# axi4_mmio_master

### Supply network, axi4_mmio_master

Drawn at 2 px/um. Pins as bars on the die edge.
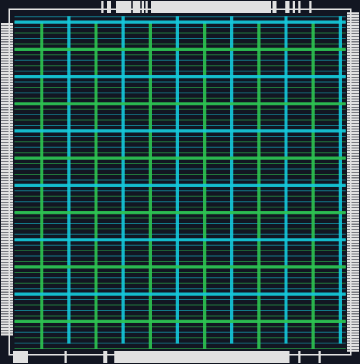
### Routed clock nets over the placement, axi4_mmio_master

Drawn at 3 px/um.
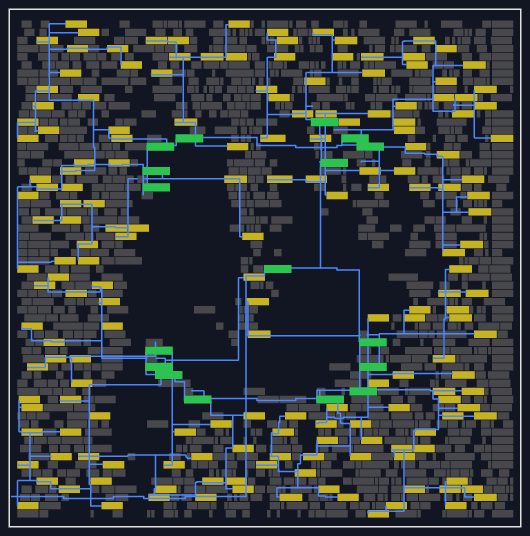
$ cat src/rtl/axi4_pkg.sv
`default_nettype none
// ============================================================================
// Package     : axi4_pkg
// Description : Shared AXI4 encodings and master FSM state codes used by the
//               MMIO master and its peer slave peripherals.
// Revision    : 1.0 - initial release
// ============================================================================
package axi4_pkg;

  // Burst type: single-beat MMIO accesses always use INCR
  localparam logic [1:0] AXI_BURST_INCR  = 2'b01;

  // Response codes
  localparam logic [1:0] AXI_RESP_OKAY   = 2'b00;
  localparam logic [1:0] AXI_RESP_EXOKAY = 2'b01;
  localparam logic [1:0] AXI_RESP_SLVERR = 2'b10;
  localparam logic [1:0] AXI_RESP_DECERR = 2'b11;

  // Transfer size codes (bytes per beat = 2**size)
  localparam logic [2:0] AXI_SIZE_1B     = 3'd0;
  localparam logic [2:0] AXI_SIZE_2B     = 3'd1;
  localparam logic [2:0] AXI_SIZE_4B     = 3'd2;
  localparam logic [2:0] AXI_SIZE_8B     = 3'd3;

  // Master state type and encodings
  typedef logic [2:0] mst_state_t;
  localparam mst_state_t ST_IDLE    = 3'd0;
  localparam mst_state_t ST_WR_REQ  = 3'd1;
  localparam mst_state_t ST_WR_RESP = 3'd2;
  localparam mst_state_t ST_RD_REQ  = 3'd3;
  localparam mst_state_t ST_RD_DATA = 3'd4;
  localparam mst_state_t ST_RSP     = 3'd5;

endpackage : axi4_pkg
`default_nettype wire

$ cat src/rtl/axi4_mmio_master.sv
`default_nettype none
// ============================================================================
// Module      : axi4_mmio_master
// Description : Single-outstanding AXI4 initiator. Converts a command /
//               response handshake into one single-beat AXI4 read or write.
// Revision    : 1.0 - initial release
// ============================================================================
module axi4_mmio_master
  import axi4_pkg::*;
#(
  parameter int ID_W   = 4,
  parameter int ADDR_W = 31,
  parameter int DATA_W = 64,
  parameter int AXI_ID = 0
) (
  input  logic                  clock,
  input  logic                  reset,
  // command / response interface
  input  logic                  cmd_valid,
  output logic                  cmd_ready,
  input  logic                  cmd_write,
  input  logic [ADDR_W-1:0]     cmd_addr,
  input  logic [2:0]            cmd_size,
  input  logic [DATA_W-1:0]     cmd_wdata,
  input  logic [DATA_W/8-1:0]   cmd_wstrb,
  output logic                  rsp_valid,
  input  logic                  rsp_ready,
  output logic                  rsp_write,
  output logic [DATA_W-1:0]     rsp_rdata,
  output logic [1:0]            rsp_resp,
  // write address channel
  output logic                  io_axi4_0_aw_valid,
  input  logic                  io_axi4_0_aw_ready,
  output logic [ID_W-1:0]       io_axi4_0_aw_id,
  output logic [ADDR_W-1:0]     io_axi4_0_aw_addr,
  output logic [7:0]            io_axi4_0_aw_len,
  output logic [2:0]            io_axi4_0_aw_size,
  output logic [1:0]            io_axi4_0_aw_burst,
  // write data channel
  output logic                  io_axi4_0_w_valid,
  input  logic                  io_axi4_0_w_ready,
  output logic [DATA_W-1:0]     io_axi4_0_w_data,
  output logic [DATA_W/8-1:0]   io_axi4_0_w_strb,
  output logic                  io_axi4_0_w_last,
  // write response channel
  input  logic                  io_axi4_0_b_valid,
  output logic                  io_axi4_0_b_ready,
  input  logic [ID_W-1:0]       io_axi4_0_b_id,
  input  logic [1:0]            io_axi4_0_b_resp,
  // read address channel
  output logic                  io_axi4_0_ar_valid,
  input  logic                  io_axi4_0_ar_ready,
  output logic [ID_W-1:0]       io_axi4_0_ar_id,
  output logic [ADDR_W-1:0]     io_axi4_0_ar_addr,
  output logic [7:0]            io_axi4_0_ar_len,
  output logic [2:0]            io_axi4_0_ar_size,
  output logic [1:0]            io_axi4_0_ar_burst,
  // read data channel
  input  logic                  io_axi4_0_r_valid,
  output logic                  io_axi4_0_r_ready,
  input  logic [ID_W-1:0]       io_axi4_0_r_id,
  input  logic [DATA_W-1:0]     io_axi4_0_r_data,
  input  logic [1:0]            io_axi4_0_r_resp,
  input  logic                  io_axi4_0_r_last,
  // status
  output logic                  busy
);

  localparam int STRB_W = DATA_W / 8;

  mst_state_t          state;
  logic                aw_valid_q;
  logic                w_valid_q;
  logic                ar_valid_q;
  logic                first_beat_q;
  logic                write_q;
  logic [ADDR_W-1:0]   addr_q;
  logic [2:0]          size_q;
  logic [DATA_W-1:0]   wdata_q;
  logic [STRB_W-1:0]   wstrb_q;
  logic [DATA_W-1:0]   rdata_q;
  logic [1:0]          resp_q;

  // A channel is finished once its valid has dropped or it handshakes now
  logic aw_done;
  logic w_done;
  assign aw_done = !aw_valid_q || io_axi4_0_aw_ready;
  assign w_done  = !w_valid_q  || io_axi4_0_w_ready;

  // IDs are not checked: only one transaction is ever outstanding
  logic unused_ids;
  assign unused_ids = ^{io_axi4_0_b_id, io_axi4_0_r_id};

  // FSM, per-channel valid tracking and command/response capture
  always_ff @(posedge clock) begin
    if (reset) begin
      state        <= ST_IDLE;
      aw_valid_q   <= 1'b0;
      w_valid_q    <= 1'b0;
      ar_valid_q   <= 1'b0;
      first_beat_q <= 1'b0;
      write_q      <= 1'b0;
      addr_q       <= '0;
      size_q       <= '0;
      wdata_q      <= '0;
      wstrb_q      <= '0;
      rdata_q      <= '0;
      resp_q       <= AXI_RESP_OKAY;
    end else begin
      case (state)
        ST_IDLE: begin
          if (cmd_valid) begin
            write_q <= cmd_write;
            addr_q  <= cmd_addr;
            size_q  <= cmd_size;
            wdata_q <= cmd_wdata;
            wstrb_q <= cmd_wstrb;
            if (cmd_write) begin
              aw_valid_q <= 1'b1;
              w_valid_q  <= 1'b1;
              state      <= ST_WR_REQ;
            end else begin
              ar_valid_q <= 1'b1;
              state      <= ST_RD_REQ;
            end
          end
        end
        ST_WR_REQ: begin
          if (aw_valid_q && io_axi4_0_aw_ready) aw_valid_q <= 1'b0;
          if (w_valid_q && io_axi4_0_w_ready)   w_valid_q  <= 1'b0;
          if (aw_done && w_done)                state      <= ST_WR_RESP;
        end
        ST_WR_RESP: begin
          if (io_axi4_0_b_valid) begin
            resp_q  <= io_axi4_0_b_resp;
            rdata_q <= '0;
            state   <= ST_RSP;
          end
        end
        ST_RD_REQ: begin
          if (io_axi4_0_ar_ready) begin
            ar_valid_q   <= 1'b0;
            first_beat_q <= 1'b1;
            state        <= ST_RD_DATA;
          end
        end
        ST_RD_DATA: begin
          // Extra beats from a misbehaving slave are drained; only the
          // worst response survives, data comes from the first beat.
          if (io_axi4_0_r_valid) begin
            first_beat_q <= 1'b0;
            if (first_beat_q) begin
              rdata_q <= io_axi4_0_r_data;
              resp_q  <= io_axi4_0_r_resp;
            end else if (io_axi4_0_r_resp > resp_q) begin
              resp_q  <= io_axi4_0_r_resp;
            end
            if (io_axi4_0_r_last) state <= ST_RSP;
          end
        end
        ST_RSP: begin
          if (rsp_ready) state <= ST_IDLE;
        end
        default: state <= ST_IDLE;
      endcase
    end
  end

  assign cmd_ready = (state == ST_IDLE);
  assign rsp_valid = (state == ST_RSP);
  assign busy      = (state != ST_IDLE);
  assign rsp_write = write_q;
  assign rsp_rdata = rdata_q;
  assign rsp_resp  = resp_q;

  assign io_axi4_0_aw_valid = aw_valid_q;
  assign io_axi4_0_aw_id    = ID_W'(AXI_ID);
  assign io_axi4_0_aw_addr  = addr_q;
  assign io_axi4_0_aw_len   = 8'd0;
  assign io_axi4_0_aw_size  = size_q;
  assign io_axi4_0_aw_burst = AXI_BURST_INCR;

  assign io_axi4_0_w_valid  = w_valid_q;
  assign io_axi4_0_w_data   = wdata_q;
  assign io_axi4_0_w_strb   = wstrb_q;
  assign io_axi4_0_w_last   = 1'b1;

  assign io_axi4_0_b_ready  = (state == ST_WR_RESP);

  assign io_axi4_0_ar_valid = ar_valid_q;
  assign io_axi4_0_ar_id    = ID_W'(AXI_ID);
  assign io_axi4_0_ar_addr  = addr_q;
  assign io_axi4_0_ar_len   = 8'd0;
  assign io_axi4_0_ar_size  = size_q;
  assign io_axi4_0_ar_burst = AXI_BURST_INCR;

  assign io_axi4_0_r_ready  = (state == ST_RD_DATA);

endmodule : axi4_mmio_master
`default_nettype wire

$ cat config.mk
export PLATFORM = sky130hd
export DESIGN_NAME = axi4_mmio_master
export DESIGN_NICKNAME = d
export VERILOG_FILES = /design/src/rtl/axi4_pkg.sv /design/src/rtl/axi4_mmio_master.sv
export SDC_FILE = /design/constraint.sdc
export NUM_CORES = 1
export LEC_CHECK = 0
export CAP_MARGIN = 5
export CORE_AREA = 2 2 168 170
export DETAILED_ROUTE_END_ITERATION = 8
export DIE_AREA = 0 0 170 172
export PLACE_DENSITY = 0.69
export RECOVER_POWER = 25
export SYNTH_ARGS = -nofsm -noshare
export SYNTH_HDL_FRONTEND = slang
export SYNTH_SLANG_ARGS = --single-unit
$ cat constraint.sdc
create_clock -name clock -period 1.5 [get_ports clock]
set_input_delay 0.225 -clock clock [delete_from_list [all_inputs] [get_ports clock]]
set_output_delay 0.225 -clock clock [all_outputs]
set_load 0.1 [all_outputs]
==> results_slide.txt <==
Key Metrics from the Run

Outcome
  – Status: complete, but fails checks
  – Failing checks: negative setup slack

Critical path
  – Kind of critical path: reg2reg
  – CP Capture Type: flop
  – Reg2reg setup slack: -0.31 ns
  – Reg2reg path depth: 9
  – CP max-delay cell: or3_4
  – Critical path depth: 9

Global route
  – Vias in the first global route: 7409
  – First-pass GRT wire length: 41800 um
  – M1 GR Usage: 20.1%
  – Global Route Usage Sum: 18.5%

Timing
  – RSZ-0062 raised after global routing: true
  – Endpoints failing setup: 181
  – Endpoints failing hold: 0
  – Setup_tns: -43.29 ns
  – Final min period: 1.81 ns
  – Worst Slack Setup Final: -0.311 ns

Final layout
  – Final Non-Filler Cells: 1624
  – FILL cells: 2137
  – Top class by area: non-clock buffers
  – Util after Layout: 58.9%
  – Commonest Layout Cell: clkdlybuf4s50_1
  – Finished Cell Area: 16200 um^2

Detailed routing
  – Number of routed nets with antenna violations: 0
  – Top sig layer: met5
  – Met1 Wirelength: 11800 um
  – Met2 WL: 16500 um
  – Vias: 7573
  – Met3 routed WL: 2840 um

Yosys
  – Commonest flop: dfxtp_1
  – Post-synth seq share: 49.4%
  – Cell variety after synth: 37
  – Adder Area Share: 0.343%
  – Ys flops: 180

Power and ir drop
  – Largest power group: combinational cells

Clock network
  – TritonCTS Buffers: 17
  – TritonCTS clock tree: built
  – Clock sinks: 180

Placed design
  – PortBufs: 399
  – Placement Setup Slack: -0.507 ns
  – Placed instance count: 1523

Worst hold path
  – Hold WC Path Type: in2reg
About 'Supply network' of axi4_mmio_master:
cyan -> VDD
green -> VSS
rows = 61
met4 straps = 12
met5 straps = 12
signal pins = 437
Core Area: 27500 um^2
Die Y: 172 um

About 'Routed clock nets over the placement' of axi4_mmio_master:
green -> clock-net drivers  # count 17
blue -> clock wires  # length 2660 um
yellow -> flip-flops  # count 180
flops lie = spread over the die
clk pwr: 4710 uW
clk_skew: 0.0178 ns
Late-Pin Clk Latency: 0.43 ns


# uart_byte_rx

### Routed clock nets over the placement, uart_byte_rx

Drawn at 8 px/um.
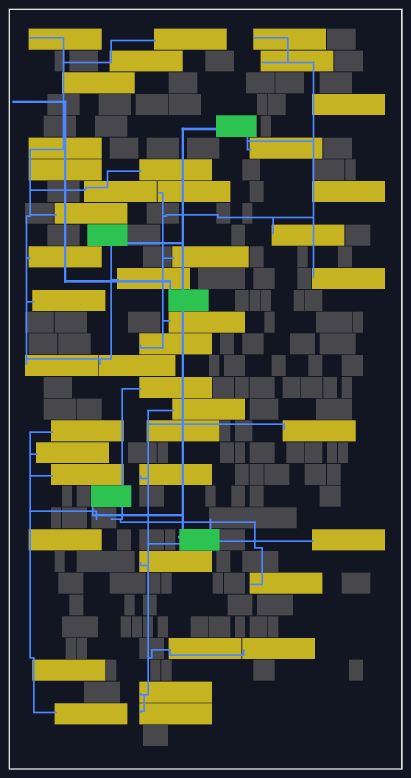
--- config.mk ---
export PLATFORM = sky130hd
export DESIGN_NAME = uart_byte_rx
export DESIGN_NICKNAME = d
export VERILOG_FILES = /design/src/rtl/uart_pkg.sv /design/src/rtl/uart_byte_rx_baud_sampler.sv /design/src/rtl/uart_byte_rx.sv
export SDC_FILE = /design/constraint.sdc
export NUM_CORES = 1
export LEC_CHECK = 0
export CAP_MARGIN = 30
export CELL_PAD_IN_SITES_DETAIL_PLACEMENT = 0
export CELL_PAD_IN_SITES_GLOBAL_PLACEMENT = 1
export CORE_ASPECT_RATIO = 2
export CORE_MARGIN = 1.5
export CORE_UTILIZATION = 47
export DETAILED_ROUTE_END_ITERATION = 6
export PLACE_DENSITY_LB_ADDON = 0.1
export SLEW_MARGIN = 20
export SYNTH_ARGS = -nofsm -noshare
export SYNTH_HDL_FRONTEND = slang
export SYNTH_SLANG_ARGS = --single-unit
--- constraint.sdc ---
create_clock -name clk_in -period 4.31 [get_ports clk_in]
set_input_delay 0.6465 -clock clk_in [delete_from_list [all_inputs] [get_ports clk_in]]
set_output_delay 0.6465 -clock clk_in [all_outputs]
set_load 0.1 [all_outputs]
--- src/rtl/uart_pkg.sv ---
// Shared UART definitions: receiver state encoding, majority vote helper and
// default link constants common to the transmitter and receiver.
package uart_pkg;

  localparam int unsigned UART_CLK_HZ       = 65_000_000;
  localparam int unsigned UART_BAUD_RATE    = 9600;
  localparam int unsigned UART_SAMP_PER_BIT = 16;
  localparam int unsigned UART_PKT_LEN      = 8;
  localparam int unsigned UART_CLK_PER_SAMP = UART_CLK_HZ / UART_BAUD_RATE / UART_SAMP_PER_BIT;

  typedef enum logic [2:0] {
    IDLE,
    START,
    DATA,
    PARITY,
    STOP
  } rx_state_t;

  function automatic logic maj3(input logic a, input logic b, input logic c);
    return (a & b) | (a & c) | (b & c);
  endfunction

endpackage

--- src/rtl/uart_byte_rx_baud_sampler.sv ---
// Oversample timebase for the UART receiver: a clock divider producing one
// tick per oversample and a per-bit sample index that wraps every bit period.
module baud_sampler #(
  parameter int unsigned SAMP_PER_BIT = 16,
  parameter int unsigned CLK_PER_SAMP = 423,
  localparam int unsigned SW = $clog2(SAMP_PER_BIT)
) (
  input  logic          clk_in,
  input  logic          rst_n_in,
  input  logic          run_i,
  input  logic          restart_i,
  output logic          tick_o,
  output logic [SW-1:0] sample_idx_o,
  output logic          bit_end_o
);

  localparam int unsigned TW = (CLK_PER_SAMP > 1) ? $clog2(CLK_PER_SAMP) : 1;
  localparam logic [TW-1:0] TICK_LAST = TW'(CLK_PER_SAMP - 1);
  localparam logic [SW-1:0] SAMP_LAST = SW'(SAMP_PER_BIT - 1);

  logic [TW-1:0] tick_q, tick_d;
  logic [SW-1:0] samp_q, samp_d;

  assign tick_o       = run_i && (tick_q == TICK_LAST);
  assign bit_end_o    = tick_o && (samp_q == SAMP_LAST);
  assign sample_idx_o = samp_q;

  // Both counters sit at zero while idle so a new frame starts phase-aligned.
  always_comb begin
    tick_d = tick_q;
    samp_d = samp_q;
    if (!run_i || restart_i) begin
      tick_d = '0;
      samp_d = '0;
    end else if (tick_o) begin
      tick_d = '0;
      samp_d = (samp_q == SAMP_LAST) ? '0 : samp_q + SW'(1);
    end else begin
      tick_d = tick_q + TW'(1);
    end
  end

  always_ff @(posedge clk_in or negedge rst_n_in) begin
    if (!rst_n_in) begin
      tick_q <= '0;
      samp_q <= '0;
    end else begin
      tick_q <= tick_d;
      samp_q <= samp_d;
    end
  end

endmodule

--- src/rtl/uart_byte_rx.sv ---
// Oversampling UART byte receiver (8N1, or 8E1 when UART_RX_PARITY_EN is
// defined) with a valid/ready holding register and framing/parity/overrun flags.
module uart_byte_rx
  import uart_pkg::*;
#(
  parameter int unsigned CLK_HZ       = UART_CLK_HZ,
  parameter int unsigned BAUD_RATE    = UART_BAUD_RATE,
  parameter int unsigned SAMP_PER_BIT = UART_SAMP_PER_BIT,
  parameter int unsigned PKT_LEN      = UART_PKT_LEN,
  parameter int unsigned CLK_PER_SAMP = UART_CLK_PER_SAMP
) (
  input  logic               clk_in,
  input  logic               rst_n_in,
  input  logic               rx_in,
  input  logic               ready_in,
  output logic [PKT_LEN-1:0] data_out,
  output logic               valid_out,
  output logic               busy_out,
  output logic               frame_err_out,
  output logic               parity_err_out,
  output logic               overrun_out
);

  localparam int unsigned SW  = $clog2(SAMP_PER_BIT);
  localparam int unsigned BW  = (PKT_LEN > 1) ? $clog2(PKT_LEN) : 1;
  localparam int unsigned MID = SAMP_PER_BIT / 2;
  localparam logic [BW-1:0] BIT_LAST = BW'(PKT_LEN - 1);

  if (SAMP_PER_BIT < 8 || (SAMP_PER_BIT % 2) != 0) begin : g_bad_spb
    $error("SAMP_PER_BIT must be even and at least 8");
  end
  if (CLK_HZ / BAUD_RATE < SAMP_PER_BIT) begin : g_bad_baud
    $error("Baud rate too high for the requested oversampling");
  end

  rx_state_t state_q, state_d;

  logic rx_meta_q, rx_s_q, rx_prev_q;
  logic [1:0]         mid_q, mid_d;
  logic [PKT_LEN-1:0] shift_q, shift_d;
  logic [BW-1:0]      bit_cnt_q, bit_cnt_d;
  logic [PKT_LEN-1:0] data_q, data_d;
  logic               valid_q, valid_d;
  logic               frame_err_q, frame_err_d;
  logic               overrun_q, overrun_d;
`ifdef UART_RX_PARITY_EN
  logic               par_bad_q, par_bad_d;
  logic               par_err_q, par_err_d;
`endif

  logic          tick, bit_end, run, start_det, decide, bit_val;
  logic [SW-1:0] sample_idx;

  assign run       = (state_q != IDLE);
  assign start_det = (state_q == IDLE) && rx_prev_q && !rx_s_q;
  assign decide    = tick && (sample_idx == SW'(MID + 1));
  assign bit_val   = maj3(mid_q[0], mid_q[1], rx_s_q);

  baud_sampler #(
    .SAMP_PER_BIT(SAMP_PER_BIT),
    .CLK_PER_SAMP(CLK_PER_SAMP)
  ) u_sampler (
    .clk_in      (clk_in),
    .rst_n_in    (rst_n_in),
    .run_i       (run),
    .restart_i   (start_det),
    .tick_o      (tick),
    .sample_idx_o(sample_idx),
    .bit_end_o   (bit_end)
  );

  always_ff @(posedge clk_in or negedge rst_n_in) begin
    if (!rst_n_in) begin
      state_q <= IDLE;
    end else begin
      state_q <= state_d;
    end
  end

  // Stop is decided at mid-bit so the next start edge is never missed.
  always_comb begin
    state_d = state_q;
    unique case (state_q)
      IDLE:   if (start_det) state_d = START;
      START:  if (decide && bit_val) state_d = IDLE;
              else if (bit_end) state_d = DATA;
`ifdef UART_RX_PARITY_EN
      DATA:   if (bit_end && bit_cnt_q == BIT_LAST) state_d = PARITY;
      PARITY: if (bit_end) state_d = STOP;
`else
      DATA:   if (bit_end && bit_cnt_q == BIT_LAST) state_d = STOP;
`endif
      STOP:   if (decide) state_d = IDLE;
      default: state_d = IDLE;
    endcase
  end

  always_comb begin
    mid_d       = mid_q;
    shift_d     = shift_q;
    bit_cnt_d   = bit_cnt_q;
    data_d      = data_q;
    valid_d     = valid_q;
    frame_err_d = 1'b0;
    overrun_d   = 1'b0;
`ifdef UART_RX_PARITY_EN
    par_bad_d   = par_bad_q;
    par_err_d   = 1'b0;
`endif
    if (tick && sample_idx == SW'(MID - 1)) mid_d[0] = rx_s_q;
    if (tick && sample_idx == SW'(MID))     mid_d[1] = rx_s_q;
    if (valid_q && ready_in) valid_d = 1'b0;

    unique case (state_q)
      IDLE: begin
        bit_cnt_d = '0;
`ifdef UART_RX_PARITY_EN
        par_bad_d = 1'b0;
`endif
      end
      DATA: begin
        if (decide)  shift_d   = {bit_val, shift_q[PKT_LEN-1:1]};
        if (bit_end) bit_cnt_d = bit_cnt_q + BW'(1);
      end
`ifdef UART_RX_PARITY_EN
      PARITY: if (decide) par_bad_d = (bit_val != ^shift_q);
`endif
      STOP: begin
        if (decide) begin
          if (!bit_val) begin
            frame_err_d = 1'b1;
`ifdef UART_RX_PARITY_EN
          end else if (par_bad_q) begin
            par_err_d = 1'b1;
`endif
          end else if (!valid_q || ready_in) begin
            data_d  = shift_q;
            valid_d = 1'b1;
          end else begin
            overrun_d = 1'b1;
          end
        end
      end
      default: ;
    endcase
  end

  always_ff @(posedge clk_in or negedge rst_n_in) begin
    if (!rst_n_in) begin
      rx_meta_q   <= 1'b1;
      rx_s_q      <= 1'b1;
      rx_prev_q   <= 1'b1;
      mid_q       <= '0;
      shift_q     <= '0;
      bit_cnt_q   <= '0;
      data_q      <= '0;
      valid_q     <= 1'b0;
      frame_err_q <= 1'b0;
      overrun_q   <= 1'b0;
`ifdef UART_RX_PARITY_EN
      par_bad_q   <= 1'b0;
      par_err_q   <= 1'b0;
`endif
    end else begin
      rx_meta_q   <= rx_in;
      rx_s_q      <= rx_meta_q;
      rx_prev_q   <= rx_s_q;
      mid_q       <= mid_d;
      shift_q     <= shift_d;
      bit_cnt_q   <= bit_cnt_d;
      data_q      <= data_d;
      valid_q     <= valid_d;
      frame_err_q <= frame_err_d;
      overrun_q   <= overrun_d;
`ifdef UART_RX_PARITY_EN
      par_bad_q   <= par_bad_d;
      par_err_q   <= par_err_d;
`endif
    end
  end

  assign data_out      = data_q;
  assign valid_out     = valid_q;
  assign busy_out      = run;
  assign frame_err_out = frame_err_q;
  assign overrun_out   = overrun_q;
`ifdef UART_RX_PARITY_EN
  assign parity_err_out = par_err_q;
`else
  assign parity_err_out = 1'b0;
`endif

endmodule

==> results_slide.txt <==
Key Metrics from the Run

Critical path
  – Worst setup SP type: flop
  – CP bufs+invs: 2

Die
  – Floorplan Utilization: 48.4%

Timing
  – Final min period: 2.98 ns

Final layout
  – Number of flip-flops in the largest register: 9
  – Nets: 201
  – Buffers excl. clock: 16
  – Data buffer area share: 7.22%

Yosys
  – Cell type with the largest total area: dfrtp_1
  – Adder Area Share: 4.93%

Clock network
  – Worst-path clk slew: 0.08 ns
  – Max H-tree Level: 2

Detailed routing
  – Vias: 1375
  – Met3 routed WL: 103 um
  – DRT iter0 DRCs: 26
  – Top sig layer: met4

Global route
  – M1 GR Usage: 18.3%

Power and ir drop
  – Clk pwr: 315 uW
  – VDD IR max: 321 uV
  – Sequential power share: 52.7%

Placed design
  – PortBufs: 15

Outcome
  – Status: finished, final reports clean
Notes on 'Routed clock nets over the placement' of uart_byte_rx above:
yellow -> flip-flops  # count 43
blue -> clock wires  # length 542 um
green -> clock-net drivers  # count 5
flops lie = spread over the die
routed clock nets = 6


# rc_channel_arbiter_flat

<file path="config.mk">
export PLATFORM = sky130hd
export DESIGN_NAME = rc_channel_arbiter_flat
export DESIGN_NICKNAME = d
export VERILOG_FILES = /design/src/rtl/rc_channel_arbiter_if.sv /design/src/rtl/rc_channel_arbiter.sv /design/src/flat_wrapper.sv
export SDC_FILE = /design/constraint.sdc
export NUM_CORES = 1
export LEC_CHECK = 0
export ABC_AREA = 1
export CORE_ASPECT_RATIO = 0.9
export CORE_MARGIN = 2
export CORE_UTILIZATION = 42
export DETAILED_ROUTE_END_ITERATION = 8
export SLEW_MARGIN = 0
export SYNTH_ARGS = -nofsm -noshare
export SYNTH_HDL_FRONTEND = slang
export SYNTH_SLANG_ARGS = --single-unit
</file>
<file path="constraint.sdc">
create_clock -name i_clk -period 4.1 [get_ports i_clk]
set_input_delay 1.23 -clock i_clk [delete_from_list [all_inputs] [get_ports i_clk]]
set_output_delay 1.23 -clock i_clk [all_outputs]
set_load 0.01 [all_outputs]
</file>
<file path="src/rtl/rc_channel_arbiter_if.sv">
// Valid/ready result stream carrying one pulse-width word tagged with its channel index.
interface rc_channel_arbiter_if #(
    parameter int unsigned WIDTH = 16,
    parameter int unsigned CH_W  = 2
) ();
    logic             valid;
    logic             ready;
    logic [WIDTH-1:0] data;
    logic [CH_W-1:0]  ch;

    modport master (output valid, output data, output ch, input ready);
    modport slave  (input valid, input data, input ch, output ready);
endinterface

</file>
<file path="src/rtl/rc_channel_arbiter.sv">
// Round-robin funnel of per-channel RC pulse-width results into one tagged stream,
// with per-channel stale timeout and sticky overrun flags.
module rc_channel_arbiter #(
    parameter int unsigned NUM_CH      = 4,
    parameter int unsigned CH_W        = 2,
    parameter int unsigned WIDTH       = 16,
    parameter int unsigned TIMEOUT_CYC = 2000000,
    parameter int unsigned TO_W        = 21
) (
    input  logic                    i_clk,
    input  logic                    i_rst_n,
    input  logic [NUM_CH*WIDTH-1:0] i_width,
    input  logic [NUM_CH-1:0]       i_strobe,
    rc_channel_arbiter_if.master    stream,
    output logic [NUM_CH-1:0]       o_stale,
    output logic [NUM_CH-1:0]       o_overrun,
    input  logic                    i_clr_overrun
);

    localparam int unsigned     IDX_W   = (NUM_CH > 1) ? $clog2(NUM_CH) : 1;
    localparam logic [TO_W-1:0] TO_MAX  = TO_W'(TIMEOUT_CYC);
    localparam logic [CH_W-1:0] LAST_CH = CH_W'(NUM_CH - 1);

    logic [WIDTH-1:0]  hold [NUM_CH];
    logic [TO_W-1:0]   to_cnt [NUM_CH];
    logic [NUM_CH-1:0] pending;
    logic [NUM_CH-1:0] stale;
    logic [NUM_CH-1:0] overrun;
    logic [CH_W-1:0]   last_grant;
    logic              valid_q;
    logic [WIDTH-1:0]  data_q;
    logic [CH_W-1:0]   ch_q;

    logic              free_c;
    logic              any_c;
    logic              grant_c;
    logic [CH_W-1:0]   sel_c;
    logic [NUM_CH-1:0] gnt_c;

    // First pending channel after last_grant; descending scan leaves the nearest one in sel_c.
    always_comb begin
        sel_c = '0;
        any_c = 1'b0;
        for (int k = int'(NUM_CH); k > 0; k--) begin
            if (pending[IDX_W'((32'(last_grant) + 32'(k)) % NUM_CH)]) begin
                sel_c = CH_W'((32'(last_grant) + 32'(k)) % NUM_CH);
                any_c = 1'b1;
            end
        end
        free_c  = !valid_q || stream.ready;
        grant_c = free_c && any_c;
        gnt_c   = grant_c ? (NUM_CH'(1) << sel_c) : '0;
    end

    always_ff @(posedge i_clk) begin
        if (!i_rst_n) begin
            valid_q    <= 1'b0;
            data_q     <= '0;
            ch_q       <= '0;
            last_grant <= LAST_CH;
            pending    <= '0;
            overrun    <= '0;
            stale      <= '1;
            for (int unsigned c = 0; c < NUM_CH; c++) begin
                hold[c]   <= '0;
                to_cnt[c] <= TO_MAX;
            end
        end else begin
            if (grant_c) begin
                valid_q    <= 1'b1;
                data_q     <= hold[sel_c];
                ch_q       <= sel_c;
                last_grant <= sel_c;
            end else if (free_c) begin
                valid_q <= 1'b0;
            end

            // A strobe on the channel being granted re-arms pending with the new value.
            for (int unsigned c = 0; c < NUM_CH; c++) begin
                if (i_strobe[c]) begin
                    hold[c]    <= i_width[c*WIDTH +: WIDTH];
                    pending[c] <= 1'b1;
                    to_cnt[c]  <= '0;
                    stale[c]   <= 1'b0;
                end else begin
                    if (gnt_c[c]) begin
                        pending[c] <= 1'b0;
                    end
                    if (to_cnt[c] != TO_MAX) begin
                        to_cnt[c] <= to_cnt[c] + TO_W'(1);
                        stale[c]  <= (to_cnt[c] + TO_W'(1)) == TO_MAX;
                    end
                end
            end

            // New overrun events win over a same-cycle clear.
            overrun <= (i_clr_overrun ? '0 : overrun) | (i_strobe & pending & ~gnt_c);
        end
    end

    assign stream.valid = valid_q;
    assign stream.data  = data_q;
    assign stream.ch    = ch_q;
    assign o_stale      = stale;
    assign o_overrun    = overrun;

endmodule

</file>
<file path="src/flat_wrapper.sv">
// flat-port wrapper written by rule: the top's interface ports become plain ports
module rc_channel_arbiter_flat 
#(
    parameter int unsigned NUM_CH      = 4,
    parameter int unsigned CH_W        = 2,
    parameter int unsigned WIDTH       = 16,
    parameter int unsigned TIMEOUT_CYC = 2000000,
    parameter int unsigned TO_W        = 21
)
  (i_clk, i_rst_n, i_width, i_strobe, o_stale, o_overrun, i_clr_overrun, stream_valid, stream_data, stream_ch, stream_ready);
  rc_channel_arbiter_if #(.WIDTH(WIDTH), .CH_W(CH_W)) stream_i ();
  input  logic i_clk;
  input  logic i_rst_n;
  input  logic [NUM_CH*WIDTH-1:0] i_width;
  input  logic [NUM_CH-1:0] i_strobe;
  output logic [NUM_CH-1:0] o_stale;
  output logic [NUM_CH-1:0] o_overrun;
  input  logic i_clr_overrun;
  output wire logic [$bits(stream_i.valid)-1:0] stream_valid;
  output wire logic [$bits(stream_i.data)-1:0] stream_data;
  output wire logic [$bits(stream_i.ch)-1:0] stream_ch;
  input wire logic [$bits(stream_i.ready)-1:0] stream_ready;
  assign stream_valid = stream_i.valid;
  assign stream_data = stream_i.data;
  assign stream_ch = stream_i.ch;
  assign stream_i.ready = stream_ready;
  rc_channel_arbiter #(.NUM_CH(NUM_CH), .CH_W(CH_W), .WIDTH(WIDTH), .TIMEOUT_CYC(TIMEOUT_CYC), .TO_W(TO_W)) u_core (.i_clk(i_clk), .i_rst_n(i_rst_n), .i_width(i_width), .i_strobe(i_strobe), .stream(stream_i), .o_stale(o_stale), .o_overrun(o_overrun), .i_clr_overrun(i_clr_overrun));
endmodule
</file>
==> results_slide.txt <==
Key Metrics from the Run

Critical path
  – Critical path depth: 8
  – CP startpoint: i_rst_n
  – Worst setup SP type: input pin
  – Kind of critical path: in2reg
  – Critical Path AT: 3.15 ns

Power and ir drop
  – Clock Power Share: 28.1%
  – Clk pwr: 1690 uW
  – Sequential power share: 38.8%

Detailed routing
  – Vias: 8609
  – DRC: 6

Timing
  – Endpoints failing setup: 0
  – Worst Slack Setup Final: 1.12 ns

Final layout
  – Finished Cell Area: 12000 um^2
  – Layout cells sized above 1: 4.39%

Placed design
  – DP Area: 11400 um^2
  – Gpl congestion: 0.894

Yosys
  – Commonest flop: edfxtp_1

Outcome
  – Status: complete, but fails checks
  – Failing checks: design-rule violations

Clock network
  – Clock root cell: clkbuf_16
  – Max H-tree Level: 4
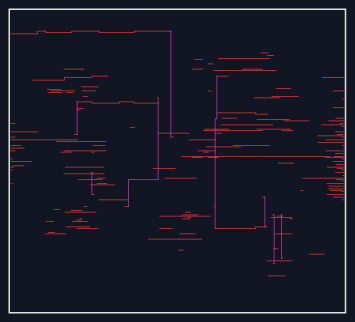
*Metal layers overlaid, rc_channel_arbiter_flat*
Drawn at 2 px/um. Only two layers are drawn.
red -> M3  # wire length 1420 um
magenta -> M4  # wire length 273 um

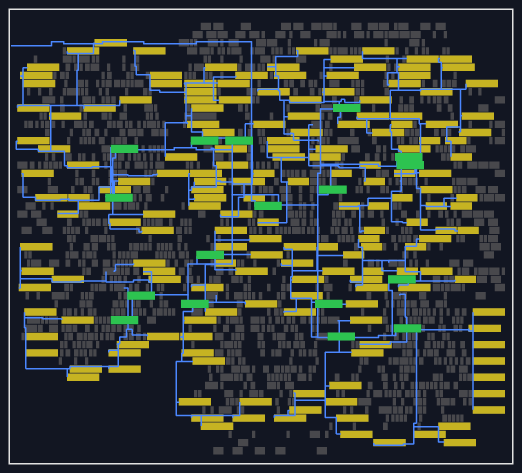
*Routed clock nets over the placement, rc_channel_arbiter_flat*
Drawn at 3 px/um.
green -> clock-net drivers  # count 17
yellow -> flip-flops  # count 181
blue -> clock wires  # length 2360 um
routed clock nets = 18


# synch_count_ctrl

### Supply network, synch_count_ctrl

Drawn at 6 px/um. Pins as bars on the die edge.
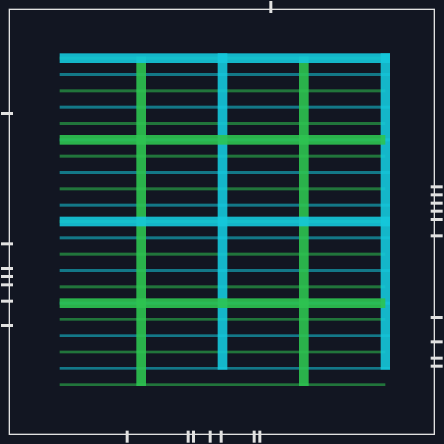
<file path="config.mk">
export PLATFORM = sky130hd
export DESIGN_NAME = synch_count_ctrl
export DESIGN_NICKNAME = d
export VERILOG_FILES = /design/src/rtl/synch_count_ctrl_pkg.sv /design/src/rtl/synch_count_ctrl_tick_prescaler.sv /design/src/rtl/synch_count_ctrl.sv
export SDC_FILE = /design/constraint.sdc
export NUM_CORES = 1
export LEC_CHECK = 0
export ABC_AREA = 1
export CORE_MARGIN = 8
export CORE_UTILIZATION = 53
export DETAILED_ROUTE_END_ITERATION = 16
export MAX_ROUTING_LAYER = met4
export PLACE_DENSITY = 0.8
export SYNTH_ARGS = -nofsm -noshare
export SYNTH_HDL_FRONTEND = slang
export SYNTH_SLANG_ARGS = --single-unit
</file>
<file path="constraint.sdc">
create_clock -name clk -period 2.15 [get_ports clk]
set_input_delay 0.43 -clock clk [delete_from_list [all_inputs] [get_ports clk]]
set_output_delay 0.43 -clock clk [all_outputs]
set_load 0.03 [all_outputs]
</file>
<file path="src/rtl/synch_count_ctrl_pkg.sv">
// Shared types for the synch_count_ctrl sequencer: FSM state encoding and
// run-mode values.
package synch_count_ctrl_pkg;

    typedef enum logic [1:0] {
        StIdle  = 2'd0,
        StRun   = 2'd1,
        StPause = 2'd2,
        StDone  = 2'd3
    } state_e;

    localparam logic ModeOneshot  = 1'b0;
    localparam logic ModePeriodic = 1'b1;

endpackage

</file>
<file path="src/rtl/synch_count_ctrl_tick_prescaler.sv">
// Prescaler for the count-enable strobe: fires once every (div+1) cycles
// in which run is high, holding its phase while run is low.
module synch_count_ctrl_tick_prescaler #(
    parameter int unsigned PRE_BITS = 8
) (
    input  logic                clk,
    input  logic                rst,
    input  logic                run,
    input  logic                clr,
    input  logic [PRE_BITS-1:0] div,
    output logic                tick
);

    localparam logic [PRE_BITS-1:0] One = PRE_BITS'(1);

    logic [PRE_BITS-1:0] pre_cnt_q, pre_cnt_d;

    assign tick = run && (pre_cnt_q == div);

    always_comb begin
        pre_cnt_d = pre_cnt_q;
        if (clr) begin
            pre_cnt_d = '0;
        end else if (tick) begin
            pre_cnt_d = '0;
        end else if (run) begin
            pre_cnt_d = pre_cnt_q + One;
        end
    end

    always_ff @(posedge clk or negedge rst) begin
        if (!rst) begin
            pre_cnt_q <= '0;
        end else begin
            pre_cnt_q <= pre_cnt_d;
        end
    end

endmodule

</file>
<file path="src/rtl/synch_count_ctrl.sv">
// Sequencer for the Nbits up-counter: prescaled strobe, terminal-count
// detection, one-shot / auto-reload runs with start/pause/resume/abort.
module synch_count_ctrl
    import synch_count_ctrl_pkg::*;
#(
    parameter int unsigned Nbits    = 4,
    parameter int unsigned PRE_BITS = 8
) (
    input  logic                clk,
    input  logic                rst,
    input  logic                start,
    input  logic                stop,
    input  logic                mode,
    input  logic [PRE_BITS-1:0] prescale,
    input  logic [Nbits-1:0]    term,
    output logic [Nbits-1:0]    counter,
    output logic                ena,
    output logic                busy,
    output logic                done,
    output logic                wrap
);

    localparam logic [Nbits-1:0] One = Nbits'(1);

    state_e              state_q, state_d;
    logic [Nbits-1:0]    counter_q, counter_d;
    logic [Nbits-1:0]    term_q, term_d;
    logic [PRE_BITS-1:0] pre_q, pre_d;
    logic                mode_q, mode_d;
    logic                done_q, done_d;
    logic                wrap_q, wrap_d;
    logic                launch, run, clr, tick;

    // Simultaneous start & stop from IDLE/DONE is ignored; stop wins elsewhere.
    assign launch = ((state_q == StIdle) || (state_q == StDone)) && start && !stop;
    assign run    = (state_q == StRun) && !stop;
    assign clr    = launch || ((state_q == StPause) && stop);

    synch_count_ctrl_tick_prescaler #(
        .PRE_BITS(PRE_BITS)
    ) u_prescaler (
        .clk (clk),
        .rst (rst),
        .run (run),
        .clr (clr),
        .div (pre_q),
        .tick(tick)
    );

    always_comb begin
        state_d   = state_q;
        counter_d = counter_q;
        term_d    = term_q;
        pre_d     = pre_q;
        mode_d    = mode_q;
        done_d    = 1'b0;
        wrap_d    = 1'b0;
        unique case (state_q)
            StIdle, StDone: begin
                if (launch) begin
                    mode_d    = mode;
                    pre_d     = prescale;
                    term_d    = term;
                    counter_d = '0;
                    state_d   = StRun;
                end
            end
            StRun: begin
                if (stop) begin
                    state_d = StPause;
                end else if (tick) begin
                    if (counter_q == term_q) begin
                        wrap_d = 1'b1;
                        if (mode_q == ModeOneshot) begin
                            done_d  = 1'b1;
                            state_d = StDone;
                        end else begin
                            counter_d = '0;
                        end
                    end else begin
                        counter_d = counter_q + One;
                    end
                end
            end
            StPause: begin
                if (stop) begin
                    counter_d = '0;
                    state_d   = StIdle;
                end else if (start) begin
                    state_d = StRun;
                end
            end
            default: state_d = StIdle;
        endcase
    end

    always_ff @(posedge clk or negedge rst) begin
        if (!rst) begin
            state_q   <= StIdle;
            counter_q <= '0;
            term_q    <= '0;
            pre_q     <= '0;
            mode_q    <= 1'b0;
            done_q    <= 1'b0;
            wrap_q    <= 1'b0;
        end else begin
            state_q   <= state_d;
            counter_q <= counter_d;
            term_q    <= term_d;
            pre_q     <= pre_d;
            mode_q    <= mode_d;
            done_q    <= done_d;
            wrap_q    <= wrap_d;
        end
    end

    assign counter = counter_q;
    assign ena     = tick;
    assign busy    = (state_q == StRun) || (state_q == StPause);
    assign done    = done_q;
    assign wrap    = wrap_q;

endmodule

</file>
==> results_slide.txt <==
Key Metrics from the Run

Final layout
  – Nets: 259
  – Mi-comb count: 145
  – ClkCell Share: 4.30%
  – Combinational fraction of the cell area: 38.0%
  – Data buffer area share: 14.0%
  – Seq area share: 36.7%
  – Layout cells sized above 1: 10.5%
  – Top class by area: combinational gates
  – Commonest Layout Cell: nand2_1

Die
  – Die area: 4990 um^2
  – Core Area: 2950 um^2

Job
  – # Max-Cap Violations: 0

Yosys
  – XOR Share, Synth: 6.10%
  – Simple-Gate Area Share: 29.6%
  – Post-synth seq share: 45.9%
  – Gate count of the mapped netlist: 202
  – Synth Cell Area: 1580 um^2

Clock network
  – Post_cts resized: 1
  – Worst-path clk slew: 0.10 ns
  – TritonCTS Buffers: 5

Power and ir drop
  – Largest power group: combinational cells
  – Cell Pwr Density: 1190 nW/um^2
  – Leakage: 0.000981 uW

Timing
  – Number of slew-limit violations in the final report: 0
  – RSZ-0062 raised after global routing: false
  – Slew HR: 76.0%
  – Worst Slack Setup Final: 0.132 ns

Critical path
  – CP Data Required Time: 1.72 ns
  – R2r endpoint: counter[3]$_DFFE_PN0P_
  – Reg2reg path depth: 9
  – Crit path largest cell delay: 0.41 ns
  – CP Max Fanout: 6

Global route
  – GR peak layer: met2
  – Met3 Track Usage GR: 5.37%
  – Vias in the first global route: 1322

Detailed routing
  – WL final: 3240 um
  – Routed WL per cell: 12.0 um
  – Post-DR vias/cell: 4.99
  – Vias: 1351

Placed design
  – DP Area: 1890 um^2
  – Placement Setup Slack: 0.112 ns

Outcome
  – Status: finished, final reports clean
Notes on 'Supply network' of synch_count_ctrl above:
green -> VSS
cyan -> VDD
signal pins = 25
met4 straps = 4
rows = 20
met1 rails = 21
Die X: 70.6 um
Die Y: 70.6 um


# uart_tx_controller

### Supply network, uart_tx_controller

Drawn at 8 px/um. Pins as bars on the die edge.
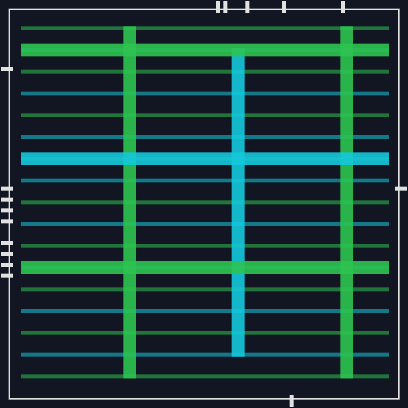
### Metal layers overlaid, uart_tx_controller

Drawn at 8 px/um. Only two layers are drawn.
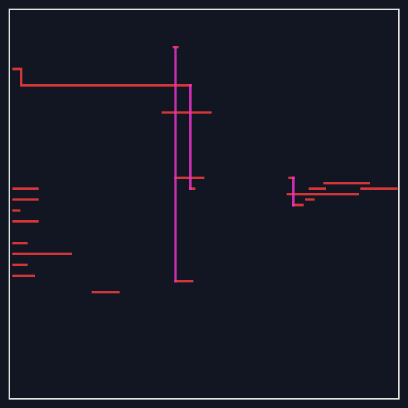
$ cat config.mk
export PLATFORM = sky130hd
export DESIGN_NAME = uart_tx_controller
export DESIGN_NICKNAME = d
export VERILOG_FILES = /design/src/rtl/uart_tx_controller.sv
export SDC_FILE = /design/constraint.sdc
export NUM_CORES = 1
export LEC_CHECK = 0
export CORE_UTILIZATION = 58
export DETAILED_ROUTE_END_ITERATION = 8
export PLACE_DENSITY = 0.85
export RECOVER_POWER = 50
export SLEW_MARGIN = 40
export SYNTH_ARGS = -nofsm -noshare
export SYNTH_HDL_FRONTEND = slang
export SYNTH_SLANG_ARGS = --single-unit
$ cat constraint.sdc
create_clock -name PCLK -period 3.93 [get_ports PCLK]
set_input_delay 0.393 -clock PCLK [delete_from_list [all_inputs] [get_ports PCLK]]
set_output_delay 0.393 -clock PCLK [all_outputs]
set_load 0.03 [all_outputs]
$ cat src/rtl/uart_tx_controller.sv
// UART transmit sequencer: pops one byte per frame from the TX FIFO and serializes it
// LSB first as an 8N1 frame, or 8E1 when PARITY_EN is set.
module uart_tx_controller #(
  parameter int unsigned CLKS_PER_BIT = 16,
  parameter bit          PARITY_EN    = 1'b0
) (
  input  logic       PCLK,
  input  logic       PRESETn,
  input  logic       enable,
  input  logic       tx_fifo_Empty,
  input  logic [7:0] tx_fifo_dataOut,
  output logic       tx_fifo_readEn,
  output logic       tx,
  output logic       busy,
  output logic       done
);

  localparam int unsigned CntW = (CLKS_PER_BIT > 2) ? $clog2(CLKS_PER_BIT) : 1;
  localparam logic [CntW-1:0] CntMax = CntW'(CLKS_PER_BIT - 1);

  typedef enum logic [2:0] {
    StIdle,
    StRead,
    StFetch,
    StStart,
    StData,
    StParity,
    StStop
  } state_e;

  state_e          state_q, state_d;
  logic [CntW-1:0] cnt_q, cnt_d;
  logic [2:0]      idx_q, idx_d;
  logic [7:0]      shift_q, shift_d;
  logic            par_q, par_d;
  logic            tx_q, tx_d;
  logic            busy_q, busy_d;
  logic            done_q, done_d;
  logic            rd_q, rd_d;
  logic            cnt_last;

  assign cnt_last = (cnt_q == CntMax);

  always_comb begin
    state_d = state_q;
    cnt_d   = cnt_q;
    idx_d   = idx_q;
    shift_d = shift_q;
    par_d   = par_q;

    case (state_q)
      StIdle: begin
        if (enable && !tx_fifo_Empty) state_d = StRead;
      end
      StRead: state_d = StFetch;
      StFetch: begin
        // Parity comes from this snapshot, since the shift register is consumed bit by bit
        shift_d = tx_fifo_dataOut;
        par_d   = ^tx_fifo_dataOut;
        idx_d   = 3'd0;
        state_d = StStart;
      end
      StStart: begin
        if (cnt_last) state_d = StData;
      end
      StData: begin
        if (cnt_last) begin
          shift_d = shift_q >> 1;
          idx_d   = idx_q + 3'd1;
          if (idx_q == 3'd7) state_d = PARITY_EN ? StParity : StStop;
        end
      end
      StParity: begin
        if (cnt_last) state_d = StStop;
      end
      StStop: begin
        if (cnt_last) state_d = StIdle;
      end
      default: state_d = StIdle;
    endcase

    if (state_q inside {StStart, StData, StParity, StStop}) begin
      cnt_d = cnt_last ? '0 : cnt_q + CntW'(1);
    end
    if (state_d != state_q) cnt_d = '0;
  end

  // Outputs are registered images of the next state so they line up with state_q
  always_comb begin
    tx_d = 1'b1;
    case (state_d)
      StStart:  tx_d = 1'b0;
      StData:   tx_d = shift_d[0];
      StParity: tx_d = par_d;
      default:  tx_d = 1'b1;
    endcase
    busy_d = (state_d != StIdle);
    done_d = (state_d == StStop) && (cnt_d == CntMax);
    rd_d   = (state_d == StRead);
  end

  always_ff @(posedge PCLK) begin
    if (!PRESETn) begin
      state_q <= StIdle;
      cnt_q   <= '0;
      idx_q   <= 3'd0;
      shift_q <= 8'd0;
      par_q   <= 1'b0;
      tx_q    <= 1'b1;
      busy_q  <= 1'b0;
      done_q  <= 1'b0;
      rd_q    <= 1'b0;
    end else begin
      state_q <= state_d;
      cnt_q   <= cnt_d;
      idx_q   <= idx_d;
      shift_q <= shift_d;
      par_q   <= par_d;
      tx_q    <= tx_d;
      busy_q  <= busy_d;
      done_q  <= done_d;
      rd_q    <= rd_d;
    end
  end

  assign tx             = tx_q;
  assign busy           = busy_q;
  assign done           = done_q;
  assign tx_fifo_readEn = rd_q;

endmodule
==> results_slide.txt <==
Key Metrics from the Run

Outcome
  – Status: finished, final reports clean

Final layout
  – Commonest Layout Cell: dfxtp_1
  – Nets: 171
  – Top logic cells by instance count in the layout: dfxtp_1 (23), nand2_1 (17), a21oi_1 (11), clkdlybuf4s50_1 (11), a21boi_0 (9)
  – Clkbuf count: 4
  – Combinational fraction of the cell area: 52.5%
  – ClkCell Share: 1.84%
  – Seq. cell area: 460 um^2
  – Final Non-Filler Cells: 182

Timing
  – Hold WS: 0.477 ns
  – Period Utilization, post-route: 54.7%

Critical path
  – Critical path endpoint: tx$_SDFF_PN1_
  – Crit path cell chain: ha_1, and3_1, a21oi_1, a221o_1, a21oi_1, o31ai_1
  – CP Data Required Time: 4.13 ns
  – Reg2reg setup slack: 1.78 ns
  – Critical Path AT: 2.35 ns
  – CP startpoint: cnt_q[0]$_SDFF_PN0_
  – CP Max Fanout: 10

Global route
  – Vias in the first global route: 950
  – Global Route Usage Sum: 23.0%
  – GR Overflow Total: 0

Die
  – Die area: 2350 um^2

Detailed routing
  – Number of routed nets with antenna violations: 0
  – DR pass1 iterations: 4
  – Top sig layer: met4

Power and ir drop
  – Clock Power Share: 25.2%

Clock network
  – Worst-path clk slew: 0.12 ns
  – TritonCTS Buffers: 3

Yosys
  – Synth Cell Area: 1250 um^2
  – Largest family of logic cells by area: AND-OR/OR-AND gates

Placed design
  – Post-DP HPWL: 1770 um
## Picture notes: 'Supply network' of uart_tx_controller
cyan -> VDD
green -> VSS
met5 straps = 3
rows = 16
VDD IR max: 247 uV
Die Y: 48.5 um
Die X: 48.5 um
Core Area: 2000 um^2

## Picture notes: 'Metal layers overlaid' of uart_tx_controller
red -> M3  # wire length 84.6 um
magenta -> M4  # wire length 45.6 um


# imem_loader

[src/rtl/imem_loader.sv]
// Boot loader: receives a framed instruction image over a byte stream and writes it
// word by word into the processor's instruction memory while holding the CPU in reset.
module imem_loader #(
    parameter int DEPTH_W = 16
) (
    input  logic        clk,
    input  logic        reset,
    input  logic        start,
    input  logic [7:0]  in_data,
    input  logic        in_valid,
    output logic        in_ready,
    output logic        prog,
    output logic        write,
    output logic [31:0] addr,
    output logic [31:0] data_o,
    output logic        cpu_reset,
    output logic        busy,
    output logic        done,
    output logic        err
);

    localparam logic [2:0] S_IDLE  = 3'd0;
    localparam logic [2:0] S_HDR0  = 3'd1;
    localparam logic [2:0] S_HDR1  = 3'd2;
    localparam logic [2:0] S_DATA  = 3'd3;
    localparam logic [2:0] S_WRITE = 3'd4;
    localparam logic [2:0] S_CSUM  = 3'd5;
    localparam logic [2:0] S_DONE  = 3'd6;
    localparam logic [2:0] S_ERR   = 3'd7;

    localparam logic [32:0] CAPACITY = 33'(1) << DEPTH_W;

    logic [2:0]       state;
    logic [DEPTH_W:0] waddr;
    logic [15:0]      remaining;
    logic [7:0]       cnt_hi;
    logic [7:0]       sum;
    logic [1:0]       idx;
    logic [31:0]      word;

    logic        take;
    logic [7:0]  sum_next;
    logic [15:0] cnt;
    logic        too_big;

    assign take     = in_valid & in_ready;
    assign sum_next = sum + in_data;
    assign cnt      = {cnt_hi, in_data};
    assign too_big  = {17'd0, cnt} > CAPACITY;

    always_ff @(posedge clk) begin
        if (reset) begin
            state     <= S_IDLE;
            waddr     <= '0;
            word      <= '0;
            remaining <= '0;
            cnt_hi    <= '0;
            sum       <= '0;
            idx       <= '0;
        end else begin
            case (state)
                S_IDLE, S_DONE, S_ERR: begin
                    if (start) begin
                        state <= S_HDR0;
                        waddr <= '0;
                        sum   <= '0;
                        idx   <= '0;
                    end
                end
                S_HDR0: begin
                    if (take) begin
                        cnt_hi <= in_data;
                        sum    <= sum_next;
                        state  <= S_HDR1;
                    end
                end
                S_HDR1: begin
                    if (take) begin
                        sum       <= sum_next;
                        remaining <= cnt;
                        if (too_big)
                            state <= S_ERR;
                        else if (cnt == 16'd0)
                            state <= S_CSUM;
                        else
                            state <= S_DATA;
                    end
                end
                S_DATA: begin
                    if (take) begin
                        sum  <= sum_next;
                        word <= {word[23:0], in_data};
                        idx  <= idx + 2'd1;
                        if (idx == 2'd3)
                            state <= S_WRITE;
                    end
                end
                S_WRITE: begin
                    // addr/data_o stay stable for the whole strobe cycle; advance on exit
                    waddr     <= waddr + 1'b1;
                    remaining <= remaining - 16'd1;
                    state     <= (remaining == 16'd1) ? S_CSUM : S_DATA;
                end
                S_CSUM: begin
                    if (take) begin
                        sum   <= sum_next;
                        state <= (sum_next == 8'd0) ? S_DONE : S_ERR;
                    end
                end
                default: state <= S_IDLE;
            endcase
        end
    end

    assign in_ready  = (state == S_HDR0) || (state == S_HDR1) ||
                       (state == S_DATA) || (state == S_CSUM);
    assign busy      = in_ready || (state == S_WRITE);
    assign prog      = busy;
    // CPU stays held after a failed load so a partial image never runs
    assign cpu_reset = busy || (state == S_ERR);
    assign write     = (state == S_WRITE);
    assign done      = (state == S_DONE);
    assign err       = (state == S_ERR);
    assign addr      = 32'(waddr);
    assign data_o    = word;

endmodule

[config.mk]
export PLATFORM = sky130hd
export DESIGN_NAME = imem_loader
export DESIGN_NICKNAME = d
export VERILOG_FILES = /design/src/rtl/imem_loader.sv
export SDC_FILE = /design/constraint.sdc
export NUM_CORES = 1
export LEC_CHECK = 0
export CAP_MARGIN = 40
export CORE_MARGIN = 3
export CORE_UTILIZATION = 50
export CTS_CLUSTER_SIZE = 16
export DETAILED_ROUTE_END_ITERATION = 7
export PLACE_DENSITY = 0.77
export SYNTH_ARGS = -nofsm -noshare
export SYNTH_HDL_FRONTEND = slang
export SYNTH_SLANG_ARGS = --single-unit
[constraint.sdc]
create_clock -name clk -period 2.8 [get_ports clk]
set_input_delay 0.84 -clock clk [delete_from_list [all_inputs] [get_ports clk]]
set_output_delay 0.84 -clock clk [all_outputs]
set_load 0.02 [all_outputs]
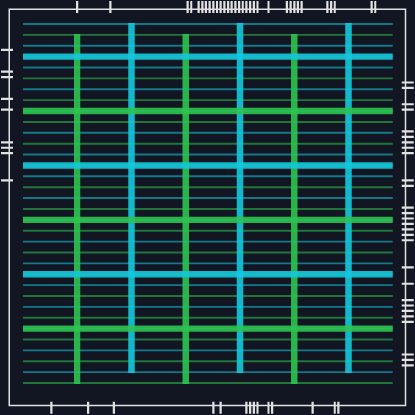
*Supply network, imem_loader*
Drawn at 4 px/um. Pins as bars on the die edge.
cyan -> VDD
green -> VSS
signal pins = 83
met1 rails = 34
rows = 33
met5 straps = 6
met4 straps = 6

==> results_slide.txt <==
Key Metrics from the Run

Outcome
  – Status: finished, final reports clean

Die
  – Die area: 9740 um^2

Timing
  – Slew HR: 48.2%
  – Max Freq: 366 MHz
  – Final min period: 2.73 ns
  – Hold WS: 0.455 ns
  – Number of slew-limit violations in the final report: 0

Critical path
  – Crit path largest cell delay: 0.61 ns

Final layout
  – Finished Cell Area: 5320 um^2
  – Mi-comb count: 402
  – Area grow syn2layout: 23.7%
  – Clkbuf count: 9
  – Final Non-Filler Cells: 710

Placed design
  – Gpl congestion: 0.928
  – Placement Setup Slack: -0.320 ns

Global route
  – Met2 usage: 36.9%
  – GR peak layer: met2

Power and ir drop
  – Int Pwr: 1960 uW
  – Combinational power: 674 uW

Detailed routing
  – WL final: 10800 um
  – Met2 WL: 5250 um

Clock network
  – Post-CTS Setup Inserts: 0

# tsu_marker_capture

### Supply network, tsu_marker_capture

Drawn at 2 px/um. Pins as bars on the die edge.
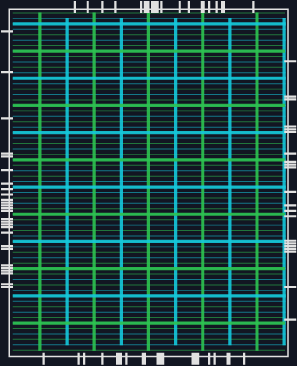
### Cell classes on the final placement, tsu_marker_capture

Drawn at 1.5 px/um. Fill, decap, tap and diode cells in grey.
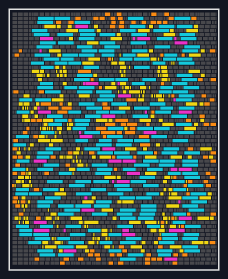
### Routed clock nets over the placement, tsu_marker_capture

Drawn at 3 px/um.
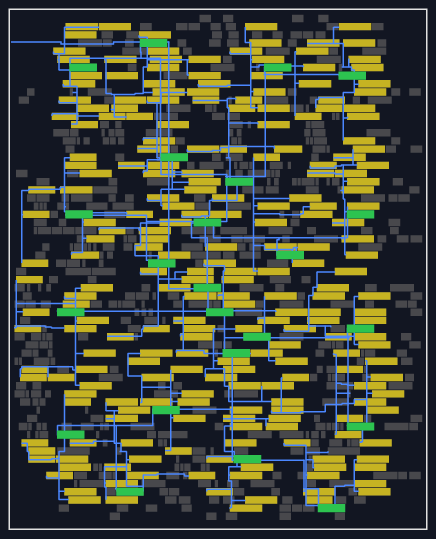
### config.mk
export PLATFORM = sky130hd
export DESIGN_NAME = tsu_marker_capture
export DESIGN_NICKNAME = d
export VERILOG_FILES = /design/src/rtl/tsu_pkg.sv /design/src/rtl/tsu_cap_fifo.sv /design/src/rtl/tsu_marker_capture.sv
export SDC_FILE = /design/constraint.sdc
export NUM_CORES = 1
export LEC_CHECK = 0
export CAP_MARGIN = 15
export CORE_ASPECT_RATIO = 1.25
export CORE_UTILIZATION = 40
export DETAILED_ROUTE_END_ITERATION = 16
export GPL_ROUTABILITY_DRIVEN = 0
export GPL_TIMING_DRIVEN = 0
export PLACE_DENSITY_LB_ADDON = 0.05
export SLEW_MARGIN = 0
export SYNTH_ARGS = -nofsm -noshare
export SYNTH_HDL_FRONTEND = slang
export SYNTH_SLANG_ARGS = --single-unit
### constraint.sdc
create_clock -name clk -period 2.25 [get_ports clk]
set_input_delay 0.225 -clock clk [delete_from_list [all_inputs] [get_ports clk]]
set_output_delay 0.225 -clock clk [all_outputs]
set_load 0.02 [all_outputs]
### src/rtl/tsu_pkg.sv
// Shared TSU types: the per-cycle info stream and the extended timestamp entry
// that the marker capture block stores.
package tsu_pkg;

    localparam int PHASE_B_WIDTH = 32;
    localparam int FCLK_DIV_BITS = 3;
    localparam int TSU_SUB_W     = FCLK_DIV_BITS;
    localparam int EPOCH_W       = 8;
    localparam int TSU_SEQ_W     = 8;

    typedef struct packed {
        logic                     marker_v;
        logic [PHASE_B_WIDTH-1:0] phase_b;
    } info;

    typedef struct packed {
        logic [EPOCH_W-1:0]       epoch;
        logic [PHASE_B_WIDTH-1:0] phase_b;
        logic [FCLK_DIV_BITS-1:0] sub;
    } ts_entry;

    localparam int TS_W = $bits(ts_entry);

endpackage

### src/rtl/tsu_cap_fifo.sv
// Generic show-ahead FIFO: rdata is the head entry straight from storage and
// reads as zero while empty. A push while full is accepted only with a pop.
module tsu_cap_fifo #(
    parameter int DEPTH = 4,
    parameter int WIDTH = 43
) (
    input  logic             clk,
    input  logic             rst_n,
    input  logic             push,
    input  logic [WIDTH-1:0] wdata,
    input  logic             pop,
    output logic [WIDTH-1:0] rdata,
    output logic             full,
    output logic             empty
);

    localparam int AW = $clog2(DEPTH);
    localparam int CW = AW + 1;

    logic [WIDTH-1:0] mem [DEPTH];
    logic [AW-1:0]    wr_ptr;
    logic [AW-1:0]    rd_ptr;
    logic [CW-1:0]    count;
    logic             do_push;
    logic             do_pop;

    assign full    = (count == CW'(DEPTH));
    assign empty   = (count == '0);
    assign do_pop  = pop && !empty;
    assign do_push = push && (!full || do_pop);
    assign rdata   = empty ? '0 : mem[rd_ptr];

    always_ff @(posedge clk or negedge rst_n) begin
        if (!rst_n) begin
            wr_ptr <= '0;
            rd_ptr <= '0;
            count  <= '0;
        end else begin
            if (do_push) wr_ptr <= wr_ptr + AW'(1);
            if (do_pop)  rd_ptr <= rd_ptr + AW'(1);
            case ({do_push, do_pop})
                2'b10:   count <= count + CW'(1);
                2'b01:   count <= count - CW'(1);
                default: count <= count;
            endcase
        end
    end

    // Storage needs no reset: the occupancy count alone decides what is visible.
    always_ff @(posedge clk) begin
        if (do_push) mem[wr_ptr] <= wdata;
    end

endmodule

### src/rtl/tsu_marker_capture.sv
// Captures {epoch, phase_b, sub} on each TSU marker into a show-ahead FIFO.
// Optional TSU_CAP_SEQNUM_EN adds a per-entry 8-bit sequence number (out_seq).
module tsu_marker_capture
    import tsu_pkg::*;
#(
    parameter int DEPTH   = 4,
    parameter int EPOCH_W = 8,
    parameter int DROP_W  = 8
) (
    input  logic                                         clk,
    input  logic                                         rst_n,
    input  info                                          in_info,
    input  logic [TSU_SUB_W-1:0]                         in_sub,
    output logic                                         out_valid,
    input  logic                                         out_ready,
    output logic [EPOCH_W+PHASE_B_WIDTH+TSU_SUB_W-1:0]   out_ts,
`ifdef TSU_CAP_SEQNUM_EN
    output logic [TSU_SEQ_W-1:0]                         out_seq,
`endif
    output logic                                         ovf,
    input  logic                                         clr_ovf,
    output logic [DROP_W-1:0]                            drop_cnt
);

    localparam int ENT_TS_W = EPOCH_W + PHASE_B_WIDTH + TSU_SUB_W;
`ifdef TSU_CAP_SEQNUM_EN
    localparam int ENT_W = ENT_TS_W + TSU_SEQ_W;
`else
    localparam int ENT_W = ENT_TS_W;
`endif

    info                      r_info;
    logic [TSU_SUB_W-1:0]     r_sub;
    logic [PHASE_B_WIDTH-1:0] prev_phase;
    logic [EPOCH_W-1:0]       epoch;
    logic [EPOCH_W-1:0]       epoch_nxt;
    logic [EPOCH_W-1:0]       r_epoch;
    logic                     push;
    logic                     pop;
    logic                     drop;
    logic                     full;
    logic                     empty;
    logic [ENT_W-1:0]         wdata;
    logic [ENT_W-1:0]         rdata;

    // A backwards step of phase_b means it wrapped; the wrap-cycle marker
    // already carries the incremented epoch.
    assign epoch_nxt = (in_info.phase_b < prev_phase) ? epoch + EPOCH_W'(1) : epoch;

    always_ff @(posedge clk or negedge rst_n) begin
        if (!rst_n) begin
            r_info     <= '0;
            r_sub      <= '0;
            prev_phase <= '0;
            epoch      <= '0;
            r_epoch    <= '0;
        end else begin
            r_info     <= in_info;
            r_sub      <= in_sub;
            prev_phase <= in_info.phase_b;
            epoch      <= epoch_nxt;
            r_epoch    <= epoch_nxt;
        end
    end

    assign push      = r_info.marker_v;
    assign out_valid = !empty;
    assign pop       = out_valid && out_ready;
    assign drop      = push && full && !pop;

`ifdef TSU_CAP_SEQNUM_EN
    logic [TSU_SEQ_W-1:0] seq_cnt;

    // Counts every marker, dropped or not, so losses show up as gaps.
    always_ff @(posedge clk or negedge rst_n) begin
        if (!rst_n)    seq_cnt <= '0;
        else if (push) seq_cnt <= seq_cnt + TSU_SEQ_W'(1);
    end

    assign wdata   = {seq_cnt, r_epoch, r_info.phase_b, r_sub};
    assign out_seq = rdata[ENT_TS_W +: TSU_SEQ_W];
`else
    assign wdata   = {r_epoch, r_info.phase_b, r_sub};
`endif

    assign out_ts = rdata[ENT_TS_W-1:0];

    tsu_cap_fifo #(
        .DEPTH (DEPTH),
        .WIDTH (ENT_W)
    ) u_fifo (
        .clk   (clk),
        .rst_n (rst_n),
        .push  (push),
        .wdata (wdata),
        .pop   (pop),
        .rdata (rdata),
        .full  (full),
        .empty (empty)
    );

    // A clear in the same cycle as a drop takes precedence.
    always_ff @(posedge clk or negedge rst_n) begin
        if (!rst_n) begin
            ovf      <= 1'b0;
            drop_cnt <= '0;
        end else if (clr_ovf) begin
            ovf      <= 1'b0;
            drop_cnt <= '0;
        end else if (drop) begin
            ovf <= 1'b1;
            if (drop_cnt != '1) drop_cnt <= drop_cnt + DROP_W'(1);
        end
    end

endmodule

==> results_slide.txt <==
Key Metrics from the Run

Yosys
  – Ys flops: 232
  – Gate count of the mapped netlist: 523
  – Yosys Warn Count: 0
  – Cell count in the Yosys report: 523
  – Post-Syn Area per Cell: 17.9 um^2

Critical path
  – Crit path cell chain: inv_1, ha_1, nand4_1, o311a_1, o41ai_4, a31oi_4, mux2_4
  – Reg2reg setup slack: -0.11 ns
  – CP max-delay cell: o41ai_4

Die
  – Floorplan Utilization: 40.7%
  – Die Y: 173 um

Timing
  – Endpoints failing setup: 18
  – Worst Slack Setup Final: -0.108 ns
  – Hold WS: 0.119 ns

Final layout
  – Commonest Layout Cell: edfxtp_1

Placed design
  – Placement Setup Slack: -0.602 ns
  – DP Area: 10700 um^2

Worst hold path
  – Hold Path Cell Cnt: 2
  – Hold_sp: clr_ovf

Detailed routing
  – DRC: 10
  – Routed WL per cell: 19.5 um

Outcome
  – Failing checks: design-rule violations, negative setup slack
  – Status: complete, but fails checks

Global route
  – Initial antenna violation count: 0
  – M1 GR Usage: 20.5%

Power and ir drop
  – Psw: 4910 uW
Notes on 'Supply network' of tsu_marker_capture above:
cyan -> VDD
green -> VSS
met4 straps = 10
met1 rails = 63

Notes on 'Cell classes on the final placement' of tsu_marker_capture above:
cyan -> sequential cells  # cells 232
orange -> remaining buffers and delay cells  # cells 138
magenta -> clock drivers and dummy loads  # cells 41
yellow -> remaining logic cells  # cells 275

Notes on 'Routed clock nets over the placement' of tsu_marker_capture above:
yellow -> flip-flops  # count 232
green -> clock-net drivers  # count 23
blue -> clock wires  # length 2760 um
routed clock nets = 24


# trng_health_buffer

--- src/rtl/trng_health_buffer.sv ---
// trng_health_buffer: monobit/repetition health test on raw TRNG words, feeding a FWFT FIFO with an alarm lockout
module trng_health_buffer #(
    parameter int DEPTH      = 8,
    parameter int ONES_MIN   = 16,
    parameter int ONES_MAX   = 48,
    parameter int FAIL_LIMIT = 3
) (
    input  logic                     clk,
    input  logic                     rst,
    input  logic [63:0]              in_data,
    input  logic                     in_valid,
    output logic [63:0]              m_tdata,
    output logic                     m_tvalid,
    input  logic                     m_tready,
    input  logic                     clear_alarm,
    output logic                     alarm,
    output logic                     overflow,
    output logic [15:0]              drop_count,
    output logic [$clog2(DEPTH):0]   fifo_level
);
    localparam int AW = $clog2(DEPTH);
    localparam logic [AW:0]   LVL_FULL = DEPTH[AW:0];
    localparam logic [AW:0]   LVL_ONE  = 1;
    localparam logic [AW-1:0] PTR_ONE  = 1;
    localparam logic [3:0]    FAIL_LIM = FAIL_LIMIT[3:0];

    typedef enum logic {RUN, ALARM} state_t;

    state_t        state_q, state_d;
    logic [63:0]   prev_q, prev_d;
    logic          prev_vld_q, prev_vld_d;
    logic [63:0]   s1_data_q, s1_data_d;
    logic          s1_vld_q, s1_vld_d;
    logic [3:0]    fail_q, fail_d;
    logic [63:0]   mem_q [DEPTH];
    logic [63:0]   mem_d [DEPTH];
    logic [AW-1:0] wr_q, wr_d, rd_q, rd_d;
    logic [AW:0]   lvl_q, lvl_d;
    logic          ovf_q, ovf_d;
    logic [15:0]   drop_q, drop_d;
    logic [6:0]    ones;
    logic          word_ok, pop, wr_try, full, wr_en, drop;

    // Health tests on the incoming word: popcount window and repeat of the previous word
    always_comb begin
        ones = '0;
        for (int i = 0; i < 64; i++) ones = ones + {6'd0, in_data[i]};
        word_ok = (ones >= 7'(ONES_MIN)) && (ones <= 7'(ONES_MAX)) && !(prev_vld_q && in_data == prev_q);
    end

    // FIFO handshake: a full FIFO still accepts a write when the head pops in the same cycle
    always_comb begin
        m_tvalid = (state_q == RUN) && (lvl_q != '0);
        pop      = m_tvalid && m_tready;
        full     = lvl_q == LVL_FULL;
        wr_try   = (state_q == RUN) && s1_vld_q;
        wr_en    = wr_try && (!full || pop);
        drop     = wr_try && full && !pop;
    end

    // Next-state: test stage, fail counter, alarm entry/exit, FIFO pointers and drop statistics
    always_comb begin
        state_d    = state_q;
        prev_d     = prev_q;
        prev_vld_d = prev_vld_q;
        s1_data_d  = s1_data_q;
        s1_vld_d   = 1'b0;
        fail_d     = fail_q;
        mem_d      = mem_q;
        if (wr_en) mem_d[wr_q] = s1_data_q;
        wr_d   = wr_en ? wr_q + PTR_ONE : wr_q;
        rd_d   = pop ? rd_q + PTR_ONE : rd_q;
        lvl_d  = lvl_q + (wr_en ? LVL_ONE : '0) - (pop ? LVL_ONE : '0);
        ovf_d  = ovf_q | drop;
        drop_d = (drop && drop_q != 16'hFFFF) ? drop_q + 16'd1 : drop_q;
        if (state_q == RUN) begin
            if (in_valid) begin
                prev_d     = in_data;
                prev_vld_d = 1'b1;
                s1_data_d  = in_data;
                s1_vld_d   = word_ok;
                fail_d     = word_ok ? 4'd0 : fail_q + 4'd1;
                if (!word_ok && fail_q + 4'd1 >= FAIL_LIM) state_d = ALARM;
            end
        end else if (clear_alarm) begin
            state_d    = RUN;
            fail_d     = 4'd0;
            prev_vld_d = 1'b0;
        end
        if (state_d == ALARM) begin
            s1_vld_d = 1'b0;
            wr_d     = '0;
            rd_d     = '0;
            lvl_d    = '0;
        end
    end

    // State and control registers with synchronous reset
    always_ff @(posedge clk) begin
        if (rst) begin
            state_q    <= RUN;
            prev_q     <= '0;
            prev_vld_q <= 1'b0;
            s1_data_q  <= '0;
            s1_vld_q   <= 1'b0;
            fail_q     <= '0;
            wr_q       <= '0;
            rd_q       <= '0;
            lvl_q      <= '0;
            ovf_q      <= 1'b0;
            drop_q     <= '0;
        end else begin
            state_q    <= state_d;
            prev_q     <= prev_d;
            prev_vld_q <= prev_vld_d;
            s1_data_q  <= s1_data_d;
            s1_vld_q   <= s1_vld_d;
            fail_q     <= fail_d;
            wr_q       <= wr_d;
            rd_q       <= rd_d;
            lvl_q      <= lvl_d;
            ovf_q      <= ovf_d;
            drop_q     <= drop_d;
        end
    end

    // Storage array; contents are never visible while empty, so it needs no reset
    always_ff @(posedge clk) begin
        mem_q <= mem_d;
    end

    assign m_tdata    = m_tvalid ? mem_q[rd_q] : '0;
    assign alarm      = state_q == ALARM;
    assign overflow   = ovf_q;
    assign drop_count = drop_q;
    assign fifo_level = lvl_q;
endmodule
--- config.mk ---
export PLATFORM = sky130hd
export DESIGN_NAME = trng_health_buffer
export DESIGN_NICKNAME = d
export VERILOG_FILES = /design/src/rtl/trng_health_buffer.sv
export SDC_FILE = /design/constraint.sdc
export NUM_CORES = 1
export LEC_CHECK = 0
export ABC_AREA = 1
export CORE_MARGIN = 1
export CORE_UTILIZATION = 45
export CTS_CLUSTER_DIAMETER = 150
export CTS_CLUSTER_SIZE = 30
export DETAILED_ROUTE_END_ITERATION = 12
export GPL_TIMING_DRIVEN = 0
export HOLD_SLACK_MARGIN = 0.12
export PLACE_DENSITY_LB_ADDON = 0.3
export SETUP_SLACK_MARGIN = 0.1
export SLEW_MARGIN = 15
export SYNTH_ARGS = -nofsm -noshare
export SYNTH_HDL_FRONTEND = slang
export SYNTH_SLANG_ARGS = --single-unit
--- constraint.sdc ---
create_clock -name clk -period 14.1 [get_ports clk]
set_input_delay 2.82 -clock clk [delete_from_list [all_inputs] [get_ports clk]]
set_output_delay 2.82 -clock clk [all_outputs]
set_load 0.01 [all_outputs]
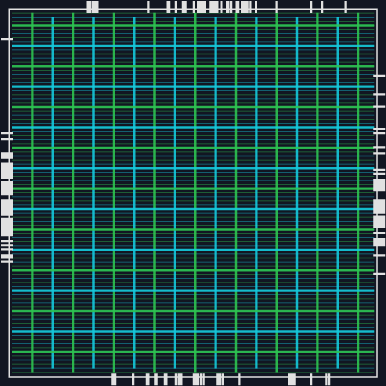
*Supply network, trng_health_buffer*
Drawn at 1.5 px/um. Pins as bars on the die edge.
green -> VSS
cyan -> VDD
met4 straps = 17
signal pins = 156
rows = 88
met5 straps = 17

==> results_slide.txt <==
Key Metrics from the Run

Timing
  – Hold WS: 0.464 ns
  – RSZ-0062 raised after global routing: false
  – Slew of the pin with the lowest slew margin: 1.26 ns
  – Max Freq: 109 MHz
  – Endpoints failing hold: 0

Clock network
  – Late-Pin Clk Latency: 0.61 ns

Critical path
  – CP Max Fanout: 10
  – Reg2reg path depth: 9
  – CP startpoint: in_data[35]

Detailed routing
  – Number of routed nets with antenna violations: 0
  – Top sig layer: met5
  – DRT iter0 DRCs: 2002
  – Met1 Wirelength: 30300 um
  – DRC: 0

Yosys
  – EDFF count, synth: 512
  – Post-synth seq share: 65.7%
  – Yosys aoi share: 12.5%
  – Adder Area Share: 5.40%
  – Cell count in the Yosys report: 2381
  – Commonest flop: edfxtp_1

Final layout
  – Commonest Layout Cell: edfxtp_1
  – Top class by area: sequential cells
  – ClkCell Share: 2.37%
  – Area grow syn2layout: 14.0%
  – Clkbuf count: 43
  – Top reg by flops: mem_q
  – Ant diodes: 1

Power and ir drop
  – Leakage: 0.0105 uW
  – Combinational fraction of design power: 53.4%
  – Int Pwr: 3800 uW
  – VDD IR max: 491 uV
  – Cell Pwr Density: 220 nW/um^2

Global route
  – First-pass GRT wire length: 110000 um
  – Met2 usage: 40.1%
  – Global Route Usage Sum: 24.3%

Outcome
  – Status: finished, final reports clean

Placed design
  – Placed instance count: 3319
  – DP Area: 29400 um^2

Die
  – N_taps: 765
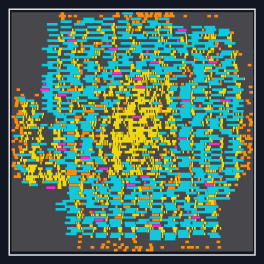
*Cell classes on the final placement, trng_health_buffer*
Drawn at 1 px/um. Fill, decap, tap and diode cells in grey.
cyan -> sequential cells  # cells 610
magenta -> clock drivers and dummy loads  # cells 44
yellow -> remaining logic cells  # cells 1641
orange -> remaining buffers and delay cells  # cells 303


# heartbeat_frame_tx

[src/rtl/heartbeat_frame_tx.sv]
// heartbeat_frame_tx
//
// Liveness/identity beacon. A free-running frame counter is sent on one pin
// as framed Manchester: alternating preamble (first bit 1), a sync symbol
// that is a deliberate Manchester violation (both halves high), the counter
// snapshot MSB first, even parity over the snapshot, then a low idle gap.
// Frames repeat back to back while en is high.
//
// Manchester symbol per bit: half 0 = bit, half 1 = ~bit (1 = high-then-low).
// The line value is XORed with invert before it is registered.
//
// Ports:
//   clk          rising-edge clock
//   rst_n        asynchronous active-low reset; aborts any frame in flight
//   en           start/continue framing; only looked at on frame boundaries
//   div          half-bit period is div+1 clocks; latched at frame start
//   invert       line polarity; applied on the next registered update
//   signal       registered Manchester line output
//   frame_start  one-cycle registered pulse marking the start of a frame
//   busy         high whenever the sequencer is not idle
//   count        current frame counter value
//
// Handshake: there is no valid/ready pair here. en is a level, sampled only
// when the sequencer is idle or at the last clock of the idle gap; a frame
// that has started always runs to completion unless reset intervenes.
module heartbeat_frame_tx #(
    parameter int WIDTH         = 8,
    parameter int PREAMBLE_BITS = 4,
    parameter int IDLE_BITS     = 2,
    parameter int DIV_WIDTH     = 8
) (
    input  logic                 clk,
    input  logic                 rst_n,
    input  logic                 en,
    input  logic [DIV_WIDTH-1:0] div,
    input  logic                 invert,
    output logic                 signal,
    output logic                 frame_start,
    output logic                 busy,
    output logic [WIDTH-1:0]     count
);

    // Bit index has to cover the longest of the preamble, data and gap runs.
    localparam int MAX_A    = (WIDTH > PREAMBLE_BITS) ? WIDTH : PREAMBLE_BITS;
    localparam int MAX_BITS = (MAX_A > IDLE_BITS) ? MAX_A : IDLE_BITS;
    localparam int IDX_W    = $clog2(MAX_BITS + 1);

    typedef enum logic [2:0] {
        S_IDLE,
        S_PREAMBLE,
        S_SYNC,
        S_DATA,
        S_PARITY,
        S_GAP
    } state_t;

    state_t               state_q,       state_d;
    logic [WIDTH-1:0]     cnt_q,         cnt_d;
    logic [WIDTH-1:0]     shift_q,       shift_d;
    logic                 parity_q,      parity_d;
    logic [DIV_WIDTH-1:0] div_q,         div_d;
    logic [DIV_WIDTH-1:0] div_cnt_q,     div_cnt_d;
    logic [IDX_W-1:0]     bit_idx_q,     bit_idx_d;
    logic                 half_q,        half_d;
    logic                 signal_q,      signal_d;
    logic                 frame_start_q, frame_start_d;

    logic tick;
    logic last_half;
    logic sym;
    logic start_frame;

    always_comb begin
        state_d       = state_q;
        cnt_d         = cnt_q;
        shift_d       = shift_q;
        parity_d      = parity_q;
        div_d         = div_q;
        div_cnt_d     = div_cnt_q;
        bit_idx_d     = bit_idx_q;
        half_d        = half_q;
        frame_start_d = 1'b0;
        sym           = 1'b0;
        start_frame   = 1'b0;

        tick      = (div_cnt_q == div_q);
        last_half = tick && half_q;

        // Half-bit timing runs in every active state.
        if (tick) begin
            div_cnt_d = '0;
            half_d    = ~half_q;
        end else begin
            div_cnt_d = div_cnt_q + DIV_WIDTH'(1);
        end

        case (state_q)
            S_IDLE: begin
                sym       = 1'b0;
                div_cnt_d = '0;
                half_d    = 1'b0;
                if (en) begin
                    start_frame = 1'b1;
                end
            end
            S_PREAMBLE: begin
                // Preamble bit value is 1 on even indices, 0 on odd.
                sym = ~bit_idx_q[0] ^ half_q;
                if (last_half) begin
                    if (bit_idx_q == IDX_W'(PREAMBLE_BITS - 1)) begin
                        state_d   = S_SYNC;
                        bit_idx_d = '0;
                    end else begin
                        bit_idx_d = bit_idx_q + IDX_W'(1);
                    end
                end
            end
            S_SYNC: begin
                sym = 1'b1;
                if (last_half) begin
                    state_d   = S_DATA;
                    bit_idx_d = '0;
                end
            end
            S_DATA: begin
                sym = shift_q[WIDTH-1] ^ half_q;
                if (last_half) begin
                    shift_d = {shift_q[WIDTH-2:0], 1'b0};
                    if (bit_idx_q == IDX_W'(WIDTH - 1)) begin
                        state_d   = S_PARITY;
                        bit_idx_d = '0;
                    end else begin
                        bit_idx_d = bit_idx_q + IDX_W'(1);
                    end
                end
            end
            S_PARITY: begin
                sym = parity_q ^ half_q;
                if (last_half) begin
                    state_d   = S_GAP;
                    bit_idx_d = '0;
                    cnt_d     = cnt_q + WIDTH'(1);
                end
            end
            S_GAP: begin
                sym = 1'b0;
                if (last_half) begin
                    if (bit_idx_q == IDX_W'(IDLE_BITS - 1)) begin
                        if (en) begin
                            start_frame = 1'b1;
                        end else begin
                            state_d   = S_IDLE;
                            bit_idx_d = '0;
                        end
                    end else begin
                        bit_idx_d = bit_idx_q + IDX_W'(1);
                    end
                end
            end
            default: begin
                state_d = S_IDLE;
            end
        endcase

        // The counter has already been bumped at the parity->gap step, so a
        // back-to-back frame snapshots the new value.
        if (start_frame) begin
            state_d       = S_PREAMBLE;
            div_d         = div;
            div_cnt_d     = '0;
            half_d        = 1'b0;
            bit_idx_d     = '0;
            shift_d       = cnt_q;
            parity_d      = ^cnt_q;
            frame_start_d = 1'b1;
        end

        signal_d = sym ^ invert;
    end

    always_ff @(posedge clk or negedge rst_n) begin
        if (!rst_n) begin
            state_q       <= S_IDLE;
            cnt_q         <= '0;
            shift_q       <= '0;
            parity_q      <= 1'b0;
            div_q         <= '0;
            div_cnt_q     <= '0;
            bit_idx_q     <= '0;
            half_q        <= 1'b0;
            signal_q      <= 1'b0;
            frame_start_q <= 1'b0;
        end else begin
            state_q       <= state_d;
            cnt_q         <= cnt_d;
            shift_q       <= shift_d;
            parity_q      <= parity_d;
            div_q         <= div_d;
            div_cnt_q     <= div_cnt_d;
            bit_idx_q     <= bit_idx_d;
            half_q        <= half_d;
            signal_q      <= signal_d;
            frame_start_q <= frame_start_d;
        end
    end

    assign signal      = signal_q;
    assign frame_start = frame_start_q;
    assign busy        = (state_q != S_IDLE);
    assign count       = cnt_q;

endmodule

[config.mk]
export PLATFORM = sky130hd
export DESIGN_NAME = heartbeat_frame_tx
export DESIGN_NICKNAME = d
export VERILOG_FILES = /design/src/rtl/heartbeat_frame_tx.sv
export SDC_FILE = /design/constraint.sdc
export NUM_CORES = 1
export LEC_CHECK = 0
export CORE_MARGIN = 2
export CORE_UTILIZATION = 61
export DETAILED_ROUTE_END_ITERATION = 10
export PLACE_DENSITY = 0.84
export SKIP_LAST_GASP = 1
export SLEW_MARGIN = 10
export SYNTH_ARGS = -nofsm -noshare
export SYNTH_HDL_FRONTEND = slang
export SYNTH_SLANG_ARGS = --single-unit
[constraint.sdc]
create_clock -name clk -period 3.39 [get_ports clk]
set_input_delay 1.017 -clock clk [delete_from_list [all_inputs] [get_ports clk]]
set_output_delay 1.017 -clock clk [all_outputs]
set_load 0.005 [all_outputs]
==> results_slide.txt <==
Key Metrics from the Run

Outcome
  – Status: finished, final reports clean

Clock network
  – Late-Pin Clk Latency: 0.29 ns
  – Worst-path clk slew: 0.08 ns
  – TritonCTS Buffers: 5
  – Clock root cell: clkbuf_8
  – TritonCTS clock tree: built

Placed design
  – Placed instance count: 309

Critical path
  – Critical Path AT: 1.84 ns
  – CP Capture Type: primary output
  – CP Data Required Time: 2.37 ns
  – Crit path cell chain: or3_1, clkdlybuf4s50_1
  – CP startpoint: state_q[1]$_DFFE_PN0P_

Timing
  – Clk_skew: 0.00683 ns
  – Endpoints failing hold: 0
  – Endpoints failing setup: 0
  – Final min period: 2.85 ns

Detailed routing
  – DR pass1 iterations: 6
  – WL final: 4480 um
  – Vias: 1814

Die
  – Floorplan Utilization: 63.8%

Final layout
  – Util after Layout: 73.0%
  – Layout cells sized above 1: 7.06%
  – Mi-comb count: 186
  – Top class by area: combinational gates

Yosys
  – Adder Area Share: 3.19%
  – Synth Cell Area: 2350 um^2
  – Gate count of the mapped netlist: 247
  – Largest family of logic cells by area: simple AND/OR/NAND/NOR gates

Worst hold path
  – Hold_sp: shift_q[1]$_DFFE_PN0P_

Power and ir drop
  – Sequential Power: 513 uW
  – Sequential power share: 57.6%
  – Tot Pwr: 891 uW

Global route
  – Largest net degree at the start of global routing: 44
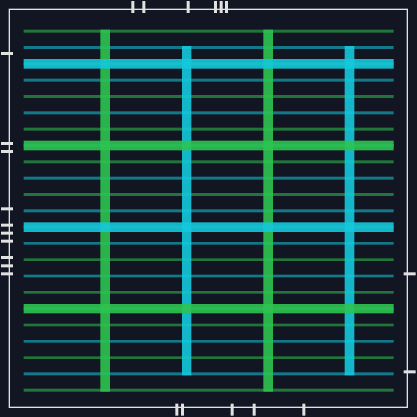
*Supply network, heartbeat_frame_tx*
Drawn at 6 px/um. Pins as bars on the die edge.
green -> VSS
cyan -> VDD
met1 rails = 23
met5 straps = 4
met4 straps = 4
signal pins = 23
Die Y: 66.1 um
VDD IR max: 264 uV
Core Area: 3690 um^2
Die X: 66.1 um


# serial_subtractor

$ cat src/rtl/serial_subtractor.sv
// Bit-serial WIDTH-bit subtractor: diff = a - b - bin, processed LSB first over WIDTH cycles.
// Optional SERIAL_SUB_ADD_MODE_EN adds a 'mode' input that selects a + b + bin instead.
module serial_subtractor #(
    parameter int WIDTH = 8
) (
    input  logic             clk,
    input  logic             rst,
`ifdef SERIAL_SUB_ADD_MODE_EN
    input  logic             mode,
`endif
    input  logic             start,
    input  logic [WIDTH-1:0] a,
    input  logic [WIDTH-1:0] b,
    input  logic             bin,
    output logic             busy,
    output logic             done,
    output logic [WIDTH-1:0] diff,
    output logic             bout
);

    localparam int CW = $clog2(WIDTH);

    typedef enum logic [1:0] {
        IDLE  = 2'd0,
        SHIFT = 2'd1,
        DONE  = 2'd2
    } state_t;

    state_t           state_q, state_d;
    logic [WIDTH-1:0] a_q, a_d;
    logic [WIDTH-1:0] b_q, b_d;
    logic [WIDTH-1:0] res_q, res_d;
    logic [WIDTH-1:0] diff_q, diff_d;
    logic             br_q, br_d;
    logic             bout_q, bout_d;
    logic [CW-1:0]    cnt_q, cnt_d;

    logic x, y, d, br_next, last;

    assign x    = a_q[0];
    assign y    = b_q[0];
    assign d    = x ^ y ^ br_q;
    assign last = (cnt_q == CW'(WIDTH - 1));

`ifdef SERIAL_SUB_ADD_MODE_EN
    logic mode_q, mode_d;
    // Same sum bit for both modes; only the carry/borrow recurrence differs.
    assign br_next = mode_q ? ((x & y) | (br_q & (x ^ y)))
                            : ((~x & y) | (~(x ^ y) & br_q));
`else
    assign br_next = (~x & y) | (~(x ^ y) & br_q);
`endif

    always_comb begin
        state_d = state_q;
        a_d     = a_q;
        b_d     = b_q;
        res_d   = res_q;
        diff_d  = diff_q;
        br_d    = br_q;
        bout_d  = bout_q;
        cnt_d   = cnt_q;
`ifdef SERIAL_SUB_ADD_MODE_EN
        mode_d  = mode_q;
`endif
        busy    = 1'b0;
        done    = 1'b0;
        case (state_q)
            IDLE: begin
                if (start) begin
                    a_d     = a;
                    b_d     = b;
                    br_d    = bin;
                    cnt_d   = '0;
`ifdef SERIAL_SUB_ADD_MODE_EN
                    mode_d  = mode;
`endif
                    state_d = SHIFT;
                end
            end
            SHIFT: begin
                busy  = 1'b1;
                a_d   = a_q >> 1;
                b_d   = b_q >> 1;
                res_d = {d, res_q[WIDTH-1:1]};
                br_d  = br_next;
                cnt_d = cnt_q + 1'b1;
                if (last) begin
                    // Publish only the complete word; partial results stay internal.
                    diff_d  = {d, res_q[WIDTH-1:1]};
                    bout_d  = br_next;
                    cnt_d   = '0;
                    state_d = DONE;
                end
            end
            DONE: begin
                done    = 1'b1;
                state_d = IDLE;
            end
            default: state_d = IDLE;
        endcase
    end

    always_ff @(posedge clk) begin
        if (rst) begin
            state_q <= IDLE;
            a_q     <= '0;
            b_q     <= '0;
            res_q   <= '0;
            diff_q  <= '0;
            br_q    <= 1'b0;
            bout_q  <= 1'b0;
            cnt_q   <= '0;
`ifdef SERIAL_SUB_ADD_MODE_EN
            mode_q  <= 1'b0;
`endif
        end else begin
            state_q <= state_d;
            a_q     <= a_d;
            b_q     <= b_d;
            res_q   <= res_d;
            diff_q  <= diff_d;
            br_q    <= br_d;
            bout_q  <= bout_d;
            cnt_q   <= cnt_d;
`ifdef SERIAL_SUB_ADD_MODE_EN
            mode_q  <= mode_d;
`endif
        end
    end

    assign diff = diff_q;
    assign bout = bout_q;

endmodule

$ cat config.mk
export PLATFORM = sky130hd
export DESIGN_NAME = serial_subtractor
export DESIGN_NICKNAME = d
export VERILOG_FILES = /design/src/rtl/serial_subtractor.sv
export SDC_FILE = /design/constraint.sdc
export NUM_CORES = 1
export LEC_CHECK = 0
export CORE_ASPECT_RATIO = 1.25
export CORE_MARGIN = 1.5
export CORE_UTILIZATION = 40
export CTS_BUF_LIST = sky130_fd_sc_hd__clkbuf_4 sky130_fd_sc_hd__clkbuf_8
export CTS_CLUSTER_SIZE = 30
export DETAILED_ROUTE_END_ITERATION = 16
export HOLD_SLACK_MARGIN = 0.06
export PLACE_DENSITY = 0.67
export SYNTH_ARGS = -nofsm -noshare
export SYNTH_HDL_FRONTEND = slang
export SYNTH_SLANG_ARGS = --single-unit
$ cat constraint.sdc
create_clock -name clk -period 3.85 [get_ports clk]
set_input_delay 1.155 -clock clk [delete_from_list [all_inputs] [get_ports clk]]
set_output_delay 1.155 -clock clk [all_outputs]
set_load 0.05 [all_outputs]
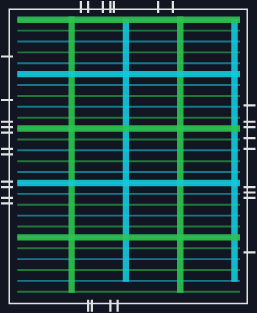
*Supply network, serial_subtractor*
Drawn at 4 px/um. Pins as bars on the die edge.
green -> VSS
cyan -> VDD
met4 straps = 4
met1 rails = 26
rows = 25

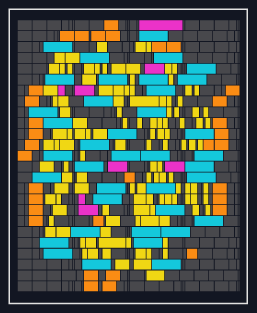
*Cell classes on the final placement, serial_subtractor*
Drawn at 4 px/um. Fill, decap, tap and diode cells in grey.
orange -> remaining buffers and delay cells  # cells 33
cyan -> sequential cells  # cells 38
magenta -> clock drivers and dummy loads  # cells 8
yellow -> remaining logic cells  # cells 121

==> results_slide.txt <==
Key Metrics from the Run

Outcome
  – Status: finished, final reports clean

Clock network
  – CTS Hold Bufs: 0
  – Post_cts resized: 0
  – Max H-tree Level: 2
  – Post-CTS Setup Inserts: 0

Detailed routing
  – Met3 routed WL: 128 um
  – DRT iter0 DRCs: 58
  – Vias: 1240
  – Met2 WL: 1410 um

Global route
  – Met2 usage: 26.3%
  – Global Route Usage Sum: 14.8%
  – GR peak layer: met2

Power and ir drop
  – VDD IR max: 225 uV
  – Combinational power: 92.3 uW

Timing
  – Number of slew-limit violations in the final report: 0
  – Endpoints failing hold: 0
  – Endpoints failing setup: 0

Final layout
  – Combinational fraction of the cell area: 35.9%

Yosys
  – Adder Area Share: 2.86%
  – Ys flops: 38
  – Simple-Gate Area Share: 15.5%
  – Mux frac, synth: 10.2%
  – Cell count in the Yosys report: 172
  – XOR Share, Synth: 0%

Worst hold path
  – Hold path endpoint: diff[0]$_SDFFE_PP0P_

Critical path
  – Kind of critical path: reg2out

Die
  – Core Area: 3780 um^2
  – Die area: 4330 um^2
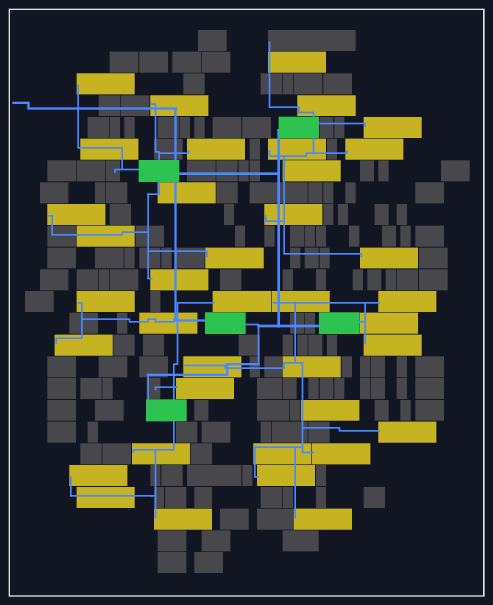
*Routed clock nets over the placement, serial_subtractor*
Drawn at 8 px/um.
green -> clock-net drivers  # count 5
yellow -> flip-flops  # count 38
blue -> clock wires  # length 428 um
flops lie = spread over the die
clk_skew: 0.00691 ns
Late-Pin Clk Latency: 0.29 ns
Clock Power Share: 38.7%
clk pwr: 325 uW


# lieat_biu_rd_arbiter_flat

### Routed clock nets over the placement, lieat_biu_rd_arbiter_flat

Drawn at 4 px/um.
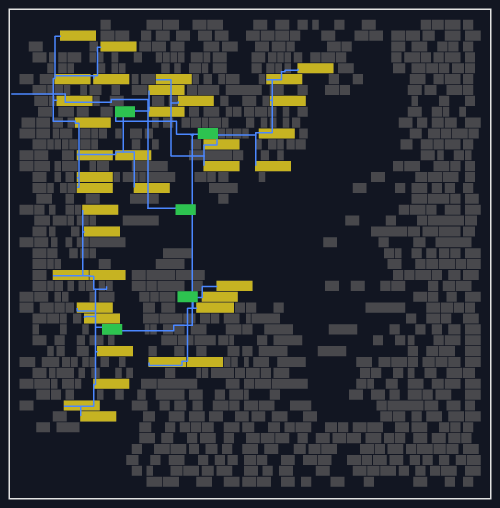
### Cell classes on the final placement, lieat_biu_rd_arbiter_flat

Drawn at 2 px/um. Fill, decap, tap and diode cells in grey.
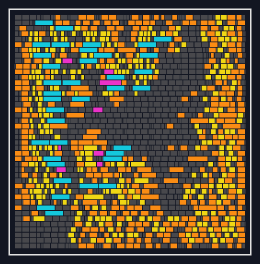
==> src/rtl/lieat_biu_rd_arbiter_pkg.sv <==
// Shared lieat defines: base word width, arbiter FSM encodings and requester indices.
package lieat_biu_rd_arbiter_pkg;
  localparam int XLEN = 32;

  // One-hot so an illegal pattern is easy to detect and flush back to IDLE.
  typedef enum logic [2:0] {
    ST_IDLE = 3'b001,
    ST_AR   = 3'b010,
    ST_R    = 3'b100
  } state_e;

  localparam logic REQ_IFU = 1'b0;
  localparam logic REQ_LSU = 1'b1;
endpackage

==> src/rtl/lieat_biu_rd_arbiter_if.sv <==
// Read-bus bundle between the two requesters, the arbiter and the shared memory port.
interface lieat_biu_rd_arbiter_if #(
  parameter int AW = lieat_biu_rd_arbiter_pkg::XLEN,
  parameter int DW = 2 * lieat_biu_rd_arbiter_pkg::XLEN
);
  logic [AW-1:0] ifu_araddr;
  logic          ifu_arvalid;
  logic          ifu_arready;
  logic [DW-1:0] ifu_rdata;
  logic          ifu_rvalid;
  logic          ifu_rready;

  logic [AW-1:0] lsu_araddr;
  logic          lsu_arvalid;
  logic          lsu_arready;
  logic [DW-1:0] lsu_rdata;
  logic          lsu_rvalid;
  logic          lsu_rready;

  logic [AW-1:0] mem_araddr;
  logic          mem_arvalid;
  logic          mem_arready;
  logic [DW-1:0] mem_rdata;
  logic          mem_rvalid;
  logic          mem_rready;

  // Arbiter view.
  modport slave (
    input  ifu_araddr, ifu_arvalid, ifu_rready,
    input  lsu_araddr, lsu_arvalid, lsu_rready,
    input  mem_arready, mem_rdata, mem_rvalid,
    output ifu_arready, ifu_rdata, ifu_rvalid,
    output lsu_arready, lsu_rdata, lsu_rvalid,
    output mem_araddr, mem_arvalid, mem_rready
  );

  // Requester + memory environment view.
  modport master (
    output ifu_araddr, ifu_arvalid, ifu_rready,
    output lsu_araddr, lsu_arvalid, lsu_rready,
    output mem_arready, mem_rdata, mem_rvalid,
    input  ifu_arready, ifu_rdata, ifu_rvalid,
    input  lsu_arready, lsu_rdata, lsu_rvalid,
    input  mem_araddr, mem_arvalid, mem_rready
  );
endinterface

==> src/rtl/lieat_biu_rd_arbiter_arb.sv <==
// General primitives: two-way round-robin pick and reset-valued flop.
module lieat_general_rr_arb2 (
  input  logic [1:0] req_i,
  input  logic       last_i,
  input  logic       en_i,
  output logic [1:0] gnt_o
);
  always_comb begin
    gnt_o = 2'b00;
    if (en_i) begin
      case (req_i)
        2'b01:   gnt_o = 2'b01;
        2'b10:   gnt_o = 2'b10;
        2'b11:   gnt_o = last_i ? 2'b01 : 2'b10;
        default: gnt_o = 2'b00;
      endcase
    end
  end
endmodule

module lieat_general_dffr #(
  parameter int           W   = 1,
  parameter logic [W-1:0] RST = '0
) (
  input  logic         clk,
  input  logic         rst_n,
  input  logic [W-1:0] d,
  output logic [W-1:0] q
);
  always_ff @(posedge clk or negedge rst_n) begin
    if (!rst_n) q <= RST;
    else        q <= d;
  end
endmodule

==> src/rtl/lieat_biu_rd_arbiter.sv <==
// Two-requester (IFU/LSU) read arbiter onto a single memory read port, one outstanding read.
module lieat_biu_rd_arbiter
  import lieat_biu_rd_arbiter_pkg::*;
#(
  parameter int AW = XLEN,
  parameter int DW = 2 * XLEN
) (
  input  logic                    clock,
  input  logic                    reset,
  lieat_biu_rd_arbiter_if.slave   bus
);
  logic [2:0]    state_q, state_d;
  logic          owner_q, owner_d;
  logic          last_q, last_d;
  logic [AW-1:0] addr_q, addr_d;
  logic [1:0]    gnt;
  logic          st_idle, st_ar, st_r, own_rready;

  assign st_idle    = (state_q == ST_IDLE);
  assign st_ar      = (state_q == ST_AR);
  assign st_r       = (state_q == ST_R);
  assign own_rready = (owner_q == REQ_LSU) ? bus.lsu_rready : bus.ifu_rready;

  // Gate on reset so no arready leaks out while the block is held in reset.
  lieat_general_rr_arb2 u_rr (
    .req_i  ({bus.lsu_arvalid, bus.ifu_arvalid}),
    .last_i (last_q),
    .en_i   (st_idle & reset),
    .gnt_o  (gnt)
  );

  lieat_general_dffr #(.W(3), .RST(ST_IDLE)) u_state (.clk(clock), .rst_n(reset), .d(state_d), .q(state_q));
  lieat_general_dffr #(.W(1), .RST(REQ_IFU)) u_owner (.clk(clock), .rst_n(reset), .d(owner_d), .q(owner_q));
  lieat_general_dffr #(.W(1), .RST(REQ_LSU)) u_last  (.clk(clock), .rst_n(reset), .d(last_d),  .q(last_q));
  lieat_general_dffr #(.W(AW), .RST('0))     u_addr  (.clk(clock), .rst_n(reset), .d(addr_d),  .q(addr_q));

  always_comb begin
    state_d = state_q;
    owner_d = owner_q;
    addr_d  = addr_q;
    last_d  = last_q;
    case (state_q)
      ST_IDLE: if (|gnt) begin
        state_d = ST_AR;
        owner_d = gnt[1];
        addr_d  = gnt[1] ? bus.lsu_araddr : bus.ifu_araddr;
      end
      ST_AR: if (bus.mem_arready) state_d = ST_R;
      ST_R: if (bus.mem_rvalid && own_rready) begin
        state_d = ST_IDLE;
        last_d  = owner_q;
      end
      default: state_d = ST_IDLE;
    endcase
  end

  always_comb begin
    bus.ifu_arready = gnt[0];
    bus.lsu_arready = gnt[1];
    bus.mem_arvalid = st_ar;
    bus.mem_araddr  = st_ar ? addr_q : '0;
    bus.mem_rready  = st_r & own_rready;
    bus.ifu_rvalid  = 1'b0;
    bus.ifu_rdata   = '0;
    bus.lsu_rvalid  = 1'b0;
    bus.lsu_rdata   = '0;
    if (st_r) begin
      if (owner_q == REQ_LSU) begin
        bus.lsu_rvalid = bus.mem_rvalid;
        bus.lsu_rdata  = bus.mem_rdata;
      end else begin
        bus.ifu_rvalid = bus.mem_rvalid;
        bus.ifu_rdata  = bus.mem_rdata;
      end
    end
  end
endmodule

==> src/flat_wrapper.sv <==
// flat-port wrapper written by rule: the top's interface ports become plain ports
module lieat_biu_rd_arbiter_flat import lieat_biu_rd_arbiter_pkg::*;
#(
  parameter int AW = XLEN,
  parameter int DW = 2 * XLEN
)
  (clock, reset, bus_ifu_araddr, bus_ifu_arvalid, bus_ifu_rready, bus_lsu_araddr, bus_lsu_arvalid, bus_lsu_rready, bus_mem_arready, bus_mem_rdata, bus_mem_rvalid, bus_ifu_arready, bus_ifu_rdata, bus_ifu_rvalid, bus_lsu_arready, bus_lsu_rdata, bus_lsu_rvalid, bus_mem_araddr, bus_mem_arvalid, bus_mem_rready);
  lieat_biu_rd_arbiter_if #(.AW(AW), .DW(DW)) bus_i ();
  input  logic clock;
  input  logic reset;
  input wire logic [$bits(bus_i.ifu_araddr)-1:0] bus_ifu_araddr;
  input wire logic [$bits(bus_i.ifu_arvalid)-1:0] bus_ifu_arvalid;
  input wire logic [$bits(bus_i.ifu_rready)-1:0] bus_ifu_rready;
  input wire logic [$bits(bus_i.lsu_araddr)-1:0] bus_lsu_araddr;
  input wire logic [$bits(bus_i.lsu_arvalid)-1:0] bus_lsu_arvalid;
  input wire logic [$bits(bus_i.lsu_rready)-1:0] bus_lsu_rready;
  input wire logic [$bits(bus_i.mem_arready)-1:0] bus_mem_arready;
  input wire logic [$bits(bus_i.mem_rdata)-1:0] bus_mem_rdata;
  input wire logic [$bits(bus_i.mem_rvalid)-1:0] bus_mem_rvalid;
  output wire logic [$bits(bus_i.ifu_arready)-1:0] bus_ifu_arready;
  output wire logic [$bits(bus_i.ifu_rdata)-1:0] bus_ifu_rdata;
  output wire logic [$bits(bus_i.ifu_rvalid)-1:0] bus_ifu_rvalid;
  output wire logic [$bits(bus_i.lsu_arready)-1:0] bus_lsu_arready;
  output wire logic [$bits(bus_i.lsu_rdata)-1:0] bus_lsu_rdata;
  output wire logic [$bits(bus_i.lsu_rvalid)-1:0] bus_lsu_rvalid;
  output wire logic [$bits(bus_i.mem_araddr)-1:0] bus_mem_araddr;
  output wire logic [$bits(bus_i.mem_arvalid)-1:0] bus_mem_arvalid;
  output wire logic [$bits(bus_i.mem_rready)-1:0] bus_mem_rready;
  assign bus_i.ifu_araddr = bus_ifu_araddr;
  assign bus_i.ifu_arvalid = bus_ifu_arvalid;
  assign bus_i.ifu_rready = bus_ifu_rready;
  assign bus_i.lsu_araddr = bus_lsu_araddr;
  assign bus_i.lsu_arvalid = bus_lsu_arvalid;
  assign bus_i.lsu_rready = bus_lsu_rready;
  assign bus_i.mem_arready = bus_mem_arready;
  assign bus_i.mem_rdata = bus_mem_rdata;
  assign bus_i.mem_rvalid = bus_mem_rvalid;
  assign bus_ifu_arready = bus_i.ifu_arready;
  assign bus_ifu_rdata = bus_i.ifu_rdata;
  assign bus_ifu_rvalid = bus_i.ifu_rvalid;
  assign bus_lsu_arready = bus_i.lsu_arready;
  assign bus_lsu_rdata = bus_i.lsu_rdata;
  assign bus_lsu_rvalid = bus_i.lsu_rvalid;
  assign bus_mem_araddr = bus_i.mem_araddr;
  assign bus_mem_arvalid = bus_i.mem_arvalid;
  assign bus_mem_rready = bus_i.mem_rready;
  lieat_biu_rd_arbiter #(.AW(AW), .DW(DW)) u_core (.clock(clock), .reset(reset), .bus(bus_i));
endmodule
==> config.mk <==
export PLATFORM = sky130hd
export DESIGN_NAME = lieat_biu_rd_arbiter_flat
export DESIGN_NICKNAME = d
export VERILOG_FILES = /design/src/rtl/lieat_biu_rd_arbiter_pkg.sv /design/src/rtl/lieat_biu_rd_arbiter_if.sv /design/src/rtl/lieat_biu_rd_arbiter_arb.sv /design/src/rtl/lieat_biu_rd_arbiter.sv /design/src/flat_wrapper.sv
export SDC_FILE = /design/constraint.sdc
export NUM_CORES = 1
export LEC_CHECK = 0
export CAP_MARGIN = 20
export CORE_AREA = 2 2 118 120
export CTS_BUF_LIST = sky130_fd_sc_hd__clkbuf_8
export CTS_CLUSTER_DIAMETER = 30
export DETAILED_ROUTE_END_ITERATION = 16
export DIE_AREA = 0 0 120 122
export PLACE_DENSITY = 0.68
export SYNTH_ARGS = -nofsm -noshare
export SYNTH_HDL_FRONTEND = slang
export SYNTH_SLANG_ARGS = --single-unit
==> constraint.sdc <==
create_clock -name clock -period 1.6 [get_ports clock]
set_input_delay 0.32 -clock clock [delete_from_list [all_inputs] [get_ports clock]]
set_output_delay 0.32 -clock clock [all_outputs]
set_load 0.02 [all_outputs]
==> results_slide.txt <==
Key Metrics from the Run

Outcome
  – Status: complete, but fails checks
  – Failing checks: negative setup slack

Power and ir drop
  – Clock Power Share: 15.0%
  – Combinational fraction of design power: 55.7%

Clock network
  – Clock root cell: clkbuf_8
  – Late-Pin Clk Latency: 0.30 ns

Timing
  – Endpoints failing setup: 202
  – Worst Slack Setup Final: -0.568 ns

Critical path
  – Critical path endpoint: bus_ifu_rdata[9]
  – CP startpoint: u_core.u_state.q[0]$_DFFE_PN1P_
  – Critical path depth: 6

Final layout
  – Buffers excl. clock: 367
  – Clkbuf count: 5

Detailed routing
  – DRC: 0
  – WL final: 17600 um
  – Met2 WL: 9420 um

Die
  – Io pins: 302
  – Floorplan Utilization: 22.9%
  – Core Area: 13500 um^2

Yosys
  – Post-synth ARST share: 100%
  – Largest family of logic cells by area: simple AND/OR/NAND/NOR gates
  – Max-area cell share: 32.5%

Global route
  – GR peak layer: met2

Worst hold path
  – Hold WC Path Type: in2async
About 'Routed clock nets over the placement' of lieat_biu_rd_arbiter_flat:
green -> clock-net drivers  # count 5
yellow -> flip-flops  # count 37
blue -> clock wires  # length 503 um
routed clock nets = 6

About 'Cell classes on the final placement' of lieat_biu_rd_arbiter_flat:
magenta -> clock drivers and dummy loads  # cells 8
orange -> remaining buffers and delay cells  # cells 367
cyan -> sequential cells  # cells 37
yellow -> remaining logic cells  # cells 319


# dmem_responder

### Supply network, dmem_responder

Pins as bars on the die edge.
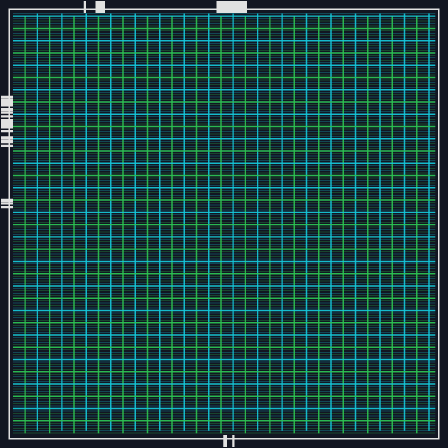
### Cell classes on the final placement, dmem_responder

Drawn at 1 px/um. Fill, decap, tap and diode cells in grey.
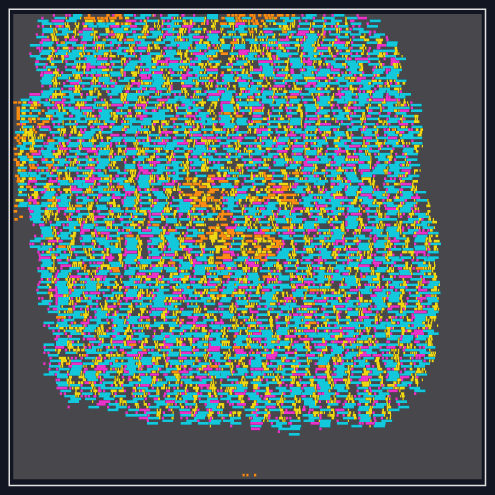
==> config.mk <==
export PLATFORM = sky130hd
export DESIGN_NAME = dmem_responder
export DESIGN_NICKNAME = d
export VERILOG_FILES = /design/src/rtl/dmem_pkg.sv /design/src/rtl/dmem_array.sv /design/src/rtl/dmem_responder.sv
export SDC_FILE = /design/constraint.sdc
export NUM_CORES = 2
export LEC_CHECK = 0
export ABC_AREA = 1
export CAP_MARGIN = 20
export CORE_MARGIN = 3
export CORE_UTILIZATION = 41
export DETAILED_ROUTE_END_ITERATION = 7
export GPL_ROUTABILITY_DRIVEN = 0
export GPL_TIMING_DRIVEN = 1
export SYNTH_ARGS = -nofsm -noshare
export SYNTH_HDL_FRONTEND = slang
export SYNTH_SLANG_ARGS = --single-unit
==> constraint.sdc <==
create_clock -name CLK -period 4.1 [get_ports CLK]
set_clock_uncertainty 0.15 [all_clocks]
set_input_delay 0.41 -clock CLK [delete_from_list [all_inputs] [get_ports CLK]]
set_output_delay 0.41 -clock CLK [all_outputs]
set_load 0.005 [all_outputs]
==> src/rtl/dmem_pkg.sv <==
// rtl/dmem_pkg.sv - shared encodings and latency helpers for the data-memory responder
//
// Contents:
//   stateT   responder FSM state (IDLE, BUSY, DONE)
//   opT      latched request kind (OP_RD, OP_WR)
//   CNT_W    width of the wait-state counter
//   LAT_MAX  largest latency the counter can express
//   latLegal true when a latency parameter fits the counter
//   latLoad  counter preload for a given latency
package dmem_pkg;

  typedef enum logic [1:0] {
    IDLE = 2'b00,
    BUSY = 2'b01,
    DONE = 2'b10
  } stateT;

  typedef enum logic {
    OP_RD = 1'b0,
    OP_WR = 1'b1
  } opT;

  localparam int CNT_W   = 4;
  localparam int LAT_MAX = (1 << CNT_W) - 1;

  function automatic logic latLegal(input int lat);
    return (lat >= 1) && (lat <= LAT_MAX);
  endfunction

  // The counter reaches zero on the edge that commits, so it starts one below the latency.
  function automatic logic [CNT_W-1:0] latLoad(input int lat);
    return CNT_W'(lat - 1);
  endfunction

endpackage

==> src/rtl/dmem_array.sv <==
// rtl/dmem_array.sv - word-addressed single-port storage, falling-edge clocked
//
// Ports:
//   CLK      in   system clock, state updates on the falling edge
//   Reset_L  in   asynchronous active-low reset (read register only)
//   we       in   write enable, stores wdata at addr
//   re       in   read enable, loads rdata from addr
//   addr     in   word address
//   wdata    in   write data
//   rdata    out  registered read data, holds between reads
module dmem_array
  import dmem_pkg::*;
#(
  parameter int ADDR_W = 6,
  parameter int DATA_W = 32
) (
  input  logic              CLK,
  input  logic              Reset_L,
  input  logic              we,
  input  logic              re,
  input  logic [ADDR_W-1:0] addr,
  input  logic [DATA_W-1:0] wdata,
  output logic [DATA_W-1:0] rdata
);

  localparam int DEPTH = 1 << ADDR_W;

  // Contents are deliberately not reset; only the output register is.
  logic [DATA_W-1:0] store [0:DEPTH-1];

  always_ff @(negedge CLK) begin
    if (we) begin
      store[addr] <= wdata;
    end
  end

  always_ff @(negedge CLK or negedge Reset_L) begin
    if (!Reset_L) begin
      rdata <= '0;
    end else if (re) begin
      rdata <= store[addr];
    end
  end

endmodule

==> src/rtl/dmem_responder.sv <==
// rtl/dmem_responder.sv - multi-cycle MEM-stage load/store responder with programmable wait states
//
// Ports:
//   CLK        in   system clock, all state updates on the falling edge
//   Reset_L    in   asynchronous active-low reset
//   mem_read   in   read request level, sampled while ready=1
//   mem_write  in   write request level, sampled while ready=1
//   addr       in   word address, sampled with the request
//   wdata      in   store data, sampled with a write request
//   ready      out  idle, a request can be accepted on the next edge
//   done       out  one-cycle pulse when a request completes
//   rdata      out  read data, valid while done=1 for a read, held otherwise
//   err        out  one-cycle pulse for a request with both read and write high
module dmem_responder
  import dmem_pkg::*;
#(
  parameter int ADDR_W = 6,
  parameter int DATA_W = 32,
  parameter int RD_LAT = 2,
  parameter int WR_LAT = 1
) (
  input  logic              CLK,
  input  logic              Reset_L,
  input  logic              mem_read,
  input  logic              mem_write,
  input  logic [ADDR_W-1:0] addr,
  input  logic [DATA_W-1:0] wdata,
  output logic              ready,
  output logic              done,
  output logic [DATA_W-1:0] rdata,
  output logic              err
);

  if (!latLegal(RD_LAT) || !latLegal(WR_LAT)) begin : gBadLat
    $error("dmem_responder: RD_LAT and WR_LAT must lie in 1..15");
  end

  localparam logic [CNT_W-1:0] RD_LOAD = latLoad(RD_LAT);
  localparam logic [CNT_W-1:0] WR_LOAD = latLoad(WR_LAT);

  stateT             state;
  opT                opQ;
  logic [ADDR_W-1:0] addrQ;
  logic [DATA_W-1:0] wdataQ;
  logic [CNT_W-1:0]  cnt;

  logic lastBusy;
  logic arrWe;
  logic arrRe;

  // The array sees the access only on the final BUSY edge, so a reset before that
  // edge leaves storage untouched and a committed write is visible to any later read.
  assign lastBusy = (state == BUSY) && (cnt == '0);
  assign arrWe    = lastBusy && (opQ == OP_WR);
  assign arrRe    = lastBusy && (opQ == OP_RD);

  dmem_array #(
    .ADDR_W (ADDR_W),
    .DATA_W (DATA_W)
  ) uArray (
    .CLK     (CLK),
    .Reset_L (Reset_L),
    .we      (arrWe),
    .re      (arrRe),
    .addr    (addrQ),
    .wdata   (wdataQ),
    .rdata   (rdata)
  );

  always_ff @(negedge CLK or negedge Reset_L) begin
    if (!Reset_L) begin
      state  <= IDLE;
      opQ    <= OP_RD;
      addrQ  <= '0;
      wdataQ <= '0;
      cnt    <= '0;
      ready  <= 1'b1;
      done   <= 1'b0;
      err    <= 1'b0;
    end else begin
      // done and err are pulses; each branch raises them for one cycle only.
      done <= 1'b0;
      err  <= 1'b0;
      case (state)
        IDLE: begin
          if (mem_read && mem_write) begin
            err <= 1'b1;
          end else if (mem_read || mem_write) begin
            opQ    <= mem_write ? OP_WR : OP_RD;
            addrQ  <= addr;
            wdataQ <= wdata;
            cnt    <= mem_write ? WR_LOAD : RD_LOAD;
            ready  <= 1'b0;
            state  <= BUSY;
          end
        end
        BUSY: begin
          if (cnt == '0) begin
            done  <= 1'b1;
            state <= DONE;
          end else begin
            cnt <= cnt - 1'b1;
          end
        end
        DONE: begin
          ready <= 1'b1;
          state <= IDLE;
        end
        default: begin
          ready <= 1'b1;
          state <= IDLE;
        end
      endcase
    end
  end

endmodule
==> results_slide.txt <==
Key Metrics from the Run

Clock network
  – TritonCTS Buffers: 226

Final layout
  – Flop Count: 2128
  – Commonest Layout Cell: inv_1
  – Layout cells sized above 1: 7.30%
  – Top logic cells by instance count in the layout: inv_1 (3766), nand2_1 (2294), edfxtp_1 (2048)
  – Top flop regs: uArray.store (2048), uArray.rdata (32), wdataQ (32)
  – Number of flip-flops in the largest register: 2048
  – Logic area: 18900 um^2
  – Data buffer area share: 3.57%

Power and ir drop
  – Clk pwr: 28700 uW
  – Combinational fraction of design power: 27.8%
  – Clock Power Share: 36.4%
  – Largest power group: clock
  – Psw: 30600 uW
  – Sequential power share: 35.8%

Critical path
  – CP Data Required Time: 6.61 ns
  – CP max-delay cell: dfrtn_1
  – R2r endpoint: uArray.rdata[0]$_DFFE_NN0P_
  – Crit path largest cell delay: 0.87 ns

Timing
  – Worst Slack Setup Final: 0.0173 ns
  – Max Freq: 245 MHz
  – RSZ-0062 raised after global routing: false
  – Period Utilization, post-route: 99.6%
  – Setup_tns: 0 ns
  – Slew HR: 32.3%

Yosys
  – Yosys aoi share: 3.01%
  – Cell variety after synth: 31
  – Top-count cell post-synth: nand2_1
  – Adder Area Share: 0.0417%
  – Syn nets: 8409
  – YS chip area: 90100 um^2

Detailed routing
  – Met3 routed WL: 21700 um
  – DRT iter0 DRCs: 6756

Worst hold path
  – Hold Path Cell Cnt: 1
  – Hold path endpoint: wdataQ[27]$_DFFE_NN0P_
  – Hold WC Path Type: reg2reg

Global route
  – M1 GR Usage: 28.8%
  – Initial antenna violation count: 7
  – Largest net degree at the start of global routing: 122

Outcome
  – Status: finished, final reports clean

Placed design
  – PortBufs: 76
  – DP Area: 96200 um^2
## Picture notes: 'Supply network' of dmem_responder
green -> VSS
cyan -> VDD
rows = 171
met4 straps = 34
met1 rails = 172

## Picture notes: 'Cell classes on the final placement' of dmem_responder
cyan -> sequential cells  # cells 2128
orange -> remaining buffers and delay cells  # cells 334
yellow -> remaining logic cells  # cells 5863
magenta -> clock drivers and dummy loads  # cells 2460


# wb_arbiter

### Supply network, wb_arbiter

Drawn at 3 px/um. Pins as bars on the die edge.
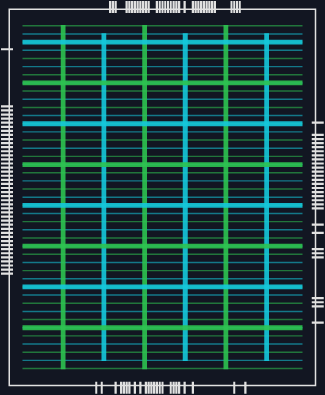
### Cell classes on the final placement, wb_arbiter

Drawn at 2 px/um. Fill, decap, tap and diode cells in grey.
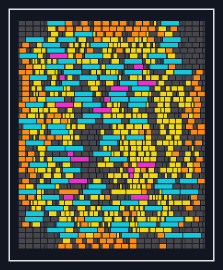
===== src/rtl/wb_arbiter.sv =====
// rtl/wb_arbiter.sv - writeback arbiter merging ALU results and in-order load returns, with load scoreboard
// Optional WB_FWD_EN adds output-stage forwarding ports and removes the output stage from the hazard check.
module wb_arbiter (
    input  logic        CLOCK_50,
    input  logic        rst_n,
    input  logic        alu_valid,
    output logic        alu_ready,
    input  logic [4:0]  alu_dst,
    input  logic [31:0] alu_data,
    input  logic        ld_issue,
    output logic        ld_ready,
    input  logic [4:0]  ld_dst,
    input  logic        ld_valid,
    input  logic [31:0] ld_data,
    input  logic [4:0]  src_a,
    input  logic [4:0]  src_b,
    output logic        stall,
    output logic [31:0] wb,
    output logic [4:0]  dst,
    output logic        reg_write,
    output logic        err
`ifdef WB_FWD_EN
    ,
    output logic        fwd_a_hit,
    output logic        fwd_b_hit,
    output logic [31:0] fwd_a_data,
    output logic [31:0] fwd_b_data
`endif
);

    // Load queue is a shift FIFO: entry 0 is always the oldest outstanding load.
    logic [1:0]  q_valid;
    logic [4:0]  q_dst [2];

    logic        hold_valid;
    logic [4:0]  hold_dst;
    logic [31:0] hold_data;

    logic        pop;
    logic        push;
    logic        alu_take;
    logic        hold_waw;
    logic        alu_waw;
    logic        sel_valid;
    logic [4:0]  sel_dst;
    logic [31:0] sel_data;
    logic        hold_release;
    logic        hold_capture;
    logic        out_busy_en;

    assign pop       = ld_valid && q_valid[0];
    assign ld_ready  = !q_valid[1] || pop;
    assign push      = ld_issue && ld_ready;
    assign alu_ready = !hold_valid;
    assign alu_take  = alu_valid && alu_ready;

    assign hold_waw = (q_valid[0] && (q_dst[0] == hold_dst)) ||
                      (q_valid[1] && (q_dst[1] == hold_dst));
    assign alu_waw  = (q_valid[0] && (q_dst[0] == alu_dst)) ||
                      (q_valid[1] && (q_dst[1] == alu_dst));

`ifdef WB_FWD_EN
    assign out_busy_en = 1'b0;
    assign fwd_a_hit   = (src_a != 5'd0) && reg_write && (src_a == dst);
    assign fwd_b_hit   = (src_b != 5'd0) && reg_write && (src_b == dst);
    assign fwd_a_data  = wb;
    assign fwd_b_data  = wb;
`else
    assign out_busy_en = 1'b1;
`endif

    function automatic logic is_busy(
        input logic [4:0] r,
        input logic [1:0] qv,
        input logic [4:0] qd0,
        input logic [4:0] qd1,
        input logic       hv,
        input logic [4:0] hd,
        input logic       ov,
        input logic [4:0] od
    );
        return (r != 5'd0) &&
               ((qv[0] && (qd0 == r)) || (qv[1] && (qd1 == r)) ||
                (hv && (hd == r)) || (ov && (od == r)));
    endfunction

    assign stall = is_busy(src_a, q_valid, q_dst[0], q_dst[1], hold_valid, hold_dst,
                           out_busy_en && reg_write, dst) ||
                   is_busy(src_b, q_valid, q_dst[0], q_dst[1], hold_valid, hold_dst,
                           out_busy_en && reg_write, dst);

    // Priority: load return, then held ALU result, then incoming ALU result.
    always_comb begin
        sel_valid    = 1'b0;
        sel_dst      = hold_dst;
        sel_data     = hold_data;
        hold_release = 1'b0;
        hold_capture = 1'b0;
        if (pop) begin
            sel_valid    = 1'b1;
            sel_dst      = q_dst[0];
            sel_data     = ld_data;
            hold_capture = alu_take;
        end else if (hold_valid && !hold_waw) begin
            sel_valid    = 1'b1;
            hold_release = 1'b1;
        end else if (alu_take && !alu_waw) begin
            sel_valid    = 1'b1;
            sel_dst      = alu_dst;
            sel_data     = alu_data;
        end else begin
            hold_capture = alu_take;
        end
    end

    always_ff @(posedge CLOCK_50 or negedge rst_n) begin
        if (!rst_n) begin
            q_valid    <= 2'b00;
            q_dst[0]   <= 5'd0;
            q_dst[1]   <= 5'd0;
            hold_valid <= 1'b0;
            hold_dst   <= 5'd0;
            hold_data  <= 32'd0;
            reg_write  <= 1'b0;
            wb         <= 32'd0;
            dst        <= 5'd0;
            err        <= 1'b0;
        end else begin
            case ({push, pop})
                2'b01: begin
                    q_valid  <= {1'b0, q_valid[1]};
                    q_dst[0] <= q_dst[1];
                end
                2'b10: begin
                    if (!q_valid[0]) begin
                        q_valid[0] <= 1'b1;
                        q_dst[0]   <= ld_dst;
                    end else begin
                        q_valid[1] <= 1'b1;
                        q_dst[1]   <= ld_dst;
                    end
                end
                2'b11: begin
                    if (q_valid[1]) begin
                        q_dst[0] <= q_dst[1];
                        q_dst[1] <= ld_dst;
                    end else begin
                        q_dst[0] <= ld_dst;
                    end
                end
                default: ;
            endcase

            if (hold_capture) begin
                hold_valid <= 1'b1;
                hold_dst   <= alu_dst;
                hold_data  <= alu_data;
            end else if (hold_release) begin
                hold_valid <= 1'b0;
            end

            // x0 results are consumed but never written.
            reg_write <= sel_valid && (sel_dst != 5'd0);
            if (sel_valid) begin
                wb  <= sel_data;
                dst <= sel_dst;
            end

            if ((ld_valid && !q_valid[0]) || (ld_issue && !ld_ready))
                err <= 1'b1;
        end
    end

endmodule


===== config.mk =====
export PLATFORM = sky130hd
export DESIGN_NAME = wb_arbiter
export DESIGN_NICKNAME = d
export VERILOG_FILES = /design/src/rtl/wb_arbiter.sv
export SDC_FILE = /design/constraint.sdc
export NUM_CORES = 1
export LEC_CHECK = 0
export CAP_MARGIN = 25
export CORE_ASPECT_RATIO = 1.25
export CORE_MARGIN = 4
export CORE_UTILIZATION = 49
export DETAILED_ROUTE_END_ITERATION = 10
export PLACE_DENSITY = 0.79
export SLEW_MARGIN = 20
export SYNTH_ARGS = -nofsm -noshare
export SYNTH_HDL_FRONTEND = slang
export SYNTH_SLANG_ARGS = --single-unit

===== constraint.sdc =====
create_clock -name CLOCK_50 -period 6.38 [get_ports CLOCK_50]
set_clock_uncertainty 0.1 [all_clocks]
set_input_delay 0.957 -clock CLOCK_50 [delete_from_list [all_inputs] [get_ports CLOCK_50]]
set_output_delay 0.957 -clock CLOCK_50 [all_outputs]
set_load 0.1 [all_outputs]

==> results_slide.txt <==
Key Metrics from the Run

Final layout
  – Ant diodes: 0
  – ClkCell Share: 4.20%
  – Seq area share: 32.1%
  – Seq. cell area: 2230 um^2
  – Logic area: 2830 um^2
  – Top flop regs: hold_data (32), wb (32), q_dst (10)
  – Final Non-Filler Cells: 750
  – Nets: 705
  – Clkbuf count: 11
  – Top class by area: combinational gates

Yosys
  – Ys flops: 89
  – Post-synth seq share: 41.5%
  – Gate count of the mapped netlist: 527
  – YS chip area: 5360 um^2
  – Yosys Warn Count: 0
  – Cell variety after synth: 43
  – Syn nets: 619
  – Yosys aoi share: 14.4%

Die
  – Io pins: 131

Critical path
  – Critical path depth: 8
  – CP Capture Type: primary output
  – CP max-delay cell: clkdlybuf4s50_1
  – CP Data Required Time: 5.32 ns
  – Worst setup SP type: input pin
  – Crit path cell chain: clkdlybuf4s50_1, xor2_1, nor4_1, nand3_1, o31ai_1, a311oi_1, o22ai_1, clkdlybuf4s50_1
  – CP startpoint: src_b[4]
  – Dominant delay contributor by cell family on the critical path: buffers and inverters

Job
  – OpenROAD warning count: 28

Global route
  – M1 GR Usage: 32.2%
  – First-pass GRT wire length: 25400 um

Placed design
  – PortBufs: 130

Outcome
  – Status: finished, final reports clean

Detailed routing
  – Post-DR vias/cell: 6.27

Clock network
  – Post-CTS Setup Inserts: 0
  – TritonCTS Buffers: 9

Power and ir drop
  – Cell Pwr Density: 603 nW/um^2

Timing
  – Max Freq: 215 MHz
  – Slew HR: 32.7%
  – Setup_tns: 0 ns
  – Number of slew-limit violations in the final report: 0
  – Endpoints failing hold: 0
Notes on 'Supply network' of wb_arbiter above:
green -> VSS
cyan -> VDD
met1 rails = 43
signal pins = 131
met5 straps = 8
rows = 42
met4 straps = 6
Core Area: 10700 um^2
Die X: 102 um
Die Y: 125 um

Notes on 'Cell classes on the final placement' of wb_arbiter above:
cyan -> sequential cells  # cells 89
yellow -> remaining logic cells  # cells 372
magenta -> clock drivers and dummy loads  # cells 16
orange -> remaining buffers and delay cells  # cells 141


# sr_readback_check

**src/rtl/sr_readback_check.sv**
```systemverilog
// Read-back checker: latches the written configuration word, waits for the read-back word,
// then scans both serially one bit per cycle. Optional feature macro: SR_READBACK_MASK_EN (don't-care mask).
module sr_readback_check #(
  parameter int WIDTH     = 170,
  parameter int CNT_WIDTH = 8,
  parameter int TMO_WIDTH = 16
) (
  input  logic                 clk,
  input  logic                 rst,
  input  logic                 start,
  input  logic [WIDTH-1:0]     expected,
`ifdef SR_READBACK_MASK_EN
  input  logic [WIDTH-1:0]     mask,
`endif
  input  logic                 valid,
  input  logic [WIDTH-1:0]     dout,
  input  logic [TMO_WIDTH-1:0] tmo_limit,
  output logic                 busy,
  output logic                 done,
  output logic                 pass,
  output logic                 timeout,
  output logic [CNT_WIDTH:0]   err_count,
  output logic [CNT_WIDTH-1:0] first_err
);

  typedef enum logic [1:0] {IDLE, WAIT, SCAN, DONE} state_t;

  localparam logic [CNT_WIDTH-1:0] LAST_IDX = CNT_WIDTH'(WIDTH - 1);
  localparam logic [CNT_WIDTH-1:0] IDX_ONE  = CNT_WIDTH'(1);
  localparam logic [CNT_WIDTH:0]   ACC_ONE  = (CNT_WIDTH + 1)'(1);
  localparam logic [CNT_WIDTH:0]   ACC_MAX  = '1;
  localparam logic [TMO_WIDTH-1:0] TMO_ONE  = TMO_WIDTH'(1);

  state_t               state;
  logic [WIDTH-1:0]     exp_q;
  logic [WIDTH-1:0]     rd_q;
  logic [TMO_WIDTH-1:0] tmo_cnt;
  logic [CNT_WIDTH-1:0] idx;
  logic [CNT_WIDTH:0]   acc;
  logic                 found;
  logic [CNT_WIDTH-1:0] first_q;
`ifdef SR_READBACK_MASK_EN
  logic [WIDTH-1:0]     mask_q;
`endif

  logic                 bit_diff;
  logic [CNT_WIDTH:0]   acc_new;
  logic [CNT_WIDTH-1:0] first_new;

  // Mismatch evaluation for the bit currently under the scan index, folded into the running totals.
  always_comb begin
    bit_diff  = 1'b0;
    acc_new   = acc;
    first_new = first_q;
`ifdef SR_READBACK_MASK_EN
    bit_diff = (exp_q[idx] != rd_q[idx]) && !mask_q[idx];
`else
    bit_diff = (exp_q[idx] != rd_q[idx]);
`endif
    if (bit_diff) begin
      acc_new = (acc == ACC_MAX) ? acc : acc + ACC_ONE;
      if (!found)
        first_new = idx;
    end
  end

  always_ff @(posedge clk) begin
    if (!rst) begin
      state     <= IDLE;
      exp_q     <= '0;
      rd_q      <= '0;
      tmo_cnt   <= '0;
      idx       <= '0;
      acc       <= '0;
      found     <= 1'b0;
      first_q   <= '0;
`ifdef SR_READBACK_MASK_EN
      mask_q    <= '0;
`endif
      busy      <= 1'b0;
      done      <= 1'b0;
      pass      <= 1'b0;
      timeout   <= 1'b0;
      err_count <= '0;
      first_err <= '0;
    end else begin
      done <= 1'b0;
      case (state)
        IDLE: begin
          if (start) begin
            exp_q   <= expected;
`ifdef SR_READBACK_MASK_EN
            mask_q  <= mask;
`endif
            tmo_cnt <= '0;
            idx     <= '0;
            acc     <= '0;
            found   <= 1'b0;
            first_q <= '0;
            busy    <= 1'b1;
            state   <= WAIT;
          end
        end
        WAIT: begin
          // A valid word takes priority over a timeout landing in the same cycle.
          if (valid) begin
            rd_q  <= dout;
            state <= SCAN;
          end else if (tmo_limit != '0) begin
            if (tmo_cnt == tmo_limit - TMO_ONE) begin
              pass      <= 1'b0;
              timeout   <= 1'b1;
              err_count <= '0;
              first_err <= '0;
              done      <= 1'b1;
              state     <= DONE;
            end else begin
              tmo_cnt <= tmo_cnt + TMO_ONE;
            end
          end
        end
        SCAN: begin
          acc     <= acc_new;
          first_q <= first_new;
          found   <= found | bit_diff;
          if (idx == LAST_IDX) begin
            pass      <= (acc_new == '0);
            timeout   <= 1'b0;
            err_count <= acc_new;
            first_err <= first_new;
            done      <= 1'b1;
            state     <= DONE;
          end else begin
            idx <= idx + IDX_ONE;
          end
        end
        DONE: begin
          busy  <= 1'b0;
          state <= IDLE;
        end
        default: state <= IDLE;
      endcase
    end
  end

endmodule
```
**config.mk**
```make
export PLATFORM = sky130hd
export DESIGN_NAME = sr_readback_check
export DESIGN_NICKNAME = d
export VERILOG_FILES = /design/src/rtl/sr_readback_check.sv
export SDC_FILE = /design/constraint.sdc
export NUM_CORES = 1
export LEC_CHECK = 0
export CORE_MARGIN = 3
export CORE_UTILIZATION = 32
export CTS_CLUSTER_SIZE = 16
export DETAILED_ROUTE_END_ITERATION = 8
export PLACE_DENSITY = 0.64
export SYNTH_ARGS = -nofsm -noshare
export SYNTH_HDL_FRONTEND = slang
export SYNTH_SLANG_ARGS = --single-unit
```
**constraint.sdc**
```tcl
create_clock -name clk -period 3 [get_ports clk]
set_input_delay 0.3 -clock clk [delete_from_list [all_inputs] [get_ports clk]]
set_output_delay 0.3 -clock clk [all_outputs]
set_load 0.03 [all_outputs]
```
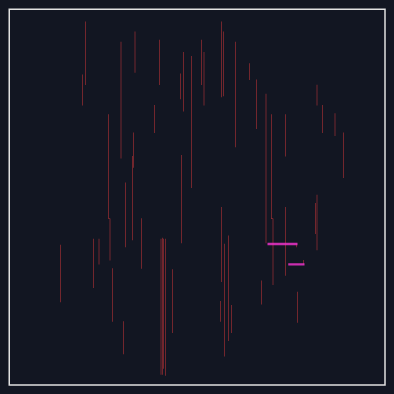
*Metal layers overlaid, sr_readback_check*
Drawn at 1.5 px/um. Only two layers are drawn.
red -> M4  # wire length 2180 um
magenta -> M5  # wire length 27.6 um
WL final: 64900 um
Routed WL per cell: 19.0 um
Global Route Usage Sum: 20.1%
Vias: 17200

==> results_slide.txt <==
Key Metrics from the Run

Yosys
  – XOR Share, Synth: 1.89%
  – YS chip area: 19000 um^2
  – Top-count cell post-synth: nand2_1
  – Synth Cell Area: 19000 um^2
  – Post-Syn Area per Cell: 8.68 um^2
  – Cell count in the Yosys report: 2185

Timing
  – Worst Slack Setup Final: -0.255 ns
  – Endpoints failing setup: 35
  – RSZ-0062 raised after global routing: true
  – Clk_skew: 0.0250 ns

Detailed routing
  – Met3 routed WL: 3330 um

Power and ir drop
  – Sequential power share: 37.1%
  – Clock Power Share: 35.0%

Outcome
  – Failing checks: negative setup slack
  – Status: complete, but fails checks

Critical path
  – Dominant delay contributor by cell family on the critical path: multiplexers
  – CP Capture Type: flop
  – Critical path endpoint: err_count[6]$_SDFFE_PN0P_
  – Critical path depth: 13

Die
  – Core Area: 58100 um^2
  – Die X: 249 um

Final layout
  – Data buffer area share: 20.3%
  – Seq. cell area: 8120 um^2
  – Top class by area: combinational gates

Placed design
  – PortBufs: 380

Job
  – # Max-Cap Violations: 0

Clock network
  – Clock tree buffer depth: 3

# matrix_catalog_reporter

### Supply network, matrix_catalog_reporter

Drawn at 2 px/um. Pins as bars on the die edge.
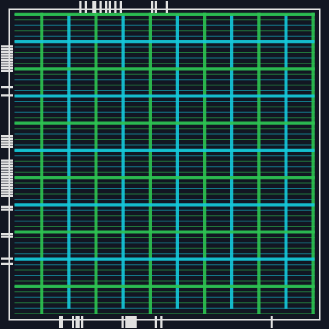
==> src/rtl/matrix_catalog_reporter.sv <==
// Scans matrix storage over every (row,col) size, prints "RxC:N\n" per non-empty size
// and a "=T\n" summary over UART, and picks one non-empty size by ordinal from rand_val.
module matrix_catalog_reporter #(
  parameter int MAX_ROW    = 5,
  parameter int MAX_COL    = 5,
  parameter int CNT_W      = 5,
  parameter int CNT_DIGITS = 2,
  parameter int TOT_W      = 10,
  parameter int TOT_DIGITS = 4,
  parameter int RD_LAT     = 2
) (
  input  logic             clk,
  input  logic             rst_n,
  input  logic             start,
  input  logic             abort,
  input  logic [7:0]       rand_val,
  output logic             busy,
  output logic             done,
  input  logic             tx_busy,
  output logic             tx_start,
  output logic [7:0]       tx_data,
  output logic [2:0]       qry_row,
  output logic [2:0]       qry_col,
  input  logic [CNT_W-1:0] qry_cnt,
  output logic [7:0]       type_count,
  output logic [TOT_W-1:0] total_count,
  output logic             sel_valid,
  output logic [2:0]       sel_row,
  output logic [2:0]       sel_col,
  output logic [CNT_W-1:0] sel_cnt
);

  typedef enum logic [3:0] {
    IDLE, CNT_ADDR, CNT_WAIT, CNT_READ, MOD, PR_ADDR, PR_WAIT, PR_READ,
    SUM_SETUP, GEN, DIG, TX_START, TX_WAIT_HI, TX_WAIT_LO, DONE
  } state_t;

  typedef enum logic [2:0] {
    PH_ROW, PH_X, PH_COL, PH_COLON, PH_EQ, PH_NUM, PH_LF, PH_END
  } phase_t;

  localparam int WW = $clog2(RD_LAT + 1);
  localparam logic [WW-1:0] LAT_M1 = WW'(RD_LAT - 1);

  state_t state, next_state;
  phase_t phase;

  logic             start_q, start_edge, in_sum, last, started, ge, emit;
  logic [2:0]       row, col, nrow, ncol;
  logic [WW-1:0]    wcnt;
  logic [7:0]       tgt, ord, byte_q;
  logic [TOT_W-1:0] num, pw;
  logic [3:0]       k, dig;

  function automatic logic [TOT_W-1:0] pow10(input logic [3:0] e);
    logic [TOT_W-1:0] p;
    p = TOT_W'(1);
    for (int unsigned i = 0; i < 15; i++)
      if (i < 32'(e)) p = p * TOT_W'(10);
    return p;
  endfunction

  assign start_edge = start & ~start_q;
  assign last       = (row == 3'(MAX_ROW)) && (col == 3'(MAX_COL));
  assign ncol       = (col == 3'(MAX_COL)) ? 3'd1 : col + 3'd1;
  assign nrow       = (col == 3'(MAX_COL)) ? row + 3'd1 : row;
  assign pw         = pow10(k);
  assign ge         = num >= pw;
  // a digit is sent once it is non-zero, follows a sent digit, or is the units digit
  assign emit       = !ge && ((dig != 4'd0) || started || (k == 4'd0));

  assign tx_data = byte_q;
  assign qry_row = row;
  assign qry_col = col;

  always_ff @(posedge clk or negedge rst_n) begin
    if (!rst_n) state <= IDLE;
    else        state <= next_state;
  end

  always_comb begin
    next_state = state;
    if (abort && state != IDLE) next_state = IDLE;
    else begin
      case (state)
        IDLE:       if (start_edge) next_state = CNT_ADDR;
        CNT_ADDR:   next_state = (RD_LAT == 1) ? CNT_READ : CNT_WAIT;
        CNT_WAIT:   if (wcnt >= LAT_M1) next_state = CNT_READ;
        CNT_READ:   next_state = last ? MOD : CNT_ADDR;
        MOD: begin
          if (type_count == 8'd0)    next_state = SUM_SETUP;
          else if (tgt < type_count) next_state = PR_ADDR;
        end
        PR_ADDR:    next_state = (RD_LAT == 1) ? PR_READ : PR_WAIT;
        PR_WAIT:    if (wcnt >= LAT_M1) next_state = PR_READ;
        PR_READ: begin
          if (qry_cnt != '0) next_state = GEN;
          else               next_state = last ? SUM_SETUP : PR_ADDR;
        end
        SUM_SETUP:  next_state = GEN;
        GEN: begin
          case (phase)
            PH_NUM:  next_state = DIG;
            PH_END:  next_state = in_sum ? DONE : (last ? SUM_SETUP : PR_ADDR);
            default: next_state = TX_START;
          endcase
        end
        DIG:        if (emit) next_state = TX_START;
        TX_START:   next_state = TX_WAIT_HI;
        TX_WAIT_HI: if (tx_busy) next_state = TX_WAIT_LO;
        TX_WAIT_LO: if (!tx_busy) next_state = GEN;
        DONE:       next_state = IDLE;
        default:    next_state = IDLE;
      endcase
    end
  end

  always_comb begin
    busy     = (state != IDLE) && (state != DONE);
    done     = (state == DONE);
    tx_start = (state == TX_START) || (state == TX_WAIT_HI);
  end

  always_ff @(posedge clk or negedge rst_n) begin
    if (!rst_n) begin
      start_q     <= 1'b1;
      row         <= 3'd1;
      col         <= 3'd1;
      wcnt        <= '0;
      tgt         <= '0;
      ord         <= '0;
      num         <= '0;
      k           <= '0;
      dig         <= '0;
      started     <= 1'b0;
      in_sum      <= 1'b0;
      phase       <= PH_ROW;
      byte_q      <= '0;
      type_count  <= '0;
      total_count <= '0;
      sel_valid   <= 1'b0;
      sel_row     <= '0;
      sel_col     <= '0;
      sel_cnt     <= '0;
    end else begin
      start_q <= start;
      if (abort && state != IDLE) sel_valid <= 1'b0;
      else begin
        case (state)
          IDLE: if (start_edge && !abort) begin
            sel_valid   <= 1'b0;
            tgt         <= rand_val;
            type_count  <= '0;
            total_count <= '0;
            ord         <= '0;
            row         <= 3'd1;
            col         <= 3'd1;
          end
          CNT_ADDR, PR_ADDR: wcnt <= WW'(1);
          CNT_WAIT, PR_WAIT: wcnt <= wcnt + WW'(1);
          CNT_READ: begin
            if (qry_cnt != '0) begin
              type_count  <= type_count + 8'd1;
              total_count <= total_count + TOT_W'(qry_cnt);
            end
            if (!last) begin
              row <= nrow;
              col <= ncol;
            end
          end
          MOD: if (type_count != 8'd0) begin
            if (tgt >= type_count) tgt <= tgt - type_count;
            else begin
              row <= 3'd1;
              col <= 3'd1;
            end
          end
          PR_READ: begin
            if (qry_cnt != '0) begin
              num    <= TOT_W'(qry_cnt);
              phase  <= PH_ROW;
              in_sum <= 1'b0;
              ord    <= ord + 8'd1;
              if (ord == tgt) begin
                sel_row <= row;
                sel_col <= col;
                sel_cnt <= qry_cnt;
              end
            end else if (!last) begin
              row <= nrow;
              col <= ncol;
            end
          end
          SUM_SETUP: begin
            num    <= total_count;
            phase  <= PH_EQ;
            in_sum <= 1'b1;
          end
          GEN: begin
            case (phase)
              PH_ROW:   begin byte_q <= 8'h30 + {5'd0, row}; phase <= PH_X; end
              PH_X:     begin byte_q <= 8'h78; phase <= PH_COL; end
              PH_COL:   begin byte_q <= 8'h30 + {5'd0, col}; phase <= PH_COLON; end
              PH_COLON: begin
                byte_q  <= 8'h3A;
                phase   <= PH_NUM;
                k       <= 4'(CNT_DIGITS - 1);
                dig     <= '0;
                started <= 1'b0;
              end
              PH_EQ: begin
                byte_q  <= 8'h3D;
                phase   <= PH_NUM;
                k       <= 4'(TOT_DIGITS - 1);
                dig     <= '0;
                started <= 1'b0;
              end
              PH_LF:    begin byte_q <= 8'h0A; phase <= PH_END; end
              PH_END: if (!in_sum && !last) begin
                row <= nrow;
                col <= ncol;
              end
              PH_NUM:   ;
            endcase
          end
          DIG: begin
            if (ge) begin
              num <= num - pw;
              dig <= dig + 4'd1;
            end else begin
              dig <= '0;
              if (k != 4'd0) k <= k - 4'd1;
              if (emit) begin
                byte_q  <= 8'h30 + {4'd0, dig};
                started <= 1'b1;
                if (k == 4'd0) phase <= PH_LF;
              end
            end
          end
          DONE: sel_valid <= (type_count != 8'd0);
          default: ;
        endcase
      end
    end
  end

endmodule

==> config.mk <==
export PLATFORM = sky130hd
export DESIGN_NAME = matrix_catalog_reporter
export DESIGN_NICKNAME = d
export VERILOG_FILES = /design/src/rtl/matrix_catalog_reporter.sv
export SDC_FILE = /design/constraint.sdc
export NUM_CORES = 1
export LEC_CHECK = 0
export CAP_MARGIN = 40
export CORE_MARGIN = 2
export CORE_UTILIZATION = 46
export DETAILED_ROUTE_END_ITERATION = 7
export PLACE_DENSITY = 0.68
export SETUP_SLACK_MARGIN = 0.15
export SYNTH_ARGS = -nofsm -noshare
export SYNTH_HDL_FRONTEND = slang
export SYNTH_SLANG_ARGS = --single-unit
export TNS_END_PERCENT = 100
==> constraint.sdc <==
create_clock -name clk -period 13.4 [get_ports clk]
set_clock_uncertainty 0.15 [all_clocks]
set_input_delay 4.02 -clock clk [delete_from_list [all_inputs] [get_ports clk]]
set_output_delay 4.02 -clock clk [all_outputs]
set_load 0.01 [all_outputs]
==> results_slide.txt <==
Key Metrics from the Run

Outcome
  – Status: finished, final reports clean

Yosys
  – Yosys Warn Count: 0
  – Top area cell types: dfrtp_1 (20%), ha_1 (20%), xnor2_1 (5.5%), a21oi_1 (4.8%), nand2_1 (4.2%)
  – Cell count in the Yosys report: 1259
  – XOR Share, Synth: 7.95%
  – Post-synth ARST share: 100%
  – Mux frac, synth: 4.84%

Timing
  – Number of slew-limit violations in the final report: 0
  – Endpoints failing hold: 0

Power and ir drop
  – Leakage: 0.00580 uW
  – Int Pwr: 641 uW
  – Sequential power share: 34.8%

Final layout
  – Clkbuf count: 11
  – Layout cells sized above 1: 6.32%
  – Commonest Layout Cell: ha_1
  – Nets: 1493
  – Mi-comb count: 1055

Placed design
  – PortBufs: 63
  – DP Area: 11300 um^2
  – Placement Setup Slack: 0.940 ns

Job
  – # Max-Cap Violations: 0

Clock network
  – Clock tree buffer depth: 2
  – CTS Hold Bufs: 0
  – Post_cts resized: 0

Critical path
  – Crit path largest cell delay: 0.48 ns
  – Reg2reg setup slack: 1.14 ns
  – CP Capture Type: flop

Global route
  – Vias in the first global route: 9095
  – Met2 usage: 38.2%

Detailed routing
  – Met1 Wirelength: 11700 um
  – Number of routed nets with antenna violations: 0
  – Top sig layer: met4
  – DR pass1 iterations: 5

Worst hold path
  – Hold_sp: num[0]$_DFFE_PN0P_

Die
  – Die Y: 155 um
  – Io pins: 65
Notes on 'Supply network' of matrix_catalog_reporter above:
cyan -> VDD
green -> VSS
rows = 55
signal pins = 65


# purifier_run_ctrl

<file path="src/rtl/purifier_pkg.sv">
// Shared types and helpers for the air-cleaner run-time sequencer:
// one-hot state encodings and fan-level thermometer conversion.
package purifier_pkg;

    typedef enum logic [2:0] {
        ST_SET  = 3'b001,
        ST_RUN  = 3'b010,
        ST_DONE = 3'b100
    } state_t;

    localparam logic [4:0] LVL_0 = 5'b00000;
    localparam logic [4:0] LVL_1 = 5'b00001;
    localparam logic [4:0] LVL_2 = 5'b00011;
    localparam logic [4:0] LVL_3 = 5'b00111;
    localparam logic [4:0] LVL_4 = 5'b01111;
    localparam logic [4:0] LVL_5 = 5'b11111;

    localparam logic [7:0] TIME_MAX = 8'd59;

    typedef struct packed {
        logic       valid;
        logic [2:0] idx;
    } lvl_dec_t;

    // Thermometer code to level index; non-thermometer codes are flagged invalid.
    function automatic lvl_dec_t lvl_decode(input logic [4:0] code);
        lvl_dec_t d;
        d.valid = 1'b1;
        case (code)
            LVL_0:   d.idx = 3'd0;
            LVL_1:   d.idx = 3'd1;
            LVL_2:   d.idx = 3'd2;
            LVL_3:   d.idx = 3'd3;
            LVL_4:   d.idx = 3'd4;
            LVL_5:   d.idx = 3'd5;
            default: begin
                d.valid = 1'b0;
                d.idx   = 3'd0;
            end
        endcase
        return d;
    endfunction

    function automatic logic [4:0] lvl_encode(input logic [2:0] idx);
        logic [4:0] code;
        case (idx)
            3'd0:    code = LVL_0;
            3'd1:    code = LVL_1;
            3'd2:    code = LVL_2;
            3'd3:    code = LVL_3;
            3'd4:    code = LVL_4;
            3'd5:    code = LVL_5;
            default: code = LVL_0;
        endcase
        return code;
    endfunction

endpackage

</file>
<file path="src/rtl/purifier_run_ctrl_tick_prescaler.sv">
// Free-running divide-by-DIV counter with synchronous clear; tick is high
// for the one cycle in which the count sits at DIV-1.
module tick_prescaler #(
    parameter int DIV = 2
) (
    input  logic clk,
    input  logic rst_n,
    input  logic clr,
    output logic tick
);

    localparam int W = (DIV > 1) ? $clog2(DIV) : 1;
    localparam logic [W-1:0] LAST = W'(DIV - 1);

    logic [W-1:0] cnt_r;

    // Divider count, wrapping at DIV-1 and restartable by clr.
    always_ff @(posedge clk) begin
        if (!rst_n) begin
            cnt_r <= '0;
        end else if (clr) begin
            cnt_r <= '0;
        end else if (cnt_r == LAST) begin
            cnt_r <= '0;
        end else begin
            cnt_r <= cnt_r + W'(1);
        end
    end

    assign tick = (cnt_r == LAST);

endmodule

</file>
<file path="src/rtl/purifier_run_ctrl.sv">
// Air-cleaner run-time sequencer: 1 Hz countdown of the keypad preset,
// SET/RUN/DONE status for the keypad, soft-ramped fan level and expiry buzzer.
module purifier_run_ctrl
    import purifier_pkg::*;
#(
    parameter int CLK_HZ   = 50_000_000,
    parameter int RAMP_CYC = 10_000_000,
    parameter int BEEP_SEC = 3
) (
    input  logic       clk,
    input  logic       rst_n,
    input  logic [7:0] preset_min,
    input  logic [7:0] preset_sec,
    input  logic       count_begin,
    input  logic       stop_req,
    input  logic       sleep_flag,
    input  logic [4:0] level_req,
    output logic [2:0] state_flag,
    output logic [7:0] remain_min,
    output logic [7:0] remain_sec,
    output logic [4:0] fan_level,
    output logic       done_pulse,
    output logic       buzzer
);

    state_t     state_r;
    logic       cb_d_r;
    logic [7:0] beep_cnt_r;
    logic [2:0] lvl_idx_r;
    logic [2:0] tgt_idx_r;

    logic       start_s;
    logic       sec_tick_s;
    logic       sec_clr_s;
    logic       ramp_tick_s;
    logic [7:0] min_clamp_s;
    logic [7:0] sec_clamp_s;
    lvl_dec_t   dec_s;
    logic [2:0] tgt_nxt_s;
    logic [2:0] lvl_nxt_s;

    assign start_s     = count_begin & ~cb_d_r;
    assign min_clamp_s = (preset_min > TIME_MAX) ? TIME_MAX : preset_min;
    assign sec_clamp_s = (preset_sec > TIME_MAX) ? TIME_MAX : preset_sec;
    assign state_flag  = state_r;

    // Held at zero in SET so the first tick lands exactly one period into RUN.
    assign sec_clr_s = (state_r == ST_SET) ||
                       ((state_r == ST_DONE) && start_s && !stop_req);

    tick_prescaler #(.DIV(CLK_HZ)) u_sec_div (
        .clk   (clk),
        .rst_n (rst_n),
        .clr   (sec_clr_s),
        .tick  (sec_tick_s)
    );

    tick_prescaler #(.DIV(RAMP_CYC)) u_ramp_div (
        .clk   (clk),
        .rst_n (rst_n),
        .clr   (1'b0),
        .tick  (ramp_tick_s)
    );

    // Sequencer state, countdown registers and expiry/buzzer outputs.
    always_ff @(posedge clk) begin
        if (!rst_n) begin
            state_r    <= ST_SET;
            cb_d_r     <= 1'b0;
            remain_min <= 8'd0;
            remain_sec <= 8'd0;
            done_pulse <= 1'b0;
            buzzer     <= 1'b0;
            beep_cnt_r <= 8'd0;
        end else begin
            cb_d_r     <= count_begin;
            done_pulse <= 1'b0;
            case (state_r)
                ST_SET: begin
                    remain_min <= min_clamp_s;
                    remain_sec <= sec_clamp_s;
                    buzzer     <= 1'b0;
                    if (start_s) begin
                        state_r <= ST_RUN;
                    end
                end
                ST_RUN: begin
                    if (stop_req) begin
                        state_r    <= ST_SET;
                        remain_min <= min_clamp_s;
                        remain_sec <= sec_clamp_s;
                    end else if ((remain_min == 8'd0) && (remain_sec == 8'd0)) begin
                        // A 00:00 preset expires without waiting for a tick.
                        state_r    <= ST_DONE;
                        done_pulse <= 1'b1;
                        buzzer     <= 1'b1;
                        beep_cnt_r <= 8'd0;
                    end else if (sec_tick_s) begin
                        if (remain_sec != 8'd0) begin
                            remain_sec <= remain_sec - 8'd1;
                        end else begin
                            remain_min <= remain_min - 8'd1;
                            remain_sec <= TIME_MAX;
                        end
                        if ((remain_min == 8'd0) && (remain_sec == 8'd1)) begin
                            state_r    <= ST_DONE;
                            done_pulse <= 1'b1;
                            buzzer     <= 1'b1;
                            beep_cnt_r <= 8'd0;
                        end
                    end
                end
                ST_DONE: begin
                    remain_min <= 8'd0;
                    remain_sec <= 8'd0;
                    if (stop_req) begin
                        state_r <= ST_SET;
                        buzzer  <= 1'b0;
                    end else if (start_s) begin
                        state_r    <= ST_RUN;
                        remain_min <= min_clamp_s;
                        remain_sec <= sec_clamp_s;
                        buzzer     <= 1'b0;
                    end else if (sec_tick_s && buzzer) begin
                        beep_cnt_r <= beep_cnt_r + 8'd1;
                        if (beep_cnt_r == 8'(BEEP_SEC - 1)) begin
                            buzzer <= 1'b0;
                        end
                    end
                end
                default: begin
                    state_r    <= ST_SET;
                    remain_min <= 8'd0;
                    remain_sec <= 8'd0;
                    buzzer     <= 1'b0;
                end
            endcase
        end
    end

    // Fan target selection; a malformed level request keeps the last target.
    always_comb begin
        tgt_nxt_s = tgt_idx_r;
        dec_s     = lvl_decode(level_req);
        case (state_r)
            ST_SET: begin
                if (dec_s.valid) begin
                    tgt_nxt_s = dec_s.idx;
                end else begin
                    tgt_nxt_s = tgt_idx_r;
                end
            end
            ST_RUN: begin
                if (sleep_flag) begin
                    tgt_nxt_s = 3'd1;
                end else if (dec_s.valid) begin
                    tgt_nxt_s = dec_s.idx;
                end else begin
                    tgt_nxt_s = tgt_idx_r;
                end
            end
            ST_DONE: tgt_nxt_s = 3'd0;
            default: tgt_nxt_s = 3'd0;
        endcase
    end

    // One-step soft ramp toward the target on each ramp tick.
    always_comb begin
        lvl_nxt_s = lvl_idx_r;
        if (ramp_tick_s) begin
            if (lvl_idx_r < tgt_idx_r) begin
                lvl_nxt_s = lvl_idx_r + 3'd1;
            end else if (lvl_idx_r > tgt_idx_r) begin
                lvl_nxt_s = lvl_idx_r - 3'd1;
            end else begin
                lvl_nxt_s = lvl_idx_r;
            end
        end else begin
            lvl_nxt_s = lvl_idx_r;
        end
    end

    // Fan level registers; the LED code is registered alongside its index.
    always_ff @(posedge clk) begin
        if (!rst_n) begin
            tgt_idx_r <= 3'd0;
            lvl_idx_r <= 3'd0;
            fan_level <= LVL_0;
        end else begin
            tgt_idx_r <= tgt_nxt_s;
            lvl_idx_r <= lvl_nxt_s;
            fan_level <= lvl_encode(lvl_nxt_s);
        end
    end

endmodule

</file>
<file path="config.mk">
export PLATFORM = sky130hd
export DESIGN_NAME = purifier_run_ctrl
export DESIGN_NICKNAME = d
export VERILOG_FILES = /design/src/rtl/purifier_pkg.sv /design/src/rtl/purifier_run_ctrl_tick_prescaler.sv /design/src/rtl/purifier_run_ctrl.sv
export SDC_FILE = /design/constraint.sdc
export NUM_CORES = 1
export LEC_CHECK = 0
export CORE_MARGIN = 4
export CORE_UTILIZATION = 57
export CTS_CLUSTER_SIZE = 30
export DETAILED_ROUTE_END_ITERATION = 10
export GPL_TIMING_DRIVEN = 0
export HOLD_SLACK_MARGIN = 0.02
export PLACE_DENSITY = 0.8
export SKIP_CTS_REPAIR_TIMING = 1
export SYNTH_ARGS = -nofsm -noshare
export SYNTH_HDL_FRONTEND = slang
export SYNTH_SLANG_ARGS = --single-unit
</file>
<file path="constraint.sdc">
create_clock -name clk -period 2.75 [get_ports clk]
set_input_delay 0.55 -clock clk [delete_from_list [all_inputs] [get_ports clk]]
set_output_delay 0.55 -clock clk [all_outputs]
set_load 0.05 [all_outputs]
</file>
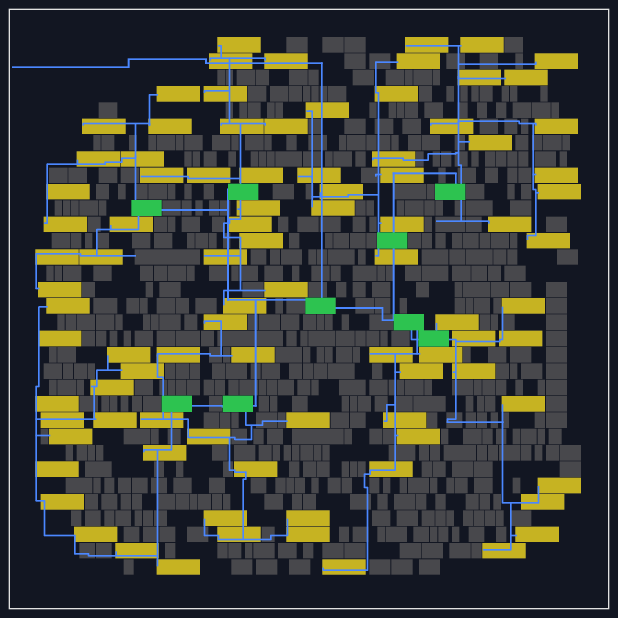
*Routed clock nets over the placement, purifier_run_ctrl*
Drawn at 6 px/um.
green -> clock-net drivers  # count 9
yellow -> flip-flops  # count 91
blue -> clock wires  # length 1050 um
flops lie = spread over the die
routed clock nets = 10

==> results_slide.txt <==
Key Metrics from the Run

Outcome
  – Status: finished, final reports clean

Power and ir drop
  – Int Pwr: 2040 uW

Detailed routing
  – WL final: 12000 um
  – Top sig layer: met4
  – Post-DR vias/cell: 6.06

Timing
  – Final min period: 2.62 ns
  – Max Freq: 382 MHz
  – Endpoints failing setup: 0

Die
  – Die Y: 99.6 um

Clock network
  – Late-Pin Clk Latency: 0.36 ns
  – Worst-path clk slew: 0.09 ns

Critical path
  – Reg2reg setup slack: 0.13 ns
  – Crit path cell chain: or4_4, or4_4, nor2_2, nand3_1, o2111a_1, a311oi_1
  – CP bufs+invs: 0
  – R2r endpoint: remain_sec[2]$_SDFFE_PN0P_
  – CP Capture Type: flop

Final layout
  – Layout cells sized above 1: 6.00%
  – FILL cells: 682
  – Finished Cell Area: 5670 um^2
  – Logic area: 2840 um^2
  – Mi-comb count: 456

Yosys
  – Simple-Gate Area Share: 31.9%

Global route
  – Met2 usage: 42.6%


==> screenshots <==
Routed clock nets over the placement.
image #1
Drawn at 4 px/um.
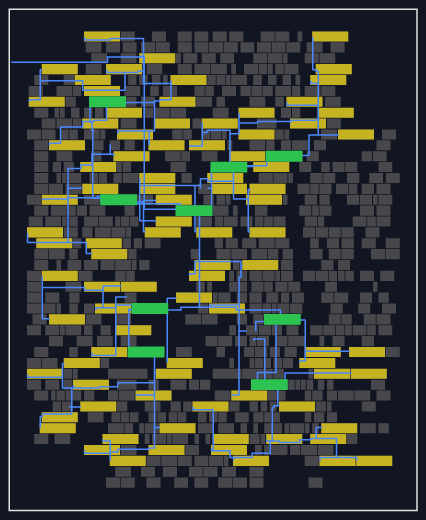
image #2
Drawn at 8 px/um.
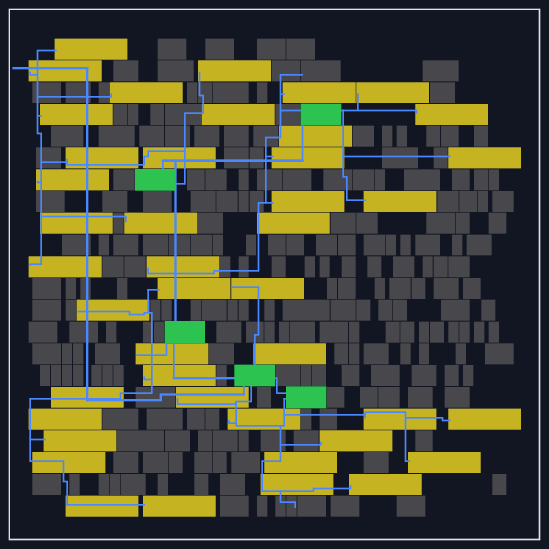
image #3
Drawn at 6 px/um.
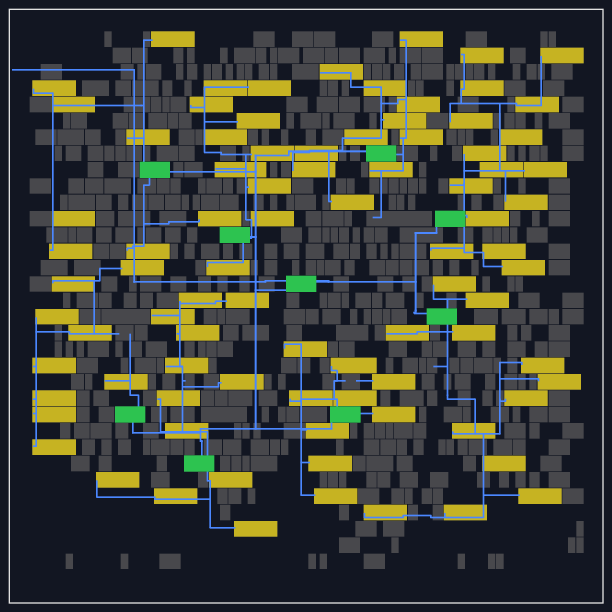
image #4
Drawn at 8 px/um.
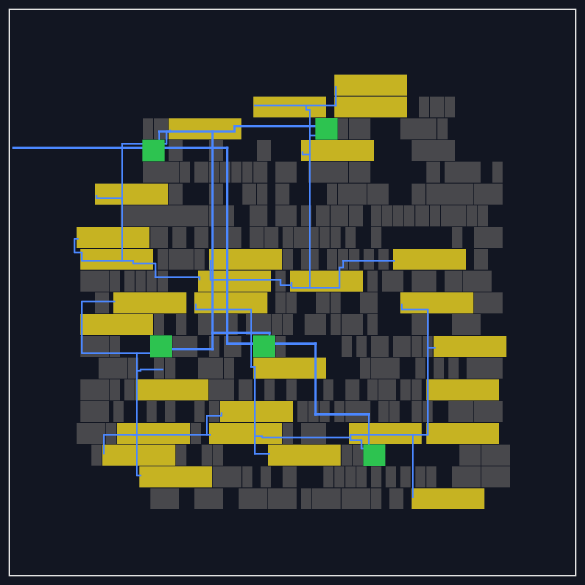
image #5
Drawn at 4 px/um.
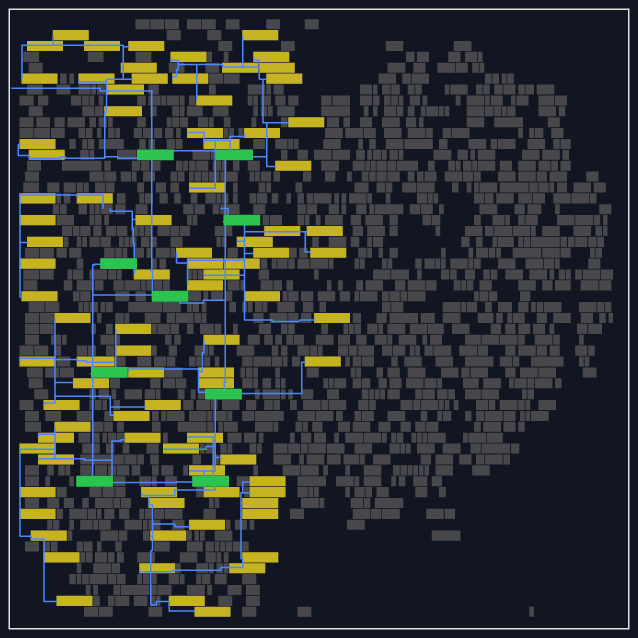
image #6
Drawn at 2 px/um.
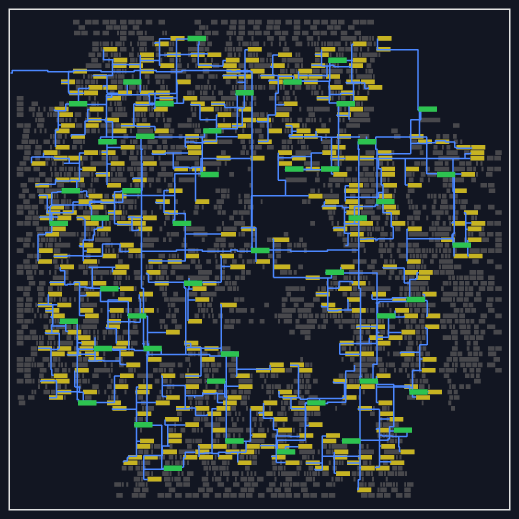
Image #5 is matrix_catalog_reporter.
Image #2 is heartbeat_frame_tx.
Image #4 is synch_count_ctrl.
Image #3 is imem_loader.
Image #1 is wb_arbiter.
Image #6 is sr_readback_check.
- most sequential cells: image #6
- fewest sequential cells: image #4


## Gallery

Metal layers overlaid.
(a)
Drawn at 2 px/um. Only two layers are drawn.
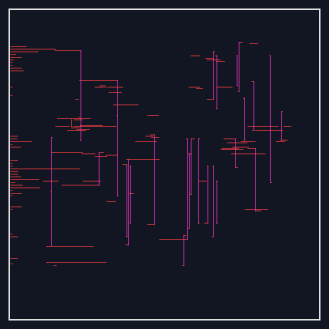
(b)
Drawn at 4 px/um. Only two layers are drawn.
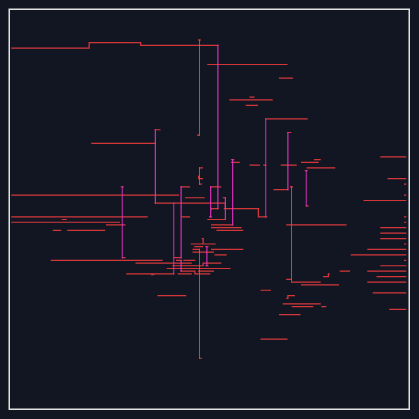
(c)
Drawn at 3 px/um. Only two layers are drawn.
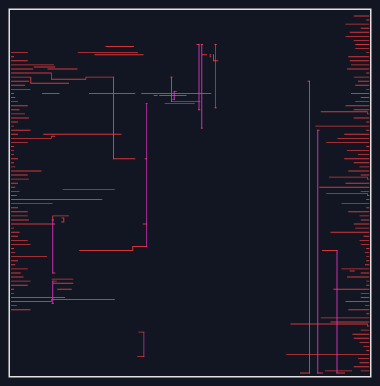
(d)
Drawn at 2 px/um. Only two layers are drawn.
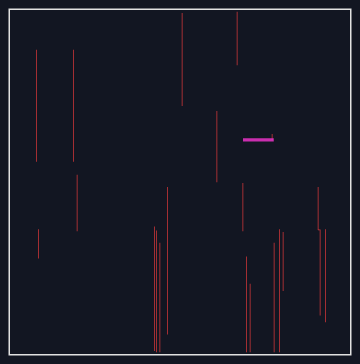
(e)
Drawn at 2 px/um. Only two layers are drawn.
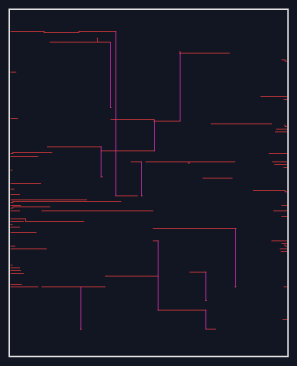
(f)
Drawn at 4 px/um. Only two layers are drawn.
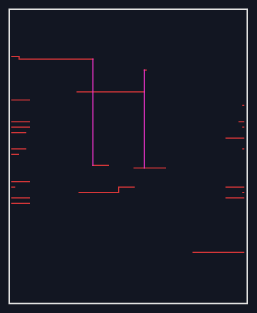
(b) -> purifier_run_ctrl
(e) -> tsu_marker_capture
(c) -> lieat_biu_rd_arbiter_flat
(d) -> axi4_mmio_master
(a) -> matrix_catalog_reporter
(f) -> serial_subtractor
The one with the largest die is (d).
The one with the most wire is (d).

Key to (e):
magenta -> M4  # wire length 305 um
red -> M3  # wire length 912 um

Power figures rest on the tool's default switching activity, not on a simulated workload.
